==================== inst_fetch_unit
inst_fetch_unit/ff_map.png
Scale: 1 px per um.
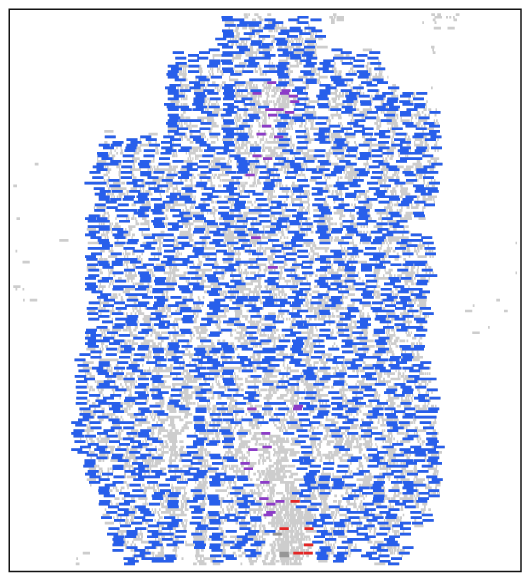

$ cat config.mk
export PLATFORM = sky130hd
export DESIGN_NAME = inst_fetch_unit
export DESIGN_NICKNAME = d
export VERILOG_FILES = /design/src/rtl/inst_fetch_unit.sv
export SDC_FILE = /design/constraint.sdc
export NUM_CORES = 2
export LEC_CHECK = 0
export ABC_AREA = 1
export CORE_ASPECT_RATIO = 1.1
export CORE_MARGIN = 3
export CORE_UTILIZATION = 30
export DETAILED_ROUTE_END_ITERATION = 7
export GPL_ROUTABILITY_DRIVEN = 1
export PLACE_DENSITY = 0.52
export SETUP_SLACK_MARGIN = 0.2
export SLEW_MARGIN = 10
export SYNTH_ARGS = -nofsm -noshare
export SYNTH_HDL_FRONTEND = slang
export SYNTH_SLANG_ARGS = --single-unit
$ cat constraint.sdc
create_clock -name clk -period 2.1 [get_ports clk]
set_clock_uncertainty 0.2 [all_clocks]
set_input_delay 0.42 -clock clk [delete_from_list [all_inputs] [get_ports clk]]
set_output_delay 0.42 -clock clk [all_outputs]
set_load 0.005 [all_outputs]
$ cat src/rtl/inst_fetch_unit.sv
// Instruction fetch stage: PC register, word-wide IMEM with synchronous read, valid/ready output.
// Optional perf counters (fetch_cnt, redirect_cnt) enabled by defining IFETCH_PERF_CNT_EN.
module inst_fetch_unit #(
    parameter int unsigned      PC_W      = 8,
    parameter logic [PC_W-1:0]  RESET_PC  = '0,
    parameter logic [31:0]      HALT_INST = 32'hFC00_0000,
    parameter int unsigned      CNT_W     = 16
) (
    input  logic              clk,
    input  logic              rst_n,
    input  logic              redirect_valid,
    input  logic [PC_W-1:0]   redirect_pc,
    input  logic              inst_ready,
    output logic              inst_valid,
    output logic [31:0]       inst_out,
    output logic [PC_W-1:0]   inst_pc,
    output logic              halted,
    output logic              misalign_err,
    input  logic              ld_en,
    input  logic [PC_W-3:0]   ld_addr,
    input  logic [31:0]       ld_data
`ifdef IFETCH_PERF_CNT_EN
    ,
    output logic [CNT_W-1:0]  fetch_cnt,
    output logic [CNT_W-1:0]  redirect_cnt
`endif
);

    localparam int unsigned DEPTH = 1 << (PC_W - 2);

    typedef enum logic [1:0] {
        S_BOOT,
        S_RUN,
        S_HALT
    } state_t;

    state_t            r_state;
    logic [31:0]       r_mem [DEPTH];

    logic              w_accept;
    logic              w_is_halt;
    logic              w_rd_en;
    logic [PC_W-1:0]   w_rd_pc;
    logic [PC_W-1:0]   w_redir_pc;
    logic [PC_W-1:0]   w_seq_pc;

    // Loader port has no reset so programs can be written while rst_n is held low.
    always_ff @(posedge clk) begin
        if (ld_en) begin
            r_mem[ld_addr] <= ld_data;
        end
    end

    // A read happens only when a new instruction is presented; redirect wins over everything.
    always_comb begin
        w_accept   = inst_valid & inst_ready;
        w_is_halt  = (inst_out == HALT_INST);
        w_redir_pc = {redirect_pc[PC_W-1:2], 2'b00};
        w_seq_pc   = inst_pc + PC_W'(4);
        w_rd_en    = 1'b0;
        w_rd_pc    = w_seq_pc;
        if (redirect_valid) begin
            w_rd_en = 1'b1;
            w_rd_pc = w_redir_pc;
        end else begin
            case (r_state)
                S_BOOT: begin
                    w_rd_en = 1'b1;
                    w_rd_pc = RESET_PC;
                end
                S_RUN: begin
                    w_rd_en = w_accept & ~w_is_halt;
                end
                default: begin
                    w_rd_en = 1'b0;
                end
            endcase
        end
    end

    always_ff @(posedge clk or negedge rst_n) begin
        if (!rst_n) begin
            r_state      <= S_BOOT;
            inst_valid   <= 1'b0;
            inst_out     <= '0;
            inst_pc      <= RESET_PC;
            halted       <= 1'b0;
            misalign_err <= 1'b0;
        end else begin
            misalign_err <= redirect_valid & (|redirect_pc[1:0]);
            if (w_rd_en) begin
                inst_out   <= r_mem[w_rd_pc[PC_W-1:2]];
                inst_pc    <= w_rd_pc;
                inst_valid <= 1'b1;
                halted     <= 1'b0;
                r_state    <= S_RUN;
            end else if ((r_state == S_RUN) && w_accept && w_is_halt) begin
                inst_valid <= 1'b0;
                halted     <= 1'b1;
                r_state    <= S_HALT;
            end
        end
    end

`ifdef IFETCH_PERF_CNT_EN
    always_ff @(posedge clk or negedge rst_n) begin
        if (!rst_n) begin
            fetch_cnt    <= '0;
            redirect_cnt <= '0;
        end else begin
            if (w_accept && (fetch_cnt != '1)) begin
                fetch_cnt <= fetch_cnt + CNT_W'(1);
            end
            if (redirect_valid && (redirect_cnt != '1)) begin
                redirect_cnt <= redirect_cnt + CNT_W'(1);
            end
        end
    end
`endif

endmodule

==================== mux4_sel_sequencer
## config.mk

```make
export PLATFORM = sky130hd
export DESIGN_NAME = mux4_sel_sequencer
export DESIGN_NICKNAME = d
export VERILOG_FILES = /design/src/rtl/mux4_sel_sequencer.sv
export SDC_FILE = /design/constraint.sdc
export NUM_CORES = 1
export LEC_CHECK = 0
export CORE_MARGIN = 10
export CORE_UTILIZATION = 30
export CTS_BUF_LIST = sky130_fd_sc_hd__clkbuf_4 sky130_fd_sc_hd__clkbuf_8
export DETAILED_ROUTE_END_ITERATION = 16
export PLACE_DENSITY = 0.49
export SETUP_SLACK_MARGIN = 0.02
export SYNTH_ARGS = -nofsm -noshare
export SYNTH_HDL_FRONTEND = slang
export SYNTH_SLANG_ARGS = --single-unit
```

## constraint.sdc

```tcl
create_clock -name clk -period 5.1 [get_ports clk]
set_clock_uncertainty 0.1 [all_clocks]
set_input_delay 1.275 -clock clk [delete_from_list [all_inputs] [get_ports clk]]
set_output_delay 1.275 -clock clk [all_outputs]
set_load 0.02 [all_outputs]
```

## src/rtl/mux4_sel_sequencer.sv

```systemverilog
// Round-robin select sequencer that drives the 2-bit select of a 4:1 data mux.
// Latency: one cycle from a sampled request to valid; all outputs are registered.
// Backpressure: a grant is held until done, dwell expiry, en low or request
// withdrawal. One idle cycle always follows each grant.
// Optional macro MUXSEQ_TIMEOUT_FLAG_EN adds a 'timeout' output that flags
// releases caused only by dwell expiry.
module mux4_sel_sequencer #(
  parameter int HOLD_CYCLES = 4,
  parameter int CNT_W       = 8
) (
  input  logic       clk,
  input  logic       reset_n,
  input  logic       en,
  input  logic [3:0] req,
  input  logic       done,
`ifdef MUXSEQ_TIMEOUT_FLAG_EN
  output logic       timeout,
`endif
  output logic [1:0] sel,
  output logic [3:0] grant,
  output logic       valid,
  output logic       busy
);

  typedef enum logic [1:0] {
    IDLE    = 2'd0,
    GRANT   = 2'd1,
    RELEASE = 2'd2
  } state_t;

  state_t           state, state_nxt;
  logic [CNT_W-1:0] cnt, cnt_nxt;
  logic [1:0]       last, last_nxt;
  logic [1:0]       sel_nxt;
  logic [3:0]       grant_nxt;
  logic             valid_nxt;
  logic             busy_nxt;
  logic             timeout_nxt;
  logic             found;
  logic [1:0]       pick;
  logic [1:0]       cand;
  logic             expired;
  logic             rel;

  // Search order starts just after the last served source, so every requester
  // is reached within four arbitration rounds.
  always_comb begin
    found = 1'b0;
    pick  = 2'd0;
    cand  = 2'd0;
    for (int k = 1; k <= 4; k++) begin
      cand = last + 2'(k);
      if (!found && req[cand]) begin
        found = 1'b1;
        pick  = cand;
      end
    end
  end

  // Next-state and next-output logic; several release causes collapse into one release.
  always_comb begin
    state_nxt   = state;
    cnt_nxt     = cnt;
    last_nxt    = last;
    sel_nxt     = sel;
    grant_nxt   = grant;
    valid_nxt   = valid;
    timeout_nxt = 1'b0;
    expired     = (cnt == CNT_W'(HOLD_CYCLES - 1));
    rel         = done || expired || !en || !req[sel];
    case (state)
      IDLE: begin
        if (en && found) begin
          state_nxt = GRANT;
          sel_nxt   = pick;
          grant_nxt = 4'b0001 << pick;
          valid_nxt = 1'b1;
          cnt_nxt   = '0;
        end
      end
      GRANT: begin
        cnt_nxt = cnt + 1'b1;
        if (rel) begin
          state_nxt   = RELEASE;
          grant_nxt   = 4'b0000;
          valid_nxt   = 1'b0;
          last_nxt    = sel;
          timeout_nxt = expired && !done && en && req[sel];
        end
      end
      RELEASE: begin
        state_nxt = IDLE;
      end
      default: begin
        state_nxt = IDLE;
        grant_nxt = 4'b0000;
        valid_nxt = 1'b0;
      end
    endcase
    busy_nxt = (state_nxt != IDLE);
  end

  // State and registered outputs; reset clears them asynchronously.
  always_ff @(posedge clk or negedge reset_n) begin
    if (!reset_n) begin
      state <= IDLE;
      cnt   <= '0;
      last  <= 2'd3;
      sel   <= 2'b00;
      grant <= 4'b0000;
      valid <= 1'b0;
      busy  <= 1'b0;
    end else begin
      state <= state_nxt;
      cnt   <= cnt_nxt;
      last  <= last_nxt;
      sel   <= sel_nxt;
      grant <= grant_nxt;
      valid <= valid_nxt;
      busy  <= busy_nxt;
    end
  end

`ifdef MUXSEQ_TIMEOUT_FLAG_EN
  // Timeout flag is high only during the RELEASE cycle that follows a pure dwell expiry.
  always_ff @(posedge clk or negedge reset_n) begin
    if (!reset_n) timeout <= 1'b0;
    else          timeout <= timeout_nxt;
  end
`endif

endmodule
```

==================== seq_transport_ctrl
File: src/rtl/seq_transport_ctrl.sv
// Step-sequencer transport and pattern controller.
// 8-entry step bank, tick counter, run/pause FSM, sync restart and per-step gate.

`ifndef BITS
`define BITS 16
`endif

module seq_transport_ctrl #(
    parameter int STEPS = 8,
    parameter int LENW  = 24
) (
    input  logic                    clk,
    input  logic                    rst,
    input  logic                    run,
    input  logic                    sync,
    input  logic                    wr_en,
    input  logic [2:0]              wr_addr,
    input  logic signed [`BITS-1:0] wr_data,
    input  logic [3:0]              num_steps,
    input  logic [LENW-1:0]         len,
    input  logic [LENW-1:0]         gate_len,
    output logic signed [`BITS-1:0] sigOut,
    output logic                    gate,
    output logic [2:0]              step_idx,
    output logic                    step_strobe
);

    typedef enum logic {
        PAUSE = 1'b0,
        RUN   = 1'b1
    } state_t;

    state_t                  r_state;
    state_t                  w_next;
    logic                    w_count;
    logic                    w_resume;

    logic [LENW-1:0]         r_cnt;
    logic [2:0]              r_step;
    logic                    r_strobe;
    logic                    r_gate;
    logic signed [`BITS-1:0] r_sig;
    logic signed [`BITS-1:0] r_bank [STEPS];

    logic [2:0]              w_last;
    logic                    w_wrap;
    logic [2:0]              w_step_nx;

    // Transport state register.
    always_ff @(posedge clk or posedge rst) begin
        if (rst) begin
            r_state <= PAUSE;
        end else begin
            r_state <= w_next;
        end
    end

    // Next state; a transition cycle neither counts nor gates.
    always_comb begin
        w_next   = r_state;
        w_count  = 1'b0;
        w_resume = 1'b0;
        unique case (r_state)
            PAUSE: begin
                if (run) begin
                    w_next   = RUN;
                    w_resume = 1'b1;
                end
            end
            RUN: begin
                if (run) begin
                    w_count = 1'b1;
                end else begin
                    w_next = PAUSE;
                end
            end
        endcase
    end

    // Last active step index: 0 steps acts as 1, above 8 acts as 8.
    always_comb begin
        w_last = 3'd0;
        if (num_steps == 4'd0) begin
            w_last = 3'd0;
        end else if (num_steps > 4'd8) begin
            w_last = 3'd7;
        end else begin
            w_last = 3'(num_steps - 4'd1);
        end
    end

    assign w_wrap    = (r_cnt == len);
    assign w_step_nx = (r_step >= w_last) ? 3'd0 : r_step + 3'd1;

    // Tick counter, step index, step strobe and gate; sync wins over wrap.
    always_ff @(posedge clk or posedge rst) begin
        if (rst) begin
            r_cnt    <= '0;
            r_step   <= '0;
            r_strobe <= 1'b0;
            r_gate   <= 1'b0;
        end else begin
            r_strobe <= 1'b0;
            r_gate   <= 1'b0;
            if (w_count) begin
                r_gate <= (r_cnt < gate_len);
                if (w_wrap) begin
                    r_cnt    <= '0;
                    r_step   <= w_step_nx;
                    r_strobe <= 1'b1;
                end else begin
                    r_cnt <= r_cnt + 1'b1;
                end
            end
            if (w_resume) begin
                r_strobe <= 1'b1;
            end
            if (sync) begin
                r_cnt  <= '0;
                r_step <= '0;
                if (r_state == RUN) begin
                    r_strobe <= 1'b1;
                end
            end
        end
    end

    // Step-value bank, writable in any state.
    always_ff @(posedge clk or posedge rst) begin
        if (rst) begin
            for (int i = 0; i < STEPS; i++) begin
                r_bank[i] <= '0;
            end
        end else if (wr_en) begin
            r_bank[wr_addr] <= wr_data;
        end
    end

    // Output sample follows the current step one cycle later.
    always_ff @(posedge clk or posedge rst) begin
        if (rst) begin
            r_sig <= '0;
        end else begin
            r_sig <= r_bank[r_step];
        end
    end

    assign sigOut      = r_sig;
    assign gate        = r_gate;
    assign step_idx    = r_step;
    assign step_strobe = r_strobe;

endmodule

File: config.mk
export PLATFORM = sky130hd
export DESIGN_NAME = seq_transport_ctrl
export DESIGN_NICKNAME = d
export VERILOG_FILES = /design/src/rtl/seq_transport_ctrl.sv
export SDC_FILE = /design/constraint.sdc
export NUM_CORES = 1
export LEC_CHECK = 0
export CELL_PAD_IN_SITES_DETAIL_PLACEMENT = 1
export CELL_PAD_IN_SITES_GLOBAL_PLACEMENT = 1
export CORE_MARGIN = 2
export CORE_UTILIZATION = 50
export DETAILED_ROUTE_END_ITERATION = 6
export PLACE_DENSITY = 0.91
export SLEW_MARGIN = 0
export SYNTH_ARGS = -nofsm -noshare
export SYNTH_HDL_FRONTEND = slang
export SYNTH_SLANG_ARGS = --single-unit
File: constraint.sdc
create_clock -name clk -period 11.1 [get_ports clk]
set_input_delay 1.665 -clock clk [delete_from_list [all_inputs] [get_ports clk]]
set_output_delay 1.665 -clock clk [all_outputs]
set_load 0.01 [all_outputs]
==================== geig_multi_counter_flat
## src/rtl/geig_pkg.sv

```systemverilog
// Shared types and field widths for the multi-channel Geiger event counter.
package geig_pkg;

    typedef enum logic [1:0] {
        ST_IDLE = 2'd0,
        ST_SEND = 2'd1,
        ST_SUM  = 2'd2
    } geig_state_e;

    localparam int          TS_W   = 24;
    localparam int          ID_W   = 8;
    localparam logic [7:0]  SUM_ID = 8'hFF;

endpackage

```

## src/rtl/geig_multi_counter_if.sv

```systemverilog
// Valid/ready output bus carrying tagged count words, plus the overrun flag.
interface geig_multi_counter_if #(
    parameter int CNT_W = 16
);
    logic [CNT_W+31:0] G_DATA_STACK;
    logic              G_VALID;
    logic              G_READY;
    logic              G_OVERRUN;

    modport master (output G_DATA_STACK, output G_VALID, output G_OVERRUN, input G_READY);
    modport slave  (input G_DATA_STACK, input G_VALID, input G_OVERRUN, output G_READY);
endinterface

```

## src/rtl/geig_edge_detect.sv

```systemverilog
// Per-channel input conditioning: 2-flop synchroniser, debounce shift register
// and a pulse on the edge where the shift register becomes {DEB_LO zeros, DEB_HI ones}.
module geig_edge_detect #(
    parameter int DEB_LO = 4,
    parameter int DEB_HI = 6
) (
    input  logic clk,
    input  logic rst,
    input  logic din,
    output logic evt
);
    localparam int              SR_W    = DEB_LO + DEB_HI;
    localparam logic [SR_W-1:0] PATTERN = SR_W'((64'd1 << DEB_HI) - 64'd1);

    logic            sync1_q, sync2_q;
    logic [SR_W-1:0] sr_q, sr_d;

    // evt is combinational so the counter sees it on the same edge the pattern lands
    always_comb begin
        sr_d = {sr_q[SR_W-2:0], sync2_q};
        evt  = (sr_d == PATTERN);
    end

    always_ff @(posedge clk or posedge rst) begin
        if (rst) begin
            sync1_q <= 1'b0;
            sync2_q <= 1'b0;
            sr_q    <= '0;
        end else begin
            sync1_q <= din;
            sync2_q <= sync1_q;
            sr_q    <= sr_d;
        end
    end

endmodule

```

## src/rtl/geig_multi_counter.sv

```systemverilog
// Multi-channel Geiger counter: windowed per-channel event counts, serialised as tagged words.
// Define GEIG_SUM_WORD_EN to append a saturated sum-of-all-channels word (ID 8'hFF) per window.
module geig_multi_counter
    import geig_pkg::*;
#(
    parameter int         N_CH         = 2,
    parameter int         CNT_W        = 16,
    parameter int         DEB_LO       = 4,
    parameter int         DEB_HI       = 6,
    parameter int         WINDOW_TICKS = 6000000,
    parameter logic [7:0] ID_BASE      = 8'h47
) (
    input  logic                   CLK_100KHZ,
    input  logic                   RESET,
    input  logic [TS_W-1:0]        TIMESTAMP,
    input  logic [N_CH-1:0]        GSTREAM,
    geig_multi_counter_if.master   gbus
);
    localparam int CH_W   = (N_CH > 1) ? $clog2(N_CH) : 1;
    localparam int TICK_W = (WINDOW_TICKS > 1) ? $clog2(WINDOW_TICKS) : 1;
    localparam int WORD_W = CNT_W + TS_W + ID_W;

    function automatic logic [CNT_W-1:0] sat_inc(input logic [CNT_W-1:0] c, input logic e);
        return (e && (c != {CNT_W{1'b1}})) ? c + CNT_W'(1) : c;
    endfunction

    function automatic logic [WORD_W-1:0] mk_word(input logic [CNT_W-1:0] c,
                                                  input logic [TS_W-1:0] ts,
                                                  input logic [ID_W-1:0] id);
        return {c, ts, id};
    endfunction

    logic [N_CH-1:0]   evt;
    logic [TICK_W-1:0] tick_q, tick_d;
    logic [TS_W-1:0]   ts_q, ts_d;
    logic [CNT_W-1:0]  cnt_q [N_CH];
    logic [CNT_W-1:0]  cnt_d [N_CH];
    logic [CNT_W-1:0]  snap_q[N_CH];
    logic [CNT_W-1:0]  snap_d[N_CH];
    logic [CNT_W-1:0]  inc   [N_CH];
    logic              close_w, take_w;

    geig_state_e       state_q;
    logic [CH_W-1:0]   ch_q, ch_nxt;
    logic              valid_q, ovr_q;
    logic [WORD_W-1:0] data_q;

    for (genvar k = 0; k < N_CH; k++) begin : g_ch
        geig_edge_detect #(.DEB_LO(DEB_LO), .DEB_HI(DEB_HI)) u_edge (
            .clk (CLK_100KHZ),
            .rst (RESET),
            .din (GSTREAM[k]),
            .evt (evt[k])
        );
    end

    // Snapshots only load when the serializer is free; counters clear on every close regardless
    always_comb begin
        close_w = (tick_q == TICK_W'(WINDOW_TICKS - 1));
        take_w  = close_w && (state_q == ST_IDLE);
        tick_d  = close_w ? '0 : tick_q + TICK_W'(1);
        ts_d    = take_w ? TIMESTAMP : ts_q;
        ch_nxt  = ch_q + CH_W'(1);
        for (int k = 0; k < N_CH; k++) begin
            inc[k]    = sat_inc(cnt_q[k], evt[k]);
            cnt_d[k]  = close_w ? '0 : inc[k];
            snap_d[k] = take_w ? inc[k] : snap_q[k];
        end
    end

`ifdef GEIG_SUM_WORD_EN
    localparam int SUM_W = CNT_W + 4;
    logic [SUM_W-1:0] sum_wide;
    logic [CNT_W-1:0] sum_sat;

    always_comb begin
        sum_wide = '0;
        for (int k = 0; k < N_CH; k++) begin
            sum_wide = sum_wide + SUM_W'(snap_q[k]);
        end
        sum_sat = (sum_wide > SUM_W'({CNT_W{1'b1}})) ? {CNT_W{1'b1}} : sum_wide[CNT_W-1:0];
    end
`endif

    always_ff @(posedge CLK_100KHZ or posedge RESET) begin
        if (RESET) begin
            tick_q <= '0;
            ts_q   <= '0;
            for (int k = 0; k < N_CH; k++) begin
                cnt_q[k]  <= '0;
                snap_q[k] <= '0;
            end
        end else begin
            tick_q <= tick_d;
            ts_q   <= ts_d;
            for (int k = 0; k < N_CH; k++) begin
                cnt_q[k]  <= cnt_d[k];
                snap_q[k] <= snap_d[k];
            end
        end
    end

    // Serializer: first word is built from the snapshot being loaded on the same close edge
    always_ff @(posedge CLK_100KHZ or posedge RESET) begin
        if (RESET) begin
            state_q <= ST_IDLE;
            ch_q    <= '0;
            valid_q <= 1'b0;
            data_q  <= '0;
            ovr_q   <= 1'b0;
        end else begin
            ovr_q <= close_w && (state_q != ST_IDLE);
            case (state_q)
                ST_IDLE: begin
                    if (close_w) begin
                        state_q <= ST_SEND;
                        ch_q    <= '0;
                        valid_q <= 1'b1;
                        data_q  <= mk_word(snap_d[0], ts_d, ID_BASE);
                    end
                end
                ST_SEND: begin
                    if (gbus.G_READY) begin
                        if (ch_q == CH_W'(N_CH - 1)) begin
`ifdef GEIG_SUM_WORD_EN
                            state_q <= ST_SUM;
                            data_q  <= mk_word(sum_sat, ts_q, SUM_ID);
`else
                            state_q <= ST_IDLE;
                            valid_q <= 1'b0;
                            data_q  <= '0;
`endif
                        end else begin
                            ch_q   <= ch_nxt;
                            data_q <= mk_word(snap_q[ch_nxt], ts_q, ID_BASE + 8'(ch_nxt));
                        end
                    end
                end
`ifdef GEIG_SUM_WORD_EN
                ST_SUM: begin
                    if (gbus.G_READY) begin
                        state_q <= ST_IDLE;
                        valid_q <= 1'b0;
                        data_q  <= '0;
                    end
                end
`endif
                default: begin
                    state_q <= ST_IDLE;
                    valid_q <= 1'b0;
                    data_q  <= '0;
                end
            endcase
        end
    end

    assign gbus.G_VALID      = valid_q;
    assign gbus.G_DATA_STACK = data_q;
    assign gbus.G_OVERRUN    = ovr_q;

endmodule
```

## src/flat_wrapper.sv

```systemverilog
// flat-port wrapper written by rule: the top's interface ports become plain ports
module geig_multi_counter_flat import geig_pkg::*;
#(
    parameter int         N_CH         = 2,
    parameter int         CNT_W        = 16,
    parameter int         DEB_LO       = 4,
    parameter int         DEB_HI       = 6,
    parameter int         WINDOW_TICKS = 6000000,
    parameter logic [7:0] ID_BASE      = 8'h47
)
  (CLK_100KHZ, RESET, TIMESTAMP, GSTREAM, gbus_G_DATA_STACK, gbus_G_VALID, gbus_G_OVERRUN, gbus_G_READY);
  geig_multi_counter_if #(.CNT_W(CNT_W)) gbus_i ();
  input  logic CLK_100KHZ;
  input  logic RESET;
  input  logic [TS_W-1:0] TIMESTAMP;
  input  logic [N_CH-1:0] GSTREAM;
  output wire logic [$bits(gbus_i.G_DATA_STACK)-1:0] gbus_G_DATA_STACK;
  output wire logic [$bits(gbus_i.G_VALID)-1:0] gbus_G_VALID;
  output wire logic [$bits(gbus_i.G_OVERRUN)-1:0] gbus_G_OVERRUN;
  input wire logic [$bits(gbus_i.G_READY)-1:0] gbus_G_READY;
  assign gbus_G_DATA_STACK = gbus_i.G_DATA_STACK;
  assign gbus_G_VALID = gbus_i.G_VALID;
  assign gbus_G_OVERRUN = gbus_i.G_OVERRUN;
  assign gbus_i.G_READY = gbus_G_READY;
  geig_multi_counter #(.N_CH(N_CH), .CNT_W(CNT_W), .DEB_LO(DEB_LO), .DEB_HI(DEB_HI), .WINDOW_TICKS(WINDOW_TICKS), .ID_BASE(ID_BASE)) u_core (.CLK_100KHZ(CLK_100KHZ), .RESET(RESET), .TIMESTAMP(TIMESTAMP), .GSTREAM(GSTREAM), .gbus(gbus_i));
endmodule
```

## config.mk

```make
export PLATFORM = sky130hd
export DESIGN_NAME = geig_multi_counter_flat
export DESIGN_NICKNAME = d
export VERILOG_FILES = /design/src/rtl/geig_pkg.sv /design/src/rtl/geig_multi_counter_if.sv /design/src/rtl/geig_edge_detect.sv /design/src/rtl/geig_multi_counter.sv /design/src/flat_wrapper.sv
export SDC_FILE = /design/constraint.sdc
export NUM_CORES = 1
export LEC_CHECK = 0
export CORE_MARGIN = 1.5
export CORE_UTILIZATION = 40
export CTS_CLUSTER_SIZE = 28
export DETAILED_ROUTE_END_ITERATION = 6
export HOLD_SLACK_MARGIN = 0.15
export PLACE_DENSITY_LB_ADDON = 0.12
export SLEW_MARGIN = 20
export SYNTH_ARGS = -nofsm -noshare
export SYNTH_HDL_FRONTEND = slang
export SYNTH_HIERARCHICAL = 1
export SYNTH_SLANG_ARGS = --single-unit
```

## constraint.sdc

```tcl
create_clock -name CLK_100KHZ -period 13.2 [get_ports CLK_100KHZ]
set_input_delay 3.3 -clock CLK_100KHZ [delete_from_list [all_inputs] [get_ports CLK_100KHZ]]
set_output_delay 3.3 -clock CLK_100KHZ [all_outputs]
set_load 0.02 [all_outputs]
```

==================== trigger_serializer_flat
--- src/rtl/trigger_serializer_if.sv ---
// Symbol handshake between the 8b/10b encoder (master) and the trigger serializer (slave).
interface trigger_serializer_if;
  logic [9:0] sym_in;
  logic       sym_valid;
  logic       sym_ready;

  modport master (output sym_in, output sym_valid, input sym_ready);
  modport slave  (input sym_in, input sym_valid, output sym_ready);
endinterface

--- src/rtl/trigger_serializer.sv ---
// Fixed-rate serializer for 10-bit trigger symbols; inserts K28.5 idles whenever
// no symbol is pending at a symbol boundary so the line never stalls.
module trigger_serializer #(
  parameter int         CLKS_PER_BIT = 4,
  parameter bit         LSB_FIRST    = 1'b1,
  parameter logic [9:0] IDLE_SYMBOL  = 10'h17C
) (
  input  logic                 clk,
  input  logic                 reset,
  trigger_serializer_if.slave  sym,
  output logic                 tx_out,
  output logic                 sym_start,
  output logic                 tx_active,
  output logic                 idle_inserted
);

  localparam logic [7:0] CNT_MAX = 8'(CLKS_PER_BIT - 1);

  logic [9:0] sr;
  logic [7:0] clk_cnt;
  logic [3:0] bit_cnt;
  logic [9:0] hold;
  logic       hold_full;
  logic       is_user;

  logic bit_wrap, boundary, accept;

  assign bit_wrap  = (clk_cnt == CNT_MAX);
  assign boundary  = bit_wrap && (bit_cnt == 4'd9);
  assign accept    = sym.sym_valid && !hold_full;

  assign sym.sym_ready = !hold_full;
  assign tx_out        = LSB_FIRST ? sr[0] : sr[9];
  assign tx_active     = is_user;

  always_ff @(posedge clk) begin
    if (reset) begin
      sr            <= IDLE_SYMBOL;
      clk_cnt       <= '0;
      bit_cnt       <= '0;
      hold          <= '0;
      hold_full     <= 1'b0;
      is_user       <= 1'b0;
      sym_start     <= 1'b0;
      idle_inserted <= 1'b0;
    end else begin
      sym_start     <= 1'b0;
      idle_inserted <= 1'b0;
      clk_cnt       <= bit_wrap ? '0 : clk_cnt + 8'd1;

      if (boundary) begin
        bit_cnt   <= '0;
        sym_start <= 1'b1;
        // Held symbol wins; a same-cycle accept bypasses the hold entirely.
        if (hold_full) begin
          sr        <= hold;
          hold_full <= 1'b0;
          is_user   <= 1'b1;
        end else if (accept) begin
          sr      <= sym.sym_in;
          is_user <= 1'b1;
        end else begin
          sr            <= IDLE_SYMBOL;
          is_user       <= 1'b0;
          idle_inserted <= 1'b1;
        end
      end else begin
        if (bit_wrap) begin
          bit_cnt <= bit_cnt + 4'd1;
          sr      <= LSB_FIRST ? {1'b0, sr[9:1]} : {sr[8:0], 1'b0};
        end
        if (accept) begin
          hold      <= sym.sym_in;
          hold_full <= 1'b1;
        end
      end
    end
  end

endmodule

--- src/flat_wrapper.sv ---
// flat-port wrapper written by rule: the top's interface ports become plain ports
module trigger_serializer_flat 
#(
  parameter int         CLKS_PER_BIT = 4,
  parameter bit         LSB_FIRST    = 1'b1,
  parameter logic [9:0] IDLE_SYMBOL  = 10'h17C
)
  (clk, reset, tx_out, sym_start, tx_active, idle_inserted, sym_sym_in, sym_sym_valid, sym_sym_ready);
  trigger_serializer_if sym_i ();
  input  logic clk;
  input  logic reset;
  output logic tx_out;
  output logic sym_start;
  output logic tx_active;
  output logic idle_inserted;
  input wire logic [$bits(sym_i.sym_in)-1:0] sym_sym_in;
  input wire logic [$bits(sym_i.sym_valid)-1:0] sym_sym_valid;
  output wire logic [$bits(sym_i.sym_ready)-1:0] sym_sym_ready;
  assign sym_i.sym_in = sym_sym_in;
  assign sym_i.sym_valid = sym_sym_valid;
  assign sym_sym_ready = sym_i.sym_ready;
  trigger_serializer #(.CLKS_PER_BIT(CLKS_PER_BIT), .LSB_FIRST(LSB_FIRST), .IDLE_SYMBOL(IDLE_SYMBOL)) u_core (.clk(clk), .reset(reset), .sym(sym_i), .tx_out(tx_out), .sym_start(sym_start), .tx_active(tx_active), .idle_inserted(idle_inserted));
endmodule
--- config.mk ---
export PLATFORM = sky130hd
export DESIGN_NAME = trigger_serializer_flat
export DESIGN_NICKNAME = d
export VERILOG_FILES = /design/src/rtl/trigger_serializer_if.sv /design/src/rtl/trigger_serializer.sv /design/src/flat_wrapper.sv
export SDC_FILE = /design/constraint.sdc
export NUM_CORES = 1
export LEC_CHECK = 0
export CORE_MARGIN = 10
export CORE_UTILIZATION = 54
export CTS_CLUSTER_DIAMETER = 200
export CTS_CLUSTER_SIZE = 24
export DETAILED_ROUTE_END_ITERATION = 10
export PLACE_DENSITY = 0.81
export SKIP_LAST_GASP = 1
export SYNTH_ARGS = -nofsm -noshare
export SYNTH_HDL_FRONTEND = slang
export SYNTH_SLANG_ARGS = --single-unit
--- constraint.sdc ---
create_clock -name clk -period 2.08 [get_ports clk]
set_clock_uncertainty 0.1 [all_clocks]
set_input_delay 0.312 -clock clk [delete_from_list [all_inputs] [get_ports clk]]
set_output_delay 0.312 -clock clk [all_outputs]
set_load 0.01 [all_outputs]
inst_fetch_unit/layers.png
Scale: 1 px per um. Only two layers are drawn.
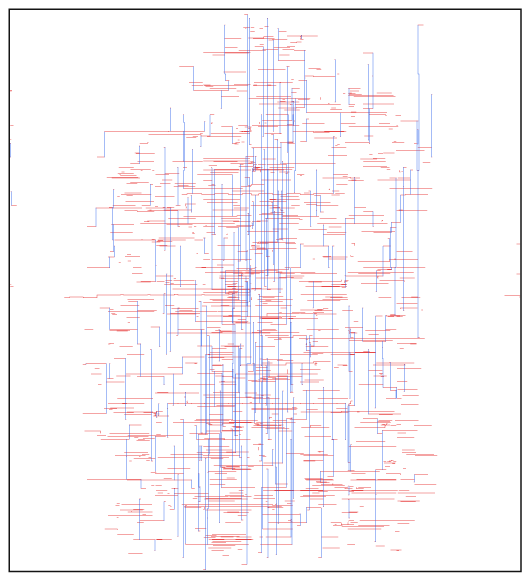
Red stands for M3, wire length 18,200 um. Blue stands for M4, wire length 13,400 um.

Notes on inst_fetch_unit/ff_map.png above:
Purple stands for inst_out, placed flops 32, where a vertical strip down the middle. Blue stands for r_mem, placed flops 2,048. Red stands for inst_pc, placed flops 6, where bottom center.

==> flow_summary.toml, inst_fetch_unit <==
# implementation run metrics
[die]
ioPinCount = 94
num_rows = 203
core_mm2 = 0.278
chipArea_mm2 = 0.286

[status]
status = "finished, violations left"
violations = "negative setup slack"

[placed_design]
post-place-ws_ns = -1.43
routabilityCongestion = 0.858

[layout]
fin_util = 0.394
clkbuf_count = 269
layout-drive-gt1-share = 0.229
area_delta_synth_final_pct = 30.7
lay_top_count = "nand2_1"

[drt]
routed_wirelength_mm = 294
dr.max_layer_used = "met4"

[worst_setup_path]
cp-start-kind = "flop"
cp.depth = 15
critPathMaxStageDelay_ns = 0.40
end_kind = "flop"
crit_path_end = "inst_out[22]$_DFFE_PN0P_"

[grt]
first_global_vias = 56969
grt-busiest-layer = "met2"

[power]
p_switching_w = 0.0290
top_power_group = "registers"
peakVddDrop_uv = 632
p_comb_w = 0.0217
clkPwrFrac = 0.345

[sta]
hold_ws_ns = 0.0638
finalSetupTns_ns = -23.36
fin_ws_ns = -0.621
setup_viol = 74
hold_violations = 0
finalClockPeriodUsage = 1.30

[min_path]
hold_end = "r_mem[10][14]$_DFFE_PP_"
hp-class = "input port to flop"

[synth]
mux_area_frac = 0
topCombFamilyByArea = "simple AND/OR/NAND/NOR gates"
yosys_cells = 6929
adder_share = 0.000149
synth_flops = 2089
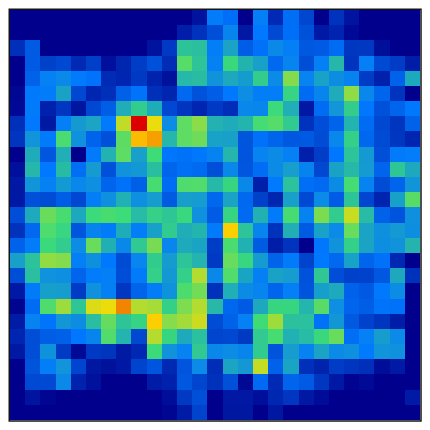
geig_multi_counter_flat/route_heat.png
Scale: 3 px per um. 27 x 27 tiles, from dark blue (low) to red (high), scaled to the fullest tile. Values are wire area over tile area, all layers added.
The densest ninth of the die: center. 8.9% of the tiles are over half the peak. The mean over all tiles is 0.13. The fullest tile reaches 0.55. 14% of the tiles are nearly empty.

==> flow_summary.toml, geig_multi_counter_flat <==
# implementation run metrics
[status]
status = "completed"

[power]
clock_power_w = 0.000474
peakVddDrop_uv = 104
p_seq_w = 0.000553
combPwrFrac = 0.134
power_density_mw_per_mm2 = 138
p_comb_w = 0.000159
clkPwrFrac = 0.400
p_total_w = 0.00119

[min_path]
hp-class = "flop to flop"
hold_path_depth = 0

[worst_setup_path]
critPathTopFamily = "buffers and inverters"
crit_path_end = "u_core/gbus.G_DATA_STACK[25]$_DFFE_PP0P_"
cp_max_fo = 38
r2r-end = "u_core/gbus.G_DATA_STACK[25]$_DFFE_PP0P_"
critPathMaxStageDelay_ns = 0.69
path_cells = "clkdlybuf4s50_1, nand2_1, buf_4, nand2_1, o221a_2"
cp-start-kind = "input port"
cp_common_cell = "nand2_1"
critical_path_class = "input port to flop"

[clock_network]
cts_buffers = 17
cts_hold_buf = 0
cts_tree = "done"
clk_pin_slew_ns = 0.06
cts_max_path_buffers = 2

[sta]
worst_pin_slew_ns = 0.945
post-route-min-period_ns = 5.40
rsz0062_at_grt = "no"
fin_ws_ns = 7.80
finalClockPeriodUsage = 0.409

[synth]
ys_top_cells_by_area = "dfrtp_1, mux2_2, nor2_1, o221a_2, a21o_1"
synth-edff-count = 0
simple_gate_share = 0.159
synth_area_leader_cell = "dfrtp_1"
seq_area_frac_synth = 0.570
synthFlopType = "dfrtp_1"
ys_area_mm2 = 0.00715
adder_share = 0.00525
xor_share = 0.0478
avgSynthCellArea_um2 = 11.4
synth.distinct_cells = 55
mux_area_frac = 0.0479
topCombFamilyByArea = "simple AND/OR/NAND/NOR gates"

[grt]
met3_usage = 0.0437
grt-busiest-layer = "met2"
use_met1 = 0.238
grt-ovfl-total = 0
first_global_vias = 5062
grt_max_degree = 73
grt_use_met2 = 0.297
grt_usage = 0.182

[layout]
seq_share = 0.476
largest_class = "registers"
fin_util = 0.494
lay_top_count = "dfrtp_1"
clkCellAreaFrac = 0.0665
num-multi-input-gates = 416
final_nets = 724

[drt]
wl_met1_mm = 7.47
wl_per_cell_um = 17.3
via_per_inst = 5.40
firstDrtPassIters = 4

[placed_design]
placed_area_mm2 = 0.00800
post-place-ws_ns = 7.40

[die]
die_h_um = 137
die_x_um = 137
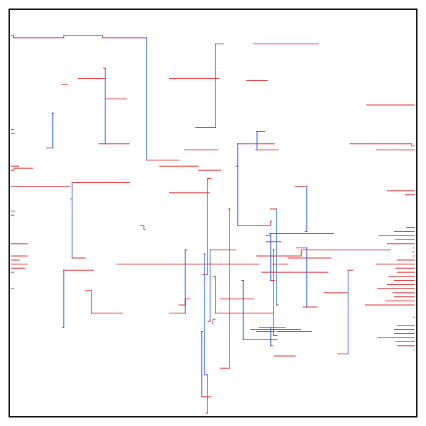
seq_transport_ctrl/layers.png
Scale: 3 px per um. Only two layers are drawn.
Blue stands for M4, wire length 573 um. Red stands for M3, wire length 897 um.

==> flow_summary.toml, seq_transport_ctrl <==
# implementation run metrics
[synth]
synth.distinct_cells = 50
xor_share = 0.0447
syn_nets = 737
ys_top_cells_by_count = "dfrtp_1, mux2_2, mux2_1, xor2_1"
syn-cell-area_mm2 = 0.00863
synthFlopType = "dfrtp_1"
synth_flops = 174

[layout]
flop-count = 174
non_clock_buffer_area_share = 0.0981
inv_count = 32
nFillCells = 1620
fin_util = 0.610
largest_register_ff_count = 128
num-multi-input-gates = 398
final_cells = 962
largest_class = "registers"
mi_logic_area_mm2 = 0.00403

[power]
p_total_w = 0.00170
peakVddDrop_uv = 122
switching_share = 0.240
power_frac_seq = 0.481
p_seq_w = 0.000818
power_density_mw_per_mm2 = 163
combPwrFrac = 0.161
clkPwrFrac = 0.358
clock_power_w = 0.000608
p_int_w = 0.00129

[clock_network]
htreeDepth = 4
clk_pin_slew_ns = 0.06
clk_latency_ns = 0.42
cts-root-buf = "clkbuf_16"

[grt]
first_global_vias = 6597
grt_max_degree = 99
use_met1 = 0.324
grt_first_pass_wirelength_mm = 36.8
met3_usage = 0.0445

[sta]
fmax_mhz = 239
slew_violations = 0
rsz0062_at_grt = "no"
fin_ws_ns = 6.91
worst_pin_slew_ns = 1.18

[worst_setup_path]
cp.depth = 6
critPathMaxStageDelay_ns = 0.91
required_ns = 11.34
rrSetupSlack_ns = 8.05
cp_max_fo = 24

[status]
status = "completed"

[die]
ioPinCount = 97

[placed_design]
hpwl_mm = 15.5

[drt]
vias = 5693
drt_iter0_drc = 262
firstDrtPassIters = 4
wl_met1_mm = 9.20
routed_wirelength_mm = 23.0
routed-wl-met3_um = 897
trigger_serializer_flat/layers.png
Scale: 4 px per um. Only two layers are drawn.
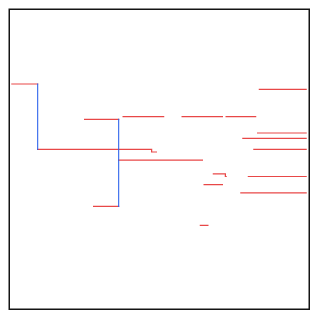
Blue stands for M4, wire length 38.1 um. Red stands for M3, wire length 194 um.

trigger_serializer_flat/route_heat.png
Scale: 4 px per um. 15 x 15 tiles, from dark blue (low) to red (high), scaled to the fullest tile. Values are wire area over tile area, all layers added.
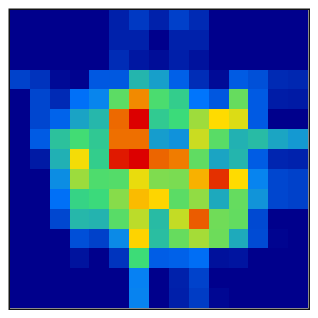
The densest ninth of the die: center. 20% of the tiles are over half the peak. 36% of the tiles are nearly empty. The fullest tile reaches 0.41. The mean over all tiles is 0.096.

==> flow_summary.toml, trigger_serializer_flat <==
# implementation run metrics
[drt]
firstDrtPassIters = 5
wl_per_cell_um = 14.0
routed-wl-met3_um = 194

[worst_setup_path]
reg2regPathDepth = 5
slowest_stage = "dfxtp_1"
cp.depth = 2
critPathMaxStageDelay_ns = 0.65
cp_data_arrival_time_ns = 1.57
cp-start-kind = "flop"

[synth]
syn-cell-area_mm2 = 0.00161
synth_area_leader_cell = "dfxtp_1"
synth.most_common_cell = "dfxtp_1"
avgSynthCellArea_um2 = 8.75
synthArstFlopShare = 0
xor_share = 0.0326
ys.warnings.count = 0

[status]
status = "completed"

[die]
chipArea_mm2 = 0.00557
ioPinCount = 18
n_tap_cell = 31

[layout]
flop-count = 36
lay_top_count = "dfxtp_1"
non_clock_buffer_area_share = 0.139
inv_count = 10
seq_share = 0.367
fin_util = 0.701
final_cell_mix = "dfxtp_1, nor2_1, clkdlybuf4s50_1"

[clock_network]
cts-root-buf = "clkbuf_4"
htreeDepth = 2
clk_latency_ns = 0.33

[power]
clock_power_w = 0.000541
power_frac_seq = 0.518
switching_share = 0.223

[sta]
post-route-min-period_ns = 1.98
fin_ws_ns = 0.103

[grt]
grt_first_pass_wirelength_mm = 5.77
grt_usage = 0.132
mux4_sel_sequencer/port_trees.png
Scale: 6 px per um.
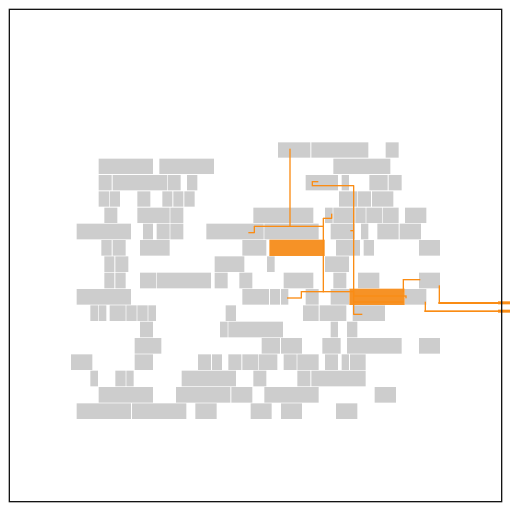
Orange stands for sel, bits 2, direction output, edge right, end cells 2, wire 134 um.

mux4_sel_sequencer/ff_map.png
Scale: 6 px per um.
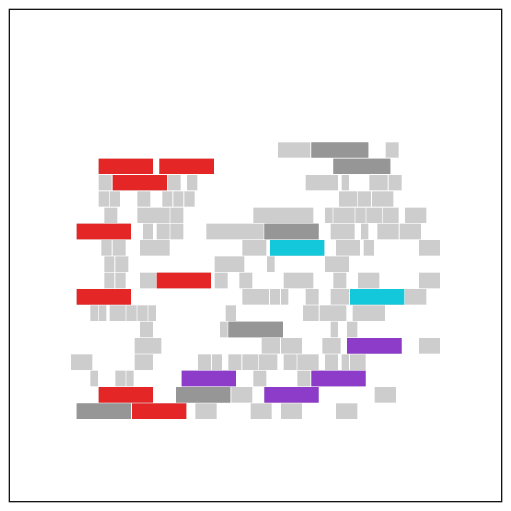
Red stands for cnt, placed flops 8. Purple stands for grant, placed flops 4. Cyan stands for sel, placed flops 2.

==> flow_summary.toml, mux4_sel_sequencer <==
# implementation run metrics
[status]
status = "completed"

[sta]
worst_pin_slew_ns = 0.950
hold_violations = 0
setup_viol = 0
slew-limit-headroom = 0.365
finalClockPeriodUsage = 0.556

[layout]
design_area_mm2 = 0.00140
final_nets = 135
largest_register_ff_count = 8
area_delta_synth_final_pct = 21.9
signal_buffers = 15
nFillCells = 383
final_cell_mix = "dfrtp_1, clkdlybuf4s50_1, o21ai_0"
flop_area_um2 = 503
mi_logic_area_um2 = 628
inv_count = 2

[drt]
vias = 926
via_per_inst = 5.35
final_antenna_net_count = 0
route.detailed.drc = 0
dr.max_layer_used = "met4"
wl_met1_mm = 1.36
drt_iter0_drc = 48
routed-wl-met3_um = 109

[worst_setup_path]
critPathTopFamily = "simple AND/OR/NAND/NOR gates"
cp.depth = 4
r2r-start = "cnt[0]$_DFFE_PN0P_"
cp-start-kind = "input port"

[grt]
use_met1 = 0.107
first_global_vias = 912
grt-ovfl-total = 0
grt_usage = 0.0839

[synth]
syn_nets = 117
synth_flops = 20
synth.distinct_cells = 42
topCombFamilyByArea = "AND-OR/OR-AND gates"
adder_share = 0.0109
synth_area_leader_cell = "dfrtp_1"
syn-cell-area_mm2 = 0.00115
seq_area_frac_synth = 0.439
ys_sh_aoi = 0.260
yosys_cells = 108
mux_area_frac = 0.0666
synth-edff-count = 0
ys_area_mm2 = 0.00115
synth.most_common_cell = "dfrtp_1"

[min_path]
hold_path_depth = 1

[die]
die_h_um = 81.8
chipArea_mm2 = 0.00669
fp_util = 0.311
num_rows = 22
ioPinCount = 16

[power]
p_switching_w = 0.000283
top_power_group = "combinational logic"
p_seq_w = 0.000282
clock_power_w = 0.000113
peakVddDrop_uv = 193
p_total_w = 0.000722

[clock_network]
clk_latency_ns = 0.26
cts_hold_buf = 0
cts-root-buf = "clkbuf_8"

[job]
warnings = 26

==================== sram_arbiter_flat
==> src/rtl/sram_arbiter_if.sv <==
// sram_arbiter_if: bundles the requester handshakes and the SRAM pin-side signals of
// sram_arbiter.
//   slave  : arbiter view (requests and sram_data_i in; acks, read data and pins out)
//   master : environment view (requesters plus the tristate pin wrapper)
// AVR port : avr_req/avr_we/avr_addr/avr_wdata in, avr_rdata/avr_ack out
// SNES port: snes_mode/snes_req/snes_addr in, snes_rdata/snes_ack out
// SRAM side: sram_addr/sram_data_o/sram_data_oe/sram_ce_n/sram_oe_n/sram_we_n out,
//            sram_data_i in; busy out
interface sram_arbiter_if;
  logic        snes_mode;
  logic        avr_req;
  logic        avr_we;
  logic [20:0] avr_addr;
  logic [7:0]  avr_wdata;
  logic [7:0]  avr_rdata;
  logic        avr_ack;
  logic        snes_req;
  logic [20:0] snes_addr;
  logic [7:0]  snes_rdata;
  logic        snes_ack;
  logic [20:0] sram_addr;
  logic [7:0]  sram_data_o;
  logic [7:0]  sram_data_i;
  logic        sram_data_oe;
  logic        sram_ce_n;
  logic        sram_oe_n;
  logic        sram_we_n;
  logic        busy;

  modport slave (
    input  snes_mode, avr_req, avr_we, avr_addr, avr_wdata, snes_req, snes_addr, sram_data_i,
    output avr_rdata, avr_ack, snes_rdata, snes_ack, sram_addr, sram_data_o, sram_data_oe,
           sram_ce_n, sram_oe_n, sram_we_n, busy
  );

  modport master (
    output snes_mode, avr_req, avr_we, avr_addr, avr_wdata, snes_req, snes_addr, sram_data_i,
    input  avr_rdata, avr_ack, snes_rdata, snes_ack, sram_addr, sram_data_o, sram_data_oe,
           sram_ce_n, sram_oe_n, sram_we_n, busy
  );
endinterface

==> src/rtl/sram_arbiter.sv <==
// sram_arbiter: sequences every access to the shared external SRAM and arbitrates it
// between the AVR port (read/write) and the SNES port (read-only). SNES has priority, but
// AVR is forced in after AVR_STARVE_MAX consecutive SNES grants while it waits.
// Access sequence: IDLE -> SETUP -> STROBE (WAIT_CYCLES) -> HOLD -> (TURN on write) -> IDLE.
// All outputs are registered.
// Ports:
//   avr_clk   : system clock, rising edge
//   avr_reset : synchronous active-high reset
//   bus       : sram_arbiter_if.slave (requester handshakes and SRAM pins)
module sram_arbiter #(
  parameter int unsigned WAIT_CYCLES    = 2,
  parameter int unsigned AVR_STARVE_MAX = 4
) (
  input logic           avr_clk,
  input logic           avr_reset,
  sram_arbiter_if.slave bus
);

  localparam int unsigned WaitW   = (WAIT_CYCLES > 1) ? $clog2(WAIT_CYCLES) : 1;
  localparam int unsigned StarveW = $clog2(AVR_STARVE_MAX + 1);
  localparam logic [WaitW-1:0]   WaitLast  = WaitW'(WAIT_CYCLES - 1);
  localparam logic [StarveW-1:0] StarveMax = StarveW'(AVR_STARVE_MAX);

  typedef enum logic [2:0] {StIdle, StSetup, StStrobe, StHold, StTurn} state_e;

  state_e               state_q;
  logic [WaitW-1:0]     wait_cnt_q;
  logic [StarveW-1:0]   starve_cnt_q;
  logic                 owner_snes_q;
  logic                 we_q;
  logic [20:0]          addr_q;
  logic [7:0]           data_o_q;
  logic                 data_oe_q;
  logic                 ce_n_q;
  logic                 oe_n_q;
  logic                 we_n_q;
  logic [7:0]           avr_rdata_q;
  logic [7:0]           snes_rdata_q;
  logic                 avr_ack_q;
  logic                 snes_ack_q;
  logic                 busy_q;

  logic avr_forced;
  logic grant_snes;
  logic grant_avr;

  always_comb begin
    avr_forced = bus.avr_req && (starve_cnt_q == StarveMax);
    grant_snes = bus.snes_mode && bus.snes_req && !avr_forced;
    grant_avr  = bus.avr_req && !grant_snes;
  end

  always_ff @(posedge avr_clk) begin
    if (avr_reset) begin
      state_q      <= StIdle;
      wait_cnt_q   <= '0;
      starve_cnt_q <= '0;
      owner_snes_q <= 1'b0;
      we_q         <= 1'b0;
      addr_q       <= '0;
      data_o_q     <= '0;
      data_oe_q    <= 1'b0;
      ce_n_q       <= 1'b1;
      oe_n_q       <= 1'b1;
      we_n_q       <= 1'b1;
      avr_rdata_q  <= '0;
      snes_rdata_q <= '0;
      avr_ack_q    <= 1'b0;
      snes_ack_q   <= 1'b0;
      busy_q       <= 1'b0;
    end else begin
      avr_ack_q  <= 1'b0;
      snes_ack_q <= 1'b0;

      // Starvation counts only SNES grants taken while AVR is actually waiting.
      if (!bus.avr_req) begin
        starve_cnt_q <= '0;
      end else if (state_q == StIdle && grant_snes) begin
        if (starve_cnt_q != StarveMax) starve_cnt_q <= starve_cnt_q + StarveW'(1);
      end else if (state_q == StIdle && grant_avr) begin
        starve_cnt_q <= '0;
      end

      unique case (state_q)
        StIdle: begin
          if (grant_snes || grant_avr) begin
            state_q      <= StSetup;
            busy_q       <= 1'b1;
            ce_n_q       <= 1'b0;
            owner_snes_q <= grant_snes;
            if (grant_snes) begin
              addr_q    <= bus.snes_addr;
              we_q      <= 1'b0;
              data_oe_q <= 1'b0;
            end else begin
              addr_q    <= bus.avr_addr;
              we_q      <= bus.avr_we;
              data_oe_q <= bus.avr_we;
              if (bus.avr_we) data_o_q <= bus.avr_wdata;
            end
          end
        end
        StSetup: begin
          state_q    <= StStrobe;
          wait_cnt_q <= '0;
          oe_n_q     <= we_q;
          we_n_q     <= !we_q;
        end
        StStrobe: begin
          if (wait_cnt_q == WaitLast) begin
            state_q <= StHold;
            oe_n_q  <= 1'b1;
            we_n_q  <= 1'b1;
            // oe_n is still low at this edge, so pin data is valid here.
            if (!we_q) begin
              if (owner_snes_q) snes_rdata_q <= bus.sram_data_i;
              else              avr_rdata_q  <= bus.sram_data_i;
            end
            if (owner_snes_q) snes_ack_q <= 1'b1;
            else              avr_ack_q  <= 1'b1;
          end else begin
            wait_cnt_q <= wait_cnt_q + WaitW'(1);
          end
        end
        StHold: begin
          ce_n_q <= 1'b1;
          if (we_q) begin
            // Extra cycle so the data bus is released before any following read.
            state_q   <= StTurn;
            data_oe_q <= 1'b0;
          end else begin
            state_q <= StIdle;
            busy_q  <= 1'b0;
          end
        end
        StTurn: begin
          state_q <= StIdle;
          busy_q  <= 1'b0;
        end
        default: begin
          state_q <= StIdle;
          busy_q  <= 1'b0;
        end
      endcase
    end
  end

  assign bus.sram_addr    = addr_q;
  assign bus.sram_data_o  = data_o_q;
  assign bus.sram_data_oe = data_oe_q;
  assign bus.sram_ce_n    = ce_n_q;
  assign bus.sram_oe_n    = oe_n_q;
  assign bus.sram_we_n    = we_n_q;
  assign bus.avr_rdata    = avr_rdata_q;
  assign bus.snes_rdata   = snes_rdata_q;
  assign bus.avr_ack      = avr_ack_q;
  assign bus.snes_ack     = snes_ack_q;
  assign bus.busy         = busy_q;

endmodule

==> src/flat_wrapper.sv <==
// flat-port wrapper written by rule: the top's interface ports become plain ports
module sram_arbiter_flat 
#(
  parameter int unsigned WAIT_CYCLES    = 2,
  parameter int unsigned AVR_STARVE_MAX = 4
)
  (avr_clk, avr_reset, bus_snes_mode, bus_avr_req, bus_avr_we, bus_avr_addr, bus_avr_wdata, bus_snes_req, bus_snes_addr, bus_sram_data_i, bus_avr_rdata, bus_avr_ack, bus_snes_rdata, bus_snes_ack, bus_sram_addr, bus_sram_data_o, bus_sram_data_oe, bus_sram_ce_n, bus_sram_oe_n, bus_sram_we_n, bus_busy);
  sram_arbiter_if bus_i ();
  input logic avr_clk;
  input logic avr_reset;
  input wire logic [$bits(bus_i.snes_mode)-1:0] bus_snes_mode;
  input wire logic [$bits(bus_i.avr_req)-1:0] bus_avr_req;
  input wire logic [$bits(bus_i.avr_we)-1:0] bus_avr_we;
  input wire logic [$bits(bus_i.avr_addr)-1:0] bus_avr_addr;
  input wire logic [$bits(bus_i.avr_wdata)-1:0] bus_avr_wdata;
  input wire logic [$bits(bus_i.snes_req)-1:0] bus_snes_req;
  input wire logic [$bits(bus_i.snes_addr)-1:0] bus_snes_addr;
  input wire logic [$bits(bus_i.sram_data_i)-1:0] bus_sram_data_i;
  output wire logic [$bits(bus_i.avr_rdata)-1:0] bus_avr_rdata;
  output wire logic [$bits(bus_i.avr_ack)-1:0] bus_avr_ack;
  output wire logic [$bits(bus_i.snes_rdata)-1:0] bus_snes_rdata;
  output wire logic [$bits(bus_i.snes_ack)-1:0] bus_snes_ack;
  output wire logic [$bits(bus_i.sram_addr)-1:0] bus_sram_addr;
  output wire logic [$bits(bus_i.sram_data_o)-1:0] bus_sram_data_o;
  output wire logic [$bits(bus_i.sram_data_oe)-1:0] bus_sram_data_oe;
  output wire logic [$bits(bus_i.sram_ce_n)-1:0] bus_sram_ce_n;
  output wire logic [$bits(bus_i.sram_oe_n)-1:0] bus_sram_oe_n;
  output wire logic [$bits(bus_i.sram_we_n)-1:0] bus_sram_we_n;
  output wire logic [$bits(bus_i.busy)-1:0] bus_busy;
  assign bus_i.snes_mode = bus_snes_mode;
  assign bus_i.avr_req = bus_avr_req;
  assign bus_i.avr_we = bus_avr_we;
  assign bus_i.avr_addr = bus_avr_addr;
  assign bus_i.avr_wdata = bus_avr_wdata;
  assign bus_i.snes_req = bus_snes_req;
  assign bus_i.snes_addr = bus_snes_addr;
  assign bus_i.sram_data_i = bus_sram_data_i;
  assign bus_avr_rdata = bus_i.avr_rdata;
  assign bus_avr_ack = bus_i.avr_ack;
  assign bus_snes_rdata = bus_i.snes_rdata;
  assign bus_snes_ack = bus_i.snes_ack;
  assign bus_sram_addr = bus_i.sram_addr;
  assign bus_sram_data_o = bus_i.sram_data_o;
  assign bus_sram_data_oe = bus_i.sram_data_oe;
  assign bus_sram_ce_n = bus_i.sram_ce_n;
  assign bus_sram_oe_n = bus_i.sram_oe_n;
  assign bus_sram_we_n = bus_i.sram_we_n;
  assign bus_busy = bus_i.busy;
  sram_arbiter #(.WAIT_CYCLES(WAIT_CYCLES), .AVR_STARVE_MAX(AVR_STARVE_MAX)) u_core (.avr_clk(avr_clk), .avr_reset(avr_reset), .bus(bus_i));
endmodule
==> config.mk <==
export PLATFORM = sky130hd
export DESIGN_NAME = sram_arbiter_flat
export DESIGN_NICKNAME = d
export VERILOG_FILES = /design/src/rtl/sram_arbiter_if.sv /design/src/rtl/sram_arbiter.sv /design/src/flat_wrapper.sv
export SDC_FILE = /design/constraint.sdc
export NUM_CORES = 1
export LEC_CHECK = 0
export CORE_MARGIN = 4
export CORE_UTILIZATION = 42
export CTS_CLUSTER_DIAMETER = 150
export DETAILED_ROUTE_END_ITERATION = 8
export GPL_ROUTABILITY_DRIVEN = 0
export PLACE_DENSITY = 0.87
export SKIP_LAST_GASP = 1
export SYNTH_ARGS = -nofsm -noshare
export SYNTH_HDL_FRONTEND = slang
export SYNTH_SLANG_ARGS = --single-unit
==> constraint.sdc <==
create_clock -name avr_clk -period 1.6 [get_ports avr_clk]
set_input_delay 0.16 -clock avr_clk [delete_from_list [all_inputs] [get_ports avr_clk]]
set_output_delay 0.16 -clock avr_clk [all_outputs]
set_load 0.01 [all_outputs]
==================== uart_rx_frontend
===== config.mk =====
export PLATFORM = sky130hd
export DESIGN_NAME = uart_rx_frontend
export DESIGN_NICKNAME = d
export VERILOG_FILES = /design/src/rtl/uart_rx_frontend.sv
export SDC_FILE = /design/constraint.sdc
export NUM_CORES = 1
export LEC_CHECK = 0
export ABC_AREA = 1
export ABC_CLOCK_PERIOD_IN_PS = 2700
export CAP_MARGIN = 10
export CORE_UTILIZATION = 56
export CTS_CLUSTER_DIAMETER = 30
export DETAILED_ROUTE_END_ITERATION = 8
export DONT_BUFFER_PORTS = 1
export PLACE_DENSITY = 0.83
export SLEW_MARGIN = 10
export SYNTH_ARGS = -nofsm -noshare
export SYNTH_HDL_FRONTEND = slang
export SYNTH_SLANG_ARGS = --single-unit

===== constraint.sdc =====
create_clock -name i_clk -period 2.7 [get_ports i_clk]
set_input_delay 0.81 -clock i_clk [delete_from_list [all_inputs] [get_ports i_clk]]
set_output_delay 0.81 -clock i_clk [all_outputs]
set_load 0.03 [all_outputs]

===== src/rtl/uart_rx_frontend.sv =====
// uart_rx_frontend: oversampling UART receiver, centre-sampled bits, framing/break detection; UART_RX_MAJORITY_EN adds 3-sample majority vote
module uart_rx_frontend #(
  parameter int DATA_BITS   = 8,
  parameter int MIN_DIVIDER = 4
) (
  input  logic                 i_clk,
  input  logic                 i_rst,
  input  logic                 i_in,
  input  logic [15:0]          i_divider,
  output logic [DATA_BITS-1:0] o_data,
  output logic                 o_valid,
  output logic                 o_frame_err,
  output logic                 o_break
);
  localparam int BW = $clog2(DATA_BITS + 1);
  typedef enum logic [2:0] {ARM, IDLE, START, DATA, STOP} state_t;
  state_t state, state_n;
  logic [15:0] cnt, div_q, div_in;
  logic [BW-1:0] bits;
  logic [DATA_BITS-1:0] sh;
  logic smp, centre, stop_hit;
`ifdef UART_RX_MAJORITY_EN
  logic [1:0] hist;
  assign smp = (i_in & hist[0]) | (i_in & hist[1]) | (hist[0] & hist[1]);
  always_ff @(posedge i_clk or posedge i_rst)
    if (i_rst) hist <= '1;
    else hist <= {hist[0], i_in};
`else
  assign smp = i_in;
`endif
  assign div_in   = (i_divider < 16'(MIN_DIVIDER)) ? 16'(MIN_DIVIDER) : i_divider;
  assign centre   = (state == START) ? (cnt == (div_q >> 1) - 16'd1) : (cnt == div_q - 16'd1);
  assign stop_hit = (state == STOP) && centre;
  always_comb begin
    state_n = state;
    unique case (state)
      ARM:   state_n = i_in ? IDLE : ARM;
      IDLE:  state_n = i_in ? IDLE : START;
      START: state_n = !centre ? START : (smp ? IDLE : DATA);
      DATA:  state_n = (centre && bits == BW'(DATA_BITS - 1)) ? STOP : DATA;
      STOP:  state_n = !centre ? STOP : (smp ? IDLE : ARM);
      default: state_n = ARM;
    endcase
  end
  always_ff @(posedge i_clk or posedge i_rst)
    if (i_rst) begin
      state       <= ARM;
      cnt         <= '0;
      div_q       <= 16'(MIN_DIVIDER);
      bits        <= '0;
      sh          <= '0;
      o_data      <= '0;
      o_valid     <= 1'b0;
      o_frame_err <= 1'b0;
      o_break     <= 1'b0;
    end else begin
      state       <= state_n;
      cnt         <= (state == ARM || state == IDLE || centre) ? '0 : cnt + 16'd1;
      if (state == IDLE && !i_in) div_q <= div_in;
      if (state == START) bits <= '0;
      else if (state == DATA && centre) bits <= bits + BW'(1);
      if (state == DATA && centre) sh <= DATA_BITS'({smp, sh} >> 1);
      if (stop_hit && smp) o_data <= sh;
      o_valid     <= stop_hit && smp;
      o_frame_err <= stop_hit && !smp;
      o_break     <= stop_hit && !smp && sh == '0;
    end
endmodule


uart_rx_frontend/placed.png
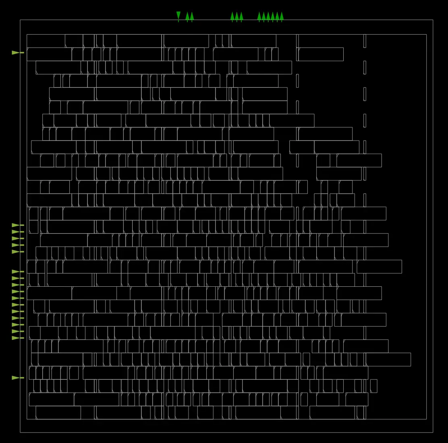
Filler Cells Inserted: 452
Tap Cells: 77
Core Rows: 29

==> flow_summary.toml, uart_rx_frontend <==
# implementation run metrics
[power]
switching_share = 0.268
top_power_group = "registers"
p_total_w = 0.00214
p_switching_w = 0.000575

[drt]
firstDrtPassIters = 6
routed-wl-met3_um = 795
wl_per_cell_um = 16.4

[worst_setup_path]
slowest_stage = "dfrtp_1"
cp-start-kind = "flop"
critPathMaxStageDelay_ns = 0.43
cp_common_cell = "nand2_1"

[synth]
synth-edff-count = 0
yosys_cells = 527
syn_nets = 549
synth_flops = 58
ys_sh_aoi = 0.0419
top_area_frac = 0.373
seq_area_frac_synth = 0.380
netlist_instances = 527
ys_top_cells_by_area = "dfrtp_1, nand2_1, nand3_1, inv_1, nor2_1"
xor_share = 0.0298
synthFlopType = "dfrtp_1"

[status]
status = "finished, violations left"
violations = "negative setup slack"

[sta]
fin_ws_ns = -0.113
setup_viol = 38
finalSetupTns_ns = -1.73
slew-limit-headroom = 0.751
hold_violations = 0

[die]
die_h_um = 84.6
fp_util = 0.591
die_x_um = 84.6
ioPinCount = 30

[clock_network]
ctsResizeCount = 2
clk_pin_slew_ns = 0.07
cts_hold_buf = 0
cts-root-buf = "clkbuf_8"

[layout]
comb_share = 0.494
seq_share = 0.320
num-multi-input-gates = 393
final_cells = 642
fin_util = 0.703
largestRegisters = "cnt (16), div_q (16)"

[grt]
grt_first_pass_wirelength_mm = 14.9
grt-busiest-layer = "met2"
grt-ovfl-total = 0
grt_max_degree = 29
antenna_found_initial = 0

[job]
max_cap_viol_count = 0

[placed_design]
numPortBuffers = 0
sram_arbiter_flat/port_trees.png
Scale: 4 px per um.
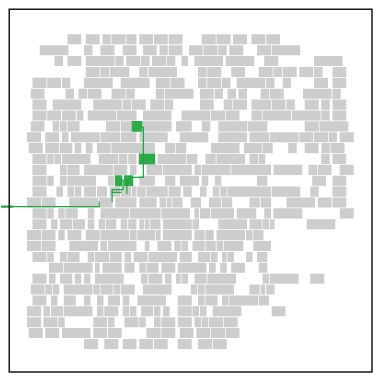
Green stands for bus_snes_mode, bits 1, direction input, edge left, end cells 5, wire 57.8 um.

sram_arbiter_flat/layers.png
Scale: 4 px per um. Only two layers are drawn.
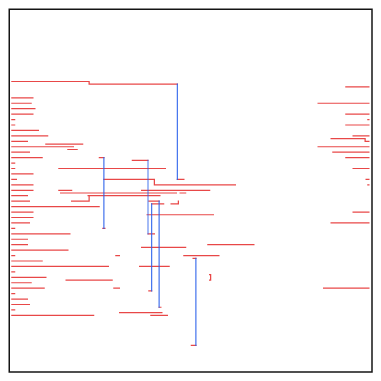
Red stands for M3, wire length 649 um. Blue stands for M4, wire length 130 um.

==> flow_summary.toml, sram_arbiter_flat <==
# implementation run metrics
[status]
status = "completed"

[synth]
ys_top_cells_by_area = "dfxtp_1, nand2b_1, mux2i_1, a311oi_1, a21oi_1"
synth.most_common_cell = "dfxtp_1"
yosys_cells = 307
avgSynthCellArea_um2 = 9.26
top_area_frac = 0.429
syn-cell-area_mm2 = 0.00284

[drt]
final_antenna_net_count = 0
dr.max_layer_used = "met4"
routed_wirelength_mm = 8.28
via_per_inst = 5.48
routed-wl-met3_um = 649
vias = 2786
wl_met2_mm = 4.31
route.detailed.drc = 0
wl_per_cell_um = 16.3

[layout]
largest_class = "logic gates"
nFillCells = 504
final_cells = 508
n_antenna_cell = 0
flop-count = 61
num-multi-input-gates = 212
area_delta_synth_final_pct = 54.3
mi_logic_area_mm2 = 0.00146
seq_share = 0.279

[power]
power_frac_seq = 0.405
p_total_w = 0.00426
peakVddDrop_uv = 595
switching_share = 0.258
p_seq_w = 0.00173
top_power_group = "registers"
p_comb_w = 0.00101

[clock_network]
cts_tree = "done"
cts_setup_buffers = 0
cts-root-buf = "clkbuf_8"
clk_pin_slew_ns = 0.07
clk_latency_ns = 0.32
numClockSinks = 61
cts_hold_buf = 0

[worst_setup_path]
critPathLaunch = "u_core.state_q[0]$_SDFFE_PP0P_"
required_ns = 1.76
cp_num_buf_inv = 0
critical_path_class = "flop to flop"
path_cells = "or3_1, nor2_4, a311oi_2"
cp_data_arrival_time_ns = 1.72
critPathTopFamily = "simple AND/OR/NAND/NOR gates"
r2r-start = "u_core.state_q[0]$_SDFFE_PP0P_"
reg2regPathDepth = 3
r2r-end = "u_core.bus.sram_addr[14]$_SDFFE_PP0P_"

[grt]
use_met1 = 0.215
first_global_vias = 2883
grt_use_met2 = 0.350
grt_usage = 0.198

[die]
num_rows = 29
chipArea_mm2 = 0.00815
fp_util = 0.440

[sta]
post-route-min-period_ns = 1.56

[placed_design]
post-place-ws_ns = -0.321
numPortBuffers = 115

## Gallery

Routed metal per tile.
picture 1
Scale: 4 px per um. 17 x 17 tiles, from dark blue (low) to red (high), scaled to the fullest tile. Values are wire area over tile area, all layers added.
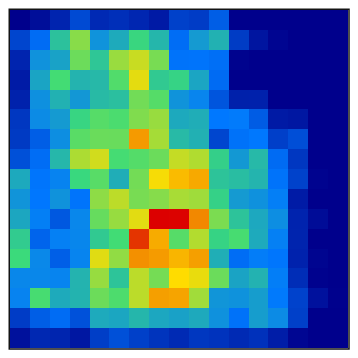
picture 2
Scale: 4 px per um. 18 x 18 tiles, from dark blue (low) to red (high), scaled to the fullest tile. Values are wire area over tile area, all layers added.
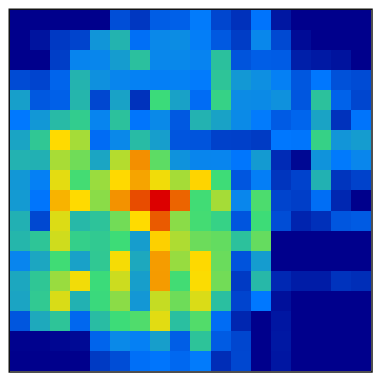
For sram_arbiter_flat, see picture 2.
For uart_rx_frontend, see picture 1.

Key to picture 1:
The densest ninth of the die: center. The mean over all tiles is 0.25. 17% of the tiles are nearly empty. The emptiest ninth of the die: upper right. 24% of the tiles are over half the peak. The fullest tile reaches 0.80.


==================== serial_subtractor
serial_subtractor/ff_map.png
Scale: 8 px per um.
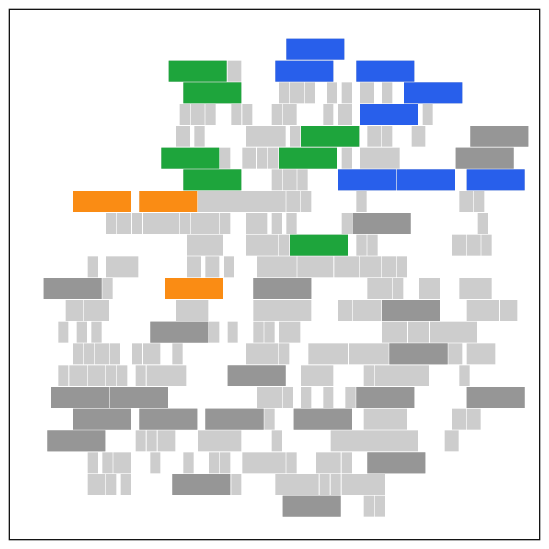

File: src/rtl/arith_pkg.sv
// ============================================================================
// Module  : arith_pkg
// Brief   : Shared arithmetic types and constants for the serial datapaths.
// Revision: 1.0
// ============================================================================
`default_nettype none

package arith_pkg;

    localparam int DEFAULT_WIDTH = 8;

    typedef enum logic [1:0] {
        IDLE = 2'd0,
        RUN  = 2'd1,
        DONE = 2'd2
    } state_t;

endpackage : arith_pkg

`default_nettype wire

File: src/rtl/full_adder.sv
// ============================================================================
// Module  : full_adder
// Brief   : One-bit full-adder cell.
// Revision: 1.0
// ============================================================================
`default_nettype none

module full_adder (
    input  logic i_a,
    input  logic i_b,
    input  logic i_cin,
    output logic o_sum,
    output logic o_cout
);

    assign o_sum  = i_a ^ i_b ^ i_cin;
    assign o_cout = (i_a & i_b) | (i_cin & (i_a ^ i_b));

endmodule : full_adder

`default_nettype wire

File: src/rtl/serial_subtractor.sv
// ============================================================================
// Module  : serial_subtractor
// Brief   : Bit-serial WIDTH-bit subtractor (a + ~b + 1), one bit per clock.
// Revision: 1.0
// ============================================================================
`default_nettype none

module serial_subtractor
    import arith_pkg::*;
#(
    parameter int WIDTH = DEFAULT_WIDTH
) (
    input  logic             clk,
    input  logic             rst,
    input  logic             start,
    input  logic [WIDTH-1:0] a,
    input  logic [WIDTH-1:0] b,
    output logic [WIDTH-1:0] diff,
    output logic             b_out,
    output logic             ovf,
    output logic             busy,
    output logic             done
);

    localparam int CNT_W = $clog2(WIDTH);

    state_t             r_state;
    state_t             w_state_next;

    logic [WIDTH-1:0]   r_sa;
    logic [WIDTH-1:0]   r_sb;
    // Holds the WIDTH-1 most recent sum bits; the final bit joins them at latch time.
    logic [WIDTH-2:0]   r_res;
    logic               r_carry;
    logic [CNT_W-1:0]   r_cnt;
    logic [WIDTH-1:0]   r_diff;
    logic               r_bout;
    logic               r_ovf;

    logic               w_sum;
    logic               w_cout;
    logic               w_accept;
    logic               w_last;
    logic [WIDTH-1:0]   w_res_next;

    full_adder u_slice (
        .i_a    (r_sa[0]),
        .i_b    (r_sb[0]),
        .i_cin  (r_carry),
        .o_sum  (w_sum),
        .o_cout (w_cout)
    );

    assign w_accept   = (r_state == IDLE) && start;
    assign w_last     = (r_state == RUN) && (r_cnt == CNT_W'(WIDTH - 1));
    assign w_res_next = {w_sum, r_res};

    always_ff @(posedge clk) begin
        if (rst) begin
            r_state <= IDLE;
        end else begin
            r_state <= w_state_next;
        end
    end

    always_comb begin
        w_state_next = r_state;
        case (r_state)
            IDLE:    if (start)  w_state_next = RUN;
            RUN:     if (w_last) w_state_next = DONE;
            DONE:    w_state_next = IDLE;
            default: w_state_next = IDLE;
        endcase
    end

    always_ff @(posedge clk) begin
        if (rst) begin
            r_sa    <= '0;
            r_sb    <= '0;
            r_res   <= '0;
            r_carry <= 1'b0;
            r_cnt   <= '0;
            r_diff  <= '0;
            r_bout  <= 1'b0;
            r_ovf   <= 1'b0;
        end else if (w_accept) begin
            r_sa    <= a;
            r_sb    <= ~b;
            r_res   <= '0;
            r_carry <= 1'b1;
            r_cnt   <= '0;
        end else if (r_state == RUN) begin
            r_sa    <= r_sa >> 1;
            r_sb    <= r_sb >> 1;
            r_res   <= w_res_next[WIDTH-1:1];
            r_carry <= w_cout;
            r_cnt   <= w_last ? '0 : r_cnt + CNT_W'(1);
            if (w_last) begin
                r_diff <= w_res_next;
                r_bout <= ~w_cout;
                // r_carry is the carry into the MSB on this edge.
                r_ovf  <= r_carry ^ w_cout;
            end
        end
    end

    assign diff  = r_diff;
    assign b_out = r_bout;
    assign ovf   = r_ovf;
    assign busy  = (r_state == RUN);
    assign done  = (r_state == DONE);

endmodule : serial_subtractor

`default_nettype wire

File: config.mk
export PLATFORM = sky130hd
export DESIGN_NAME = serial_subtractor
export DESIGN_NICKNAME = d
export VERILOG_FILES = /design/src/rtl/arith_pkg.sv /design/src/rtl/full_adder.sv /design/src/rtl/serial_subtractor.sv
export SDC_FILE = /design/constraint.sdc
export NUM_CORES = 1
export LEC_CHECK = 0
export CORE_UTILIZATION = 40
export DETAILED_ROUTE_END_ITERATION = 10
export DONT_BUFFER_PORTS = 1
export GPL_ROUTABILITY_DRIVEN = 0
export GPL_TIMING_DRIVEN = 0
export SLEW_MARGIN = 20
export SYNTH_ARGS = -nofsm -noshare
export SYNTH_HDL_FRONTEND = slang
export SYNTH_SLANG_ARGS = --single-unit
File: constraint.sdc
create_clock -name clk -period 2.53 [get_ports clk]
set_input_delay 0.253 -clock clk [delete_from_list [all_inputs] [get_ports clk]]
set_output_delay 0.253 -clock clk [all_outputs]
set_load 0.03 [all_outputs]
==================== noc_ejection_buffer
<file path="config.mk">
export PLATFORM = sky130hd
export DESIGN_NAME = noc_ejection_buffer
export DESIGN_NICKNAME = d
export VERILOG_FILES = /design/src/rtl/noc_ejection_buffer.sv
export SDC_FILE = /design/constraint.sdc
export NUM_CORES = 1
export LEC_CHECK = 0
export ABC_AREA = 0
export CAP_MARGIN = 20
export CORE_AREA = 5 5 152 227
export DETAILED_ROUTE_END_ITERATION = 10
export DIE_AREA = 0 0 157 232
export GPL_TIMING_DRIVEN = 0
export SYNTH_ARGS = -nofsm -noshare
export SYNTH_HDL_FRONTEND = slang
export SYNTH_SLANG_ARGS = --single-unit
</file>
<file path="constraint.sdc">
create_clock -name clk_noc -period 3.21 [get_ports clk_noc]
set_input_delay 0.642 -clock clk_noc [delete_from_list [all_inputs] [get_ports clk_noc]]
set_output_delay 0.642 -clock clk_noc [all_outputs]
set_load 0.01 [all_outputs]
</file>
<file path="src/rtl/noc_ejection_buffer.sv">
// Router ejection stage: credit-fed FIFO, valid/ready output, framing and overflow checks.
// Optional statistics counters are enabled by defining NOC_EJECT_STATS_EN.
//
// state | meaning
// IDLE  | between packets; the next accepted flit is a head
// BODY  | inside a packet; accepted flits must carry the head's dest
module noc_ejection_buffer #(
  parameter int FLIT_WIDTH   = 64,
  parameter int DEST_WIDTH   = 6,
  parameter int BUFFER_DEPTH = 4,
  parameter int CNT_WIDTH    = 16
) (
  input  logic                  clk_noc,
  input  logic                  rst_noc_sync,
  input  logic [FLIT_WIDTH-1:0] data_in,
  input  logic [DEST_WIDTH-1:0] dest_in,
  input  logic                  is_tail_in,
  input  logic                  send_in,
  output logic                  credit_out,
  output logic                  out_tvalid,
  input  logic                  out_tready,
  output logic [FLIT_WIDTH-1:0] out_tdata,
  output logic [DEST_WIDTH-1:0] out_tdest,
  output logic                  out_tlast,
  output logic                  err_overflow,
  output logic                  err_dest_mismatch
`ifdef NOC_EJECT_STATS_EN
  ,
  output logic [CNT_WIDTH-1:0]  pkt_count,
  output logic [CNT_WIDTH-1:0]  flit_count
`endif
);

  localparam int PTR_W = $clog2(BUFFER_DEPTH);
  localparam int CNT_W = $clog2(BUFFER_DEPTH + 1);
  localparam logic [CNT_W-1:0] DEPTH_C   = CNT_W'(BUFFER_DEPTH);
  localparam logic [PTR_W-1:0] LAST_PTR  = PTR_W'(BUFFER_DEPTH - 1);

  if (BUFFER_DEPTH < 2 || CNT_WIDTH < 1) begin : g_bad_param
    $error("noc_ejection_buffer: BUFFER_DEPTH must be >= 2 and CNT_WIDTH >= 1");
  end

  typedef enum logic {IDLE = 1'b0, BODY = 1'b1} state_t;

  logic [FLIT_WIDTH-1:0] data_mem [BUFFER_DEPTH];
  logic [DEST_WIDTH-1:0] dest_mem [BUFFER_DEPTH];
  logic                  tail_mem [BUFFER_DEPTH];

  logic [PTR_W-1:0]      wr_ptr;
  logic [PTR_W-1:0]      rd_ptr;
  logic [CNT_W-1:0]      count;
  logic                  full;
  logic                  push;
  logic                  pop;
  logic                  overflow;

  state_t                state_q;
  state_t                state_d;
  logic [DEST_WIDTH-1:0] pkt_dest_q;
  logic [DEST_WIDTH-1:0] pkt_dest_d;
  logic                  mismatch;

  assign full       = (count == DEPTH_C);
  assign out_tvalid = (count != '0);
  assign pop        = out_tvalid & out_tready;
  // A pop frees the head slot this cycle, so a full FIFO can still accept.
  assign push       = send_in & (~full | pop);
  assign overflow   = send_in & full & ~pop;

  assign out_tdata  = data_mem[rd_ptr];
  assign out_tdest  = dest_mem[rd_ptr];
  assign out_tlast  = tail_mem[rd_ptr];

  always_ff @(posedge clk_noc) begin
    if (push) begin
      data_mem[wr_ptr] <= data_in;
      dest_mem[wr_ptr] <= dest_in;
      tail_mem[wr_ptr] <= is_tail_in;
    end
  end

  always_ff @(posedge clk_noc) begin
    if (rst_noc_sync) begin
      wr_ptr       <= '0;
      rd_ptr       <= '0;
      count        <= '0;
      credit_out   <= 1'b0;
      err_overflow <= 1'b0;
    end else begin
      if (push) wr_ptr <= (wr_ptr == LAST_PTR) ? '0 : wr_ptr + 1'b1;
      if (pop)  rd_ptr <= (rd_ptr == LAST_PTR) ? '0 : rd_ptr + 1'b1;
      case ({push, pop})
        2'b10:   count <= count + 1'b1;
        2'b01:   count <= count - 1'b1;
        default: count <= count;
      endcase
      credit_out <= pop;
      if (overflow) err_overflow <= 1'b1;
    end
  end

  always_comb begin
    state_d    = state_q;
    pkt_dest_d = pkt_dest_q;
    mismatch   = 1'b0;
    if (push) begin
      case (state_q)
        IDLE: begin
          pkt_dest_d = dest_in;
          if (!is_tail_in) state_d = BODY;
        end
        BODY: begin
          mismatch = (dest_in != pkt_dest_q);
          if (is_tail_in) state_d = IDLE;
        end
        default: state_d = IDLE;
      endcase
    end
  end

  always_ff @(posedge clk_noc) begin
    if (rst_noc_sync) begin
      state_q           <= IDLE;
      pkt_dest_q        <= '0;
      err_dest_mismatch <= 1'b0;
    end else begin
      state_q    <= state_d;
      pkt_dest_q <= pkt_dest_d;
      if (mismatch) err_dest_mismatch <= 1'b1;
    end
  end

`ifdef NOC_EJECT_STATS_EN
  always_ff @(posedge clk_noc) begin
    if (rst_noc_sync) begin
      pkt_count  <= '0;
      flit_count <= '0;
    end else if (pop) begin
      flit_count <= flit_count + CNT_WIDTH'(1);
      if (out_tlast) pkt_count <= pkt_count + CNT_WIDTH'(1);
    end
  end
`endif

endmodule

</file>
==================== prism_cfg_sequencer
==> config.mk <==
export PLATFORM = sky130hd
export DESIGN_NAME = prism_cfg_sequencer
export DESIGN_NICKNAME = d
export VERILOG_FILES = /design/src/rtl/prism_cfg_pkg.sv /design/src/rtl/prism_cfg_fifo.sv /design/src/rtl/prism_cfg_sequencer.sv
export SDC_FILE = /design/constraint.sdc
export NUM_CORES = 1
export LEC_CHECK = 0
export CORE_MARGIN = 2
export CORE_UTILIZATION = 48
export CTS_BUF_LIST = sky130_fd_sc_hd__clkbuf_16
export CTS_CLUSTER_DIAMETER = 30
export DETAILED_ROUTE_END_ITERATION = 10
export GPL_TIMING_DRIVEN = 0
export PLACE_DENSITY_LB_ADDON = 0.25
export SLEW_MARGIN = 30
export SYNTH_ARGS = -nofsm -noshare
export SYNTH_HDL_FRONTEND = slang
export SYNTH_SLANG_ARGS = --single-unit
==> constraint.sdc <==
create_clock -name clk -period 2.8 [get_ports clk]
set_clock_uncertainty 0.2 [all_clocks]
set_input_delay 0.56 -clock clk [delete_from_list [all_inputs] [get_ports clk]]
set_output_delay 0.56 -clock clk [all_outputs]
set_load 0.01 [all_outputs]
==> src/rtl/prism_cfg_pkg.sv <==
// Shared types and defaults for the PRISM configuration sequencer.
// The state encoding matches the values software sees when debugging the block.
package prism_cfg_pkg;

   localparam int DEFAULT_AW    = 6;
   localparam int DEFAULT_DEPTH = 4;
   localparam int DATA_W        = 32;

   typedef enum logic [2:0] {
      ST_IDLE    = 3'd0,
      ST_HALT    = 3'd1,
      ST_LOAD    = 3'd2,
      ST_RELEASE = 3'd3,
      ST_RUN     = 3'd4
   } state_t;

   // A queued entry packs the target address above the write data.
   function automatic int entry_width(input int aw);
      return aw + DATA_W;
   endfunction

endpackage

==> src/rtl/prism_cfg_fifo.sv <==
// Show-ahead synchronous FIFO holding queued {addr,data} register writes.
// A push into a full FIFO is accepted only when a pop frees a slot in the same cycle.
module prism_cfg_fifo #(
   parameter int WIDTH = 38,
   parameter int DEPTH = 4
) (
   input  logic                   clk,
   input  logic                   rst_n,
   input  logic                   push,
   input  logic                   pop,
   input  logic                   flush,
   input  logic [WIDTH-1:0]       wdata,
   output logic [WIDTH-1:0]       rdata,
   output logic                   full,
   output logic                   empty,
   output logic [$clog2(DEPTH):0] count
);

   localparam int PW = $clog2(DEPTH);
   localparam int CW = PW + 1;

   logic [WIDTH-1:0] mem [DEPTH];
   logic [PW-1:0]    wr_ptr;
   logic [PW-1:0]    rd_ptr;
   logic             do_push;
   logic             do_pop;

   assign full    = (count == CW'(DEPTH));
   assign empty   = (count == '0);
   assign do_pop  = pop && !empty;
   assign do_push = push && (!full || do_pop);
   assign rdata   = mem[rd_ptr];

   always_ff @(posedge clk or negedge rst_n) begin
      if (!rst_n) begin
         wr_ptr <= '0;
         rd_ptr <= '0;
         count  <= '0;
      end else if (flush) begin
         wr_ptr <= '0;
         rd_ptr <= '0;
         count  <= '0;
      end else begin
         if (do_push) wr_ptr <= wr_ptr + PW'(1);
         if (do_pop)  rd_ptr <= rd_ptr + PW'(1);
         count <= count + CW'(do_push) - CW'(do_pop);
      end
   end

   // Storage carries no reset; occupancy alone decides what is valid.
   always_ff @(posedge clk) begin
      if (do_push && !flush) mem[wr_ptr] <= wdata;
   end

endmodule

==> src/rtl/prism_cfg_sequencer.sv <==
// Halts PRISM, drains queued register writes into its debug port, then re-enables it.
// Outside the drain the host bus passes straight through to the debug port.
module prism_cfg_sequencer
   import prism_cfg_pkg::*;
#(
   parameter int DEPTH       = DEFAULT_DEPTH,
   parameter int HALT_CYCLES = 2,
   parameter int AW          = DEFAULT_AW
) (
   input  logic                   clk,
   input  logic                   rst_n,
   input  logic [AW-1:0]          host_addr,
   input  logic [31:0]            host_wdata,
   input  logic                   host_wr,
   input  logic                   host_rd,
   output logic [31:0]            host_rdata,
   output logic                   host_ready,
   input  logic                   q_push,
   input  logic [AW-1:0]          q_addr,
   input  logic [31:0]            q_data,
   output logic                   q_full,
   output logic [$clog2(DEPTH):0] q_count,
   input  logic                   start,
   input  logic                   abort,
   output logic [AW-1:0]          prism_addr,
   output logic                   prism_wr,
   output logic [31:0]            prism_wdata,
   input  logic [31:0]            prism_rdata,
   output logic                   prism_reset,
   output logic                   prism_enable,
   output logic                   busy,
   output logic                   done,
   output logic                   overflow
);

   localparam int EW = entry_width(AW);
   localparam int CW = $clog2(DEPTH) + 1;
   localparam int HW = $clog2(HALT_CYCLES + 1);

   state_t         state, state_next;
   logic [HW-1:0]  halt_cnt, halt_next;
   logic           hold_reset;
   logic           done_q;
   logic           overflow_q;
   logic           q_empty;
   logic           loading;
   logic           pop_fire;
   logic           start_ok;
   logic [EW-1:0]  head;

   assign loading  = (state == ST_LOAD);
   assign pop_fire = loading && !q_empty;
   assign start_ok = start && !abort && (state == ST_IDLE || state == ST_RUN);

   prism_cfg_fifo #(.WIDTH(EW), .DEPTH(DEPTH)) u_fifo (
      .clk   (clk),
      .rst_n (rst_n),
      .push  (q_push),
      .pop   (loading),
      .flush (abort),
      .wdata ({q_addr, q_data}),
      .rdata (head),
      .full  (q_full),
      .empty (q_empty),
      .count (q_count)
   );

   always_ff @(posedge clk or negedge rst_n) begin
      if (!rst_n) begin
         state      <= ST_IDLE;
         halt_cnt   <= '0;
         hold_reset <= 1'b0;
         done_q     <= 1'b0;
         overflow_q <= 1'b0;
      end else begin
         state    <= state_next;
         halt_cnt <= halt_next;
         done_q   <= (state == ST_RELEASE) && !abort;
         if (abort)         hold_reset <= 1'b1;
         else if (start_ok) hold_reset <= 1'b0;
         if (start_ok)                                overflow_q <= 1'b0;
         else if (q_push && q_full && !pop_fire)      overflow_q <= 1'b1;
      end
   end

   // Leave LOAD once the entry popping now is the last one and nothing new arrives.
   always_comb begin
      state_next = state;
      halt_next  = halt_cnt;
      if (abort) begin
         state_next = ST_IDLE;
      end else begin
         case (state)
            ST_IDLE, ST_RUN: begin
               if (start) begin
                  state_next = ST_HALT;
                  halt_next  = HW'(HALT_CYCLES - 1);
               end
            end
            ST_HALT: begin
               if (halt_cnt == '0) state_next = q_empty ? ST_RELEASE : ST_LOAD;
               else                halt_next  = halt_cnt - HW'(1);
            end
            ST_LOAD: begin
               if (q_empty || (q_count == CW'(1) && !q_push)) state_next = ST_RELEASE;
            end
            ST_RELEASE: state_next = ST_RUN;
            default:    state_next = ST_IDLE;
         endcase
      end
   end

   assign host_ready   = !loading;
   assign host_rdata   = prism_rdata;
   assign prism_addr   = loading ? head[EW-1:32] : host_addr;
   assign prism_wdata  = loading ? head[31:0]    : host_wdata;
   assign prism_wr     = loading ? pop_fire      : host_wr;
   assign prism_reset  = (state == ST_HALT) || loading || (state == ST_IDLE && hold_reset);
   assign prism_enable = (state == ST_RUN);
   assign busy         = (state == ST_HALT) || loading || (state == ST_RELEASE);
   assign done         = done_q;
   assign overflow     = overflow_q;

endmodule
serial_subtractor/route_heat.png
Scale: 6 px per um. 13 x 13 tiles, from dark blue (low) to red (high), scaled to the fullest tile. Values are wire area over tile area, all layers added.
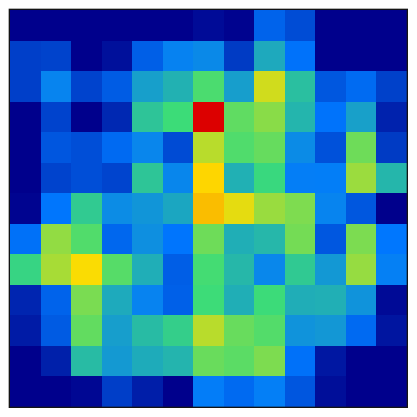
The densest ninth of the die: center. The mean over all tiles is 0.12. The emptiest ninth of the die: upper left.

Notes on serial_subtractor/ff_map.png above:
Green stands for r_res, placed flops 7. Orange stands for r_cnt, placed flops 3. Blue stands for diff, placed flops 8.
Another 21 sequential cells are not colored.

==> flow_summary.toml, serial_subtractor <==
# implementation run metrics
[status]
status = "completed"

[synth]
netlist_instances = 187
avgSynthCellArea_um2 = 8.79
syn-cell-area_mm2 = 0.00164
ys_area_mm2 = 0.00164
synthArstFlopShare = 0
synth_flops = 39
adder_share = 0.0274
topCombFamilyByArea = "simple AND/OR/NAND/NOR gates"

[drt]
vias = 1248
final_antenna_net_count = 0
via_per_inst = 5.14
route.detailed.drc = 0
firstDrtPassIters = 4
dr.max_layer_used = "met4"

[layout]
fin_util = 0.484
num-multi-input-gates = 131
largest_class = "registers"
inv_count = 5
n_antenna_cell = 0
comb_share = 0.405
clkCellAreaFrac = 0.0722
area_delta_synth_final_pct = 11.7
non_clock_buffer_area_share = 0.0545
signal_buffers = 12
mi_logic_area_um2 = 744

[die]
n_tap_cell = 48
die_x_um = 66.1
chipArea_mm2 = 0.00437
core_mm2 = 0.00380

[power]
clock_power_w = 0.000609
combPwrFrac = 0.092
p_seq_w = 0.000656
peakVddDrop_uv = 328
power_frac_seq = 0.471
power_density_mw_per_mm2 = 759
top_power_group = "registers"
p_leak_nw = 0.687

[sta]
fmax_mhz = 650
worst_pin_slew_ns = 0.563
final.setup_skew_ns = 0.00519
finalClockPeriodUsage = 0.608

[clock_network]
cts_max_path_buffers = 2

[worst_setup_path]
critPathTopFamily = "simple AND/OR/NAND/NOR gates"
required_ns = 2.28
critical_path_class = "flop to primary output"
critPathMaxStageDelay_ns = 0.48
cp_num_buf_inv = 1

[grt]
grt_use_met2 = 0.274

[min_path]
hold_end = "r_sb[3]$_SDFFE_PP0P_"

[placed_design]
placed_area_mm2 = 0.00170
hpwl_mm = 2.43
prism_cfg_sequencer/placed.png
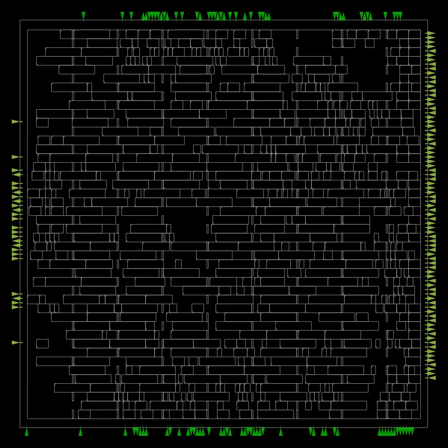
final std cells w/o fill: 846
Flops: 167
post-layout util: 0.670
fraction of area in registers: 0.509

==> flow_summary.toml, prism_cfg_sequencer <==
# implementation run metrics
[status]
status = "completed"

[drt]
route.detailed.drc = 0
wl_met1_mm = 6.09
via_per_inst = 5.13

[worst_setup_path]
crit_path_end = "prism_addr[3]"
cp_max_fo = 5
cp_data_arrival_time_ns = 1.98
r2r-end = "u_fifo.count[2]$_DFF_PN0_"

[synth]
synth.distinct_cells = 36
synth-edff-count = 152

[layout]
final_nets = 772

[placed_design]
hpwl_mm = 9.43
numPortBuffers = 162
routabilityCongestion = 0.789

[die]
core_mm2 = 0.0145
die_x_um = 125
noc_ejection_buffer/port_trees.png
Scale: 2 px per um.
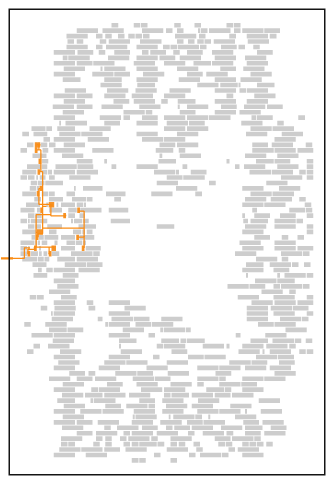
Orange stands for rst_noc_sync, bits 1, direction input, edge left, end cells 19, wire 188 um.

noc_ejection_buffer/placed.png
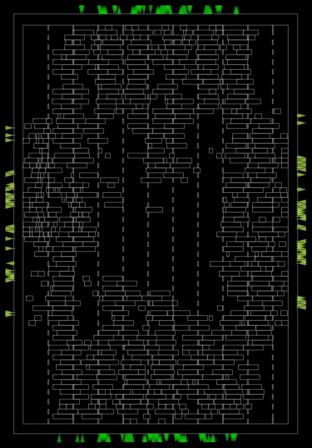
post-layout util: 0.439
fraction of area in registers: 0.628
Core Rows: 81

==> flow_summary.toml, noc_ejection_buffer <==
# implementation run metrics
[layout]
lay_top_count = "edfxtp_1"
layout-drive-gt1-share = 0.208
mi_logic_area_mm2 = 0.00216
non_clock_buffer_area_share = 0.119
clkCellAreaFrac = 0.0624
largest_register_ff_count = 256
largest_class = "registers"
final_cells = 1083
nFillCells = 2687
area_delta_synth_final_pct = 27.0
largest_register = "data_mem"

[sta]
hold_ws_ns = 0.450
fmax_mhz = 328
slew_violations = 0
finalClockPeriodUsage = 0.950
slew-limit-headroom = 0.594

[grt]
grt_usage = 0.121
grt-ovfl-total = 0
use_met1 = 0.136
grt-busiest-layer = "met2"

[drt]
via_per_inst = 4.73
final_antenna_net_count = 0

[power]
peakVddDrop_uv = 356
power_density_mw_per_mm2 = 677
switching_share = 0.231
top_power_group = "registers"
p_seq_w = 0.00468

[synth]
mux_area_frac = 0.153
netlist_instances = 467
synth-edff-count = 284
syn-cell-area_mm2 = 0.0112
synth_area_leader_cell = "edfxtp_1"
seq_area_frac_synth = 0.797
synth.most_common_cell = "edfxtp_1"
ys_sh_aoi = 0.00974
simple_gate_share = 0.0157

[min_path]
hold_path_depth = 2
hp-class = "flop to flop"

[placed_design]
routabilityCongestion = 0.758

[die]
chipArea_mm2 = 0.0364
ioPinCount = 150

[clock_network]
clk_pin_slew_ns = 0.06
cts-root-buf = "clkbuf_16"
htreeDepth = 1

[worst_setup_path]
r2r-start = "count[2]$_SDFFE_PP0P_"
cp_max_fo = 10
cp_data_arrival_time_ns = 2.41

[status]
status = "completed"

[job]
max_cap_viol_count = 0

==================== ps2_rx
$ cat src/rtl/ps2_rx.sv
// ps2_rx: PS/2 device-to-host serial receiver.
//
// Both line inputs pass through 2-flop synchronizers. ps2_clk is then
// glitch-filtered, and the frame (start, 8 data LSB first, odd parity, stop)
// is shifted in on falling edges of the filtered clock.
//
// Parameters:
//   FILTER_LEN  - cycles the synchronized ps2_clk must hold a new level
//   TIMEOUT_CYC - idle-line watchdog limit in clk cycles
// Ports:
//   clk       - system clock, rising edge
//   reset_n   - asynchronous active-low reset
//   ps2_clk   - PS/2 clock line (async, idle high)
//   ps2_dat   - PS/2 data line (async, idle high)
//   data      - last correctly received byte
//   valid     - one-cycle pulse, data updated and good
//   frame_err - one-cycle pulse, frame rejected
//   busy      - high while a frame is in progress
// Configuration:
//   PS2_RX_TIMEOUT_EN - when defined, a watchdog aborts a stalled frame in SHIFT.
module ps2_rx #(
  parameter int unsigned FILTER_LEN  = 4,
  parameter int unsigned TIMEOUT_CYC = 2400
) (
  input  logic       clk,
  input  logic       reset_n,
  input  logic       ps2_clk,
  input  logic       ps2_dat,
  output logic [7:0] data,
  output logic       valid,
  output logic       frame_err,
  output logic       busy
);

  localparam logic [1:0] ST_IDLE  = 2'd0;
  localparam logic [1:0] ST_SHIFT = 2'd1;
  localparam logic [1:0] ST_CHECK = 2'd2;

  localparam int unsigned FCW = (FILTER_LEN < 2) ? 1 : $clog2(FILTER_LEN);

  // Synchronizers
  logic r_clk_meta, r_clk_sync;
  logic r_dat_meta, r_dat_sync;

  always_ff @(posedge clk or negedge reset_n) begin
    if (!reset_n) begin
      r_clk_meta <= 1'b1;
      r_clk_sync <= 1'b1;
      r_dat_meta <= 1'b1;
      r_dat_sync <= 1'b1;
    end else begin
      r_clk_meta <= ps2_clk;
      r_clk_sync <= r_clk_meta;
      r_dat_meta <= ps2_dat;
      r_dat_sync <= r_dat_meta;
    end
  end

  // Glitch filter: r_filt_cnt counts consecutive cycles the synchronized
  // clock has disagreed with the filtered one; the flip happens on the
  // FILTER_LEN-th such cycle.
  logic           r_clk_filt;
  logic [FCW-1:0] r_filt_cnt;
  logic           w_differ;
  logic           w_flip;
  logic           w_fall;

  assign w_differ = (r_clk_sync != r_clk_filt);
  assign w_flip   = w_differ && (r_filt_cnt == FCW'(FILTER_LEN - 1));
  // Falling edge of the filtered clock: the cycle in which it goes 1 -> 0.
  assign w_fall   = w_flip && r_clk_filt;

  always_ff @(posedge clk or negedge reset_n) begin
    if (!reset_n) begin
      r_clk_filt <= 1'b1;
      r_filt_cnt <= '0;
    end else if (w_flip) begin
      r_clk_filt <= r_clk_sync;
      r_filt_cnt <= '0;
    end else if (w_differ) begin
      r_filt_cnt <= r_filt_cnt + 1'b1;
    end else begin
      r_filt_cnt <= '0;
    end
  end

  // Frame FSM
  logic [1:0] r_state;
  logic [3:0] r_bit_cnt;
  logic [9:0] r_shift;
  logic [7:0] r_data;
  logic       r_valid;
  logic       r_err;
  logic       w_good;

  // After 10 shifts: [7:0] data, [8] parity, [9] stop.
  assign w_good = (^r_shift[8:0]) && r_shift[9];

`ifdef PS2_RX_TIMEOUT_EN
  localparam int unsigned WDW = $clog2(TIMEOUT_CYC + 1);
  logic [WDW-1:0] r_wd;
  logic           w_wd_hit;
  assign w_wd_hit = (r_wd == WDW'(TIMEOUT_CYC - 1));
`endif

  always_ff @(posedge clk or negedge reset_n) begin
    if (!reset_n) begin
      r_state   <= ST_IDLE;
      r_bit_cnt <= '0;
      r_shift   <= '0;
      r_data    <= 8'h00;
      r_valid   <= 1'b0;
      r_err     <= 1'b0;
`ifdef PS2_RX_TIMEOUT_EN
      r_wd      <= '0;
`endif
    end else begin
      r_valid <= 1'b0;
      r_err   <= 1'b0;
      case (r_state)
        ST_IDLE: begin
          r_bit_cnt <= '0;
`ifdef PS2_RX_TIMEOUT_EN
          r_wd      <= '0;
`endif
          // A sampled 1 here is a false start and is simply ignored.
          if (w_fall && !r_dat_sync) begin
            r_state <= ST_SHIFT;
          end
        end
        ST_SHIFT: begin
          if (w_fall) begin
            r_shift <= {r_dat_sync, r_shift[9:1]};
`ifdef PS2_RX_TIMEOUT_EN
            r_wd    <= '0;
`endif
            if (r_bit_cnt == 4'd9) begin
              r_state   <= ST_CHECK;
              r_bit_cnt <= '0;
            end else begin
              r_bit_cnt <= r_bit_cnt + 4'd1;
            end
          end
`ifdef PS2_RX_TIMEOUT_EN
          else if (w_wd_hit) begin
            r_state   <= ST_IDLE;
            r_bit_cnt <= '0;
            r_wd      <= '0;
            r_err     <= 1'b1;
          end else begin
            r_wd <= r_wd + 1'b1;
          end
`endif
        end
        ST_CHECK: begin
          if (w_good) begin
            r_data  <= r_shift[7:0];
            r_valid <= 1'b1;
          end else begin
            r_err <= 1'b1;
          end
          r_state <= ST_IDLE;
        end
        default: begin
          r_state <= ST_IDLE;
        end
      endcase
    end
  end

  assign data      = r_data;
  assign valid     = r_valid;
  assign frame_err = r_err;
  assign busy      = (r_state == ST_SHIFT) || (r_state == ST_CHECK);

endmodule

$ cat config.mk
export PLATFORM = sky130hd
export DESIGN_NAME = ps2_rx
export DESIGN_NICKNAME = d
export VERILOG_FILES = /design/src/rtl/ps2_rx.sv
export SDC_FILE = /design/constraint.sdc
export NUM_CORES = 1
export LEC_CHECK = 0
export ABC_AREA = 1
export CAP_MARGIN = 20
export CORE_ASPECT_RATIO = 0.6
export CORE_MARGIN = 2
export CORE_UTILIZATION = 44
export DETAILED_ROUTE_END_ITERATION = 12
export GPL_ROUTABILITY_DRIVEN = 0
export PLACE_DENSITY = 0.62
export SLEW_MARGIN = 10
export SYNTH_ARGS = -nofsm -noshare
export SYNTH_HDL_FRONTEND = slang
export SYNTH_SLANG_ARGS = --single-unit
$ cat constraint.sdc
create_clock -name clk -period 1.5 [get_ports clk]
set_input_delay 0.3 -clock clk [delete_from_list [all_inputs] [get_ports clk]]
set_output_delay 0.3 -clock clk [all_outputs]
set_load 0.02 [all_outputs]
==================== imem_arbiter
[config.mk]
export PLATFORM = sky130hd
export DESIGN_NAME = imem_arbiter
export DESIGN_NICKNAME = d
export VERILOG_FILES = /design/src/rtl/imem_arbiter_pkg.sv /design/src/rtl/imem_arbiter.sv
export SDC_FILE = /design/constraint.sdc
export NUM_CORES = 1
export LEC_CHECK = 0
export CELL_PAD_IN_SITES_DETAIL_PLACEMENT = 1
export CELL_PAD_IN_SITES_GLOBAL_PLACEMENT = 1
export CORE_ASPECT_RATIO = 0.6
export CORE_MARGIN = 2
export CORE_UTILIZATION = 17
export DETAILED_ROUTE_END_ITERATION = 8
export GPL_ROUTABILITY_DRIVEN = 0
export PLACE_DENSITY = 0.89
export REMOVE_ABC_BUFFERS = 1
export SLEW_MARGIN = 20
export SYNTH_ARGS = -nofsm -noshare
export SYNTH_HDL_FRONTEND = slang
export SYNTH_SLANG_ARGS = --single-unit
[constraint.sdc]
create_clock -name clk -period 5.14 [get_ports clk]
set_clock_uncertainty 0.15 [all_clocks]
set_input_delay 0.514 -clock clk [delete_from_list [all_inputs] [get_ports clk]]
set_output_delay 0.514 -clock clk [all_outputs]
set_load 0.005 [all_outputs]
[src/rtl/imem_arbiter_pkg.sv]
// Shared definitions for the instruction-memory arbiter: response FSM
// states and the default geometry/starvation limit.
package imem_arbiter_pkg;

  typedef enum logic [1:0] {
    IDLE   = 2'd0,  // no read response pending
    RESP_F = 2'd1,  // fetch read data arrives this cycle
    RESP_L = 2'd2   // loader read data arrives this cycle
  } state_t;

  localparam int ADDR_W_DEF     = 10;
  localparam int DATA_W_DEF     = 32;
  localparam int STARVE_MAX_DEF = 4;

endpackage

[src/rtl/imem_arbiter.sv]
// Two-master arbiter in front of a single-port synchronous instruction memory.
// The loader/debug port has priority; the core fetch port is protected from
// starvation by a saturating denied-cycle counter, unless the loader holds
// the lock. Grants are combinational; read data comes back one cycle later.
//
// Handshake: a master holds req until it sees gnt in the same cycle; the
// address/write data are taken in that grant cycle. A read grant is answered
// by rvalid exactly one cycle later; rdata is zero whenever rvalid is zero.
module imem_arbiter
  import imem_arbiter_pkg::*;
#(
  parameter int ADDR_W     = ADDR_W_DEF,
  parameter int DATA_W     = DATA_W_DEF,
  parameter int STARVE_MAX = STARVE_MAX_DEF
) (
  input  logic              clk,
  input  logic              reset_n,
  input  logic              fetch_req_i,
  input  logic [ADDR_W-1:0] fetch_addr_i,
  output logic              fetch_gnt_o,
  output logic              fetch_rvalid_o,
  output logic [DATA_W-1:0] fetch_rdata_o,
  input  logic              ldr_req_i,
  input  logic              ldr_we_i,
  input  logic [ADDR_W-1:0] ldr_addr_i,
  input  logic [DATA_W-1:0] ldr_wdata_i,
  input  logic              ldr_lock_i,
  output logic              ldr_gnt_o,
  output logic              ldr_rvalid_o,
  output logic [DATA_W-1:0] ldr_rdata_o,
  output logic              mem_ce_o,
  output logic              mem_we_o,
  output logic [ADDR_W-1:0] mem_addr_o,
  output logic [DATA_W-1:0] mem_d_o,
  input  logic [DATA_W-1:0] mem_q_i,
  output logic [1:0]        state_o
);

  localparam int CNT_W = (STARVE_MAX < 1) ? 1 : $clog2(STARVE_MAX + 1);
  localparam logic [CNT_W-1:0] STARVE_LIM = CNT_W'(STARVE_MAX);

  state_t            state_q, state_d;
  logic [CNT_W-1:0]  starve_q, starve_d;
  logic [ADDR_W-1:0] addr_q, addr_d;
  logic              starved;

  assign starved = (starve_q == STARVE_LIM);

  // Grants are gated by reset so nothing is accepted while reset is held.
  assign fetch_gnt_o = reset_n && fetch_req_i && !ldr_lock_i && (!ldr_req_i || starved);
  assign ldr_gnt_o   = reset_n && ldr_req_i && !fetch_gnt_o;

  // Memory port: winner's access, or keep the chip enabled while read data is returning.
  always_comb begin
    mem_ce_o   = 1'b0;
    mem_we_o   = 1'b0;
    mem_addr_o = addr_q;
    mem_d_o    = '0;
    if (fetch_gnt_o) begin
      mem_ce_o   = 1'b1;
      mem_addr_o = fetch_addr_i;
    end else if (ldr_gnt_o) begin
      mem_ce_o   = 1'b1;
      mem_we_o   = ldr_we_i;
      mem_addr_o = ldr_addr_i;
      mem_d_o    = ldr_wdata_i;
    end else if (state_q != IDLE) begin
      mem_ce_o   = 1'b1;
    end
  end

  // Next-state values: response state from this cycle's read grant, starvation count, last address.
  always_comb begin
    state_d  = IDLE;
    starve_d = starve_q;
    addr_d   = addr_q;
    if (fetch_gnt_o) begin
      state_d = RESP_F;
    end else if (ldr_gnt_o && !ldr_we_i) begin
      state_d = RESP_L;
    end
    if (ldr_lock_i || fetch_gnt_o) begin
      starve_d = '0;
    end else if (fetch_req_i && !starved) begin
      starve_d = starve_q + 1'b1;
    end
    if (fetch_gnt_o || ldr_gnt_o) begin
      addr_d = mem_addr_o;
    end
  end

  // Response FSM, starvation counter and held address; reset drops any pending response.
  always_ff @(posedge clk or negedge reset_n) begin
    if (!reset_n) begin
      state_q  <= IDLE;
      starve_q <= '0;
      addr_q   <= '0;
    end else begin
      state_q  <= state_d;
      starve_q <= starve_d;
      addr_q   <= addr_d;
    end
  end

  assign fetch_rvalid_o = (state_q == RESP_F);
  assign ldr_rvalid_o   = (state_q == RESP_L);
  assign fetch_rdata_o  = fetch_rvalid_o ? mem_q_i : '0;
  assign ldr_rdata_o    = ldr_rvalid_o ? mem_q_i : '0;
  assign state_o        = state_q;

endmodule

==================== mult_array
File: src/rtl/mult_array_pkg.sv
// Shared defaults and the per-stage control payload for the mult_array multiplier.
// The control payload travels down the pipe beside each lane's product registers.
package mult_array_pkg;

  localparam int WIDTH_DEF    = 8;
  localparam int CHANNELS_DEF = 3;
  localparam int STAGES_DEF   = 2;
  localparam int GUARD_DEF    = 4;

  typedef struct packed {
    logic vld;
    logic sgn;
    logic last;
  } stage_ctl_t;

endpackage

File: src/rtl/mult_lane.sv
// One lane of mult_array: operand extension, full-width multiply, product stages, and the
// per-lane accumulator when MULT_ARRAY_ACC_EN is defined.
module mult_lane
  import mult_array_pkg::*;
#(
  parameter int WIDTH  = WIDTH_DEF,
  parameter int STAGES = STAGES_DEF,
  parameter int PW     = 2*WIDTH_DEF
) (
  input  logic             clk,
  input  logic             rst,
  input  logic             i_adv,
  input  logic             i_sgn,
  input  logic [WIDTH-1:0] i_a,
  input  logic [WIDTH-1:0] i_b,
  input  logic             i_acc_vld,
  input  logic             i_acc_sgn,
  input  logic             i_acc_last,
  output logic [PW-1:0]    o_p
);

  localparam int FW = 2*WIDTH + 2;

  // One extra bit lets a single signed multiplier serve both operand modes.
  function automatic logic signed [WIDTH:0] ext_op(input logic [WIDTH-1:0] v, input logic sgn);
    return $signed({sgn & v[WIDTH-1], v});
  endfunction

  logic signed [FW-1:0]      w_ea;
  logic signed [FW-1:0]      w_eb;
  logic signed [FW-1:0]      w_full;
  logic signed [2*WIDTH-1:0] r_prod_p [STAGES];

  assign w_ea   = FW'(ext_op(i_a, i_sgn));
  assign w_eb   = FW'(ext_op(i_b, i_sgn));
  assign w_full = w_ea * w_eb;

  // Stage 0 captures the product; later stages shift on the shared advance enable.
  always_ff @(posedge clk) begin
    if (i_adv) begin
      r_prod_p[0] <= w_full[2*WIDTH-1:0];
      for (int s = 1; s < STAGES; s++) r_prod_p[s] <= r_prod_p[s-1];
    end
    if (rst) r_prod_p[STAGES-1] <= '0;
  end

`ifdef MULT_ARRAY_ACC_EN
  function automatic logic [PW-1:0] ext_prod(input logic [2*WIDTH-1:0] p, input logic sgn);
    return {{(PW-2*WIDTH){sgn & p[2*WIDTH-1]}}, p};
  endfunction

  logic [PW-1:0] r_acc;
  logic [PW-1:0] r_out;
  logic [PW-1:0] w_sum;
  logic          w_unused;

  assign w_sum    = r_acc + ext_prod(r_prod_p[STAGES-1], i_acc_sgn);
  assign w_unused = ^w_full[FW-1:2*WIDTH];

  // Accumulator stage: a frame's last beat emits acc+product and restarts the sum at 0.
  always_ff @(posedge clk) begin
    if (rst) begin
      r_acc <= '0;
      r_out <= '0;
    end else if (i_adv && i_acc_vld) begin
      if (i_acc_last) begin
        r_out <= w_sum;
        r_acc <= '0;
      end else begin
        r_acc <= w_sum;
      end
    end
  end

  assign o_p = r_out;
`else
  logic w_unused;

  assign w_unused = ^{w_full[FW-1:2*WIDTH], i_acc_vld, i_acc_sgn, i_acc_last};
  assign o_p      = r_prod_p[STAGES-1];
`endif

endmodule

File: src/rtl/mult_array.sv
// Pipelined CHANNELS-lane multiplier on one valid/ready stream with per-beat signedness.
// Define MULT_ARRAY_ACC_EN to add per-lane accumulation with in_last frame delimiting.
module mult_array
  import mult_array_pkg::*;
#(
  parameter int WIDTH    = WIDTH_DEF,
  parameter int CHANNELS = CHANNELS_DEF,
  parameter int STAGES   = STAGES_DEF,
  parameter int GUARD    = GUARD_DEF,
`ifdef MULT_ARRAY_ACC_EN
  localparam int PW      = 2*WIDTH + GUARD
`else
  localparam int PW      = 2*WIDTH
`endif
) (
  input  logic                      clk,
  input  logic                      rst,
  input  logic                      in_valid,
  output logic                      in_ready,
  input  logic [CHANNELS*WIDTH-1:0] in_a,
  input  logic [CHANNELS*WIDTH-1:0] in_b,
  input  logic                      in_signed,
  input  logic                      in_last,
  output logic                      out_valid,
  input  logic                      out_ready,
  output logic [CHANNELS*PW-1:0]    out_p
);

  stage_ctl_t r_ctl_p [STAGES];
  logic       w_stall;
  logic       w_adv;

  assign w_stall  = out_valid && !out_ready;
  assign w_adv    = !w_stall;
  assign in_ready = !rst && !w_stall;

  // Control stages: an unaccepted cycle enters as a bubble, nothing is compacted.
  always_ff @(posedge clk) begin
    if (rst) begin
      for (int s = 0; s < STAGES; s++) r_ctl_p[s] <= '0;
    end else if (w_adv) begin
      r_ctl_p[0] <= '{vld: in_valid, sgn: in_signed, last: in_last};
      for (int s = 1; s < STAGES; s++) r_ctl_p[s] <= r_ctl_p[s-1];
    end
  end

`ifdef MULT_ARRAY_ACC_EN
  logic r_out_vld;

  // Only a frame's last beat produces an output beat.
  always_ff @(posedge clk) begin
    if (rst) r_out_vld <= 1'b0;
    else if (w_adv) r_out_vld <= r_ctl_p[STAGES-1].vld && r_ctl_p[STAGES-1].last;
  end

  assign out_valid = r_out_vld;
`else
  logic w_unused;

  assign w_unused  = ^{r_ctl_p[STAGES-1].sgn, r_ctl_p[STAGES-1].last, 32'(GUARD)};
  assign out_valid = r_ctl_p[STAGES-1].vld;
`endif

  for (genvar ch = 0; ch < CHANNELS; ch++) begin : g_lane
    mult_lane #(
      .WIDTH (WIDTH),
      .STAGES(STAGES),
      .PW    (PW)
    ) u_lane (
      .clk       (clk),
      .rst       (rst),
      .i_adv     (w_adv),
      .i_sgn     (in_signed),
      .i_a       (in_a[ch*WIDTH +: WIDTH]),
      .i_b       (in_b[ch*WIDTH +: WIDTH]),
      .i_acc_vld (r_ctl_p[STAGES-1].vld),
      .i_acc_sgn (r_ctl_p[STAGES-1].sgn),
      .i_acc_last(r_ctl_p[STAGES-1].last),
      .o_p       (out_p[ch*PW +: PW])
    );
  end

endmodule
File: config.mk
export PLATFORM = sky130hd
export DESIGN_NAME = mult_array
export DESIGN_NICKNAME = d
export VERILOG_FILES = /design/src/rtl/mult_array_pkg.sv /design/src/rtl/mult_lane.sv /design/src/rtl/mult_array.sv
export SDC_FILE = /design/constraint.sdc
export NUM_CORES = 1
export LEC_CHECK = 0
export ABC_CLOCK_PERIOD_IN_PS = 12300
export CORE_ASPECT_RATIO = 1.75
export CORE_MARGIN = 4
export CORE_UTILIZATION = 65
export DETAILED_ROUTE_END_ITERATION = 16
export PLACE_DENSITY_LB_ADDON = 0.12
export SYNTH_ARGS = -nofsm -noshare
export SYNTH_HDL_FRONTEND = slang
export SYNTH_SLANG_ARGS = --single-unit
File: constraint.sdc
create_clock -name clk -period 12.3 [get_ports clk]
set_input_delay 1.23 -clock clk [delete_from_list [all_inputs] [get_ports clk]]
set_output_delay 1.23 -clock clk [all_outputs]
set_load 0.005 [all_outputs]
mult_array/layers.png
Scale: 3 px per um. Only two layers are drawn.
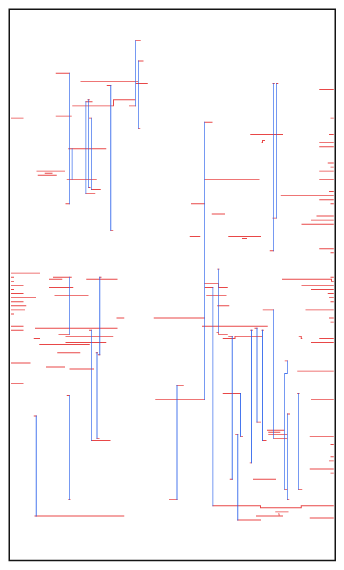
Red stands for M3, wire length 812 um. Blue stands for M4, wire length 1,080 um.

==> flow_summary.toml, mult_array <==
# implementation run metrics
[status]
status = "completed"

[layout]
clkbuf_count = 9
layout-drive-gt1-share = 0.0313
comb_share = 0.613
design_area_mm2 = 0.0129
clkCellAreaFrac = 0.0230
inv_count = 240
n_antenna_cell = 0
lay_top_count = "inv_1"
seq_share = 0.191
fin_util = 0.752
flop-count = 98

[sta]
hold_ws_ns = 0.451
fin_ws_ns = 5.39
finalClockPeriodUsage = 0.562
final.setup_skew_ns = 0.00567

[job]
warnings = 27

[clock_network]
htreeDepth = 3
cts_max_path_buffers = 2

[die]
chipArea_mm2 = 0.0198

[drt]
wl_met1_mm = 7.90
drt_iter0_drc = 363
routed-wl-met3_um = 811
vias = 8056
route.detailed.drc = 0

[synth]
ys_top_cells_by_count = "inv_1, nand2_1, fa_1, and2_1, ha_1"
synth-edff-count = 50
avgSynthCellArea_um2 = 9.49
synthFlopType = "edfxtp_1"

[grt]
grt-ovfl-total = 0
use_met1 = 0.271
first_global_vias = 8724
grt_use_met2 = 0.502

[placed_design]
routabilityCongestion = 0.892

[worst_setup_path]
cp.depth = 17
reg2regPathDepth = 6
critical_path_class = "input port to flop"
required_ns = 12.38

[power]
combPwrFrac = 0.649
peakVddDrop_uv = 111
p_int_w = 0.00140
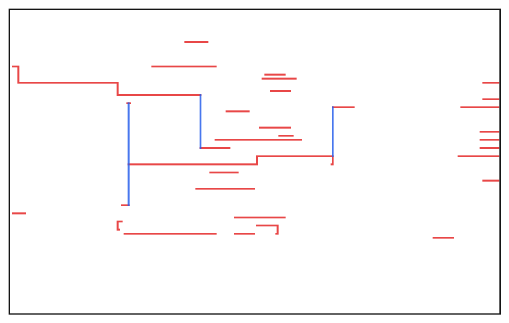
ps2_rx/layers.png
Scale: 6 px per um. Only two layers are drawn.
Red stands for M3, wire length 217 um. Blue stands for M4, wire length 34.0 um.

ps2_rx/ff_map.png
Scale: 10 px per um.
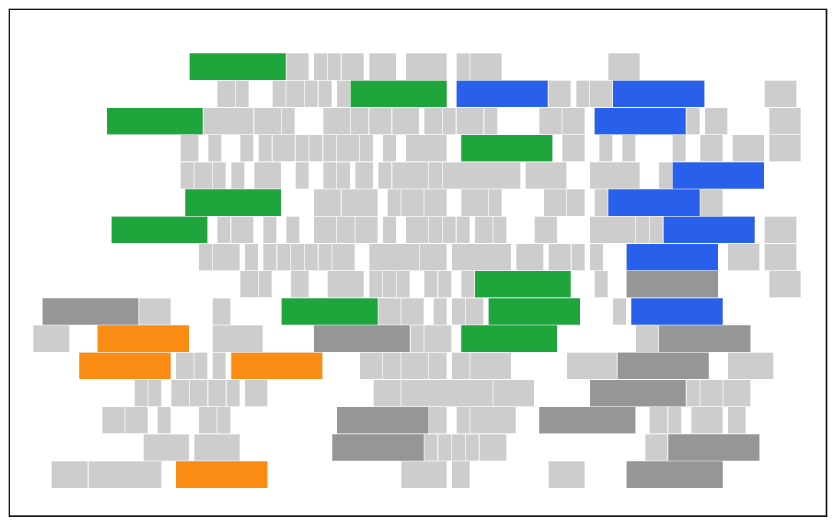
Blue stands for data, placed flops 8. Orange stands for r_bit_cnt, placed flops 4. Green stands for r_shift, placed flops 10.

==> flow_summary.toml, ps2_rx <==
# implementation run metrics
[synth]
ys.warnings.count = 0
ys_top_cells_by_count = "nand2_1, dfrtp_1, inv_1, o21ai_0, nand4_1"
synth_area_leader_cell = "dfrtp_1"
synth.most_common_cell = "nand2_1"
ys_area_mm2 = 0.00159
topCombFamilyByArea = "simple AND/OR/NAND/NOR gates"
xor_share = 0.0110
synth-edff-count = 0
netlist_instances = 189
avgSynthCellArea_um2 = 8.41
adder_share = 0.0472
simple_gate_share = 0.276
yosys_cells = 189

[layout]
final_cells = 271
non_clock_buffer_area_share = 0.126
flop_area_um2 = 842
n_antenna_cell = 0
lay_top_count = "nand2_1"
design_area_mm2 = 0.00210
nFillCells = 267
final_cell_mix = "nand2_1, dfrtp_1, inv_1, nand2_2, buf_4"
final_nets = 235
signal_buffers = 31

[die]
core_mm2 = 0.00336
chipArea_mm2 = 0.00412

[sta]
hold_ws_ns = 0.357
finalClockPeriodUsage = 1.02
setup_viol = 2
post-route-min-period_ns = 1.52
slew-limit-headroom = 0.693
final.setup_skew_ns = 0.00293
slew_violations = 0
fin_ws_ns = -0.0238

[grt]
use_met1 = 0.234
grt-busiest-layer = "met2"
grt_usage = 0.179
met3_usage = 0.0701

[worst_setup_path]
cp_common_cell = "nand2_2"
cp.depth = 11
reg2regPathDepth = 11
end_kind = "flop"

[clock_network]
cts_setup_buffers = 0
htreeDepth = 2
ctsResizeCount = 16
numClockSinks = 33
cts_buffers = 5

[power]
clkPwrFrac = 0.278
p_seq_w = 0.00106
peakVddDrop_uv = 699
p_int_w = 0.00158

[placed_design]
placed_area_mm2 = 0.00183
hpwl_mm = 2.23
post-place-ws_ns = -0.0616

[drt]
wl_met2_mm = 1.59
final_antenna_net_count = 0
wl_met1_mm = 1.79
route.detailed.drc = 0
routed_wirelength_mm = 3.63

[status]
status = "finished, violations left"
violations = "negative setup slack"
imem_arbiter/placed.png
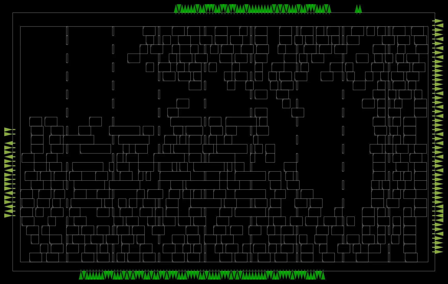
Flops: 15
Tap Cells: 112

==> flow_summary.toml, imem_arbiter <==
# implementation run metrics
[status]
status = "completed"

[grt]
use_met1 = 0.169
grt-ovfl-total = 0
grt_usage = 0.151

[synth]
synth.most_common_cell = "and2_1"
ys_sh_aoi = 0.169
xor_share = 0.00570

[drt]
dr.max_layer_used = "met4"
routed_wirelength_mm = 7.82
vias = 2116

[sta]
worst_pin_slew_ns = 0.948
fmax_mhz = 283

[worst_setup_path]
rrSetupSlack_ns = 2.95
critPathTopFamily = "buffers and inverters"

[layout]
n_antenna_cell = 0
comb_share = 0.287
clkbuf_count = 4
flop_area_um2 = 375
largest_register = "addr_q"

[power]
p_total_w = 0.000513
p_switching_w = 0.000125

[die]
core_mm2 = 0.00865

[min_path]
hold_start = "addr_q[0]$_DFFE_PN0P_"

==================== jedro_1_mem_arb
jedro_1_mem_arb/ff_map.png
Scale: 4 px per um.
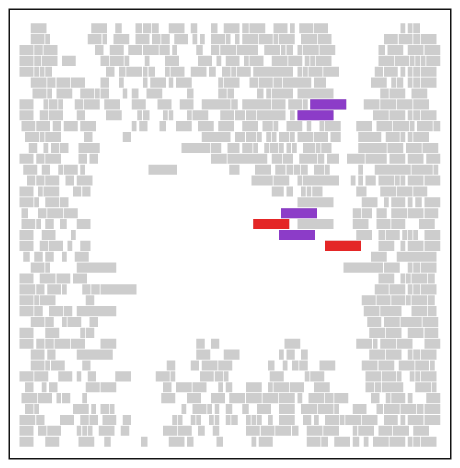

## config.mk

```make
export PLATFORM = sky130hd
export DESIGN_NAME = jedro_1_mem_arb
export DESIGN_NICKNAME = d
export VERILOG_FILES = /design/src/rtl/jedro_1_mem_arb.sv
export SDC_FILE = /design/constraint.sdc
export NUM_CORES = 1
export LEC_CHECK = 0
export ABC_AREA = 1
export CORE_AREA = 2 2 108 110
export CTS_CLUSTER_DIAMETER = 120
export DETAILED_ROUTE_END_ITERATION = 6
export DIE_AREA = 0 0 110 112
export SLEW_MARGIN = 40
export SYNTH_ARGS = -nofsm -noshare
export SYNTH_HDL_FRONTEND = slang
export SYNTH_SLANG_ARGS = --single-unit
```

## constraint.sdc

```tcl
create_clock -name clk_i -period 1.5 [get_ports clk_i]
set_clock_uncertainty 0.05 [all_clocks]
set_input_delay 0.225 -clock clk_i [delete_from_list [all_inputs] [get_ports clk_i]]
set_output_delay 0.225 -clock clk_i [all_outputs]
set_load 0.01 [all_outputs]
```

## src/rtl/jedro_1_mem_arb.sv

```systemverilog
// jedro_1_mem_arb: shares one single-port synchronous memory (fixed 1-cycle read latency)
// between the instruction fetch unit (IFU) and the load/store unit (LSU).
//
// Ports:
//   clk_i, rstn_i            clock, asynchronous active-low reset
//   ifu_req_i/ifu_addr_i     IFU read request and address
//   ifu_flush_i              drop the IFU response due this cycle (jump/flush)
//   ifu_gnt_o                IFU request accepted this cycle (combinational)
//   ifu_rvalid_o/ifu_rdata_o IFU read response
//   lsu_req_i/lsu_we_i/lsu_be_i/lsu_addr_i/lsu_wdata_i  LSU request
//   lsu_gnt_o                LSU request accepted this cycle (combinational)
//   lsu_rvalid_o/lsu_rdata_o LSU response (acknowledge for writes)
//   mem_*_o / mem_rdata_i    memory port; read data arrives one cycle after mem_en_o
//
// LSU wins by default. A starve counter tracks consecutive cycles where the IFU was
// requesting but denied; once it reaches STARVE_LIMIT the IFU wins unconditionally.
module jedro_1_mem_arb #(
  parameter int unsigned DATA_WIDTH   = 32,
  parameter int unsigned ADDR_WIDTH   = 32,
  parameter int unsigned STARVE_LIMIT = 4
) (
  input  logic                    clk_i,
  input  logic                    rstn_i,
  // IFU port
  input  logic                    ifu_req_i,
  input  logic [ADDR_WIDTH-1:0]   ifu_addr_i,
  input  logic                    ifu_flush_i,
  output logic                    ifu_gnt_o,
  output logic                    ifu_rvalid_o,
  output logic [DATA_WIDTH-1:0]   ifu_rdata_o,
  // LSU port
  input  logic                    lsu_req_i,
  input  logic                    lsu_we_i,
  input  logic [DATA_WIDTH/8-1:0] lsu_be_i,
  input  logic [ADDR_WIDTH-1:0]   lsu_addr_i,
  input  logic [DATA_WIDTH-1:0]   lsu_wdata_i,
  output logic                    lsu_gnt_o,
  output logic                    lsu_rvalid_o,
  output logic [DATA_WIDTH-1:0]   lsu_rdata_o,
  // Memory port
  output logic                    mem_en_o,
  output logic                    mem_we_o,
  output logic [DATA_WIDTH/8-1:0] mem_be_o,
  output logic [ADDR_WIDTH-1:0]   mem_addr_o,
  output logic [DATA_WIDTH-1:0]   mem_wdata_o,
  input  logic [DATA_WIDTH-1:0]   mem_rdata_i
);

  localparam int unsigned CntW = 4;  // covers STARVE_LIMIT up to 15
  localparam logic [CntW-1:0] StarveMax = CntW'(STARVE_LIMIT);

  // Who owns the response returning from memory in the current cycle.
  typedef enum logic [1:0] {
    OwnNone = 2'd0,
    OwnIfu  = 2'd1,
    OwnLsu  = 2'd2
  } owner_e;

  owner_e          owner_q, owner_d;
  logic [CntW-1:0] starve_q, starve_d;

  logic ifu_win;
  logic lsu_win;
  logic ifu_starved;

  // ---------------------------------------------------------------------------
  // Grant decision
  // ---------------------------------------------------------------------------
  always_comb begin
    ifu_win     = 1'b0;
    lsu_win     = 1'b0;
    ifu_starved = ifu_req_i && (starve_q == StarveMax);
    if (ifu_starved) begin
      ifu_win = 1'b1;
    end else if (lsu_req_i) begin
      lsu_win = 1'b1;
    end else if (ifu_req_i) begin
      ifu_win = 1'b1;
    end
  end

  // Grants are forced low while reset is asserted, since they are combinational.
  assign ifu_gnt_o = rstn_i & ifu_win;
  assign lsu_gnt_o = rstn_i & lsu_win;

  // ---------------------------------------------------------------------------
  // Memory request mux
  // ---------------------------------------------------------------------------
  always_comb begin
    mem_en_o    = 1'b0;
    mem_we_o    = 1'b0;
    mem_be_o    = '0;
    mem_addr_o  = '0;
    mem_wdata_o = '0;
    if (ifu_gnt_o) begin
      mem_en_o   = 1'b1;
      mem_be_o   = '1;
      mem_addr_o = ifu_addr_i;
    end else if (lsu_gnt_o) begin
      mem_en_o    = 1'b1;
      mem_we_o    = lsu_we_i;
      mem_be_o    = lsu_be_i;
      mem_addr_o  = lsu_addr_i;
      mem_wdata_o = lsu_wdata_i;
    end
  end

  // ---------------------------------------------------------------------------
  // Owner and starve counter next state
  // ---------------------------------------------------------------------------
  always_comb begin
    owner_d  = OwnNone;
    starve_d = '0;
    if (ifu_gnt_o) begin
      owner_d = OwnIfu;
    end else if (lsu_gnt_o) begin
      owner_d = OwnLsu;
    end
    // Denied IFU request: count up and saturate; any grant or idle IFU clears.
    if (ifu_req_i && !ifu_gnt_o) begin
      starve_d = (starve_q == StarveMax) ? starve_q : starve_q + 1'b1;
    end
  end

  // Asynchronous reset drops any in-flight response along with the owner.
  always_ff @(posedge clk_i or negedge rstn_i) begin
    if (!rstn_i) begin
      owner_q  <= OwnNone;
      starve_q <= '0;
    end else begin
      owner_q  <= owner_d;
      starve_q <= starve_d;
    end
  end

  // ---------------------------------------------------------------------------
  // Response routing
  // ---------------------------------------------------------------------------
  always_comb begin
    ifu_rvalid_o = (owner_q == OwnIfu) && !ifu_flush_i;
    lsu_rvalid_o = (owner_q == OwnLsu);
    ifu_rdata_o  = ifu_rvalid_o ? mem_rdata_i : '0;
    lsu_rdata_o  = lsu_rvalid_o ? mem_rdata_i : '0;
  end

endmodule

```

==================== port_rx
### src/rtl/port_rx_pkg.sv
// Shared definitions for the serial port blocks: FSM state encodings and defaults.
// Kept in a package so a future port_tx can import the same encodings.
package port_rx_pkg;
    typedef enum logic [2:0] {
        S_IDLE  = 3'd0,
        S_START = 3'd1,
        S_DATA  = 3'd2,
        S_STOP  = 3'd3,
        S_BREAK = 3'd4
    } rx_state_t;

    localparam int DEF_CLKS_PER_BIT = 434;
    localparam int DEF_TIMEOUT_BITS = 20;
endpackage

### src/rtl/port_rx_sync.sv
// Two-flop synchronizer for the async rx pin; resets to the idle (high) level.
module rx_sync (
    input  logic clk,
    input  logic rst,
    input  logic rx,
    output logic rx_s
);
    logic [1:0] sync_q;

    always_ff @(posedge clk) begin
        if (rst) sync_q <= 2'b11;
        else     sync_q <= {sync_q[0], rx};
    end

    assign rx_s = sync_q[1];
endmodule

### src/rtl/port_rx.sv
// 8N1 serial receiver that pairs bytes (low first) into 16-bit words for the CPU in_port.
// A lone low byte is dropped after TIMEOUT_BITS idle bit-times.
module port_rx
    import port_rx_pkg::*;
#(
    parameter int CLKS_PER_BIT = DEF_CLKS_PER_BIT,
    parameter int TIMEOUT_BITS = DEF_TIMEOUT_BITS
) (
    input  logic        clk,
    input  logic        rst,
    input  logic        rx,
    output logic [15:0] in_port,
    output logic        word_valid,
    output logic        frame_err,
    output logic        busy
);
    localparam int CW    = $clog2(CLKS_PER_BIT);
    localparam int TMO_N = TIMEOUT_BITS * CLKS_PER_BIT;
    localparam int TW    = $clog2(TMO_N);

    rx_state_t   state, state_n;
    logic        rx_s;
    logic [CW-1:0] cnt;
    logic [2:0]  bidx;
    logic [TW-1:0] tmo;
    logic [7:0]  shreg;
    logic [7:0]  lo;
    logic        have_lo;
    logic        bit_end;
    logic        half_end;

    rx_sync u_sync (
        .clk  (clk),
        .rst  (rst),
        .rx   (rx),
        .rx_s (rx_s)
    );

    assign bit_end  = (cnt == CW'(CLKS_PER_BIT - 1));
    assign half_end = (cnt == CW'(CLKS_PER_BIT / 2 - 1));
    assign busy     = (state != S_IDLE);

    always_ff @(posedge clk) begin
        if (rst) state <= S_IDLE;
        else     state <= state_n;
    end

    always_comb begin
        state_n = state;
        case (state)
            S_IDLE:  if (!rx_s) state_n = S_START;
            S_START: if (half_end) state_n = rx_s ? S_IDLE : S_DATA;
            S_DATA:  if (bit_end && bidx == 3'd7) state_n = S_STOP;
            S_STOP:  if (bit_end) state_n = rx_s ? S_IDLE : S_BREAK;
            S_BREAK: if (rx_s) state_n = S_IDLE;
            default: state_n = S_IDLE;
        endcase
    end

    always_ff @(posedge clk) begin
        if (rst) begin
            cnt        <= '0;
            bidx       <= '0;
            tmo        <= '0;
            shreg      <= '0;
            lo         <= '0;
            have_lo    <= 1'b0;
            in_port    <= '0;
            word_valid <= 1'b0;
            frame_err  <= 1'b0;
        end else begin
            word_valid <= 1'b0;
            frame_err  <= 1'b0;
            case (state)
                S_IDLE: begin
                    cnt <= '0;
                    // A start edge outranks a timeout landing on the same cycle.
                    if (!rx_s) begin
                        tmo <= '0;
                    end else if (have_lo) begin
                        if (tmo == TW'(TMO_N - 1)) begin
                            have_lo <= 1'b0;
                            tmo     <= '0;
                        end else begin
                            tmo <= tmo + TW'(1);
                        end
                    end
                end
                S_START: begin
                    bidx <= '0;
                    cnt  <= half_end ? '0 : cnt + CW'(1);
                end
                S_DATA: begin
                    if (bit_end) begin
                        cnt   <= '0;
                        shreg <= {rx_s, shreg[7:1]};
                        bidx  <= bidx + 3'd1;
                    end else begin
                        cnt <= cnt + CW'(1);
                    end
                end
                S_STOP: begin
                    if (bit_end) begin
                        cnt <= '0;
                        if (rx_s) begin
                            if (!have_lo) begin
                                lo      <= shreg;
                                have_lo <= 1'b1;
                                tmo     <= '0;
                            end else begin
                                in_port    <= {shreg, lo};
                                word_valid <= 1'b1;
                                have_lo    <= 1'b0;
                            end
                        end else begin
                            frame_err <= 1'b1;
                            have_lo   <= 1'b0;
                        end
                    end else begin
                        cnt <= cnt + CW'(1);
                    end
                end
                default: cnt <= '0;
            endcase
        end
    end
endmodule

### config.mk
export PLATFORM = sky130hd
export DESIGN_NAME = port_rx
export DESIGN_NICKNAME = d
export VERILOG_FILES = /design/src/rtl/port_rx_pkg.sv /design/src/rtl/port_rx_sync.sv /design/src/rtl/port_rx.sv
export SDC_FILE = /design/constraint.sdc
export NUM_CORES = 1
export LEC_CHECK = 0
export ABC_AREA = 1
export CAP_MARGIN = 10
export CORE_ASPECT_RATIO = 0.6
export CORE_MARGIN = 4
export CORE_UTILIZATION = 36
export CTS_CLUSTER_SIZE = 30
export DETAILED_ROUTE_END_ITERATION = 12
export SYNTH_ARGS = -nofsm -noshare
export SYNTH_HDL_FRONTEND = slang
export SYNTH_HIERARCHICAL = 1
export SYNTH_SLANG_ARGS = --single-unit
### constraint.sdc
create_clock -name clk -period 1.3 [get_ports clk]
set_input_delay 0.13 -clock clk [delete_from_list [all_inputs] [get_ports clk]]
set_output_delay 0.13 -clock clk [all_outputs]
set_load 0.05 [all_outputs]
==================== divisor_secuencial
==> src/rtl/divisor_secuencial.sv <==
// Multi-cycle unsigned restoring divider: one quotient bit per clock,
// start/done handshake, registered Q/R/DZ held between operations.
module divisor_secuencial #(
    parameter int NUM_BITS = 4
) (
    input  logic                clk,
    input  logic                rst,
    input  logic                start,
    input  logic [NUM_BITS-1:0] A,
    input  logic [NUM_BITS-1:0] B,
    output logic                busy,
    output logic                done,
    output logic [NUM_BITS-1:0] Q,
    output logic [NUM_BITS-1:0] R,
    output logic                DZ
);
    localparam int CW = $clog2(NUM_BITS) + 1;

    typedef enum logic [1:0] {IDLE, CALC, DONE} state_t;

    state_t              state, state_next;
    logic [NUM_BITS-1:0] dvd;      // dividend shifting out, quotient shifting in
    logic [NUM_BITS-1:0] dsr;      // latched divisor
    logic [NUM_BITS:0]   rem;      // partial remainder, one extra bit so the trial never overflows
    logic [CW-1:0]       cnt;

    logic                load, load_dz, last;
    logic [NUM_BITS:0]   rem_sh, rem_nx;
    logic [NUM_BITS+1:0] trial;
    logic                fits;
    logic [NUM_BITS-1:0] dvd_nx;

    // One restoring step: shift {rem,dvd}, trial-subtract, keep on no borrow
    always_comb begin
        rem_sh = {rem[NUM_BITS-1:0], dvd[NUM_BITS-1]};
        trial  = {1'b0, rem_sh} - {2'b00, dsr};
        fits   = ~trial[NUM_BITS+1];
        rem_nx = fits ? trial[NUM_BITS:0] : rem_sh;
        dvd_nx = {dvd[NUM_BITS-2:0], fits};
        last   = (cnt == CW'(NUM_BITS - 1));
    end

    // State register
    always_ff @(posedge clk or posedge rst) begin
        if (rst) state <= IDLE;
        else     state <= state_next;
    end

    // Next-state and handshake outputs; DONE accepts a new start like IDLE
    always_comb begin
        state_next = state;
        load       = 1'b0;
        load_dz    = 1'b0;
        busy       = 1'b0;
        done       = 1'b0;
        case (state)
            IDLE, DONE: begin
                done = (state == DONE);
                if (start) begin
                    if (B == '0) begin
                        load_dz    = 1'b1;
                        state_next = DONE;
                    end else begin
                        load       = 1'b1;
                        state_next = CALC;
                    end
                end else begin
                    state_next = IDLE;
                end
            end
            CALC: begin
                busy = 1'b1;
                if (last) state_next = DONE;
            end
            default: state_next = IDLE;
        endcase
    end

    // Working registers: load operands on accept, iterate while in CALC
    always_ff @(posedge clk or posedge rst) begin
        if (rst) begin
            dvd <= '0;
            dsr <= '0;
            rem <= '0;
            cnt <= '0;
        end else if (load) begin
            dvd <= A;
            dsr <= B;
            rem <= '0;
            cnt <= '0;
        end else if (state == CALC) begin
            dvd <= dvd_nx;
            rem <= rem_nx;
            cnt <= cnt + CW'(1);
        end
    end

    // Result registers: written only on the edge entering DONE
    always_ff @(posedge clk or posedge rst) begin
        if (rst) begin
            Q  <= '0;
            R  <= '0;
            DZ <= 1'b0;
        end else if (load_dz) begin
            Q  <= '1;
            R  <= A;
            DZ <= 1'b1;
        end else if (state == CALC && last) begin
            Q  <= dvd_nx;
            R  <= rem_nx[NUM_BITS-1:0];
            DZ <= 1'b0;
        end
    end
endmodule

==> config.mk <==
export PLATFORM = sky130hd
export DESIGN_NAME = divisor_secuencial
export DESIGN_NICKNAME = d
export VERILOG_FILES = /design/src/rtl/divisor_secuencial.sv
export SDC_FILE = /design/constraint.sdc
export NUM_CORES = 1
export LEC_CHECK = 0
export ABC_AREA = 1
export CAP_MARGIN = 15
export CORE_ASPECT_RATIO = 1.1
export CORE_MARGIN = 2
export CORE_UTILIZATION = 47
export CTS_CLUSTER_DIAMETER = 30
export DETAILED_ROUTE_END_ITERATION = 10
export DONT_BUFFER_PORTS = 1
export PLACE_DENSITY = 0.7
export SYNTH_ARGS = -nofsm -noshare
export SYNTH_HDL_FRONTEND = slang
export SYNTH_SLANG_ARGS = --single-unit
==> constraint.sdc <==
create_clock -name clk -period 4 [get_ports clk]
set_input_delay 0.4 -clock clk [delete_from_list [all_inputs] [get_ports clk]]
set_output_delay 0.4 -clock clk [all_outputs]
set_load 0.01 [all_outputs]

==> screenshots <==
Routed metal per tile.
panel A
Scale: 6 px per um. 11 x 12 tiles, from dark blue (low) to red (high), scaled to the fullest tile. Values are wire area over tile area, all layers added.
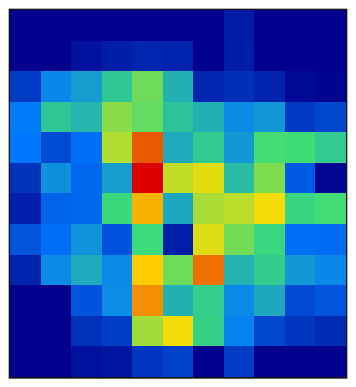
panel B
Scale: 4 px per um. 26 x 16 tiles, from dark blue (low) to red (high), scaled to the fullest tile. Values are wire area over tile area, all layers added.
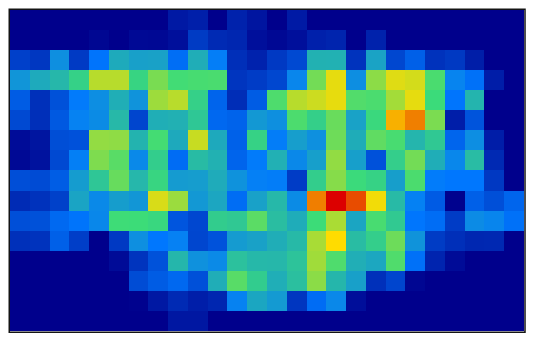
panel C
Scale: 3 px per um. 22 x 22 tiles, from dark blue (low) to red (high), scaled to the fullest tile. Values are wire area over tile area, all layers added.
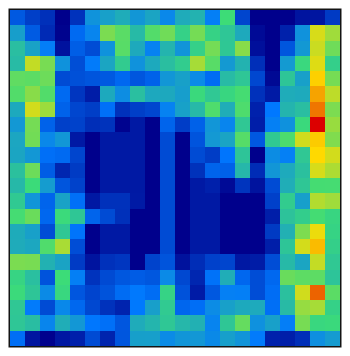
panel B -> port_rx
panel A -> divisor_secuencial
panel C -> jedro_1_mem_arb
The one with the smallest die is panel A.

Key to panel C:
The fullest tile reaches 0.54. The mean over all tiles is 0.15. 16% of the tiles are over half the peak. The emptiest ninth of the die: center.

port_rx/layers.png
Scale: 4 px per um. Only two layers are drawn.
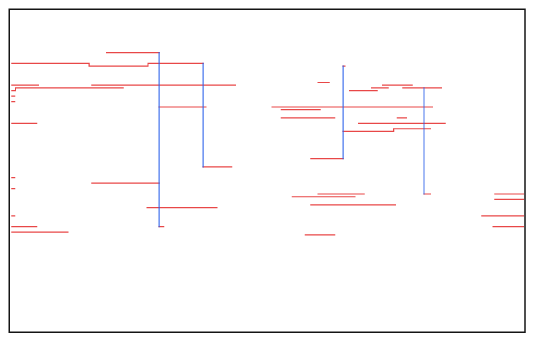
Blue stands for M4, wire length 119 um. Red stands for M3, wire length 456 um.

==> flow_summary.toml, port_rx <==
# implementation run metrics
[layout]
clkbuf_count = 10
final_cell_mix = "nand2_1, inv_1, nor2_1"
design_area_mm2 = 0.00505
flop_area_mm2 = 0.00133
largest_register = "in_port"

[min_path]
hp-class = "input port to flop"

[sta]
setup_viol = 64
slew_violations = 0
fin_ws_ns = -0.208

[drt]
wl_met2_mm = 3.67
dr.max_layer_used = "met4"
routed-wl-met3_um = 455

[status]
status = "finished, violations left"
violations = "negative setup slack"

[synth]
syn_nets = 477
ys_top_cells_by_area = "dfxtp_1, nand2_1, nor2_1, inv_1, a21oi_1"
avgSynthCellArea_um2 = 6.71
synth-edff-count = 0
syn-cell-area_mm2 = 0.00314

[placed_design]
routabilityCongestion = 0.885

[worst_setup_path]
cp_data_arrival_time_ns = 1.74
critPathMaxStageDelay_ns = 0.32

[clock_network]
cts-root-buf = "clkbuf_16"
cts_setup_buffers = 9

[power]
clock_power_w = 0.00244

[die]
n_tap_cell = 112

[grt]
first_global_vias = 2970
jedro_1_mem_arb/placed.png
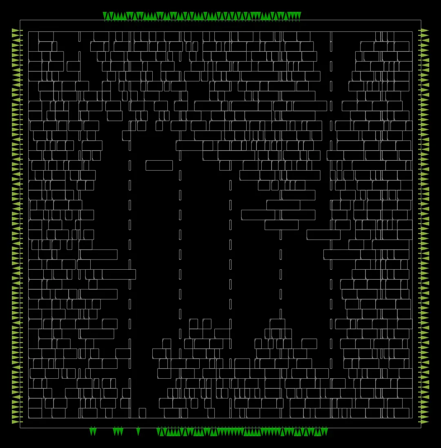
fraction of area in registers: 0.0258
Tap Cells: 143
final std cells w/o fill: 807
Flops: 6

Notes on jedro_1_mem_arb/ff_map.png above:
Red stands for owner_q, placed flops 2. Purple stands for starve_q, placed flops 4.

==> flow_summary.toml, jedro_1_mem_arb <==
# implementation run metrics
[layout]
lay_top_count = "clkdlybuf4s50_1"
largest_class = "buffers"
num-multi-input-gates = 228
mi_logic_area_mm2 = 0.00157
clkCellAreaFrac = 0.0129
largestRegisters = "starve_q (4), owner_q (2)"
design_area_mm2 = 0.00582

[power]
clkPwrFrac = 0.207
power_frac_seq = 0.087
p_total_w = 0.00213
peakVddDrop_uv = 268
p_comb_w = 0.00150
combPwrFrac = 0.707
top_power_group = "combinational logic"

[status]
violations = "negative setup slack"
status = "finished, violations left"

[die]
die_x_um = 110
core_mm2 = 0.0112

[grt]
use_met1 = 0.148
grt_first_pass_wirelength_mm = 15.7
met3_usage = 0.0416
antenna_found_initial = 0

[worst_setup_path]
critPathTopFamily = "buffers and inverters"
path_cells = "inv_2, ha_4, nand2_4, nor2_4, nand2_4, nand2_8, buf_12, buf_8, buf_12, nor2_4, buf_6"
cp_data_arrival_time_ns = 1.68
r2r-end = "owner_q[1]$_DFF_PN0_"
critPathLaunch = "starve_q[0]$_DFFE_PN0P_"
reg2regPathDepth = 10
end_kind = "primary output"
r2r-start = "starve_q[0]$_DFFE_PN0P_"
required_ns = 1.22
slowest_stage = "dfrtp_1"
cp.depth = 11

[synth]
synth.most_common_cell = "nand2_1"
syn_nets = 469
top_area_frac = 0.286
ys_top_cells_by_area = "nand2_1, nor2_1, inv_1, dfrtp_1, buf_6"
ys_top_cells_by_count = "nand2_1, nor2_1, inv_1, buf_2, dfrtp_1"
mux_area_frac = 0
synth_flops = 6
seq_area_frac_synth = 0.103
simple_gate_share = 0.581
xor_share = 0.0120
ys_area_mm2 = 0.00146

[job]
max_cap_viol_count = 0

[placed_design]
numPortBuffers = 275
hpwl_mm = 7.37
placed_area_mm2 = 0.00460

[sta]
setup_viol = 127
fin_ws_ns = -0.455
rsz0062_at_grt = "yes"
worst_pin_slew_ns = 0.268

[drt]
routed-wl-met3_mm = 1.15
wl_per_cell_um = 14.1
via_per_inst = 4.00
final_antenna_net_count = 0
drt_iter0_drc = 99

[clock_network]
clk_latency_ns = 0.23
cts-root-buf = "clkbuf_16"
cts_setup_buffers = 36
cts_max_path_buffers = 2
divisor_secuencial/port_trees.png
Scale: 8 px per um.
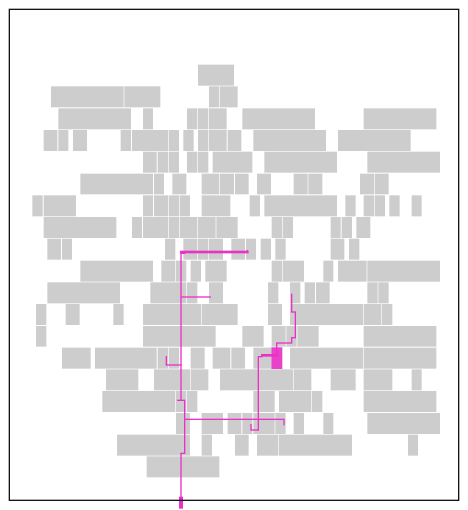
Magenta stands for busy, bits 1, direction output, edge bottom, end cells 1, wire 84.2 um.

divisor_secuencial/ff_map.png
Scale: 10 px per um.
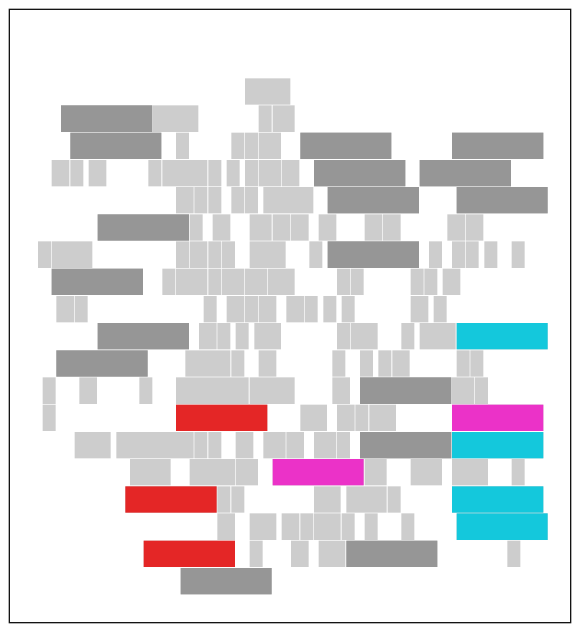
Magenta stands for state, placed flops 2. Red stands for cnt, placed flops 3. Cyan stands for Q, placed flops 4, where lower right.
Another 17 sequential cells are not colored.

==> flow_summary.toml, divisor_secuencial <==
# implementation run metrics
[job]
max_cap_viol_count = 0

[synth]
ys_sh_aoi = 0.0824
synth.distinct_cells = 28
topCombFamilyByArea = "simple AND/OR/NAND/NOR gates"
xor_share = 0.00627

[power]
clock_power_w = 0.000134
peakVddDrop_uv = 473

[worst_setup_path]
reg2regPathDepth = 10
critPathMaxStageDelay_ns = 0.39
rrSetupSlack_ns = 2.43

[sta]
post-route-min-period_ns = 1.62
worst_pin_slew_ns = 0.933
finalSetupTns_ns = 0
setup_viol = 0
hold_ws_ns = 0.142

[layout]
layout-drive-gt1-share = 0.126
design_area_mm2 = 0.00144
largest_class = "registers"
area_delta_synth_final_pct = 3.31
final_cell_mix = "nand2_1, dfrtp_1, inv_1"

[die]
core_mm2 = 0.00280
chipArea_mm2 = 0.00343
num_rows = 20

[grt]
grt-busiest-layer = "met2"
grt_usage = 0.171
grt_use_met2 = 0.308
grt-ovfl-total = 0

[placed_design]
post-place-ws_ns = 2.42
hpwl_mm = 2.09

[status]
status = "completed"

[clock_network]
clk_latency_ns = 0.33
numClockSinks = 26
cts_tree = "done"

[drt]
wl_met2_mm = 1.31
routed-wl-met3_um = 138
vias = 1044

==================== factor_judge
factor_judge/placed.png
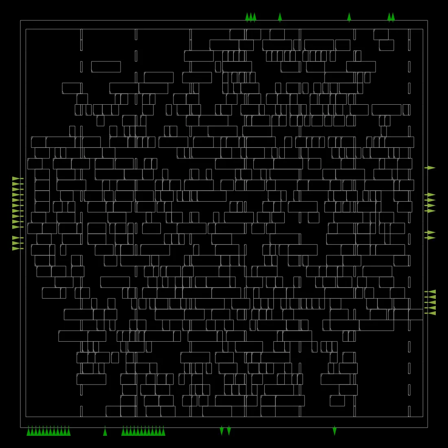

**src/rtl/factor_judge.sv**
```systemverilog
// factor_judge: checks 2^e2*3^e3*5^e5 against a 3-digit BCD question, one multiply per cycle.
module factor_judge #(
  parameter int         MAXVAL   = 999,
  parameter logic [3:0] ST_INPUT = 4'b0100,
  parameter logic [3:0] ST_READY = 4'b0010
) (
  input  logic        CLK,
  input  logic        RST,
  input  logic [3:0]  STATE,
  input  logic [23:0] QUESTION,
  input  logic        DEC,
  input  logic [3:0]  COUNT1_OUT,
  input  logic [3:0]  COUNT2_OUT,
  input  logic [3:0]  COUNT3_OUT,
  output logic [1:0]  RESULT,
  output logic        DONE,
  output logic        BUSY,
  output logic [12:0] PRODUCT
);
  typedef enum logic [1:0] {IDLE, LOAD, MUL, CMP} st_t;
  st_t st;
  logic [3:0] e2, e3, e5;
  logic [3:0] d2, d1, d0;
  logic [9:0] target;
  logic err, ovf, bad, none, last;
  logic [12:0] nxt;
  assign d2 = QUESTION[23:20];
  assign d1 = QUESTION[19:16];
  assign d0 = QUESTION[15:12];
  always_comb begin
    bad  = d2 > 4'd9 || d1 > 4'd9 || d0 > 4'd9 || COUNT1_OUT > 4'd9 || COUNT2_OUT > 4'd9 ||
           COUNT3_OUT > 4'd9 || QUESTION[23:12] == 12'd0;
    none = (COUNT1_OUT | COUNT2_OUT | COUNT3_OUT) == 4'd0;
    nxt  = PRODUCT * (e2 != 4'd0 ? 13'd2 : e3 != 4'd0 ? 13'd3 : 13'd5);
    last = ({2'b0, e2} + {2'b0, e3} + {2'b0, e5}) == 6'd1;
  end
  always_ff @(posedge CLK) begin
    if (RST) begin
      st      <= IDLE;
      RESULT  <= 2'b00;
      DONE    <= 1'b0;
      BUSY    <= 1'b0;
      PRODUCT <= 13'd1;
      err     <= 1'b0;
      ovf     <= 1'b0;
      e2      <= 4'd0;
      e3      <= 4'd0;
      e5      <= 4'd0;
      target  <= 10'd0;
    end else begin
      DONE <= 1'b0;
      case (st)
        IDLE: begin
          if (DEC && STATE == ST_INPUT) begin
            st     <= LOAD;
            RESULT <= 2'b00;
            BUSY   <= 1'b1;
            err    <= 1'b0;
            ovf    <= 1'b0;
          end else if (STATE == ST_READY) RESULT <= 2'b00;
        end
        LOAD: begin
          if (STATE != ST_INPUT) begin
            st   <= IDLE;
            BUSY <= 1'b0;
          end else begin
            e2      <= COUNT1_OUT;
            e3      <= COUNT2_OUT;
            e5      <= COUNT3_OUT;
            target  <= 10'(d2) * 10'd100 + 10'(d1) * 10'd10 + 10'(d0);
            PRODUCT <= 13'd1;
            err     <= bad;
            st      <= (bad || none) ? CMP : MUL;
          end
        end
        MUL: begin
          if (STATE != ST_INPUT) begin
            st   <= IDLE;
            BUSY <= 1'b0;
          end else begin
            PRODUCT <= nxt;
            if (e2 != 4'd0) e2 <= e2 - 4'd1;
            else if (e3 != 4'd0) e3 <= e3 - 4'd1;
            else e5 <= e5 - 4'd1;
            // overflow ends the walk at once; PRODUCT keeps the offending value
            if (nxt > 13'(MAXVAL)) begin
              ovf <= 1'b1;
              st  <= CMP;
            end else if (last) st <= CMP;
          end
        end
        CMP: begin
          RESULT <= err ? 2'b11 : ovf ? 2'b10 : PRODUCT == {3'b0, target} ? 2'b01 : 2'b10;
          DONE   <= 1'b1;
          BUSY   <= 1'b0;
          st     <= IDLE;
        end
      endcase
    end
  end
endmodule
```
**config.mk**
```make
export PLATFORM = sky130hd
export DESIGN_NAME = factor_judge
export DESIGN_NICKNAME = d
export VERILOG_FILES = /design/src/rtl/factor_judge.sv
export SDC_FILE = /design/constraint.sdc
export NUM_CORES = 1
export LEC_CHECK = 0
export CORE_UTILIZATION = 40
export CTS_CLUSTER_DIAMETER = 80
export DETAILED_ROUTE_END_ITERATION = 10
export PLACE_DENSITY = 0.61
export RECOVER_POWER = 25
export SYNTH_ARGS = -nofsm -noshare
export SYNTH_HDL_FRONTEND = slang
export SYNTH_SLANG_ARGS = --single-unit
export TNS_END_PERCENT = 100
```
**constraint.sdc**
```tcl
create_clock -name CLK -period 10.35 [get_ports CLK]
set_input_delay 2.5875 -clock CLK [delete_from_list [all_inputs] [get_ports CLK]]
set_output_delay 2.5875 -clock CLK [all_outputs]
set_load 0.1 [all_outputs]
```
==================== fetch_ctrl
File: config.mk
export PLATFORM = sky130hd
export DESIGN_NAME = fetch_ctrl
export DESIGN_NICKNAME = d
export VERILOG_FILES = /design/src/rtl/fetch_pkg.sv /design/src/rtl/fetch_dbg_arb.sv /design/src/rtl/fetch_ctrl.sv
export SDC_FILE = /design/constraint.sdc
export NUM_CORES = 1
export LEC_CHECK = 0
export CORE_AREA = 2 2 111 113
export CTS_CLUSTER_DIAMETER = 150
export CTS_CLUSTER_SIZE = 30
export DETAILED_ROUTE_END_ITERATION = 8
export DIE_AREA = 0 0 113 115
export PLACE_DENSITY_LB_ADDON = 0.15
export SLEW_MARGIN = 5
export SYNTH_ARGS = -nofsm -noshare
export SYNTH_HDL_FRONTEND = slang
export SYNTH_SLANG_ARGS = --single-unit
File: constraint.sdc
create_clock -name clk -period 3.7 [get_ports clk]
set_input_delay 0.74 -clock clk [delete_from_list [all_inputs] [get_ports clk]]
set_output_delay 0.74 -clock clk [all_outputs]
set_load 0.05 [all_outputs]
File: src/rtl/fetch_pkg.sv
// fetch_pkg: shared constants, state encoding and helpers for the fetch controller
package fetch_pkg;
  localparam logic [31:0] RESET_PC_DEF = 32'h0000_0000;
  localparam logic [31:0] NOP = 32'h0000_0000;
  typedef enum logic {WAIT, RUN} state_e;
  function automatic logic [31:0] align_word(logic [31:0] a);
    return {a[31:2], 2'b00};
  endfunction
endpackage

File: src/rtl/fetch_dbg_arb.sv
// fetch_dbg_arb: shares the single ROM port between fetch and debug, bounding debug starvation
module fetch_dbg_arb import fetch_pkg::*; #(
  parameter int STARVE_MAX = 3
) (
  input  logic   clk,
  input  logic   resetn,
  input  state_e state,
  input  logic   slot,
  input  logic   flush,
  input  logic   dbg_req,
  input  logic   ack_busy,
  output logic   dbg_gnt,
  output logic   fetch_gnt
);
  localparam int SW = $clog2(STARVE_MAX + 2);
  logic [SW-1:0] starve_q, starve_d;
  logic run;
  always_comb begin
    run = state == RUN;
    dbg_gnt = run && dbg_req && !ack_busy && (!slot || starve_q == SW'(STARVE_MAX));
    fetch_gnt = run && slot && !dbg_gnt && !flush;
    starve_d = (!dbg_req || dbg_gnt) ? '0 : fetch_gnt ? starve_q + SW'(1) : starve_q;
  end
  always_ff @(posedge clk or negedge resetn) begin
    if (!resetn) starve_q <= '0;
    else starve_q <= starve_d;
  end
endmodule

File: src/rtl/fetch_ctrl.sv
// fetch_ctrl: instruction fetch with branch redirect, decode backpressure and debug ROM reads
module fetch_ctrl import fetch_pkg::*; #(
  parameter logic [31:0] RESET_PC   = RESET_PC_DEF,
  parameter int          ROM_WORDS  = 20,
  parameter int          STARVE_MAX = 3
) (
  input  logic        clk,
  input  logic        resetn,
  output logic [4:0]  rom_addr,
  input  logic [31:0] rom_data,
  input  logic        br_taken,
  input  logic [31:0] br_target,
  input  logic        if_ready,
  output logic        inst_valid,
  output logic [31:0] inst,
  output logic [31:0] inst_pc,
  input  logic        dbg_req,
  input  logic [4:0]  dbg_addr,
  output logic        dbg_ack,
  output logic [31:0] dbg_data,
  output logic        pc_err
);
  state_e state_q, state_d;
  logic [31:0] pc_q, pc_d, inst_q, inst_d, inst_pc_q, inst_pc_d, dbg_data_q, dbg_data_d;
  logic inst_valid_q, inst_valid_d, dbg_ack_q, dbg_ack_d, pc_err_q, pc_err_d;
  logic slot, oob, dbg_gnt, fetch_gnt;
  assign slot = !inst_valid_q || if_ready;
  assign oob = pc_q[31:2] >= 30'(ROM_WORDS);
  fetch_dbg_arb #(.STARVE_MAX(STARVE_MAX)) u_arb (
    .clk      (clk),
    .resetn   (resetn),
    .state    (state_q),
    .slot     (slot),
    .flush    (br_taken),
    .dbg_req  (dbg_req),
    .ack_busy (dbg_ack_q),
    .dbg_gnt  (dbg_gnt),
    .fetch_gnt(fetch_gnt)
  );
  // A redirect squashes the fetch slot; a debug grant in the same cycle still completes.
  always_comb begin
    state_d = RUN;
    rom_addr = dbg_gnt ? dbg_addr : pc_q[6:2];
    pc_d = br_taken ? align_word(br_target) : fetch_gnt ? pc_q + 32'd4 : pc_q;
    inst_d = fetch_gnt ? (oob ? NOP : rom_data) : inst_q;
    inst_pc_d = fetch_gnt ? pc_q : inst_pc_q;
    inst_valid_d = br_taken ? 1'b0 : fetch_gnt ? 1'b1 : if_ready ? 1'b0 : inst_valid_q;
    dbg_ack_d = dbg_gnt;
    dbg_data_d = dbg_gnt ? rom_data : dbg_data_q;
    pc_err_d = pc_err_q || (fetch_gnt && oob);
  end
  always_ff @(posedge clk or negedge resetn) begin
    if (!resetn) begin
      state_q <= WAIT;
      pc_q <= RESET_PC;
      inst_q <= '0;
      inst_pc_q <= '0;
      inst_valid_q <= 1'b0;
      dbg_ack_q <= 1'b0;
      dbg_data_q <= '0;
      pc_err_q <= 1'b0;
    end else begin
      state_q <= state_d;
      pc_q <= pc_d;
      inst_q <= inst_d;
      inst_pc_q <= inst_pc_d;
      inst_valid_q <= inst_valid_d;
      dbg_ack_q <= dbg_ack_d;
      dbg_data_q <= dbg_data_d;
      pc_err_q <= pc_err_d;
    end
  end
  assign inst_valid = inst_valid_q;
  assign inst = inst_q;
  assign inst_pc = inst_pc_q;
  assign dbg_ack = dbg_ack_q;
  assign dbg_data = dbg_data_q;
  assign pc_err = pc_err_q;
endmodule
==================== ocp3_nic_pwr_scheduler_flat
<file path="config.mk">
export PLATFORM = sky130hd
export DESIGN_NAME = ocp3_nic_pwr_scheduler_flat
export DESIGN_NICKNAME = d
export VERILOG_FILES = /design/src/rtl/ocp3_nic_pwr_scheduler_if.sv /design/src/rtl/ocp3_nic_pwr_scheduler.sv /design/src/flat_wrapper.sv
export SDC_FILE = /design/constraint.sdc
export NUM_CORES = 1
export LEC_CHECK = 0
export CAP_MARGIN = 20
export CORE_ASPECT_RATIO = 1.75
export CORE_MARGIN = 3
export CORE_UTILIZATION = 49
export DETAILED_ROUTE_END_ITERATION = 10
export PLACE_DENSITY = 0.77
export SYNTH_ARGS = -nofsm -noshare
export SYNTH_HDL_FRONTEND = slang
export SYNTH_SLANG_ARGS = --single-unit
</file>
<file path="constraint.sdc">
create_clock -name iClk -period 1.6 [get_ports iClk]
set_input_delay 0.16 -clock iClk [delete_from_list [all_inputs] [get_ports iClk]]
set_output_delay 0.16 -clock iClk [all_outputs]
set_load 0.05 [all_outputs]
</file>
<file path="src/rtl/ocp3_nic_pwr_scheduler_if.sv">
// rtl/ocp3_nic_pwr_scheduler_if.sv - slot request/done and grant/status bundle for the NIC power scheduler
interface ocp3_nic_pwr_scheduler_if #(
    parameter int NUM_SLOTS = 4
);
    logic [NUM_SLOTS-1:0] iReq;
    logic [NUM_SLOTS-1:0] iDone;
    logic [NUM_SLOTS-1:0] oGrant;
    logic                 oBusy;
    logic [NUM_SLOTS-1:0] oFault;
    logic [1:0]           oDBG_SCHED_FSM;

    modport master (
        output iReq,
        output iDone,
        input  oGrant,
        input  oBusy,
        input  oFault,
        input  oDBG_SCHED_FSM
    );

    modport slave (
        input  iReq,
        input  iDone,
        output oGrant,
        output oBusy,
        output oFault,
        output oDBG_SCHED_FSM
    );
endinterface

</file>
<file path="src/rtl/ocp3_nic_pwr_scheduler.sv">
// rtl/ocp3_nic_pwr_scheduler.sv - one-at-a-time round-robin main-power ramp grant with settle gap; grant timeout via OCP3_NIC_SCHED_TIMEOUT_EN
module ocp3_nic_pwr_scheduler #(
    parameter int          NUM_SLOTS  = 4,
    parameter logic [15:0] GAP_MS     = 16'd5,
    parameter logic [15:0] TIMEOUT_MS = 16'd1100
) (
    input  logic iClk,
    input  logic iRst,
    input  logic iTick_1ms,
    ocp3_nic_pwr_scheduler_if.slave bus
);
    localparam int PTR_W = (NUM_SLOTS > 1) ? $clog2(NUM_SLOTS) : 1;

    localparam logic [1:0] S0_IDLE   = 2'b00;
    localparam logic [1:0] S1_GRANT  = 2'b01;
    localparam logic [1:0] S2_SETTLE = 2'b10;

    logic [1:0]           rState;
    logic [PTR_W-1:0]     rPtr;
    logic [PTR_W-1:0]     rGrantIdx;
    logic [15:0]          rTickCnt;
    logic [NUM_SLOTS-1:0] rGrant;

    logic [NUM_SLOTS-1:0] wFault;
    logic [NUM_SLOTS-1:0] wEligible;
    logic                 wFound;
    logic [PTR_W-1:0]     wPick;
    logic [PTR_W-1:0]     wNextPtr;
    logic                 wDone;
    logic                 wAbort;
    logic                 wTimeout;
    logic [15:0]          wTickInc;

    assign wEligible = bus.iReq & ~wFault;
    assign wDone     = bus.iDone[rGrantIdx];
    assign wAbort    = ~bus.iReq[rGrantIdx];
    assign wTickInc  = (iTick_1ms && (rTickCnt != 16'hFFFF)) ? rTickCnt + 16'd1 : rTickCnt;
    assign wNextPtr  = (rGrantIdx == PTR_W'(NUM_SLOTS - 1)) ? '0 : rGrantIdx + PTR_W'(1);

    // First eligible slot at or after rPtr, wrapping once around the ring.
    always_comb begin
        int j;
        logic [PTR_W-1:0] idx;
        j      = 0;
        idx    = '0;
        wFound = 1'b0;
        wPick  = '0;
        for (int k = 0; k < NUM_SLOTS; k++) begin
            j = int'(rPtr) + k;
            if (j >= NUM_SLOTS) begin
                j = j - NUM_SLOTS;
            end
            idx = PTR_W'(j);
            if (!wFound && wEligible[idx]) begin
                wFound = 1'b1;
                wPick  = idx;
            end
        end
    end

`ifdef OCP3_NIC_SCHED_TIMEOUT_EN
    logic [NUM_SLOTS-1:0] rFault;
    logic [NUM_SLOTS-1:0] wFaultSet;

    assign wTimeout = (rTickCnt == TIMEOUT_MS);

    // Done and abort both take precedence over the timeout, so only a live stalled ramp faults.
    always_comb begin
        wFaultSet = '0;
        if ((rState == S1_GRANT) && wTimeout && !wDone && !wAbort) begin
            wFaultSet[rGrantIdx] = 1'b1;
        end
    end

    always_ff @(posedge iClk or posedge iRst) begin
        if (iRst) begin
            rFault <= '0;
        end else begin
            rFault <= bus.iReq & (rFault | wFaultSet);
        end
    end

    assign wFault = rFault;
`else
    // TIMEOUT_MS has no effect in this build.
    assign wTimeout = 1'b0 & (rTickCnt == TIMEOUT_MS);
    assign wFault   = '0;
`endif

    always_ff @(posedge iClk or posedge iRst) begin
        if (iRst) begin
            rState    <= S0_IDLE;
            rPtr      <= '0;
            rGrantIdx <= '0;
            rTickCnt  <= '0;
            rGrant    <= '0;
        end else begin
            case (rState)
                S0_IDLE: begin
                    if (wFound) begin
                        rGrant    <= NUM_SLOTS'(1) << wPick;
                        rGrantIdx <= wPick;
                        rTickCnt  <= '0;
                        rState    <= S1_GRANT;
                    end
                end
                S1_GRANT: begin
                    if (wDone || wAbort || wTimeout) begin
                        rGrant   <= '0;
                        rTickCnt <= '0;
                        rPtr     <= wNextPtr;
                        rState   <= S2_SETTLE;
                    end else begin
                        rTickCnt <= wTickInc;
                    end
                end
                S2_SETTLE: begin
                    if (rTickCnt == GAP_MS) begin
                        rTickCnt <= '0;
                        rState   <= S0_IDLE;
                    end else begin
                        rTickCnt <= wTickInc;
                    end
                end
                default: begin
                    rGrant   <= '0;
                    rTickCnt <= '0;
                    rState   <= S0_IDLE;
                end
            endcase
        end
    end

    assign bus.oGrant         = rGrant;
    assign bus.oBusy          = (rState == S1_GRANT) || (rState == S2_SETTLE);
    assign bus.oFault         = wFault;
    assign bus.oDBG_SCHED_FSM = rState;
endmodule

</file>
<file path="src/flat_wrapper.sv">
// flat-port wrapper written by rule: the top's interface ports become plain ports
module ocp3_nic_pwr_scheduler_flat 
#(
    parameter int          NUM_SLOTS  = 4,
    parameter logic [15:0] GAP_MS     = 16'd5,
    parameter logic [15:0] TIMEOUT_MS = 16'd1100
)
  (iClk, iRst, iTick_1ms, bus_iReq, bus_iDone, bus_oGrant, bus_oBusy, bus_oFault, bus_oDBG_SCHED_FSM);
  ocp3_nic_pwr_scheduler_if #(.NUM_SLOTS(NUM_SLOTS)) bus_i ();
  input  logic iClk;
  input  logic iRst;
  input  logic iTick_1ms;
  input wire logic [$bits(bus_i.iReq)-1:0] bus_iReq;
  input wire logic [$bits(bus_i.iDone)-1:0] bus_iDone;
  output wire logic [$bits(bus_i.oGrant)-1:0] bus_oGrant;
  output wire logic [$bits(bus_i.oBusy)-1:0] bus_oBusy;
  output wire logic [$bits(bus_i.oFault)-1:0] bus_oFault;
  output wire logic [$bits(bus_i.oDBG_SCHED_FSM)-1:0] bus_oDBG_SCHED_FSM;
  assign bus_i.iReq = bus_iReq;
  assign bus_i.iDone = bus_iDone;
  assign bus_oGrant = bus_i.oGrant;
  assign bus_oBusy = bus_i.oBusy;
  assign bus_oFault = bus_i.oFault;
  assign bus_oDBG_SCHED_FSM = bus_i.oDBG_SCHED_FSM;
  ocp3_nic_pwr_scheduler #(.NUM_SLOTS(NUM_SLOTS), .GAP_MS(GAP_MS), .TIMEOUT_MS(TIMEOUT_MS)) u_core (.iClk(iClk), .iRst(iRst), .iTick_1ms(iTick_1ms), .bus(bus_i));
endmodule
</file>
==================== program_loader
--- config.mk ---
export PLATFORM = sky130hd
export DESIGN_NAME = program_loader
export DESIGN_NICKNAME = d
export VERILOG_FILES = /design/src/rtl/program_loader.sv
export SDC_FILE = /design/constraint.sdc
export NUM_CORES = 1
export LEC_CHECK = 0
export ABC_CLOCK_PERIOD_IN_PS = 5300
export CAP_MARGIN = 10
export CORE_UTILIZATION = 30
export CTS_CLUSTER_SIZE = 30
export DETAILED_ROUTE_END_ITERATION = 16
export HOLD_SLACK_MARGIN = 0.03
export PLACE_DENSITY = 0.41
export SLEW_MARGIN = 20
export SYNTH_ARGS = -nofsm -noshare
export SYNTH_HDL_FRONTEND = slang
export SYNTH_SLANG_ARGS = --single-unit
--- constraint.sdc ---
create_clock -name clk -period 5.3 [get_ports clk]
set_clock_uncertainty 0.1 [all_clocks]
set_input_delay 1.06 -clock clk [delete_from_list [all_inputs] [get_ports clk]]
set_output_delay 1.06 -clock clk [all_outputs]
set_load 0.05 [all_outputs]
--- src/rtl/program_loader.sv ---
// Program loader: buffers a program streamed in over a valid/ready handshake,
// then bursts it into a CPU's instruction-load port while that CPU is out of
// reset. After the burst, the CPU is held in reset for a few cycles and then
// released to run. A start pulse in RUN reloads the CPU.
module program_loader #(
    parameter int MAX_WORDS      = 32,
    parameter int RELEASE_CYCLES = 2
) (
    input  logic                         clk,
    input  logic                         Reset,
    input  logic                         start,
    input  logic                         in_valid,
    input  logic [31:0]                  in_data,
    input  logic                         in_last,
    output logic                         in_ready,
    output logic                         LoadInstructions,
    output logic [31:0]                  Instruction,
    output logic                         cpu_reset,
    output logic                         done,
    output logic [$clog2(MAX_WORDS):0]   word_count,
    output logic                         trunc
);

    localparam int CW = $clog2(MAX_WORDS) + 1;
    localparam int AW = $clog2(MAX_WORDS);

    localparam logic [CW-1:0] FULL      = CW'(MAX_WORDS);
    localparam logic [CW-1:0] LAST_SLOT = CW'(MAX_WORDS - 1);
    localparam logic [3:0]    REL_LAST  = 4'(RELEASE_CYCLES - 1);

    typedef enum logic [2:0] {
        S_IDLE,
        S_FILL,
        S_BURST,
        S_RELEASE,
        S_RUN
    } state_t;

    state_t        state;
    state_t        state_next;
    logic [CW-1:0] wr_ptr;
    logic [CW-1:0] rd_ptr;
    logic [3:0]    rel_cnt;
    logic [31:0]   buffer [MAX_WORDS];
    logic          transfer;

    // The write pointer doubles as the captured-word count.
    assign word_count = wr_ptr;
    assign in_ready   = (state == S_FILL) && (wr_ptr < FULL);
    assign transfer   = in_valid && in_ready;

    // State register.
    always_ff @(posedge clk or negedge Reset) begin
        // NOTE: sequential state is always updated with non-blocking assignments
        // so every register samples the pre-edge values of its inputs.
        if (!Reset) begin
            state <= S_IDLE;
        end else begin
            state <= state_next;
        end
    end

    // Next-state decode.
    always_comb begin
        // NOTE: defaulting state_next before the case keeps this block free of
        // inferred latches for any path that does not assign it.
        state_next = state;
        unique case (state)
            S_IDLE:    if (start) state_next = S_FILL;
            S_FILL:    if (transfer && (in_last || wr_ptr == LAST_SLOT)) state_next = S_BURST;
            S_BURST:   if (rd_ptr == wr_ptr) state_next = S_RELEASE;
            S_RELEASE: if (rel_cnt == REL_LAST) state_next = S_RUN;
            S_RUN:     if (start) state_next = S_FILL;
            default:   state_next = S_IDLE;
        endcase
    end

    // Program buffer write port.
    always_ff @(posedge clk) begin
        // NOTE: the buffer RAM has no reset; the pointers alone define which
        // entries are valid, so stale contents are never read.
        if (transfer) begin
            buffer[wr_ptr[AW-1:0]] <= in_data;
        end
    end

    // Pointers, counters and the registered CPU-facing outputs.
    always_ff @(posedge clk or negedge Reset) begin
        if (!Reset) begin
            wr_ptr           <= '0;
            rd_ptr           <= '0;
            rel_cnt          <= '0;
            trunc            <= 1'b0;
            LoadInstructions <= 1'b0;
            Instruction      <= '0;
            cpu_reset        <= 1'b1;
            done             <= 1'b0;
        end else begin
            unique case (state)
                S_IDLE, S_RUN: begin
                    if (start) begin
                        wr_ptr    <= '0;
                        rd_ptr    <= '0;
                        trunc     <= 1'b0;
                        cpu_reset <= 1'b1;
                        done      <= 1'b0;
                    end
                end
                S_FILL: begin
                    if (transfer) begin
                        wr_ptr <= wr_ptr + 1'b1;
                        // Buffer filled without an end marker: the program was cut short.
                        if (!in_last && wr_ptr == LAST_SLOT) begin
                            trunc <= 1'b1;
                        end
                    end
                end
                S_BURST: begin
                    if (rd_ptr != wr_ptr) begin
                        // cpu_reset drops together with the first load strobe so
                        // the CPU's address counter starts at word 0.
                        LoadInstructions <= 1'b1;
                        Instruction      <= buffer[rd_ptr[AW-1:0]];
                        cpu_reset        <= 1'b0;
                        rd_ptr           <= rd_ptr + 1'b1;
                    end else begin
                        LoadInstructions <= 1'b0;
                        Instruction      <= '0;
                        cpu_reset        <= 1'b1;
                        rel_cnt          <= '0;
                    end
                end
                S_RELEASE: begin
                    if (rel_cnt == REL_LAST) begin
                        cpu_reset <= 1'b0;
                        done      <= 1'b1;
                    end else begin
                        rel_cnt <= rel_cnt + 1'b1;
                    end
                end
                default: begin
                    cpu_reset <= 1'b1;
                end
            endcase
        end
    end

endmodule

program_loader/placed.png
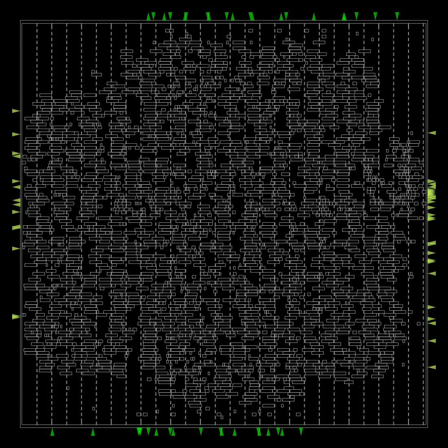
post-layout util: 0.353
final std cells w/o fill: 4,308
Flops: 1,079
Filler Cells Inserted: 13,176

program_loader/layers.png
Scale: 1 px per um. Only two layers are drawn.
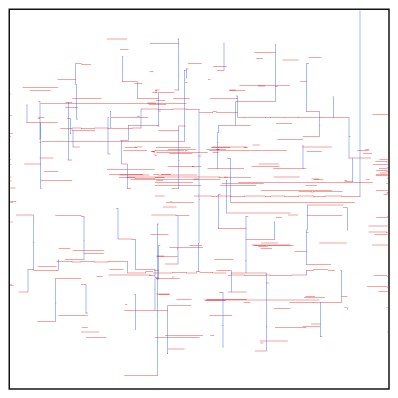
Blue stands for M4, wire length 2,490 um. Red stands for M3, wire length 5,780 um.

==> flow_summary.toml, program_loader <==
# implementation run metrics
[drt]
via_per_inst = 4.99
routed_wirelength_mm = 120
dr.max_layer_used = "met4"
wl_met1_mm = 58.9
vias = 21515
route.detailed.drc = 0

[grt]
met3_usage = 0.0311
antenna_found_initial = 5
grt-ovfl-total = 0

[clock_network]
htreeDepth = 3
numClockSinks = 1079
clk_latency_ns = 0.71
cts-root-buf = "clkbuf_16"
ctsResizeCount = 0

[layout]
flop_area_mm2 = 0.0321
design_area_mm2 = 0.0494
mi_logic_area_mm2 = 0.00986
n_antenna_cell = 2
inv_count = 6
num-multi-input-gates = 982

[sta]
post-route-min-period_ns = 3.71
fin_ws_ns = 1.59

[power]
p_switching_w = 0.00690
clock_power_w = 0.00795
peakVddDrop_uv = 277
switching_share = 0.299
p_int_w = 0.0162

[synth]
ys_sh_aoi = 0.0590
netlist_instances = 2200
ys_top_cells_by_area = "edfxtp_1, mux2i_1, mux4_2, dfrtp_1, a221oi_2"
avgSynthCellArea_um2 = 19.3
synth.distinct_cells = 57
xor_share = 0.00206

[die]
core_mm2 = 0.140
n_tap_cell = 1876
die_x_um = 378

[worst_setup_path]
critical_path_class = "flop to primary output"
cp_num_buf_inv = 1
rrSetupSlack_ns = 1.61

[placed_design]
routabilityCongestion = 0.772
hpwl_mm = 72.1
post-place-ws_ns = 1.03

[status]
status = "completed"

[min_path]
hp-class = "input port to async pin"
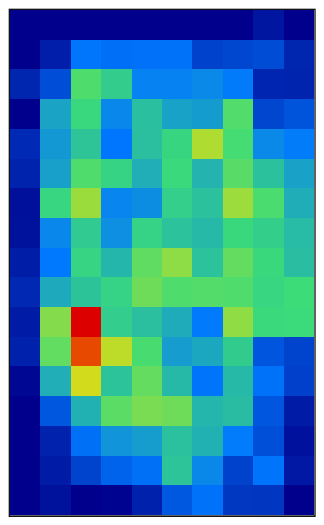
ocp3_nic_pwr_scheduler_flat/route_heat.png
Scale: 6 px per um. 10 x 17 tiles, from dark blue (low) to red (high), scaled to the fullest tile. Values are wire area over tile area, all layers added.
11% of the tiles are nearly empty. The fullest tile reaches 0.74. 17% of the tiles are over half the peak. The mean over all tiles is 0.23.

ocp3_nic_pwr_scheduler_flat/port_trees.png
Scale: 8 px per um.
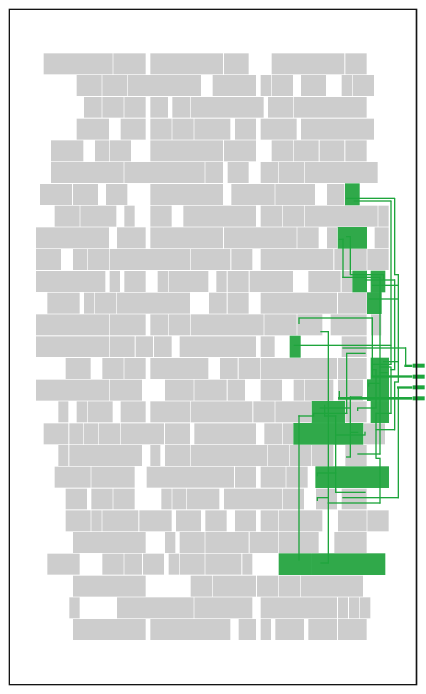
Green stands for bus_iReq, bits 4, direction input, edge right, end cells 14, wire 353 um.

==> flow_summary.toml, ocp3_nic_pwr_scheduler_flat <==
# implementation run metrics
[layout]
comb_share = 0.486
final_nets = 252
signal_buffers = 65
n_antenna_cell = 0
design_area_mm2 = 0.00271
non_clock_buffer_area_share = 0.211
flop_area_um2 = 656
largest_register_ff_count = 16
layout-drive-gt1-share = 0.560
clkbuf_count = 3
final_cells = 277
largest_register = "u_core.rTickCnt"
final_cell_mix = "buf_4, dfrtp_1, xnor2_1"
nFillCells = 175
mi_logic_area_mm2 = 0.00132

[status]
violations = "negative setup slack"
status = "finished, violations left"

[grt]
grt-busiest-layer = "met2"
first_global_vias = 1803

[worst_setup_path]
reg2regPathDepth = 5
path_cells = "and4b_2, o41ai_4, a21bo_2, nor2_2, mux2_4"
rrSetupSlack_ns = -0.28
critical_path_class = "flop to flop"
cp.depth = 5
critPathTopFamily = "AND-OR/OR-AND gates"
critPathLaunch = "u_core.rGrantIdx[0]$_DFFE_PP0P_"
required_ns = 1.77
cp_num_buf_inv = 0
r2r-end = "u_core.bus.oDBG_SCHED_FSM[1]$_DFFE_PP0P_"
cp_max_fo = 5

[clock_network]
cts_hold_buf = 0
clk_pin_slew_ns = 0.10
numClockSinks = 26
cts-root-buf = "clkbuf_8"
clk_latency_ns = 0.28

[synth]
ys_sh_aoi = 0.188
xor_share = 0.0562
synthFlopType = "dfrtp_1"
simple_gate_share = 0.243
synthArstFlopShare = 1.00
avgSynthCellArea_um2 = 10.1
synth_flops = 26
yosys_cells = 169
ys_top_cells_by_count = "dfrtp_1, nor2_1, xnor2_1, inv_1, nand2_1"
adder_share = 0.0438

[sta]
finalClockPeriodUsage = 1.17
rsz0062_at_grt = "yes"
slew_violations = 0
fmax_mhz = 532
fin_ws_ns = -0.279
setup_viol = 24

[drt]
final_antenna_net_count = 0
routed_wirelength_mm = 6.05
via_per_inst = 6.08
wl_met2_mm = 3.38
dr.max_layer_used = "met4"

[power]
peakVddDrop_uv = 1320
power_frac_seq = 0.242
clkPwrFrac = 0.144
power_density_mw_per_mm2 = 1430
p_int_w = 0.00225

[placed_design]
post-place-ws_ns = -0.441

[job]
max_cap_viol_count = 0

[die]
fp_util = 0.529
n_tap_cell = 43
chipArea_mm2 = 0.00427
die_h_um = 84.2
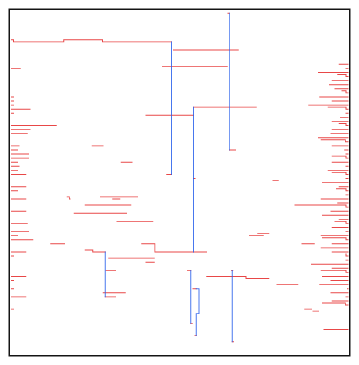
fetch_ctrl/layers.png
Scale: 3 px per um. Only two layers are drawn.
Red stands for M3, wire length 788 um. Blue stands for M4, wire length 212 um.

==> flow_summary.toml, fetch_ctrl <==
# implementation run metrics
[status]
status = "finished, violations left"
violations = "design-rule violations"

[drt]
dr.max_layer_used = "met4"
routed_wirelength_mm = 15.6
vias = 5107
route.detailed.drc = 14

[synth]
ys_area_mm2 = 0.00590
ys_sh_aoi = 0.0823
netlist_instances = 646
ys_top_cells_by_count = "nand2_1, dfrtp_1, o21ai_0, o21ai_2, xor2_1"
syn-cell-area_mm2 = 0.00590

[layout]
nFillCells = 936
final_cell_mix = "nand2_1, clkdlybuf4s50_1, dfrtp_1"
signal_buffers = 187
flop-count = 131
flop_area_mm2 = 0.00328
inv_count = 6
largest_class = "registers"

[clock_network]
cts_hold_buf = 0
cts_setup_buffers = 0
cts_max_path_buffers = 2
numClockSinks = 131

[min_path]
hp-class = "input port to async pin"

[worst_setup_path]
slowest_stage = "clkdlybuf4s50_1"
cp_data_arrival_time_ns = 2.51
path_cells = "clkdlybuf4s50_1, nor2b_2, o2111ai_4, inv_1, nand2_1, o21ai_0, buf_12"
critical_path_class = "input port to primary output"
cp_max_fo = 14

[sta]
fin_ws_ns = 0.449
hold_ws_ns = 0.307
fmax_mhz = 308

[grt]
grt_first_pass_wirelength_mm = 25.4
met3_usage = 0.0474
grt-ovfl-total = 0
use_met1 = 0.320

[power]
power_density_mw_per_mm2 = 549
peakVddDrop_uv = 266
clkPwrFrac = 0.356
p_total_w = 0.00462
combPwrFrac = 0.267
power_frac_seq = 0.376
factor_judge/layers.png
Scale: 4 px per um. Only two layers are drawn.
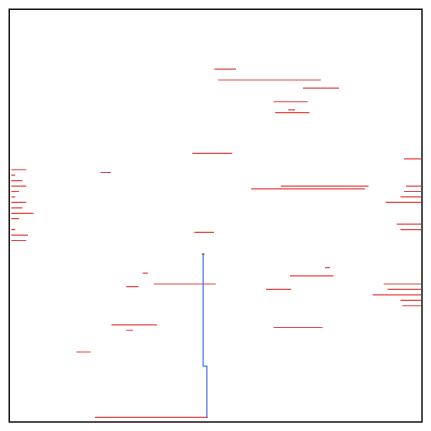
Red stands for M3, wire length 322 um. Blue stands for M4, wire length 41.7 um.

## Picture notes: factor_judge/placed.png
Flops: 43
post-layout util: 0.483

==> flow_summary.toml, factor_judge <==
# implementation run metrics
[power]
p_switching_w = 0.000115
top_power_group = "registers"
p_int_w = 0.000258

[worst_setup_path]
critical_path_class = "input port to flop"
end_kind = "flop"
crit_path_end = "target[8]$_SDFFE_PP0P_"
r2r-end = "ovf$_SDFFE_PP0P_"
cp-start-kind = "input port"

[layout]
num-multi-input-gates = 395
signal_buffers = 49
clkCellAreaFrac = 0.0179
largestRegisters = "PRODUCT (13), target (10)"
n_antenna_cell = 0
layout-drive-gt1-share = 0.0326
largest_register = "PRODUCT"

[sta]
slew_violations = 42

[die]
num_rows = 36
n_tap_cell = 133

[status]
status = "finished, violations left"
violations = "max-capacitance violations, max-slew violations"

[placed_design]
post-place-ws_ns = 4.69
placed_area_mm2 = 0.00466

[synth]
synthFlopType = "dfxtp_1"
synth.distinct_cells = 54
ys_sh_aoi = 0.184
synth_area_leader_cell = "dfxtp_1"

[drt]
firstDrtPassIters = 4
wl_per_cell_um = 14.2

[min_path]
hold_path_depth = 2

[grt]
first_global_vias = 3458
grt_usage = 0.197

[clock_network]
cts_max_path_buffers = 2
numClockSinks = 43
cts-root-buf = "clkbuf_8"
clk_latency_ns = 0.30

[job]
warnings = 47
max_cap_viol_count = 1

==================== btn_conditioner
btn_conditioner/layers.png
Scale: 8 px per um. Only two layers are drawn.
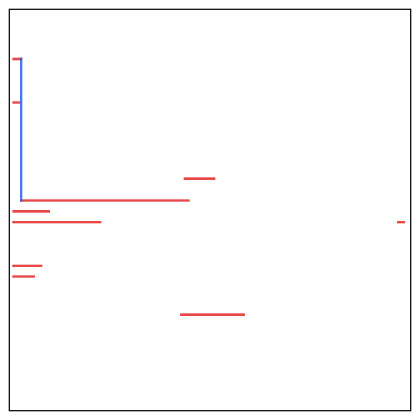

`config.mk`:
```
export PLATFORM = sky130hd
export DESIGN_NAME = btn_conditioner
export DESIGN_NICKNAME = d
export VERILOG_FILES = /design/src/rtl/btn_conditioner.sv
export SDC_FILE = /design/constraint.sdc
export NUM_CORES = 1
export LEC_CHECK = 0
export CAP_MARGIN = 20
export CORE_UTILIZATION = 57
export CTS_CLUSTER_DIAMETER = 30
export DETAILED_ROUTE_END_ITERATION = 10
export PLACE_DENSITY = 0.77
export SYNTH_ARGS = -nofsm -noshare
export SYNTH_HDL_FRONTEND = slang
export SYNTH_SLANG_ARGS = --single-unit
```
`constraint.sdc`:
```
create_clock -name clk -period 2.13 [get_ports clk]
set_input_delay 0.213 -clock clk [delete_from_list [all_inputs] [get_ports clk]]
set_output_delay 0.213 -clock clk [all_outputs]
set_load 0.05 [all_outputs]
```
`src/rtl/btn_conditioner.sv`:
```
`default_nettype none
// ============================================================================
// btn_conditioner : raw button -> synchronizer -> debounce FSM (level/rise/fall/hold)
// Rev 1.0
// ============================================================================
module btn_conditioner #(
  parameter int SYNC_STAGES     = 2,
  parameter int DEBOUNCE_CYCLES = 4,
  parameter int HOLD_CYCLES     = 16,
  parameter int CNT_W           = 8
) (
  input  logic clk,
  input  logic rst,
  input  logic btn_raw,
  output logic level,
  output logic rise,
  output logic fall,
  output logic hold,
  output logic busy
);

  typedef enum logic [1:0] {
    LOW      = 2'd0,
    ARM_HIGH = 2'd1,
    HIGH     = 2'd2,
    ARM_LOW  = 2'd3
  } state_t;

  localparam logic [CNT_W-1:0] DEB_TARGET  = CNT_W'(DEBOUNCE_CYCLES);
  localparam logic [CNT_W-1:0] HOLD_TARGET = CNT_W'(HOLD_CYCLES);
  localparam logic [CNT_W-1:0] CNT_ONE     = CNT_W'(1);
  localparam bit               DIRECT_ARM  = (DEBOUNCE_CYCLES == 1);

  logic [SYNC_STAGES-1:0] sync_chain;
  logic                   s;

  state_t           state;
  state_t           state_next;
  logic [CNT_W-1:0] dcnt;
  logic [CNT_W-1:0] dcnt_next;
  logic [CNT_W-1:0] hcnt;
  logic [CNT_W-1:0] hcnt_next;
  logic [CNT_W-1:0] hcnt_inc;
  logic             hold_armed;
  logic             rise_next;
  logic             fall_next;
  logic             hold_next;

  always_ff @(posedge clk) begin
    if (rst) begin
      sync_chain <= '0;
    end else begin
      sync_chain <= {sync_chain[SYNC_STAGES-2:0], btn_raw};
    end
  end

  assign s = sync_chain[SYNC_STAGES-1];

  // Hold counter saturates at its target, so the pulse can fire only once per press.
  assign hcnt_inc   = hcnt + CNT_ONE;
  assign hold_armed = (hcnt != HOLD_TARGET);

  always_comb begin
    state_next = state;
    dcnt_next  = dcnt;
    hcnt_next  = hcnt;
    rise_next  = 1'b0;
    fall_next  = 1'b0;
    hold_next  = 1'b0;

    case (state)
      LOW: begin
        if (s) begin
          if (DIRECT_ARM) begin
            state_next = HIGH;
            rise_next  = 1'b1;
            hcnt_next  = '0;
            dcnt_next  = '0;
          end else begin
            state_next = ARM_HIGH;
            dcnt_next  = CNT_ONE;
          end
        end
      end

      ARM_HIGH: begin
        if (!s) begin
          state_next = LOW;
          dcnt_next  = '0;
        end else if (dcnt == DEB_TARGET) begin
          state_next = HIGH;
          rise_next  = 1'b1;
          hcnt_next  = '0;
          dcnt_next  = '0;
        end else begin
          dcnt_next = dcnt + CNT_ONE;
        end
      end

      HIGH: begin
        if (!s) begin
          state_next = ARM_LOW;
          dcnt_next  = CNT_ONE;
        end else if (hold_armed) begin
          hcnt_next = hcnt_inc;
          hold_next = (hcnt_inc == HOLD_TARGET);
        end
      end

      ARM_LOW: begin
        if (s) begin
          // A short dip resumes the press; the hold count keeps its progress.
          state_next = HIGH;
          dcnt_next  = '0;
          if (hold_armed) begin
            hcnt_next = hcnt_inc;
            hold_next = (hcnt_inc == HOLD_TARGET);
          end
        end else if (dcnt == DEB_TARGET) begin
          state_next = LOW;
          fall_next  = 1'b1;
          hcnt_next  = '0;
          dcnt_next  = '0;
        end else begin
          dcnt_next = dcnt + CNT_ONE;
        end
      end

      default: begin
        state_next = LOW;
        dcnt_next  = '0;
        hcnt_next  = '0;
      end
    endcase
  end

  always_ff @(posedge clk) begin
    if (rst) begin
      state <= LOW;
      dcnt  <= '0;
      hcnt  <= '0;
      level <= 1'b0;
      rise  <= 1'b0;
      fall  <= 1'b0;
      hold  <= 1'b0;
      busy  <= 1'b0;
    end else begin
      state <= state_next;
      dcnt  <= dcnt_next;
      hcnt  <= hcnt_next;
      level <= (state_next == HIGH) || (state_next == ARM_LOW);
      busy  <= (state_next == ARM_HIGH) || (state_next == ARM_LOW);
      rise  <= rise_next;
      fall  <= fall_next;
      hold  <= hold_next;
    end
  end

endmodule
`default_nettype wire

```
==================== inv_lane_sequencer_flat
<file path="src/rtl/inv_lane_sequencer_if.sv">
// Wishbone slave bundle for the inverter lane sequencer.
// Signal names are the Caravel user-project names, seen from the slave:
//   wbs_stb_i, wbs_cyc_i, wbs_we_i : strobe, cycle, write enable
//   wbs_sel_i                      : byte enables for writes
//   wbs_adr_i, wbs_dat_i           : address and write data
//   wbs_ack_o, wbs_dat_o           : acknowledge and read data
interface inv_lane_sequencer_if;
    logic        wbs_stb_i;
    logic        wbs_cyc_i;
    logic        wbs_we_i;
    logic [3:0]  wbs_sel_i;
    logic [31:0] wbs_adr_i;
    logic [31:0] wbs_dat_i;
    logic        wbs_ack_o;
    logic [31:0] wbs_dat_o;

    modport master (
        output wbs_stb_i, wbs_cyc_i, wbs_we_i, wbs_sel_i, wbs_adr_i, wbs_dat_i,
        input  wbs_ack_o, wbs_dat_o
    );

    modport slave (
        input  wbs_stb_i, wbs_cyc_i, wbs_we_i, wbs_sel_i, wbs_adr_i, wbs_dat_i,
        output wbs_ack_o, wbs_dat_o
    );
endinterface

</file>
<file path="src/rtl/inv_lane_sequencer.sv">
// Test sequencer for the user-area inverter lanes. Drives a counting pattern
// onto the lane pads, holds each value for PERIOD cycles, samples the inverted
// return at the end of each step and counts steps with any mismatching lane.
//
// Ports:
//   wb_clk_i  : the only clock, rising edge
//   wb_rst_i  : synchronous active-high reset
//   wbs       : Wishbone slave (register file, see map below)
//   pad_in    : returned lane values (expected to be the inverse of pad_out)
//   pad_out   : driven lane values, 0 while idle
//   pad_oeb   : active-low output enables, all ones while idle
//   irq       : level interrupt, DONE & IRQ_EN
//
// Register map (word offset adr[4:2]):
//   0x00 CTRL    W:START(0) ABORT(1) CLR_DONE(3)  RW:IRQ_EN(2)  R:BUSY(8) DONE(9)
//   0x04 PERIOD  cycles per step, 0 behaves as 1
//   0x08 SEED    first pattern
//   0x0C STEPS   number of steps, 0 means 256
//   0x10 ENABLE  lane mask
//   0x14 ERRCNT  saturating mismatch count (RO)
//   0x18 CAPTURE last sampled pad_in (RO)
//   0x1C and up  read 0, writes ignored
//
// state | meaning
// ------+---------------------------------------------------------------
// IDLE  | pads released, configuration writable, waiting for START
// RUN   | pads driven, stepping the pattern, config and IRQ_EN locked
module inv_lane_sequencer #(
    parameter int          LANES    = 8,
    parameter logic [31:0] BASE_ADR = 32'h3000_0000
) (
    input  logic              wb_clk_i,
    input  logic              wb_rst_i,
    inv_lane_sequencer_if.slave wbs,
    input  logic [LANES-1:0]  pad_in,
    output logic [LANES-1:0]  pad_out,
    output logic [LANES-1:0]  pad_oeb,
    output logic              irq
);

    typedef enum logic {
        S_IDLE = 1'b0,
        S_RUN  = 1'b1
    } state_t;

    state_t state_q, state_d;

    logic              ack_q;
    logic [31:0]       dat_q;
    logic [15:0]       period_q;
    logic [LANES-1:0]  seed_q;
    logic [7:0]        steps_q;
    logic [LANES-1:0]  enable_q;
    logic              irq_en_q;
    logic              done_q;
    logic [15:0]       errcnt_q;
    logic [LANES-1:0]  capture_q;
    logic [LANES-1:0]  pattern_q;
    logic [7:0]        step_cnt_q;
    logic [15:0]       cyc_cnt_q;

    logic        busy;
    logic        decode;
    logic        accept;
    logic        wr;
    logic        in_map;
    logic [2:0]  idx;
    logic        wr_cfg;
    logic        ctrl_wr;
    logic [31:0] bmask;
    logic [31:0] rdata;
    logic [15:0] reload;
    logic        mismatch;

    logic start_run;
    logic abort_run;
    logic step_end;
    logic run_done;

    assign busy   = (state_q == S_RUN);
    assign decode = (wbs.wbs_adr_i[31:8] == BASE_ADR[31:8]);
    assign accept = wbs.wbs_stb_i & wbs.wbs_cyc_i & decode & ~ack_q;
    assign wr     = accept & wbs.wbs_we_i;

    // Anything at or above 0x1C inside the 256-byte window is a hole.
    assign in_map = (wbs.wbs_adr_i[7:2] < 6'd7);
    assign idx    = wbs.wbs_adr_i[4:2];

    // Config registers and IRQ_EN are frozen for the whole run.
    assign wr_cfg  = wr & in_map & ~busy;
    assign ctrl_wr = wr & in_map & (idx == 3'd0) & wbs.wbs_sel_i[0];

    assign bmask = {{8{wbs.wbs_sel_i[3]}}, {8{wbs.wbs_sel_i[2]}},
                    {8{wbs.wbs_sel_i[1]}}, {8{wbs.wbs_sel_i[0]}}};

    assign reload   = (period_q == 16'd0) ? 16'd0 : period_q - 16'd1;
    assign mismatch = |((pad_in ^ ~pattern_q) & enable_q);

    logic unused_ok;
    assign unused_ok = ^{wbs.wbs_adr_i[1:0], bmask[31:16], wbs.wbs_dat_i[31:16]};

    always_comb begin
        state_d   = state_q;
        start_run = 1'b0;
        abort_run = 1'b0;
        step_end  = 1'b0;
        run_done  = 1'b0;
        case (state_q)
            S_IDLE: begin
                // ABORT in the same write suppresses START.
                if (ctrl_wr && wbs.wbs_dat_i[0] && !wbs.wbs_dat_i[1]) begin
                    start_run = 1'b1;
                    state_d   = S_RUN;
                end
            end
            S_RUN: begin
                // ABORT beats a coinciding step end: no sample is taken.
                if (ctrl_wr && wbs.wbs_dat_i[1]) begin
                    abort_run = 1'b1;
                    state_d   = S_IDLE;
                end else if (cyc_cnt_q == 16'd0) begin
                    step_end = 1'b1;
                    // Step counter starting at 0 wraps through 255, giving 256 steps.
                    if (step_cnt_q == 8'd1) begin
                        run_done = 1'b1;
                        state_d  = S_IDLE;
                    end
                end
            end
            default: state_d = S_IDLE;
        endcase
    end

    always_comb begin
        rdata = 32'd0;
        if (in_map) begin
            case (idx)
                3'd0: rdata = {22'd0, done_q, busy, 5'd0, irq_en_q, 2'd0};
                3'd1: rdata = {16'd0, period_q};
                3'd2: rdata = {{(32-LANES){1'b0}}, seed_q};
                3'd3: rdata = {24'd0, steps_q};
                3'd4: rdata = {{(32-LANES){1'b0}}, enable_q};
                3'd5: rdata = {16'd0, errcnt_q};
                3'd6: rdata = {{(32-LANES){1'b0}}, capture_q};
                default: rdata = 32'd0;
            endcase
        end
    end

    always_ff @(posedge wb_clk_i) begin
        if (wb_rst_i) begin
            state_q    <= S_IDLE;
            ack_q      <= 1'b0;
            dat_q      <= 32'd0;
            period_q   <= 16'd1;
            seed_q     <= '0;
            steps_q    <= 8'd0;
            enable_q   <= '0;
            irq_en_q   <= 1'b0;
            done_q     <= 1'b0;
            errcnt_q   <= 16'd0;
            capture_q  <= '0;
            pattern_q  <= '0;
            step_cnt_q <= 8'd0;
            cyc_cnt_q  <= 16'd0;
        end else begin
            state_q <= state_d;
            ack_q   <= accept;
            // Read data is presented only alongside ack.
            dat_q   <= (accept && !wbs.wbs_we_i) ? rdata : 32'd0;

            if (wr_cfg) begin
                case (idx)
                    3'd0: if (wbs.wbs_sel_i[0]) irq_en_q <= wbs.wbs_dat_i[2];
                    3'd1: period_q <= (period_q & ~bmask[15:0]) |
                                      (wbs.wbs_dat_i[15:0] & bmask[15:0]);
                    3'd2: seed_q   <= (seed_q & ~bmask[LANES-1:0]) |
                                      (wbs.wbs_dat_i[LANES-1:0] & bmask[LANES-1:0]);
                    3'd3: if (wbs.wbs_sel_i[0]) steps_q <= wbs.wbs_dat_i[7:0];
                    3'd4: enable_q <= (enable_q & ~bmask[LANES-1:0]) |
                                      (wbs.wbs_dat_i[LANES-1:0] & bmask[LANES-1:0]);
                    default: ;
                endcase
            end

            if (ctrl_wr && wbs.wbs_dat_i[3]) begin
                done_q <= 1'b0;
            end

            if (start_run) begin
                pattern_q  <= seed_q;
                step_cnt_q <= steps_q;
                cyc_cnt_q  <= reload;
                errcnt_q   <= 16'd0;
                done_q     <= 1'b0;
            end else if (busy && !abort_run) begin
                if (step_end) begin
                    capture_q <= pad_in;
                    if (mismatch && errcnt_q != 16'hFFFF) begin
                        errcnt_q <= errcnt_q + 16'd1;
                    end
                    if (run_done) begin
                        done_q <= 1'b1;
                    end else begin
                        pattern_q  <= pattern_q + LANES'(1);
                        cyc_cnt_q  <= reload;
                        step_cnt_q <= step_cnt_q - 8'd1;
                    end
                end else begin
                    cyc_cnt_q <= cyc_cnt_q - 16'd1;
                end
            end
        end
    end

    assign wbs.wbs_ack_o = ack_q;
    assign wbs.wbs_dat_o = dat_q;

    always_comb begin
        pad_out = '0;
        pad_oeb = '1;
        if (busy) begin
            pad_out = pattern_q & enable_q;
            pad_oeb = ~enable_q;
        end
    end

    assign irq = done_q & irq_en_q;

endmodule

</file>
<file path="src/flat_wrapper.sv">
// flat-port wrapper written by rule: the top's interface ports become plain ports
module inv_lane_sequencer_flat 
#(
    parameter int          LANES    = 8,
    parameter logic [31:0] BASE_ADR = 32'h3000_0000
)
  (wb_clk_i, wb_rst_i, pad_in, pad_out, pad_oeb, irq, wbs_wbs_stb_i, wbs_wbs_cyc_i, wbs_wbs_we_i, wbs_wbs_sel_i, wbs_wbs_adr_i, wbs_wbs_dat_i, wbs_wbs_ack_o, wbs_wbs_dat_o);
  inv_lane_sequencer_if wbs_i ();
  input  logic wb_clk_i;
  input  logic wb_rst_i;
  input  logic [LANES-1:0] pad_in;
  output logic [LANES-1:0] pad_out;
  output logic [LANES-1:0] pad_oeb;
  output logic irq;
  input wire logic [$bits(wbs_i.wbs_stb_i)-1:0] wbs_wbs_stb_i;
  input wire logic [$bits(wbs_i.wbs_cyc_i)-1:0] wbs_wbs_cyc_i;
  input wire logic [$bits(wbs_i.wbs_we_i)-1:0] wbs_wbs_we_i;
  input wire logic [$bits(wbs_i.wbs_sel_i)-1:0] wbs_wbs_sel_i;
  input wire logic [$bits(wbs_i.wbs_adr_i)-1:0] wbs_wbs_adr_i;
  input wire logic [$bits(wbs_i.wbs_dat_i)-1:0] wbs_wbs_dat_i;
  output wire logic [$bits(wbs_i.wbs_ack_o)-1:0] wbs_wbs_ack_o;
  output wire logic [$bits(wbs_i.wbs_dat_o)-1:0] wbs_wbs_dat_o;
  assign wbs_i.wbs_stb_i = wbs_wbs_stb_i;
  assign wbs_i.wbs_cyc_i = wbs_wbs_cyc_i;
  assign wbs_i.wbs_we_i = wbs_wbs_we_i;
  assign wbs_i.wbs_sel_i = wbs_wbs_sel_i;
  assign wbs_i.wbs_adr_i = wbs_wbs_adr_i;
  assign wbs_i.wbs_dat_i = wbs_wbs_dat_i;
  assign wbs_wbs_ack_o = wbs_i.wbs_ack_o;
  assign wbs_wbs_dat_o = wbs_i.wbs_dat_o;
  inv_lane_sequencer #(.LANES(LANES), .BASE_ADR(BASE_ADR)) u_core (.wb_clk_i(wb_clk_i), .wb_rst_i(wb_rst_i), .wbs(wbs_i), .pad_in(pad_in), .pad_out(pad_out), .pad_oeb(pad_oeb), .irq(irq));
endmodule
</file>
<file path="config.mk">
export PLATFORM = sky130hd
export DESIGN_NAME = inv_lane_sequencer_flat
export DESIGN_NICKNAME = d
export VERILOG_FILES = /design/src/rtl/inv_lane_sequencer_if.sv /design/src/rtl/inv_lane_sequencer.sv /design/src/flat_wrapper.sv
export SDC_FILE = /design/constraint.sdc
export NUM_CORES = 1
export LEC_CHECK = 0
export CORE_MARGIN = 5
export CORE_UTILIZATION = 52
export CTS_CLUSTER_DIAMETER = 120
export CTS_CLUSTER_SIZE = 20
export DETAILED_ROUTE_END_ITERATION = 16
export GPL_ROUTABILITY_DRIVEN = 0
export PLACE_DENSITY = 0.81
export SLEW_MARGIN = 20
export SYNTH_ARGS = -nofsm -noshare
export SYNTH_HDL_FRONTEND = slang
export SYNTH_SLANG_ARGS = --single-unit
export TNS_END_PERCENT = 100
</file>
<file path="constraint.sdc">
create_clock -name wb_clk_i -period 3.36 [get_ports wb_clk_i]
set_input_delay 0.504 -clock wb_clk_i [delete_from_list [all_inputs] [get_ports wb_clk_i]]
set_output_delay 0.504 -clock wb_clk_i [all_outputs]
set_load 0.01 [all_outputs]
</file>
==================== fifo_rd_unpacker
### src/rtl/fifo_pkg.sv
// Shared helpers for the FIFO read-side unpacker: beat ratio, index width and the FSM encoding.
package fifo_pkg;

    typedef enum logic {
        ST_EMPTY  = 1'b0,
        ST_ACTIVE = 1'b1
    } unpack_state_e;

    function automatic int unsigned ratio_f(input int unsigned in_w, input int unsigned out_w);
        return in_w / out_w;
    endfunction

    // Beat index is at least one bit wide so RATIO=1 still has a (constant-zero) index.
    function automatic int unsigned idx_w_f(input int unsigned ratio);
        int unsigned w;
        w = $clog2(ratio);
        return (w < 1) ? 1 : w;
    endfunction

endpackage

### src/rtl/fifo_rd_unpacker_beat_slice_mux.sv
// Selects the OUT_WIDTH slice of a held word addressed by the beat index.
module beat_slice_mux #(
    parameter int unsigned IN_WIDTH  = 32,
    parameter int unsigned OUT_WIDTH = 8,
    parameter bit          MSB_FIRST = 1'b0,
    parameter int unsigned IDX_W     = 2
) (
    input  logic [IN_WIDTH-1:0]  word,
    input  logic [IDX_W-1:0]     idx,
    output logic [OUT_WIDTH-1:0] data
);
    localparam int unsigned RATIO = IN_WIDTH / OUT_WIDTH;

    // OR-chain of one-hot-masked slices keeps every select index a constant.
    logic [RATIO:0][OUT_WIDTH-1:0] chain;

    assign chain[0] = '0;

    for (genvar g = 0; g < RATIO; g++) begin : g_slice
        localparam int unsigned SRC = MSB_FIRST ? (RATIO - 1 - g) : g;
        logic hit;
        assign hit          = (idx == IDX_W'(g));
        assign chain[g + 1] = chain[g] | (hit ? word[SRC*OUT_WIDTH +: OUT_WIDTH] : '0);
    end

    assign data = chain[RATIO];

endmodule

### src/rtl/fifo_rd_unpacker.sv
// Pops words from a show-ahead FIFO and streams them out as RATIO narrow valid/ready beats.
module fifo_rd_unpacker
    import fifo_pkg::*;
#(
    parameter int unsigned IN_WIDTH  = 32,
    parameter int unsigned OUT_WIDTH = 8,
    parameter bit          MSB_FIRST = 1'b0
) (
    input  logic                 clk,
    input  logic                 rstn,
    input  logic                 fifo_empty,
    input  logic [IN_WIDTH-1:0]  fifo_rddata,
    output logic                 fifo_rden,
    input  logic                 flush,
    output logic                 m_valid,
    input  logic                 m_ready,
    output logic [OUT_WIDTH-1:0] m_data,
    output logic                 m_last,
    output logic                 busy
);
    localparam int unsigned      RATIO    = ratio_f(IN_WIDTH, OUT_WIDTH);
    localparam int unsigned      IDX_W    = idx_w_f(RATIO);
    localparam logic [IDX_W-1:0] LAST_IDX = IDX_W'(RATIO - 1);

    if ((IN_WIDTH % OUT_WIDTH) != 0) begin : g_width_check
        $error("fifo_rd_unpacker: IN_WIDTH must be a multiple of OUT_WIDTH");
    end

    unpack_state_e       state_q;
    logic [IN_WIDTH-1:0] word_q;
    logic [IDX_W-1:0]    idx_q;

    logic loaded;
    logic acc;
    logic last;
    logic fin;

    assign loaded = (state_q == ST_ACTIVE);
    assign acc    = loaded & m_ready;
    assign last   = (idx_q == LAST_IDX);
    assign fin    = acc & last;

    // Pop on an idle holder or in the same cycle the final beat is taken; flush and reset block it.
    assign fifo_rden = rstn & ~flush & ~fifo_empty & (~loaded | fin);

    always_ff @(posedge clk or negedge rstn) begin
        if (!rstn) begin
            state_q <= ST_EMPTY;
            word_q  <= '0;
            idx_q   <= '0;
        end else if (flush) begin
            state_q <= ST_EMPTY;
            idx_q   <= '0;
        end else if (fifo_rden) begin
            state_q <= ST_ACTIVE;
            word_q  <= fifo_rddata;
            idx_q   <= '0;
        end else if (fin) begin
            state_q <= ST_EMPTY;
            idx_q   <= '0;
        end else if (acc) begin
            idx_q   <= idx_q + 1'b1;
        end
    end

    beat_slice_mux #(
        .IN_WIDTH  (IN_WIDTH),
        .OUT_WIDTH (OUT_WIDTH),
        .MSB_FIRST (MSB_FIRST),
        .IDX_W     (IDX_W)
    ) u_slice_mux (
        .word (word_q),
        .idx  (idx_q),
        .data (m_data)
    );

    assign m_valid = loaded;
    assign m_last  = loaded & last;
    assign busy    = loaded;

endmodule
### config.mk
export PLATFORM = sky130hd
export DESIGN_NAME = fifo_rd_unpacker
export DESIGN_NICKNAME = d
export VERILOG_FILES = /design/src/rtl/fifo_pkg.sv /design/src/rtl/fifo_rd_unpacker_beat_slice_mux.sv /design/src/rtl/fifo_rd_unpacker.sv
export SDC_FILE = /design/constraint.sdc
export NUM_CORES = 1
export LEC_CHECK = 0
export CORE_MARGIN = 2
export CORE_UTILIZATION = 49
export CTS_CLUSTER_DIAMETER = 30
export DETAILED_ROUTE_END_ITERATION = 16
export PLACE_DENSITY = 0.9
export SLEW_MARGIN = 20
export SYNTH_ARGS = -nofsm -noshare
export SYNTH_HDL_FRONTEND = slang
export SYNTH_HIERARCHICAL = 1
export SYNTH_SLANG_ARGS = --single-unit
### constraint.sdc
create_clock -name clk -period 3.8 [get_ports clk]
set_input_delay 0.76 -clock clk [delete_from_list [all_inputs] [get_ports clk]]
set_output_delay 0.76 -clock clk [all_outputs]
set_load 0.05 [all_outputs]
==================== main_control_fsm
<file path="config.mk">
export PLATFORM = sky130hd
export DESIGN_NAME = main_control_fsm
export DESIGN_NICKNAME = d
export VERILOG_FILES = /design/src/rtl/legv8_pkg.sv /design/src/rtl/opcode_class.sv /design/src/rtl/main_control_fsm.sv
export SDC_FILE = /design/constraint.sdc
export NUM_CORES = 1
export LEC_CHECK = 0
export ABC_AREA = 1
export CORE_MARGIN = 1.5
export CORE_UTILIZATION = 45
export CTS_CLUSTER_SIZE = 40
export DETAILED_ROUTE_END_ITERATION = 7
export PLACE_DENSITY_LB_ADDON = 0.3
export SLEW_MARGIN = 20
export SYNTH_ARGS = -nofsm -noshare
export SYNTH_HDL_FRONTEND = slang
export SYNTH_HIERARCHICAL = 1
export SYNTH_SLANG_ARGS = --single-unit
</file>
<file path="constraint.sdc">
create_clock -name clk -period 3 [get_ports clk]
set_clock_uncertainty 0.2 [all_clocks]
set_input_delay 0.45 -clock clk [delete_from_list [all_inputs] [get_ports clk]]
set_output_delay 0.45 -clock clk [all_outputs]
set_load 0.03 [all_outputs]
</file>
<file path="src/rtl/legv8_pkg.sv">
// Shared LEGv8 control definitions: opcode patterns, ALU operation codes,
// control-FSM states and instruction classes.
package legv8_pkg;

    localparam logic [10:0] OP_ADD  = 11'b10001011000;
    localparam logic [10:0] OP_SUB  = 11'b11001011000;
    localparam logic [10:0] OP_AND  = 11'b10001010000;
    localparam logic [10:0] OP_ORR  = 11'b10101010000;
    localparam logic [10:0] OP_LDUR = 11'b11111000010;
    localparam logic [10:0] OP_STUR = 11'b11111000000;

    // CBZ and B are identified by a prefix; the remaining low bits are don't-care.
    localparam logic [10:0] CBZ_MASK  = 11'b11111111000;
    localparam logic [10:0] CBZ_MATCH = 11'b10110100000;
    localparam logic [10:0] B_MASK    = 11'b11111100000;
    localparam logic [10:0] B_MATCH   = 11'b00010100000;

    localparam logic [1:0] ALU_ADD   = 2'b00;
    localparam logic [1:0] ALU_PASSB = 2'b01;
    localparam logic [1:0] ALU_RTYPE = 2'b10;

    typedef enum logic [3:0] {
        S_FETCH,
        S_DECODE,
        S_EXEC_R,
        S_WB_R,
        S_ADDR,
        S_MEM_RD,
        S_WB_LD,
        S_MEM_WR,
        S_BRANCH,
        S_JUMP,
        S_TRAP
    } state_e;

    typedef enum logic [2:0] {
        CLS_R,
        CLS_LD,
        CLS_ST,
        CLS_CBZ,
        CLS_B,
        CLS_ILL
    } iclass_e;

endpackage

</file>
<file path="src/rtl/opcode_class.sv">
// Combinational decoder from the 11-bit opcode field to an instruction class.
// Unrecognised encodings map to CLS_ILL.
module opcode_class
    import legv8_pkg::*;
(
    input  logic [10:0] opcode,
    output iclass_e     iclass
);

    always_comb begin
        iclass = CLS_ILL;
        if (opcode == OP_ADD || opcode == OP_SUB || opcode == OP_AND || opcode == OP_ORR)
            iclass = CLS_R;
        else if (opcode == OP_LDUR)
            iclass = CLS_LD;
        else if (opcode == OP_STUR)
            iclass = CLS_ST;
        else if ((opcode & CBZ_MASK) == CBZ_MATCH)
            iclass = CLS_CBZ;
        else if ((opcode & B_MASK) == B_MATCH)
            iclass = CLS_B;
    end

endmodule

</file>
<file path="src/rtl/main_control_fsm.sv">
// Multi-cycle LEGv8 main control: sequences fetch/decode/execute/memory/write-back,
// handshakes with a variable-latency memory, counts retired instructions, traps on bad opcodes.
module main_control_fsm
    import legv8_pkg::*;
#(
    parameter int RETIRE_W = 32
) (
    input  logic                clk,
    input  logic                rst,
    input  logic [10:0]         opcode,
    input  logic                Zero,
    input  logic                MemReady,
    output logic [1:0]          AluOp,
    output logic                AluSrc,
    output logic                Reg2Loc,
    output logic                MemRead,
    output logic                MemWrite,
    output logic                MemToReg,
    output logic                RegWrite,
    output logic                IrWrite,
    output logic                PcWrite,
    output logic                PcSrc,
    output logic                Illegal,
    output logic [RETIRE_W-1:0] Retired
);

    state_e              state_q, state_d;
    logic [RETIRE_W-1:0] retired_q, retired_d;
    iclass_e             iclass;
    logic                retire;

    opcode_class u_opcode_class (
        .opcode (opcode),
        .iclass (iclass)
    );

    always_ff @(posedge clk or posedge rst) begin
        if (rst) begin
            state_q   <= S_FETCH;
            retired_q <= '0;
        end else begin
            state_q   <= state_d;
            retired_q <= retired_d;
        end
    end

    always_comb begin
        state_d  = state_q;
        retire   = 1'b0;
        AluOp    = ALU_ADD;
        AluSrc   = 1'b0;
        Reg2Loc  = 1'b0;
        MemRead  = 1'b0;
        MemWrite = 1'b0;
        MemToReg = 1'b0;
        RegWrite = 1'b0;
        IrWrite  = 1'b0;
        PcWrite  = 1'b0;
        PcSrc    = 1'b0;
        Illegal  = 1'b0;
        unique case (state_q)
            S_FETCH: begin
                MemRead = 1'b1;
                // The instruction-register and PC loads must not fire while held in reset.
                IrWrite = MemReady && !rst;
                PcWrite = MemReady && !rst;
                if (MemReady) state_d = S_DECODE;
            end
            S_DECODE: begin
                Reg2Loc = (iclass == CLS_ST) || (iclass == CLS_CBZ);
                unique case (iclass)
                    CLS_R:         state_d = S_EXEC_R;
                    CLS_LD, CLS_ST: state_d = S_ADDR;
                    CLS_CBZ:       state_d = S_BRANCH;
                    CLS_B:         state_d = S_JUMP;
                    default:       state_d = S_TRAP;
                endcase
            end
            S_EXEC_R: begin
                AluOp   = ALU_RTYPE;
                state_d = S_WB_R;
            end
            S_WB_R: begin
                AluOp    = ALU_RTYPE;
                RegWrite = 1'b1;
                retire   = 1'b1;
                state_d  = S_FETCH;
            end
            S_ADDR: begin
                AluSrc  = 1'b1;
                state_d = (iclass == CLS_LD) ? S_MEM_RD : S_MEM_WR;
            end
            S_MEM_RD: begin
                AluSrc  = 1'b1;
                MemRead = 1'b1;
                if (MemReady) state_d = S_WB_LD;
            end
            S_WB_LD: begin
                RegWrite = 1'b1;
                MemToReg = 1'b1;
                retire   = 1'b1;
                state_d  = S_FETCH;
            end
            S_MEM_WR: begin
                AluSrc   = 1'b1;
                Reg2Loc  = 1'b1;
                MemWrite = 1'b1;
                if (MemReady) begin
                    retire  = 1'b1;
                    state_d = S_FETCH;
                end
            end
            S_BRANCH: begin
                AluOp   = ALU_PASSB;
                Reg2Loc = 1'b1;
                PcSrc   = 1'b1;
                PcWrite = Zero;
                retire  = 1'b1;
                state_d = S_FETCH;
            end
            S_JUMP: begin
                PcSrc   = 1'b1;
                PcWrite = 1'b1;
                retire  = 1'b1;
                state_d = S_FETCH;
            end
            S_TRAP: begin
                Illegal = 1'b1;
                state_d = S_TRAP;
            end
            default: state_d = S_FETCH;
        endcase
    end

    assign retired_d = retire ? retired_q + RETIRE_W'(1) : retired_q;
    assign Retired   = retired_q;

endmodule

</file>
fifo_rd_unpacker/route_heat.png
Scale: 6 px per um. 12 x 12 tiles, from dark blue (low) to red (high), scaled to the fullest tile. Values are wire area over tile area, all layers added.
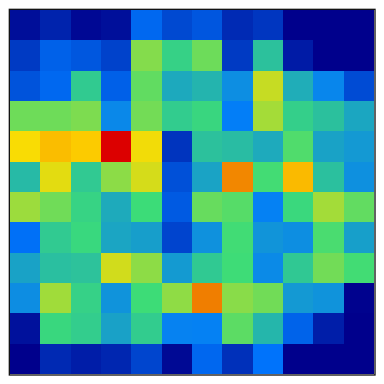
The densest ninth of the die: middle left. 28% of the tiles are over half the peak. 9.0% of the tiles are nearly empty. The mean over all tiles is 0.14.

==> flow_summary.toml, fifo_rd_unpacker <==
# implementation run metrics
[grt]
first_global_vias = 1080

[worst_setup_path]
path_cells = "mux4_2, clkdlybuf4s50_1"
end_kind = "primary output"
critPathLaunch = "idx_q[0]$_DFFE_PN0P_"

[status]
status = "completed"

[synth]
mux_area_frac = 0.356
xor_share = 0
ys_top_cells_by_area = "dfrtp_1, mux2_2, mux4_2, buf_6, a211oi_4"

[die]
chipArea_mm2 = 0.00369

[layout]
largest_class = "registers"
signal_buffers = 50
lay_top_count = "clkdlybuf4s50_1"
fin_util = 0.706

[clock_network]
cts_buffers = 5

[placed_design]
hpwl_mm = 2.25

[sta]
slew-limit-headroom = 0.609
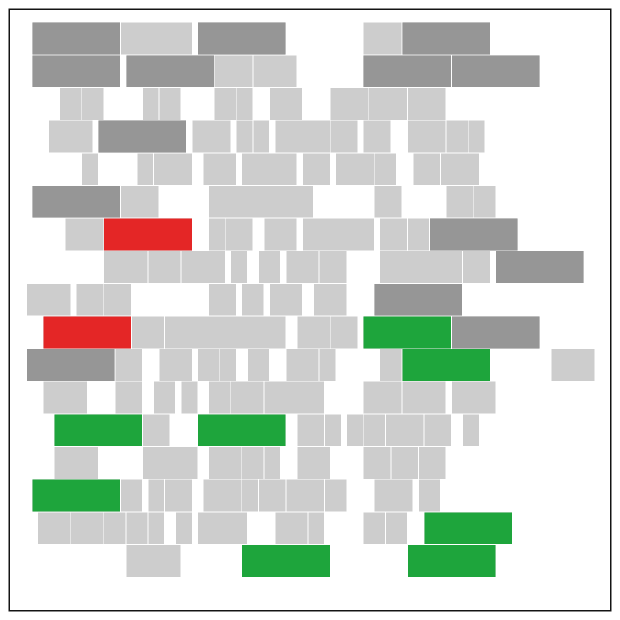
btn_conditioner/ff_map.png
Scale: 12 px per um.
Red stands for sync_chain, placed flops 2. Green stands for hcnt, placed flops 8.

## Picture notes: btn_conditioner/layers.png
Red stands for M3, wire length 55.9 um. Blue stands for M4, wire length 17.7 um.

==> flow_summary.toml, btn_conditioner <==
# implementation run metrics
[synth]
ys_top_cells_by_count = "dfxtp_1, a21oi_1, nand2_1"
ys_sh_aoi = 0.208
synthFlopType = "dfxtp_1"
syn_nets = 150
yosys_cells = 143
synthArstFlopShare = 0

[status]
status = "completed"

[layout]
largest_class = "logic gates"
num-multi-input-gates = 104
comb_share = 0.533
final_cells = 176
design_area_mm2 = 0.00142

[grt]
use_met1 = 0.321
grt_first_pass_wirelength_mm = 4.37
grt_use_met2 = 0.351
grt-busiest-layer = "met2"
grt_usage = 0.229

[worst_setup_path]
critical_path_class = "flop to primary output"
cp.depth = 1
critPathTopFamily = "buffers and inverters"

[die]
die_x_um = 50.0
die_h_um = 50.0

[power]
combPwrFrac = 0.050
switching_share = 0.221
power_density_mw_per_mm2 = 518
power_frac_seq = 0.623
peakVddDrop_uv = 419

[sta]
final.setup_skew_ns = 0.00739
hold_ws_ns = 0.444

[placed_design]
hpwl_mm = 1.82

[drt]
drt_iter0_drc = 17

[min_path]
hold_start = "btn_raw"
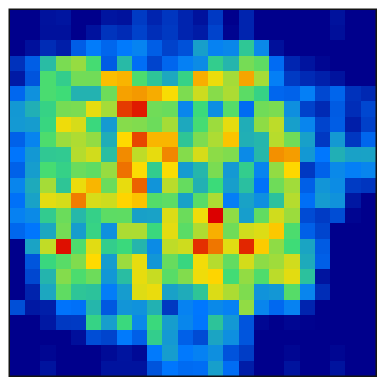
inv_lane_sequencer_flat/route_heat.png
Scale: 3 px per um. 24 x 24 tiles, from dark blue (low) to red (high), scaled to the fullest tile. Values are wire area over tile area, all layers added.
19% of the tiles are nearly empty. The emptiest ninth of the die: lower right. The fullest tile reaches 0.68. The mean over all tiles is 0.23. 31% of the tiles are over half the peak.

==> flow_summary.toml, inv_lane_sequencer_flat <==
# implementation run metrics
[layout]
final_nets = 964
seq_share = 0.284

[grt]
grt-busiest-layer = "met2"
use_met1 = 0.331
grt_first_pass_wirelength_mm = 31.6

[status]
status = "completed"

[clock_network]
cts_max_path_buffers = 2
cts_buffers = 17
ctsResizeCount = 0

[die]
n_tap_cell = 168

[min_path]
hold_path_depth = 2

[synth]
ys_area_mm2 = 0.00650
netlist_instances = 783
synth_flops = 116
synth.distinct_cells = 65

[worst_setup_path]
critical_path_class = "flop to flop"
cp_num_buf_inv = 0

[sta]
finalClockPeriodUsage = 0.893
finalSetupTns_ns = 0

[placed_design]
placed_area_mm2 = 0.00763

[drt]
routed-wl-met3_mm = 1.59
main_control_fsm/layers.png
Scale: 4 px per um. Only two layers are drawn.
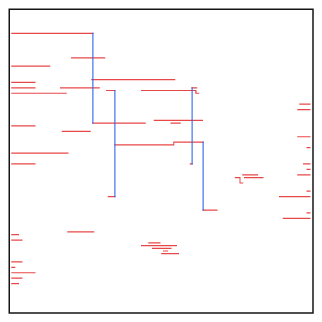
Blue stands for M4, wire length 85.0 um. Red stands for M3, wire length 286 um.

==> flow_summary.toml, main_control_fsm <==
# implementation run metrics
[status]
status = "completed"

[power]
p_int_w = 0.00121
p_switching_w = 0.00106
switching_share = 0.467
power_density_mw_per_mm2 = 730

[layout]
mi_logic_area_mm2 = 0.00123
flop-count = 36
seq_share = 0.291
signal_buffers = 59
lay_top_count = "nand2_1"
num-multi-input-gates = 262
inv_count = 53
clkbuf_count = 6
clkCellAreaFrac = 0.0299
nFillCells = 481
largest_class = "logic gates"
area_delta_synth_final_pct = 30.9
layout-drive-gt1-share = 0.0478
largest_register_ff_count = 32

[synth]
synth_area_leader_cell = "dfrtp_1"
seq_area_frac_synth = 0.380
yosys_cells = 355
syn_nets = 371
topCombFamilyByArea = "simple AND/OR/NAND/NOR gates"
ys.warnings.count = 6
ys_sh_aoi = 0.0380
xor_share = 0.0666
netlist_instances = 355
synth.distinct_cells = 27
ys_top_cells_by_area = "dfrtp_1, nand2_1, nor2_1, inv_1, xor2_1"
avgSynthCellArea_um2 = 6.67
adder_share = 0.00528
simple_gate_share = 0.411

[worst_setup_path]
end_kind = "primary output"
cp_max_fo = 6
critPathTopFamily = "buffers and inverters"
crit_path_end = "PcWrite"
rrSetupSlack_ns = 0.74
path_cells = "nor2_1, nand3_1, nor3_1, o21bai_1, clkdlybuf4s50_1"

[clock_network]
numClockSinks = 36
cts_tree = "done"
ctsResizeCount = 0
clk_pin_slew_ns = 0.07
htreeDepth = 2
cts_setup_buffers = 0
clk_latency_ns = 0.29

[grt]
grt_use_met2 = 0.355
grt-busiest-layer = "met2"
grt_first_pass_wirelength_mm = 8.87
antenna_found_initial = 0

[sta]
hold_ws_ns = 0.319
rsz0062_at_grt = "no"
setup_viol = 0
worst_pin_slew_ns = 0.933
post-route-min-period_ns = 2.78
fin_ws_ns = 0.220
hold_violations = 0

[drt]
firstDrtPassIters = 4
vias = 2386
wl_met2_mm = 2.62

[die]
fp_util = 0.467
n_tap_cell = 70
chipArea_mm2 = 0.00571
die_x_um = 75.6

[placed_design]
place_inst = 480
placed_area_mm2 = 0.00301

[job]
max_cap_viol_count = 0

## Gallery

Wires at chosen ports, followed through buffers.
shot_01.png
Scale: 10 px per um.
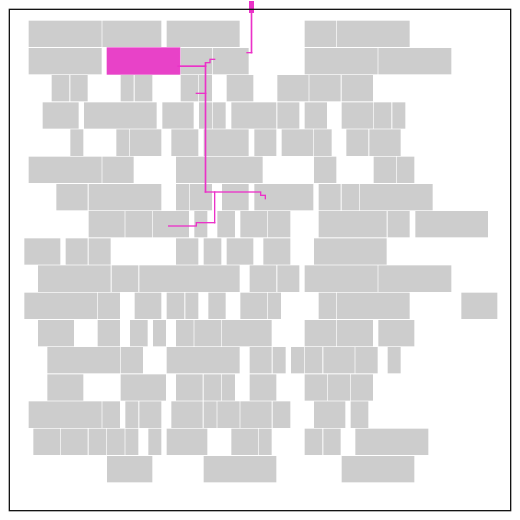
shot_02.png
Scale: 6 px per um.
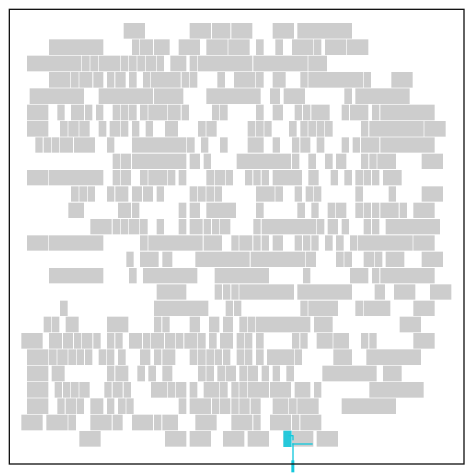
shot_03.png
Scale: 8 px per um.
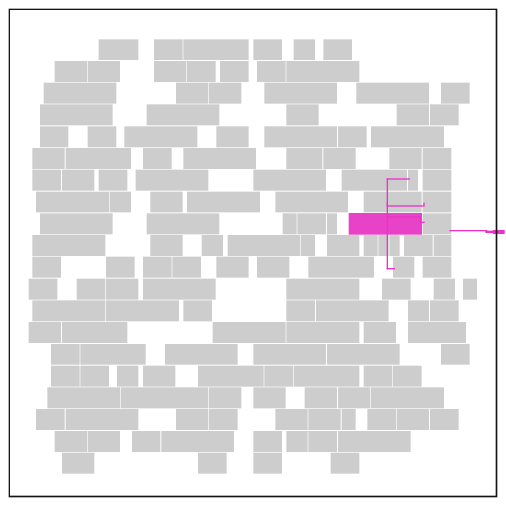
shot_04.png
Scale: 4 px per um.
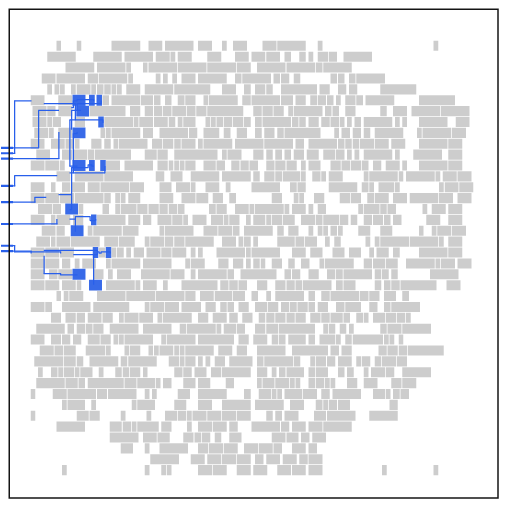
shot_01.png: btn_conditioner
shot_04.png: inv_lane_sequencer_flat
shot_03.png: fifo_rd_unpacker
shot_02.png: main_control_fsm

Key to shot_01.png:
Magenta stands for busy, bits 1, direction output, edge top, end cells 1, wire 37.0 um.


==================== ex_stage_md
File: src/rtl/ex_md_pkg.sv
// Types shared by the execute stage and its iterative multiply/divide unit.
package ex_md_pkg;

    // Encoded exactly as the RV32M funct3 field
    typedef enum logic [2:0] {
        OP_MUL    = 3'd0,
        OP_MULH   = 3'd1,
        OP_MULHSU = 3'd2,
        OP_MULHU  = 3'd3,
        OP_DIV    = 3'd4,
        OP_DIVU   = 3'd5,
        OP_REM    = 3'd6,
        OP_REMU   = 3'd7
    } md_op_e;

    typedef enum logic [1:0] {IDLE, MUL, DIV, DONE} md_state_e;

    localparam logic [31:0] BAAD_WORD = 32'hbaadbeef;

endpackage

File: src/rtl/sys_defs.sv
// Shared decode encodings: ALU function codes and operand-mux selects
// produced by the decode stage and consumed by the execute stage.
package sys_defs;

    localparam logic [1:0] OPA_IS_REG = 2'd0;
    localparam logic [1:0] OPA_IS_PC  = 2'd1;
    localparam logic [1:0] OPA_IS_ZR  = 2'd2;

    localparam logic [1:0] OPB_IS_REG = 2'd0;
    localparam logic [1:0] OPB_IS_IMM = 2'd1;
    localparam logic [1:0] OPB_IS_4   = 2'd2;

    localparam logic [4:0] ALU_ADD  = 5'h00;
    localparam logic [4:0] ALU_SUB  = 5'h01;
    localparam logic [4:0] ALU_SLT  = 5'h02;
    localparam logic [4:0] ALU_SLTU = 5'h03;
    localparam logic [4:0] ALU_AND  = 5'h04;
    localparam logic [4:0] ALU_OR   = 5'h05;
    localparam logic [4:0] ALU_XOR  = 5'h06;
    localparam logic [4:0] ALU_SLL  = 5'h07;
    localparam logic [4:0] ALU_SRL  = 5'h08;
    localparam logic [4:0] ALU_SRA  = 5'h09;

endpackage

File: src/rtl/ex_stage_md_md_unit.sv
// Iterative RV32M unit: shift-add multiplier (MUL_BITS/cycle) and restoring
// divider (1 bit/cycle). Result is held in DONE until the caller acks it.
module md_unit
    import ex_md_pkg::*;
#(
    parameter int XLEN          = 32,
    parameter int MUL_BITS      = 2,
    parameter int DIV_EARLY_OUT = 1
) (
    input  logic            clk,
    input  logic            rst,
    input  logic            flush,
    input  logic            start,
    input  logic [2:0]      funct3,
    input  logic [XLEN-1:0] a,
    input  logic [XLEN-1:0] b,
    input  logic            ack,
    output logic            busy,
    output logic            done,
    output logic [XLEN-1:0] result
);
    localparam int MUL_ITERS = XLEN / MUL_BITS;
    localparam int CW        = $clog2(XLEN + 1);
    localparam logic [XLEN-1:0] SMIN = {1'b1, {(XLEN-1){1'b0}}};

    md_state_e state, state_nxt;
    md_op_e    op;
    logic [CW-1:0]     cnt;
    logic [2*XLEN-1:0] acc, mcand, pp, prod;
    logic [XLEN-1:0]   mplier, quo, rem, dvs, rem_nxt, q_fix, r_fix;
    logic [XLEN:0]     trial;
    logic              q_bit, neg_q, neg_r, fixed, early_q;
    logic              a_neg, b_neg, b_zero, ovf, early;
    logic [XLEN-1:0]   a_abs, b_abs;

    // Operand conditioning at start
    always_comb begin
        a_neg  = (md_op_e'(funct3) inside {OP_MUL, OP_MULH, OP_MULHSU, OP_DIV, OP_REM}) && a[XLEN-1];
        b_neg  = (md_op_e'(funct3) inside {OP_MUL, OP_MULH, OP_DIV, OP_REM}) && b[XLEN-1];
        a_abs  = a_neg ? -a : a;
        b_abs  = b_neg ? -b : b;
        b_zero = (b == '0);
        ovf    = !funct3[0] && (a == SMIN) && (b == '1);
        early  = (DIV_EARLY_OUT != 0) && funct3[0] && (a < b);
    end

    always_comb begin
        pp = '0;
        for (int j = 0; j < MUL_BITS; j++)
            if (mplier[j]) pp = pp + (mcand << j);
        trial   = {rem, quo[XLEN-1]} - {1'b0, dvs};
        q_bit   = ~trial[XLEN];
        rem_nxt = q_bit ? trial[XLEN-1:0] : {rem[XLEN-2:0], quo[XLEN-1]};
    end

    always_comb begin
        state_nxt = state;
        case (state)
            IDLE: if (start) state_nxt = !funct3[2] ? MUL : (b_zero || ovf) ? DONE : DIV;
            MUL:  if (cnt == CW'(MUL_ITERS - 1)) state_nxt = DONE;
            DIV:  if (early_q || cnt == CW'(XLEN - 1)) state_nxt = DONE;
            DONE: if (ack) state_nxt = IDLE;
            default: state_nxt = IDLE;
        endcase
        if (flush) state_nxt = IDLE;
    end

    always_ff @(posedge clk or posedge rst)
        if (rst) state <= IDLE;
        else     state <= state_nxt;

    always_ff @(posedge clk or posedge rst) begin
        if (rst) begin
            op <= OP_MUL;   cnt <= '0;
            acc <= '0;      mcand <= '0;  mplier <= '0;
            quo <= '0;      rem <= '0;    dvs <= '0;
            neg_q <= 1'b0;  neg_r <= 1'b0;
            fixed <= 1'b0;  early_q <= 1'b0;
        end else if (flush) begin
            cnt <= '0;
        end else begin
            case (state)
                IDLE: if (start) begin
                    op      <= md_op_e'(funct3);
                    cnt     <= '0;
                    neg_q   <= a_neg ^ b_neg;
                    neg_r   <= a_neg;
                    fixed   <= b_zero || ovf;
                    early_q <= early;
                    acc     <= '0;
                    mcand   <= {{XLEN{1'b0}}, a_abs};
                    mplier  <= b_abs;
                    dvs     <= b_abs;
                    // Special cases preload their final quotient/remainder
                    if (b_zero)     begin quo <= '1;    rem <= a;  end
                    else if (ovf)   begin quo <= a;     rem <= '0; end
                    else if (early) begin quo <= '0;    rem <= a;  end
                    else            begin quo <= a_abs; rem <= '0; end
                end
                MUL: begin
                    acc    <= acc + pp;
                    mcand  <= mcand << MUL_BITS;
                    mplier <= mplier >> MUL_BITS;
                    cnt    <= cnt + 1'b1;
                end
                DIV: if (!early_q) begin
                    quo <= {quo[XLEN-2:0], q_bit};
                    rem <= rem_nxt;
                    cnt <= cnt + 1'b1;
                end
                default: ;
            endcase
        end
    end

    always_comb begin
        prod  = neg_q ? -acc : acc;
        q_fix = (neg_q && !fixed) ? -quo : quo;
        r_fix = (neg_r && !fixed) ? -rem : rem;
        case (op)
            OP_MUL:                       result = prod[XLEN-1:0];
            OP_MULH, OP_MULHSU, OP_MULHU: result = prod[2*XLEN-1:XLEN];
            OP_DIV, OP_DIVU:              result = q_fix;
            default:                      result = r_fix;
        endcase
    end

    assign busy = (state != IDLE);
    assign done = (state == DONE);

endmodule

File: src/rtl/ex_stage_md.sv
// Execute stage: single-cycle ALU/branch path plus iterative M-unit, with
// valid/ready on both sides and a registered result.
module ex_stage_md
    import ex_md_pkg::*;
    import sys_defs::*;
#(
    parameter int XLEN          = 32,
    parameter int MUL_BITS      = 2,
    parameter int DIV_EARLY_OUT = 1
) (
    input  logic            clk,
    input  logic            rst,
    input  logic            flush,
    input  logic            in_valid,
    output logic            in_ready,
    input  logic [XLEN-1:0] id_ex_PC,
    input  logic [XLEN-1:0] id_ex_imm,
    input  logic [XLEN-1:0] id_ex_rega,
    input  logic [XLEN-1:0] id_ex_regb,
    input  logic [1:0]      id_ex_opa_select,
    input  logic [1:0]      id_ex_opb_select,
    input  logic [4:0]      id_ex_alu_func,
    input  logic [2:0]      id_ex_funct3,
    input  logic            id_ex_md,
    input  logic [XLEN-1:0] pc_add_opa,
    input  logic            uncond_branch,
    input  logic            cond_branch,
    output logic            out_valid,
    input  logic            out_ready,
    output logic [XLEN-1:0] ex_result_out,
    output logic            ex_take_branch_out,
    output logic [XLEN-1:0] ex_target_PC_out
);
    localparam int SHW  = $clog2(XLEN);
    localparam int BW_N = (XLEN >= 32) ? XLEN / 32 : 1;
    localparam logic [32*BW_N-1:0] BAAD_REP = {BW_N{BAAD_WORD}};

    logic [XLEN-1:0] opa, opb, alu_result, md_result;
    logic [SHW-1:0]  shamt;
    logic            br_raw, take_branch;
    logic            md_busy, md_done, md_start, md_load, alu_fire;

    always_comb begin
        case (id_ex_opa_select)
            OPA_IS_REG: opa = id_ex_rega;
            OPA_IS_PC:  opa = id_ex_PC;
            OPA_IS_ZR:  opa = '0;
            default:    opa = '0;
        endcase
        case (id_ex_opb_select)
            OPB_IS_REG: opb = id_ex_regb;
            OPB_IS_IMM: opb = id_ex_imm;
            OPB_IS_4:   opb = XLEN'(4);
            default:    opb = '0;
        endcase
        shamt = opb[SHW-1:0];
        case (id_ex_alu_func)
            ALU_ADD:  alu_result = opa + opb;
            ALU_SUB:  alu_result = opa - opb;
            ALU_SLT:  alu_result = {{(XLEN-1){1'b0}}, $signed(opa) < $signed(opb)};
            ALU_SLTU: alu_result = {{(XLEN-1){1'b0}}, opa < opb};
            ALU_AND:  alu_result = opa & opb;
            ALU_OR:   alu_result = opa | opb;
            ALU_XOR:  alu_result = opa ^ opb;
            ALU_SLL:  alu_result = opa << shamt;
            ALU_SRL:  alu_result = opa >> shamt;
            ALU_SRA:  alu_result = $signed(opa) >>> shamt;
            default:  alu_result = XLEN'(BAAD_REP);
        endcase
    end

    always_comb begin
        case (id_ex_funct3[2:1])
            2'b00:   br_raw = (id_ex_rega == id_ex_regb);
            2'b10:   br_raw = $signed(id_ex_rega) < $signed(id_ex_regb);
            2'b11:   br_raw = id_ex_rega < id_ex_regb;
            default: br_raw = 1'b0;
        endcase
        take_branch = uncond_branch | (cond_branch & (br_raw ^ id_ex_funct3[0]));
    end

    assign in_ready = !rst && !md_busy && (!out_valid || out_ready);
    assign alu_fire = in_valid && in_ready && !id_ex_md && !flush;
    assign md_start = in_valid && in_ready && id_ex_md && !flush;
    // M result may only land when the output register is free or draining
    assign md_load  = md_done && (!out_valid || out_ready) && !flush;

    md_unit #(
        .XLEN(XLEN), .MUL_BITS(MUL_BITS), .DIV_EARLY_OUT(DIV_EARLY_OUT)
    ) u_md (
        .clk(clk), .rst(rst), .flush(flush), .start(md_start),
        .funct3(id_ex_funct3), .a(id_ex_rega), .b(id_ex_regb),
        .ack(md_load), .busy(md_busy), .done(md_done), .result(md_result)
    );

    always_ff @(posedge clk or posedge rst) begin
        if (rst) begin
            out_valid          <= 1'b0;
            ex_result_out      <= '0;
            ex_take_branch_out <= 1'b0;
            ex_target_PC_out   <= '0;
        end else begin
            if (flush)                   out_valid <= 1'b0;
            else if (alu_fire || md_load) out_valid <= 1'b1;
            else if (out_ready)          out_valid <= 1'b0;

            if (alu_fire) begin
                ex_result_out      <= alu_result;
                ex_take_branch_out <= take_branch;
                ex_target_PC_out   <= pc_add_opa + id_ex_imm;
            end else if (md_load) begin
                ex_result_out      <= md_result;
                ex_take_branch_out <= 1'b0;
                ex_target_PC_out   <= '0;
            end
        end
    end

endmodule

File: config.mk
export PLATFORM = sky130hd
export DESIGN_NAME = ex_stage_md
export DESIGN_NICKNAME = d
export VERILOG_FILES = /design/src/rtl/ex_md_pkg.sv /design/src/rtl/sys_defs.sv /design/src/rtl/ex_stage_md_md_unit.sv /design/src/rtl/ex_stage_md.sv
export SDC_FILE = /design/constraint.sdc
export NUM_CORES = 2
export LEC_CHECK = 0
export CORE_MARGIN = 2
export CORE_UTILIZATION = 55
export CTS_BUF_LIST = sky130_fd_sc_hd__clkbuf_4
export CTS_CLUSTER_SIZE = 14
export DETAILED_ROUTE_END_ITERATION = 6
export PLACE_DENSITY = 0.81
export SKIP_CTS_REPAIR_TIMING = 1
export SYNTH_ARGS = -nofsm -noshare
export SYNTH_HDL_FRONTEND = slang
export SYNTH_SLANG_ARGS = --single-unit
File: constraint.sdc
create_clock -name clk -period 41.2 [get_ports clk]
set_input_delay 8.24 -clock clk [delete_from_list [all_inputs] [get_ports clk]]
set_output_delay 8.24 -clock clk [all_outputs]
set_load 0.03 [all_outputs]
==================== board_state_engine
<file path="src/rtl/board_state_engine.sv">
// ---------------------------------------------------------------------------
// board_state_engine
//   Keeps the board state for an N x N tic-tac-toe game.
//   - Accepts one move at a time and rejects illegal ones.
//   - Writes the mover's marker into the chosen cell.
//   - Scans every line for a win, one line per clock.
//   - Tracks the turn, the move count and the game-over/draw result.
//
// Ports
//   clk, clr       clock, synchronous active-high reset
//   move_valid     move request, held by the requester until ack or reject
//   move_idx       row-major cell index (row*BOARD_DIM+col)
//   move_ready     high only in IDLE
//   move_ack       1-cycle pulse: move accepted and written
//   move_reject    1-cycle pulse: move illegal, board unchanged
//   board_flat     cell i at [2i+1:2i] (00 blank, 01 player 1, 10 player 2)
//   player_turn    0 = player 1 to move, 1 = player 2 to move
//   move_count     accepted moves since reset
//   game_over      high in OVER
//   winner, draw   result, valid while game_over is high
//
// Handshake: a request (move_valid) is sampled only on an edge where the
//   engine is in IDLE and no ack/reject pulse is currently showing.
//   - Exactly one of move_ack / move_reject answers it on the next cycle.
//   - The requester drops move_valid once it sees that answer.
//   - In SCAN the request is ignored.
//   - In OVER every sampled request is rejected.
// ---------------------------------------------------------------------------
module board_state_engine #(
  parameter int  BOARD_DIM = 3,
  localparam int CELLS     = BOARD_DIM * BOARD_DIM,
  localparam int IDX_W     = $clog2(CELLS),
  localparam int CNT_W     = $clog2(CELLS + 1)
) (
  input  logic               clk,
  input  logic               clr,
  input  logic               move_valid,
  input  logic [IDX_W-1:0]   move_idx,
  output logic               move_ready,
  output logic               move_ack,
  output logic               move_reject,
  output logic [2*CELLS-1:0] board_flat,
  output logic               player_turn,
  output logic [CNT_W-1:0]   move_count,
  output logic               game_over,
  output logic [1:0]         winner,
  output logic               draw
);

  localparam int LINES = 2 * BOARD_DIM + 2;
  localparam int LP_W  = $clog2(LINES);

  typedef enum logic [1:0] {
    ST_IDLE = 2'd0,
    ST_SCAN = 2'd1,
    ST_OVER = 2'd2
  } state_t;

  state_t             state_q, state_d;
  logic [2*CELLS-1:0] board_q, board_d;
  logic               turn_q, turn_d;
  logic [CNT_W-1:0]   count_q, count_d;
  logic [LP_W-1:0]    line_ptr_q, line_ptr_d;
  logic               win_q, win_d;
  logic               ack_q, ack_d;
  logic               reject_q, reject_d;
  logic [1:0]         winner_q, winner_d;
  logic               draw_q, draw_d;

  logic [1:0] marker;
  logic [1:0] sel_cell;
  logic       in_range;
  logic       legal;
  logic       req_ok;
  logic       line_hit;
  logic       last_line;

  // During SCAN, turn_q still names the player who just moved.
  assign marker = turn_q ? 2'b10 : 2'b01;

  // Ignore a request while an answer pulse is showing.
  // This keeps each pulse at exactly one cycle even if move_valid lags.
  assign req_ok    = move_valid && !ack_q && !reject_q;
  assign in_range  = int'(move_idx) < CELLS;
  assign legal     = in_range && (sel_cell == 2'b00);
  assign last_line = (line_ptr_q == LP_W'(LINES - 1));

  // Contents of the requested cell (00 when the index is out of range).
  always_comb begin
    sel_cell = 2'b00;
    for (int i = 0; i < CELLS; i++) begin
      if (move_idx == IDX_W'(i)) sel_cell = board_q[2*i +: 2];
    end
  end

  // Evaluate the line selected by line_ptr_q against the mover's marker.
  // Lines are ordered: rows, columns, main diagonal, anti-diagonal.
  always_comb begin
    int         p;
    int         c;
    logic [1:0] cell_v;
    p        = int'(line_ptr_q);
    c        = 0;
    cell_v   = 2'b00;
    line_hit = 1'b1;
    for (int k = 0; k < BOARD_DIM; k++) begin
      if (p < BOARD_DIM)            c = p * BOARD_DIM + k;
      else if (p < 2 * BOARD_DIM)   c = k * BOARD_DIM + (p - BOARD_DIM);
      else if (p == 2 * BOARD_DIM)  c = k * BOARD_DIM + k;
      else                          c = k * BOARD_DIM + (BOARD_DIM - 1 - k);
      cell_v = 2'(board_q >> (2 * c));
      if (cell_v != marker) line_hit = 1'b0;
    end
  end

  always_comb begin
    state_d    = state_q;
    board_d    = board_q;
    turn_d     = turn_q;
    count_d    = count_q;
    line_ptr_d = line_ptr_q;
    win_d      = win_q;
    ack_d      = 1'b0;
    reject_d   = 1'b0;
    winner_d   = winner_q;
    draw_d     = draw_q;
    case (state_q)
      ST_IDLE: begin
        if (req_ok) begin
          if (legal) begin
            for (int i = 0; i < CELLS; i++) begin
              if (move_idx == IDX_W'(i)) board_d[2*i +: 2] = marker;
            end
            count_d    = count_q + CNT_W'(1);
            line_ptr_d = '0;
            win_d      = 1'b0;
            ack_d      = 1'b1;
            state_d    = ST_SCAN;
          end else begin
            reject_d = 1'b1;
          end
        end
      end
      ST_SCAN: begin
        // No early exit: all lines are scanned, so latency is fixed.
        win_d      = win_q | line_hit;
        line_ptr_d = line_ptr_q + LP_W'(1);
        if (last_line) begin
          line_ptr_d = '0;
          if (win_d) begin
            state_d  = ST_OVER;
            winner_d = marker;
            draw_d   = 1'b0;
          end else if (count_q == CNT_W'(CELLS)) begin
            state_d  = ST_OVER;
            winner_d = 2'b00;
            draw_d   = 1'b1;
          end else begin
            turn_d  = ~turn_q;
            state_d = ST_IDLE;
          end
        end
      end
      ST_OVER: begin
        if (req_ok) reject_d = 1'b1;
      end
      default: state_d = ST_IDLE;
    endcase
  end

  always_ff @(posedge clk) begin
    if (clr) begin
      state_q    <= ST_IDLE;
      board_q    <= '0;
      turn_q     <= 1'b0;
      count_q    <= '0;
      line_ptr_q <= '0;
      win_q      <= 1'b0;
      ack_q      <= 1'b0;
      reject_q   <= 1'b0;
      winner_q   <= 2'b00;
      draw_q     <= 1'b0;
    end else begin
      state_q    <= state_d;
      board_q    <= board_d;
      turn_q     <= turn_d;
      count_q    <= count_d;
      line_ptr_q <= line_ptr_d;
      win_q      <= win_d;
      ack_q      <= ack_d;
      reject_q   <= reject_d;
      winner_q   <= winner_d;
      draw_q     <= draw_d;
    end
  end

  assign move_ready  = (state_q == ST_IDLE);
  assign move_ack    = ack_q;
  assign move_reject = reject_q;
  assign board_flat  = board_q;
  assign player_turn = turn_q;
  assign move_count  = count_q;
  assign game_over   = (state_q == ST_OVER);
  assign winner      = winner_q;
  assign draw        = draw_q;

endmodule

</file>
<file path="config.mk">
export PLATFORM = sky130hd
export DESIGN_NAME = board_state_engine
export DESIGN_NICKNAME = d
export VERILOG_FILES = /design/src/rtl/board_state_engine.sv
export SDC_FILE = /design/constraint.sdc
export NUM_CORES = 1
export LEC_CHECK = 0
export ABC_CLOCK_PERIOD_IN_PS = 5900
export CAP_MARGIN = 30
export CORE_MARGIN = 2
export CORE_UTILIZATION = 50
export CTS_CLUSTER_DIAMETER = 120
export DETAILED_ROUTE_END_ITERATION = 8
export PLACE_DENSITY = 0.73
export REMOVE_ABC_BUFFERS = 1
export SETUP_SLACK_MARGIN = 0.15
export SYNTH_ARGS = -nofsm -noshare
export SYNTH_HDL_FRONTEND = slang
export SYNTH_SLANG_ARGS = --single-unit
</file>
<file path="constraint.sdc">
create_clock -name clk -period 5.9 [get_ports clk]
set_clock_uncertainty 0.2 [all_clocks]
set_input_delay 1.77 -clock clk [delete_from_list [all_inputs] [get_ports clk]]
set_output_delay 1.77 -clock clk [all_outputs]
set_load 0.02 [all_outputs]
</file>
==================== pe_conv_seq
--- src/rtl/pe_pkg.sv ---
// Shared definitions for the PE convolution sequencer: FSM states and default sizes.
package pe_pkg;

  typedef enum logic [2:0] {
    ST_IDLE,
    ST_LOAD_F,
    ST_LOAD_I,
    ST_WAIT_PSUM,
    ST_MAC,
    ST_OUT,
    ST_DONE
  } state_t;

  localparam int KERNEL_DEF      = 3;
  localparam int IFMAP_DEPTH_DEF = 16;

endpackage

--- src/rtl/pe_spad.sv ---
// Scratchpad: synchronous write port, combinational read port, contents never reset.
module pe_spad #(
  parameter int WIDTH = 16,
  parameter int DEPTH = 16,
  localparam int AW   = (DEPTH > 1) ? $clog2(DEPTH) : 1
) (
  input  logic             clk,
  input  logic             wr_en,
  input  logic [AW-1:0]    wr_addr,
  input  logic [WIDTH-1:0] wr_data,
  input  logic [AW-1:0]    rd_addr,
  output logic [WIDTH-1:0] rd_data
);

  logic [WIDTH-1:0] mem [DEPTH];

  always_ff @(posedge clk) begin
    if (wr_en) mem[wr_addr] <= wr_data;
  end

  assign rd_data = mem[rd_addr];

endmodule

--- src/rtl/pe_conv_seq.sv ---
// Loads a filter row and an ifmap row, then sequences K MAC ops per output of a 1-D convolution.
module pe_conv_seq
  import pe_pkg::*;
#(
  parameter int DATA_W      = 16,
  parameter int PSUM_W      = 2 * DATA_W,
  parameter int KERNEL      = KERNEL_DEF,
  parameter int IFMAP_DEPTH = IFMAP_DEPTH_DEF,
  parameter int LEN_W       = $clog2(IFMAP_DEPTH) + 1
) (
  input  logic              clk,
  input  logic              reset,
  input  logic              start,
  input  logic [LEN_W-1:0]  cfg_len,
  input  logic              cfg_reuse_filt,
  output logic              busy,
  output logic              done,
  input  logic [DATA_W-1:0] filt_data,
  input  logic              filt_valid,
  output logic              filt_ready,
  input  logic [DATA_W-1:0] ifmap_data,
  input  logic              ifmap_valid,
  output logic              ifmap_ready,
  input  logic [DATA_W-1:0] psum_in_data,
  input  logic              psum_in_valid,
  output logic              psum_in_ready,
  output logic [PSUM_W-1:0] psum_out_data,
  output logic              psum_out_valid,
  input  logic              psum_out_ready,
  output logic [DATA_W-1:0] mac_a,
  output logic [DATA_W-1:0] mac_w,
  output logic [DATA_W-1:0] mac_sum,
  output logic              mac_en,
  input  logic [PSUM_W-1:0] mac_out
);

  localparam int KW = (KERNEL > 1) ? $clog2(KERNEL) : 1;
  localparam int IW = (IFMAP_DEPTH > 1) ? $clog2(IFMAP_DEPTH) : 1;

  state_t             state_q, state_d;
  logic [LEN_W-1:0]   len_q, len_d;
  logic [KW-1:0]      k_q, k_d;
  logic [LEN_W-1:0]   i_q, i_d;
  logic [LEN_W-1:0]   j_q, j_d;
  logic [DATA_W-1:0]  psum_q, psum_d;
  logic               filt_loaded_q, filt_loaded_d;
  logic [DATA_W-1:0]  filt_rd, ifmap_rd;

  always_comb begin
    state_d       = state_q;
    len_d         = len_q;
    k_d           = k_q;
    i_d           = i_q;
    j_d           = j_q;
    psum_d        = psum_q;
    filt_loaded_d = filt_loaded_q;
    case (state_q)
      ST_IDLE: begin
        if (start) begin
          len_d = cfg_len;
          k_d   = '0;
          i_d   = '0;
          if (cfg_len < LEN_W'(KERNEL))              state_d = ST_DONE;
          else if (cfg_reuse_filt && filt_loaded_q) state_d = ST_LOAD_I;
          else                                      state_d = ST_LOAD_F;
        end
      end
      ST_LOAD_F: begin
        if (filt_valid) begin
          k_d = k_q + 1'b1;
          if (k_q == KW'(KERNEL - 1)) begin
            k_d           = '0;
            filt_loaded_d = 1'b1;
            state_d       = ST_LOAD_I;
          end
        end
      end
      ST_LOAD_I: begin
        if (ifmap_valid) begin
          i_d = i_q + 1'b1;
          if (i_q == len_q - 1'b1) begin
            j_d     = '0;
            state_d = ST_WAIT_PSUM;
          end
        end
      end
      ST_WAIT_PSUM: begin
        if (psum_in_valid) begin
          psum_d  = psum_in_data;
          k_d     = '0;
          state_d = ST_MAC;
        end
      end
      ST_MAC: begin
        k_d = k_q + 1'b1;
        if (k_q == KW'(KERNEL - 1)) begin
          k_d     = '0;
          state_d = ST_OUT;
        end
      end
      ST_OUT: begin
        if (psum_out_ready) begin
          j_d = j_q + 1'b1;
          // j_d counts finished outputs; a row yields len-K+1 of them
          if (j_d == len_q - LEN_W'(KERNEL - 1)) state_d = ST_DONE;
          else                                   state_d = ST_WAIT_PSUM;
        end
      end
      ST_DONE:  state_d = ST_IDLE;
      default:  state_d = ST_IDLE;
    endcase
  end

  always_ff @(posedge clk) begin
    if (reset) begin
      state_q       <= ST_IDLE;
      len_q         <= '0;
      k_q           <= '0;
      i_q           <= '0;
      j_q           <= '0;
      psum_q        <= '0;
      filt_loaded_q <= 1'b0;
    end else begin
      state_q       <= state_d;
      len_q         <= len_d;
      k_q           <= k_d;
      i_q           <= i_d;
      j_q           <= j_d;
      psum_q        <= psum_d;
      filt_loaded_q <= filt_loaded_d;
    end
  end

  pe_spad #(.WIDTH(DATA_W), .DEPTH(KERNEL)) u_filt_spad (
    .clk     (clk),
    .wr_en   (filt_ready && filt_valid),
    .wr_addr (k_q),
    .wr_data (filt_data),
    .rd_addr (k_q),
    .rd_data (filt_rd)
  );

  pe_spad #(.WIDTH(DATA_W), .DEPTH(IFMAP_DEPTH)) u_ifmap_spad (
    .clk     (clk),
    .wr_en   (ifmap_ready && ifmap_valid),
    .wr_addr (IW'(i_q)),
    .wr_data (ifmap_data),
    .rd_addr (IW'(j_q + LEN_W'(k_q))),
    .rd_data (ifmap_rd)
  );

  // Moore outputs; data ports are forced to zero outside the state that owns them
  assign busy           = (state_q != ST_IDLE) && (state_q != ST_DONE);
  assign done           = (state_q == ST_DONE);
  assign filt_ready     = (state_q == ST_LOAD_F);
  assign ifmap_ready    = (state_q == ST_LOAD_I);
  assign psum_in_ready  = (state_q == ST_WAIT_PSUM);
  assign psum_out_valid = (state_q == ST_OUT);
  assign mac_en         = (state_q == ST_MAC);
  assign mac_a          = mac_en ? ifmap_rd : '0;
  assign mac_w          = mac_en ? filt_rd : '0;
  assign mac_sum        = !mac_en ? '0 : ((k_q == '0) ? psum_q : mac_out[DATA_W-1:0]);
  assign psum_out_data  = psum_out_valid ? mac_out : '0;

endmodule

--- config.mk ---
export PLATFORM = sky130hd
export DESIGN_NAME = pe_conv_seq
export DESIGN_NICKNAME = d
export VERILOG_FILES = /design/src/rtl/pe_pkg.sv /design/src/rtl/pe_spad.sv /design/src/rtl/pe_conv_seq.sv
export SDC_FILE = /design/constraint.sdc
export NUM_CORES = 1
export LEC_CHECK = 0
export CORE_MARGIN = 2
export CORE_UTILIZATION = 50
export DETAILED_ROUTE_END_ITERATION = 8
export PLACE_DENSITY_LB_ADDON = 0.2
export SLEW_MARGIN = 10
export SYNTH_ARGS = -nofsm -noshare
export SYNTH_HDL_FRONTEND = slang
export SYNTH_HIERARCHICAL = 1
export SYNTH_SLANG_ARGS = --single-unit
export TNS_END_PERCENT = 30
--- constraint.sdc ---
create_clock -name clk -period 3.1 [get_ports clk]
set_input_delay 0.31 -clock clk [delete_from_list [all_inputs] [get_ports clk]]
set_output_delay 0.31 -clock clk [all_outputs]
set_load 0.1 [all_outputs]
board_state_engine/route_heat.png
Scale: 4 px per um. 16 x 16 tiles, from dark blue (low) to red (high), scaled to the fullest tile. Values are wire area over tile area, all layers added.
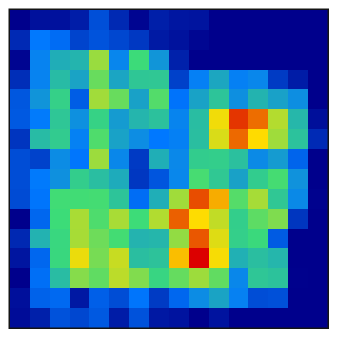
22% of the tiles are over half the peak. The mean over all tiles is 0.20. The fullest tile reaches 0.66. The emptiest ninth of the die: upper right.

==> flow_summary.toml, board_state_engine <==
# implementation run metrics
[die]
die_x_um = 79.4
num_rows = 27
fp_util = 0.516
n_tap_cell = 72

[status]
status = "completed"

[worst_setup_path]
reg2regPathDepth = 14
end_kind = "flop"
critPathMaxStageDelay_ns = 0.58
critPathLaunch = "move_idx[1]"
cp_max_fo = 12
critical_path_class = "input port to flop"
crit_path_end = "board_flat[3]$_SDFFE_PP0P_"
path_cells = "clkdlybuf4s50_1, nor2_1, nand2_1, o32ai_1, a31oi_1, o32a_1, or3_1, or4_1, a21oi_1"

[power]
clkPwrFrac = 0.355
peakVddDrop_uv = 213
p_seq_w = 0.000239
p_switching_w = 0.000183
combPwrFrac = 0.248
power_density_mw_per_mm2 = 183
switching_share = 0.303
top_power_group = "registers"
p_leak_nw = 1.16

[job]
warnings = 33

[layout]
final_cells = 463
flop-count = 34
clkbuf_count = 5
signal_buffers = 40
final_cell_mix = "nor2_1, clkdlybuf4s50_1, dfxtp_1"
largest_class = "logic gates"
flop_area_um2 = 681
fin_util = 0.600
largest_register_ff_count = 18
comb_share = 0.590
inv_count = 21

[placed_design]
numPortBuffers = 36

[synth]
yosys_cells = 364
ys.warnings.count = 0
netlist_instances = 364
ys_top_cells_by_count = "nor2_1, dfxtp_1, a21oi_1, inv_1, nand2_1"
avgSynthCellArea_um2 = 7.81
synth.most_common_cell = "nor2_1"
ys_area_mm2 = 0.00284
simple_gate_share = 0.274
top_area_frac = 0.240
xor_share = 0.0247

[clock_network]
cts_buffers = 5
htreeDepth = 2

[sta]
slew-limit-headroom = 0.493
hold_ws_ns = 0.288
fmax_mhz = 222
worst_pin_slew_ns = 0.759
finalClockPeriodUsage = 0.765

[drt]
routed_wirelength_mm = 7.82
wl_met2_mm = 3.51
dr.max_layer_used = "met4"
vias = 2864
route.detailed.drc = 0

[grt]
grt_usage = 0.255
grt_max_degree = 28
grt-ovfl-total = 0
antenna_found_initial = 0

[min_path]
hold_start = "winner[0]$_SDFFE_PP0P_"
hold_path_depth = 2
hold_end = "winner[0]$_SDFFE_PP0P_"
ex_stage_md/layers.png
Scale: 1.5 px per um. Only two layers are drawn.
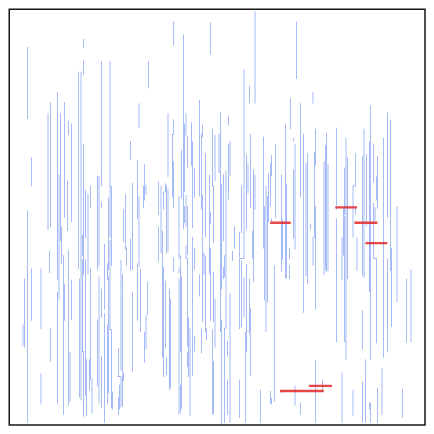
Red stands for M5, wire length 92.9 um. Blue stands for M4, wire length 12,300 um.

ex_stage_md/placed.png
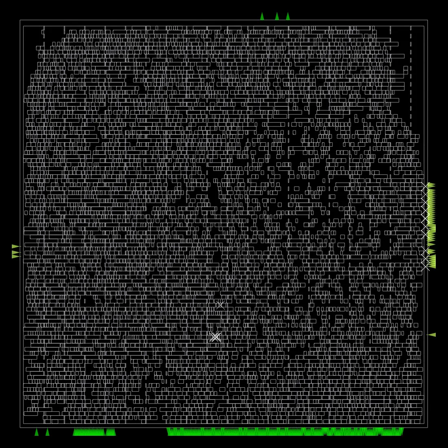
fraction of area in registers: 0.188
Flops: 337
post-layout util: 0.615
Core Region: 0.0731 mm^2

==> flow_summary.toml, ex_stage_md <==
# implementation run metrics
[layout]
non_clock_buffer_area_share = 0.0681
inv_count = 238

[drt]
route.detailed.drc = 28
wl_met1_mm = 69.3
via_per_inst = 6.69
routed-wl-met3_mm = 19.5

[worst_setup_path]
critical_path_class = "input port to primary output"
cp_common_cell = "clkdlybuf4s50_1"

[status]
status = "finished, violations left"
violations = "design-rule violations"

[synth]
synthArstFlopShare = 1.00
syn-cell-area_mm2 = 0.0407

[power]
peakVddDrop_uv = 95.0
p_total_w = 0.00257

[die]
num_rows = 99
fp_util = 0.557

[grt]
grt_use_met2 = 0.631

[sta]
rsz0062_at_grt = "no"
pe_conv_seq/port_trees.png
Scale: 3 px per um.
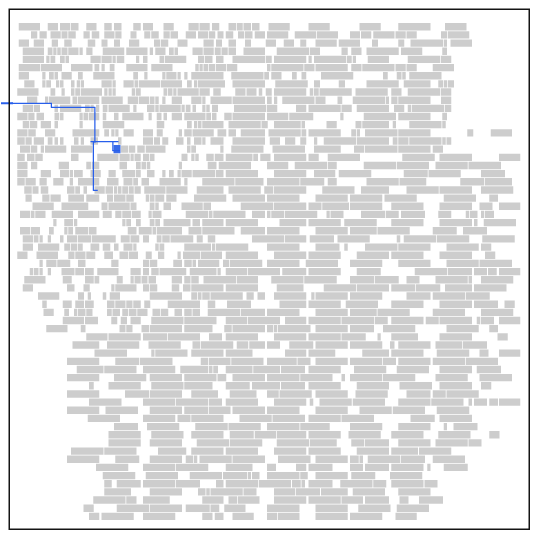
Blue stands for psum_in_ready, bits 1, direction output, edge left, end cells 1, wire 73.2 um.

==> flow_summary.toml, pe_conv_seq <==
# implementation run metrics
[synth]
synth_area_leader_cell = "edfxtp_1"
ys_top_cells_by_count = "edfxtp_1, nand2_1, and2_1, mux4_2, a21oi_1"
topCombFamilyByArea = "multiplexers"
syn_nets = 1002
syn-cell-area_mm2 = 0.0143
synth-edff-count = 304

[job]
warnings = 30

[status]
status = "finished, violations left"
violations = "negative setup slack"

[drt]
routed-wl-met3_mm = 2.40
final_antenna_net_count = 0
wl_per_cell_um = 22.0
wl_met2_mm = 17.4
wl_met1_mm = 13.3

[worst_setup_path]
rrSetupSlack_ns = 0.86
r2r-end = "u_ifmap_spad/mem[13][15]$_DFFE_PP_"
path_cells = "ha_4, inv_2, fa_1, inv_4, buf_12, clkbuf_16, mux4_2, a22oi_2, nand2_2, and2_4, buf_12"

[grt]
use_met1 = 0.307

[sta]
fin_ws_ns = -0.0809
hold_violations = 0
slew_violations = 0
setup_viol = 16
rsz0062_at_grt = "yes"
slew-limit-headroom = 0.401

[clock_network]
clk_pin_slew_ns = 0.06
cts_buffers = 36
numClockSinks = 341

[power]
p_comb_w = 0.00211

[layout]
clkbuf_count = 42
largest_class = "registers"
final_cell_mix = "edfxtp_1, nand2_1, clkdlybuf4s50_1"
largest_register = "u_ifmap_spad/mem"
flop_area_mm2 = 0.00988
layout-drive-gt1-share = 0.290

[min_path]
hp-class = "input port to flop"

[die]
chipArea_mm2 = 0.0299
num_rows = 61


## Gallery

Placement view.
(a)
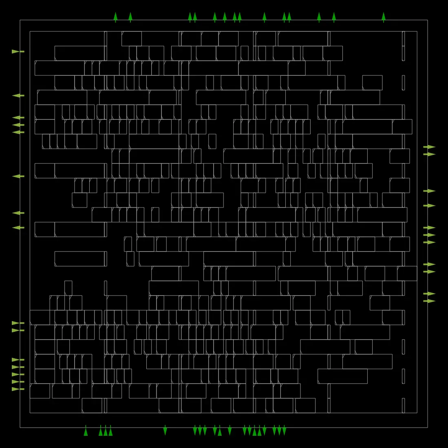
(b)
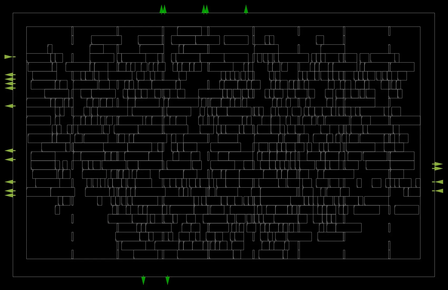
(c)
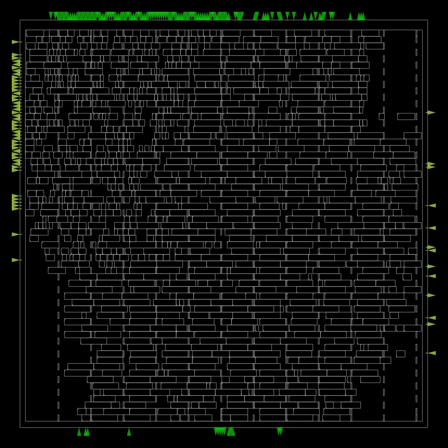
(d)
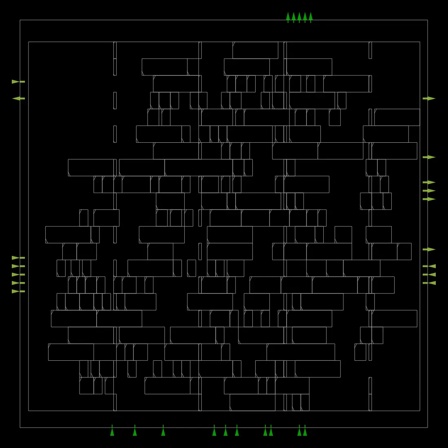
(e)
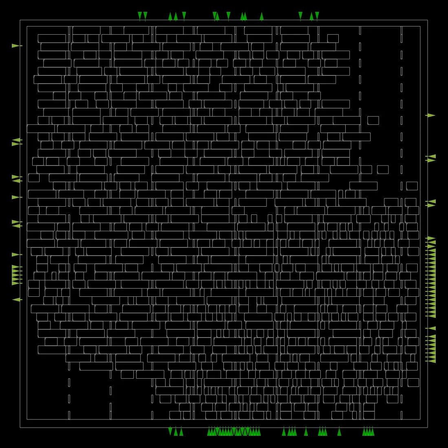
(f)
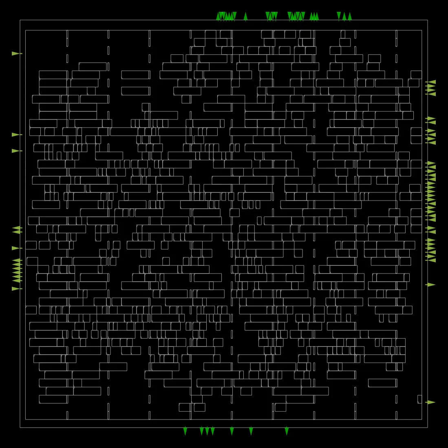
pe_conv_seq -> (c)
serial_subtractor -> (d)
main_control_fsm -> (a)
port_rx -> (b)
seq_transport_ctrl -> (e)
geig_multi_counter_flat -> (f)
Of these, fewest cells: (d)


## Gallery

Routed metal, one color a layer.
Plate I
Scale: 3 px per um. Only two layers are drawn.
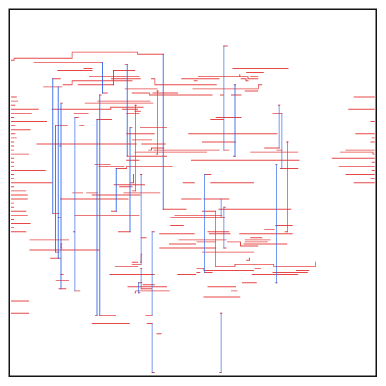
Plate II
Scale: 4 px per um. Only two layers are drawn.
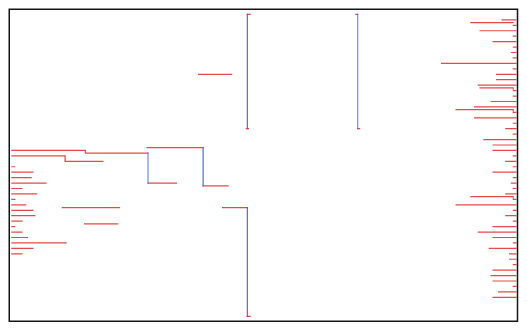
Plate III
Scale: 2 px per um. Only two layers are drawn.
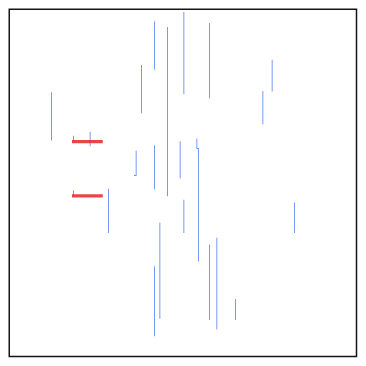
Plate IV
Scale: 6 px per um. Only two layers are drawn.
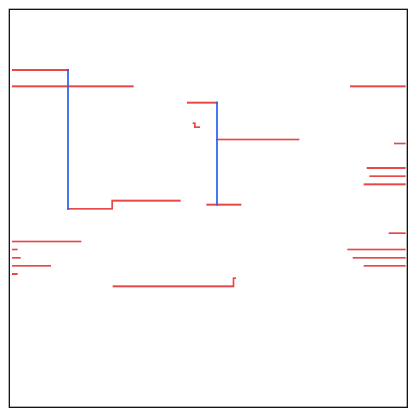
Plate V
Scale: 4 px per um. Only two layers are drawn.
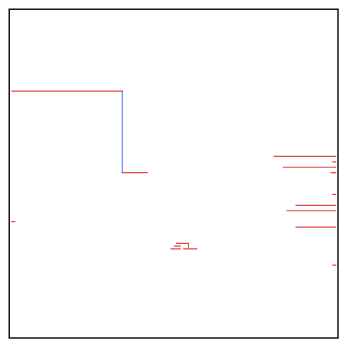
Plate VI
Scale: 6 px per um. Only two layers are drawn.
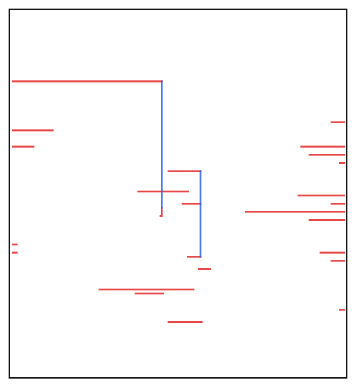
The one with the largest die is Plate III.
The one with the most wire is Plate III.
Plate IV: serial_subtractor
Plate III: pe_conv_seq
Plate II: imem_arbiter
Plate V: mux4_sel_sequencer
Plate I: inv_lane_sequencer_flat
Plate VI: divisor_secuencial

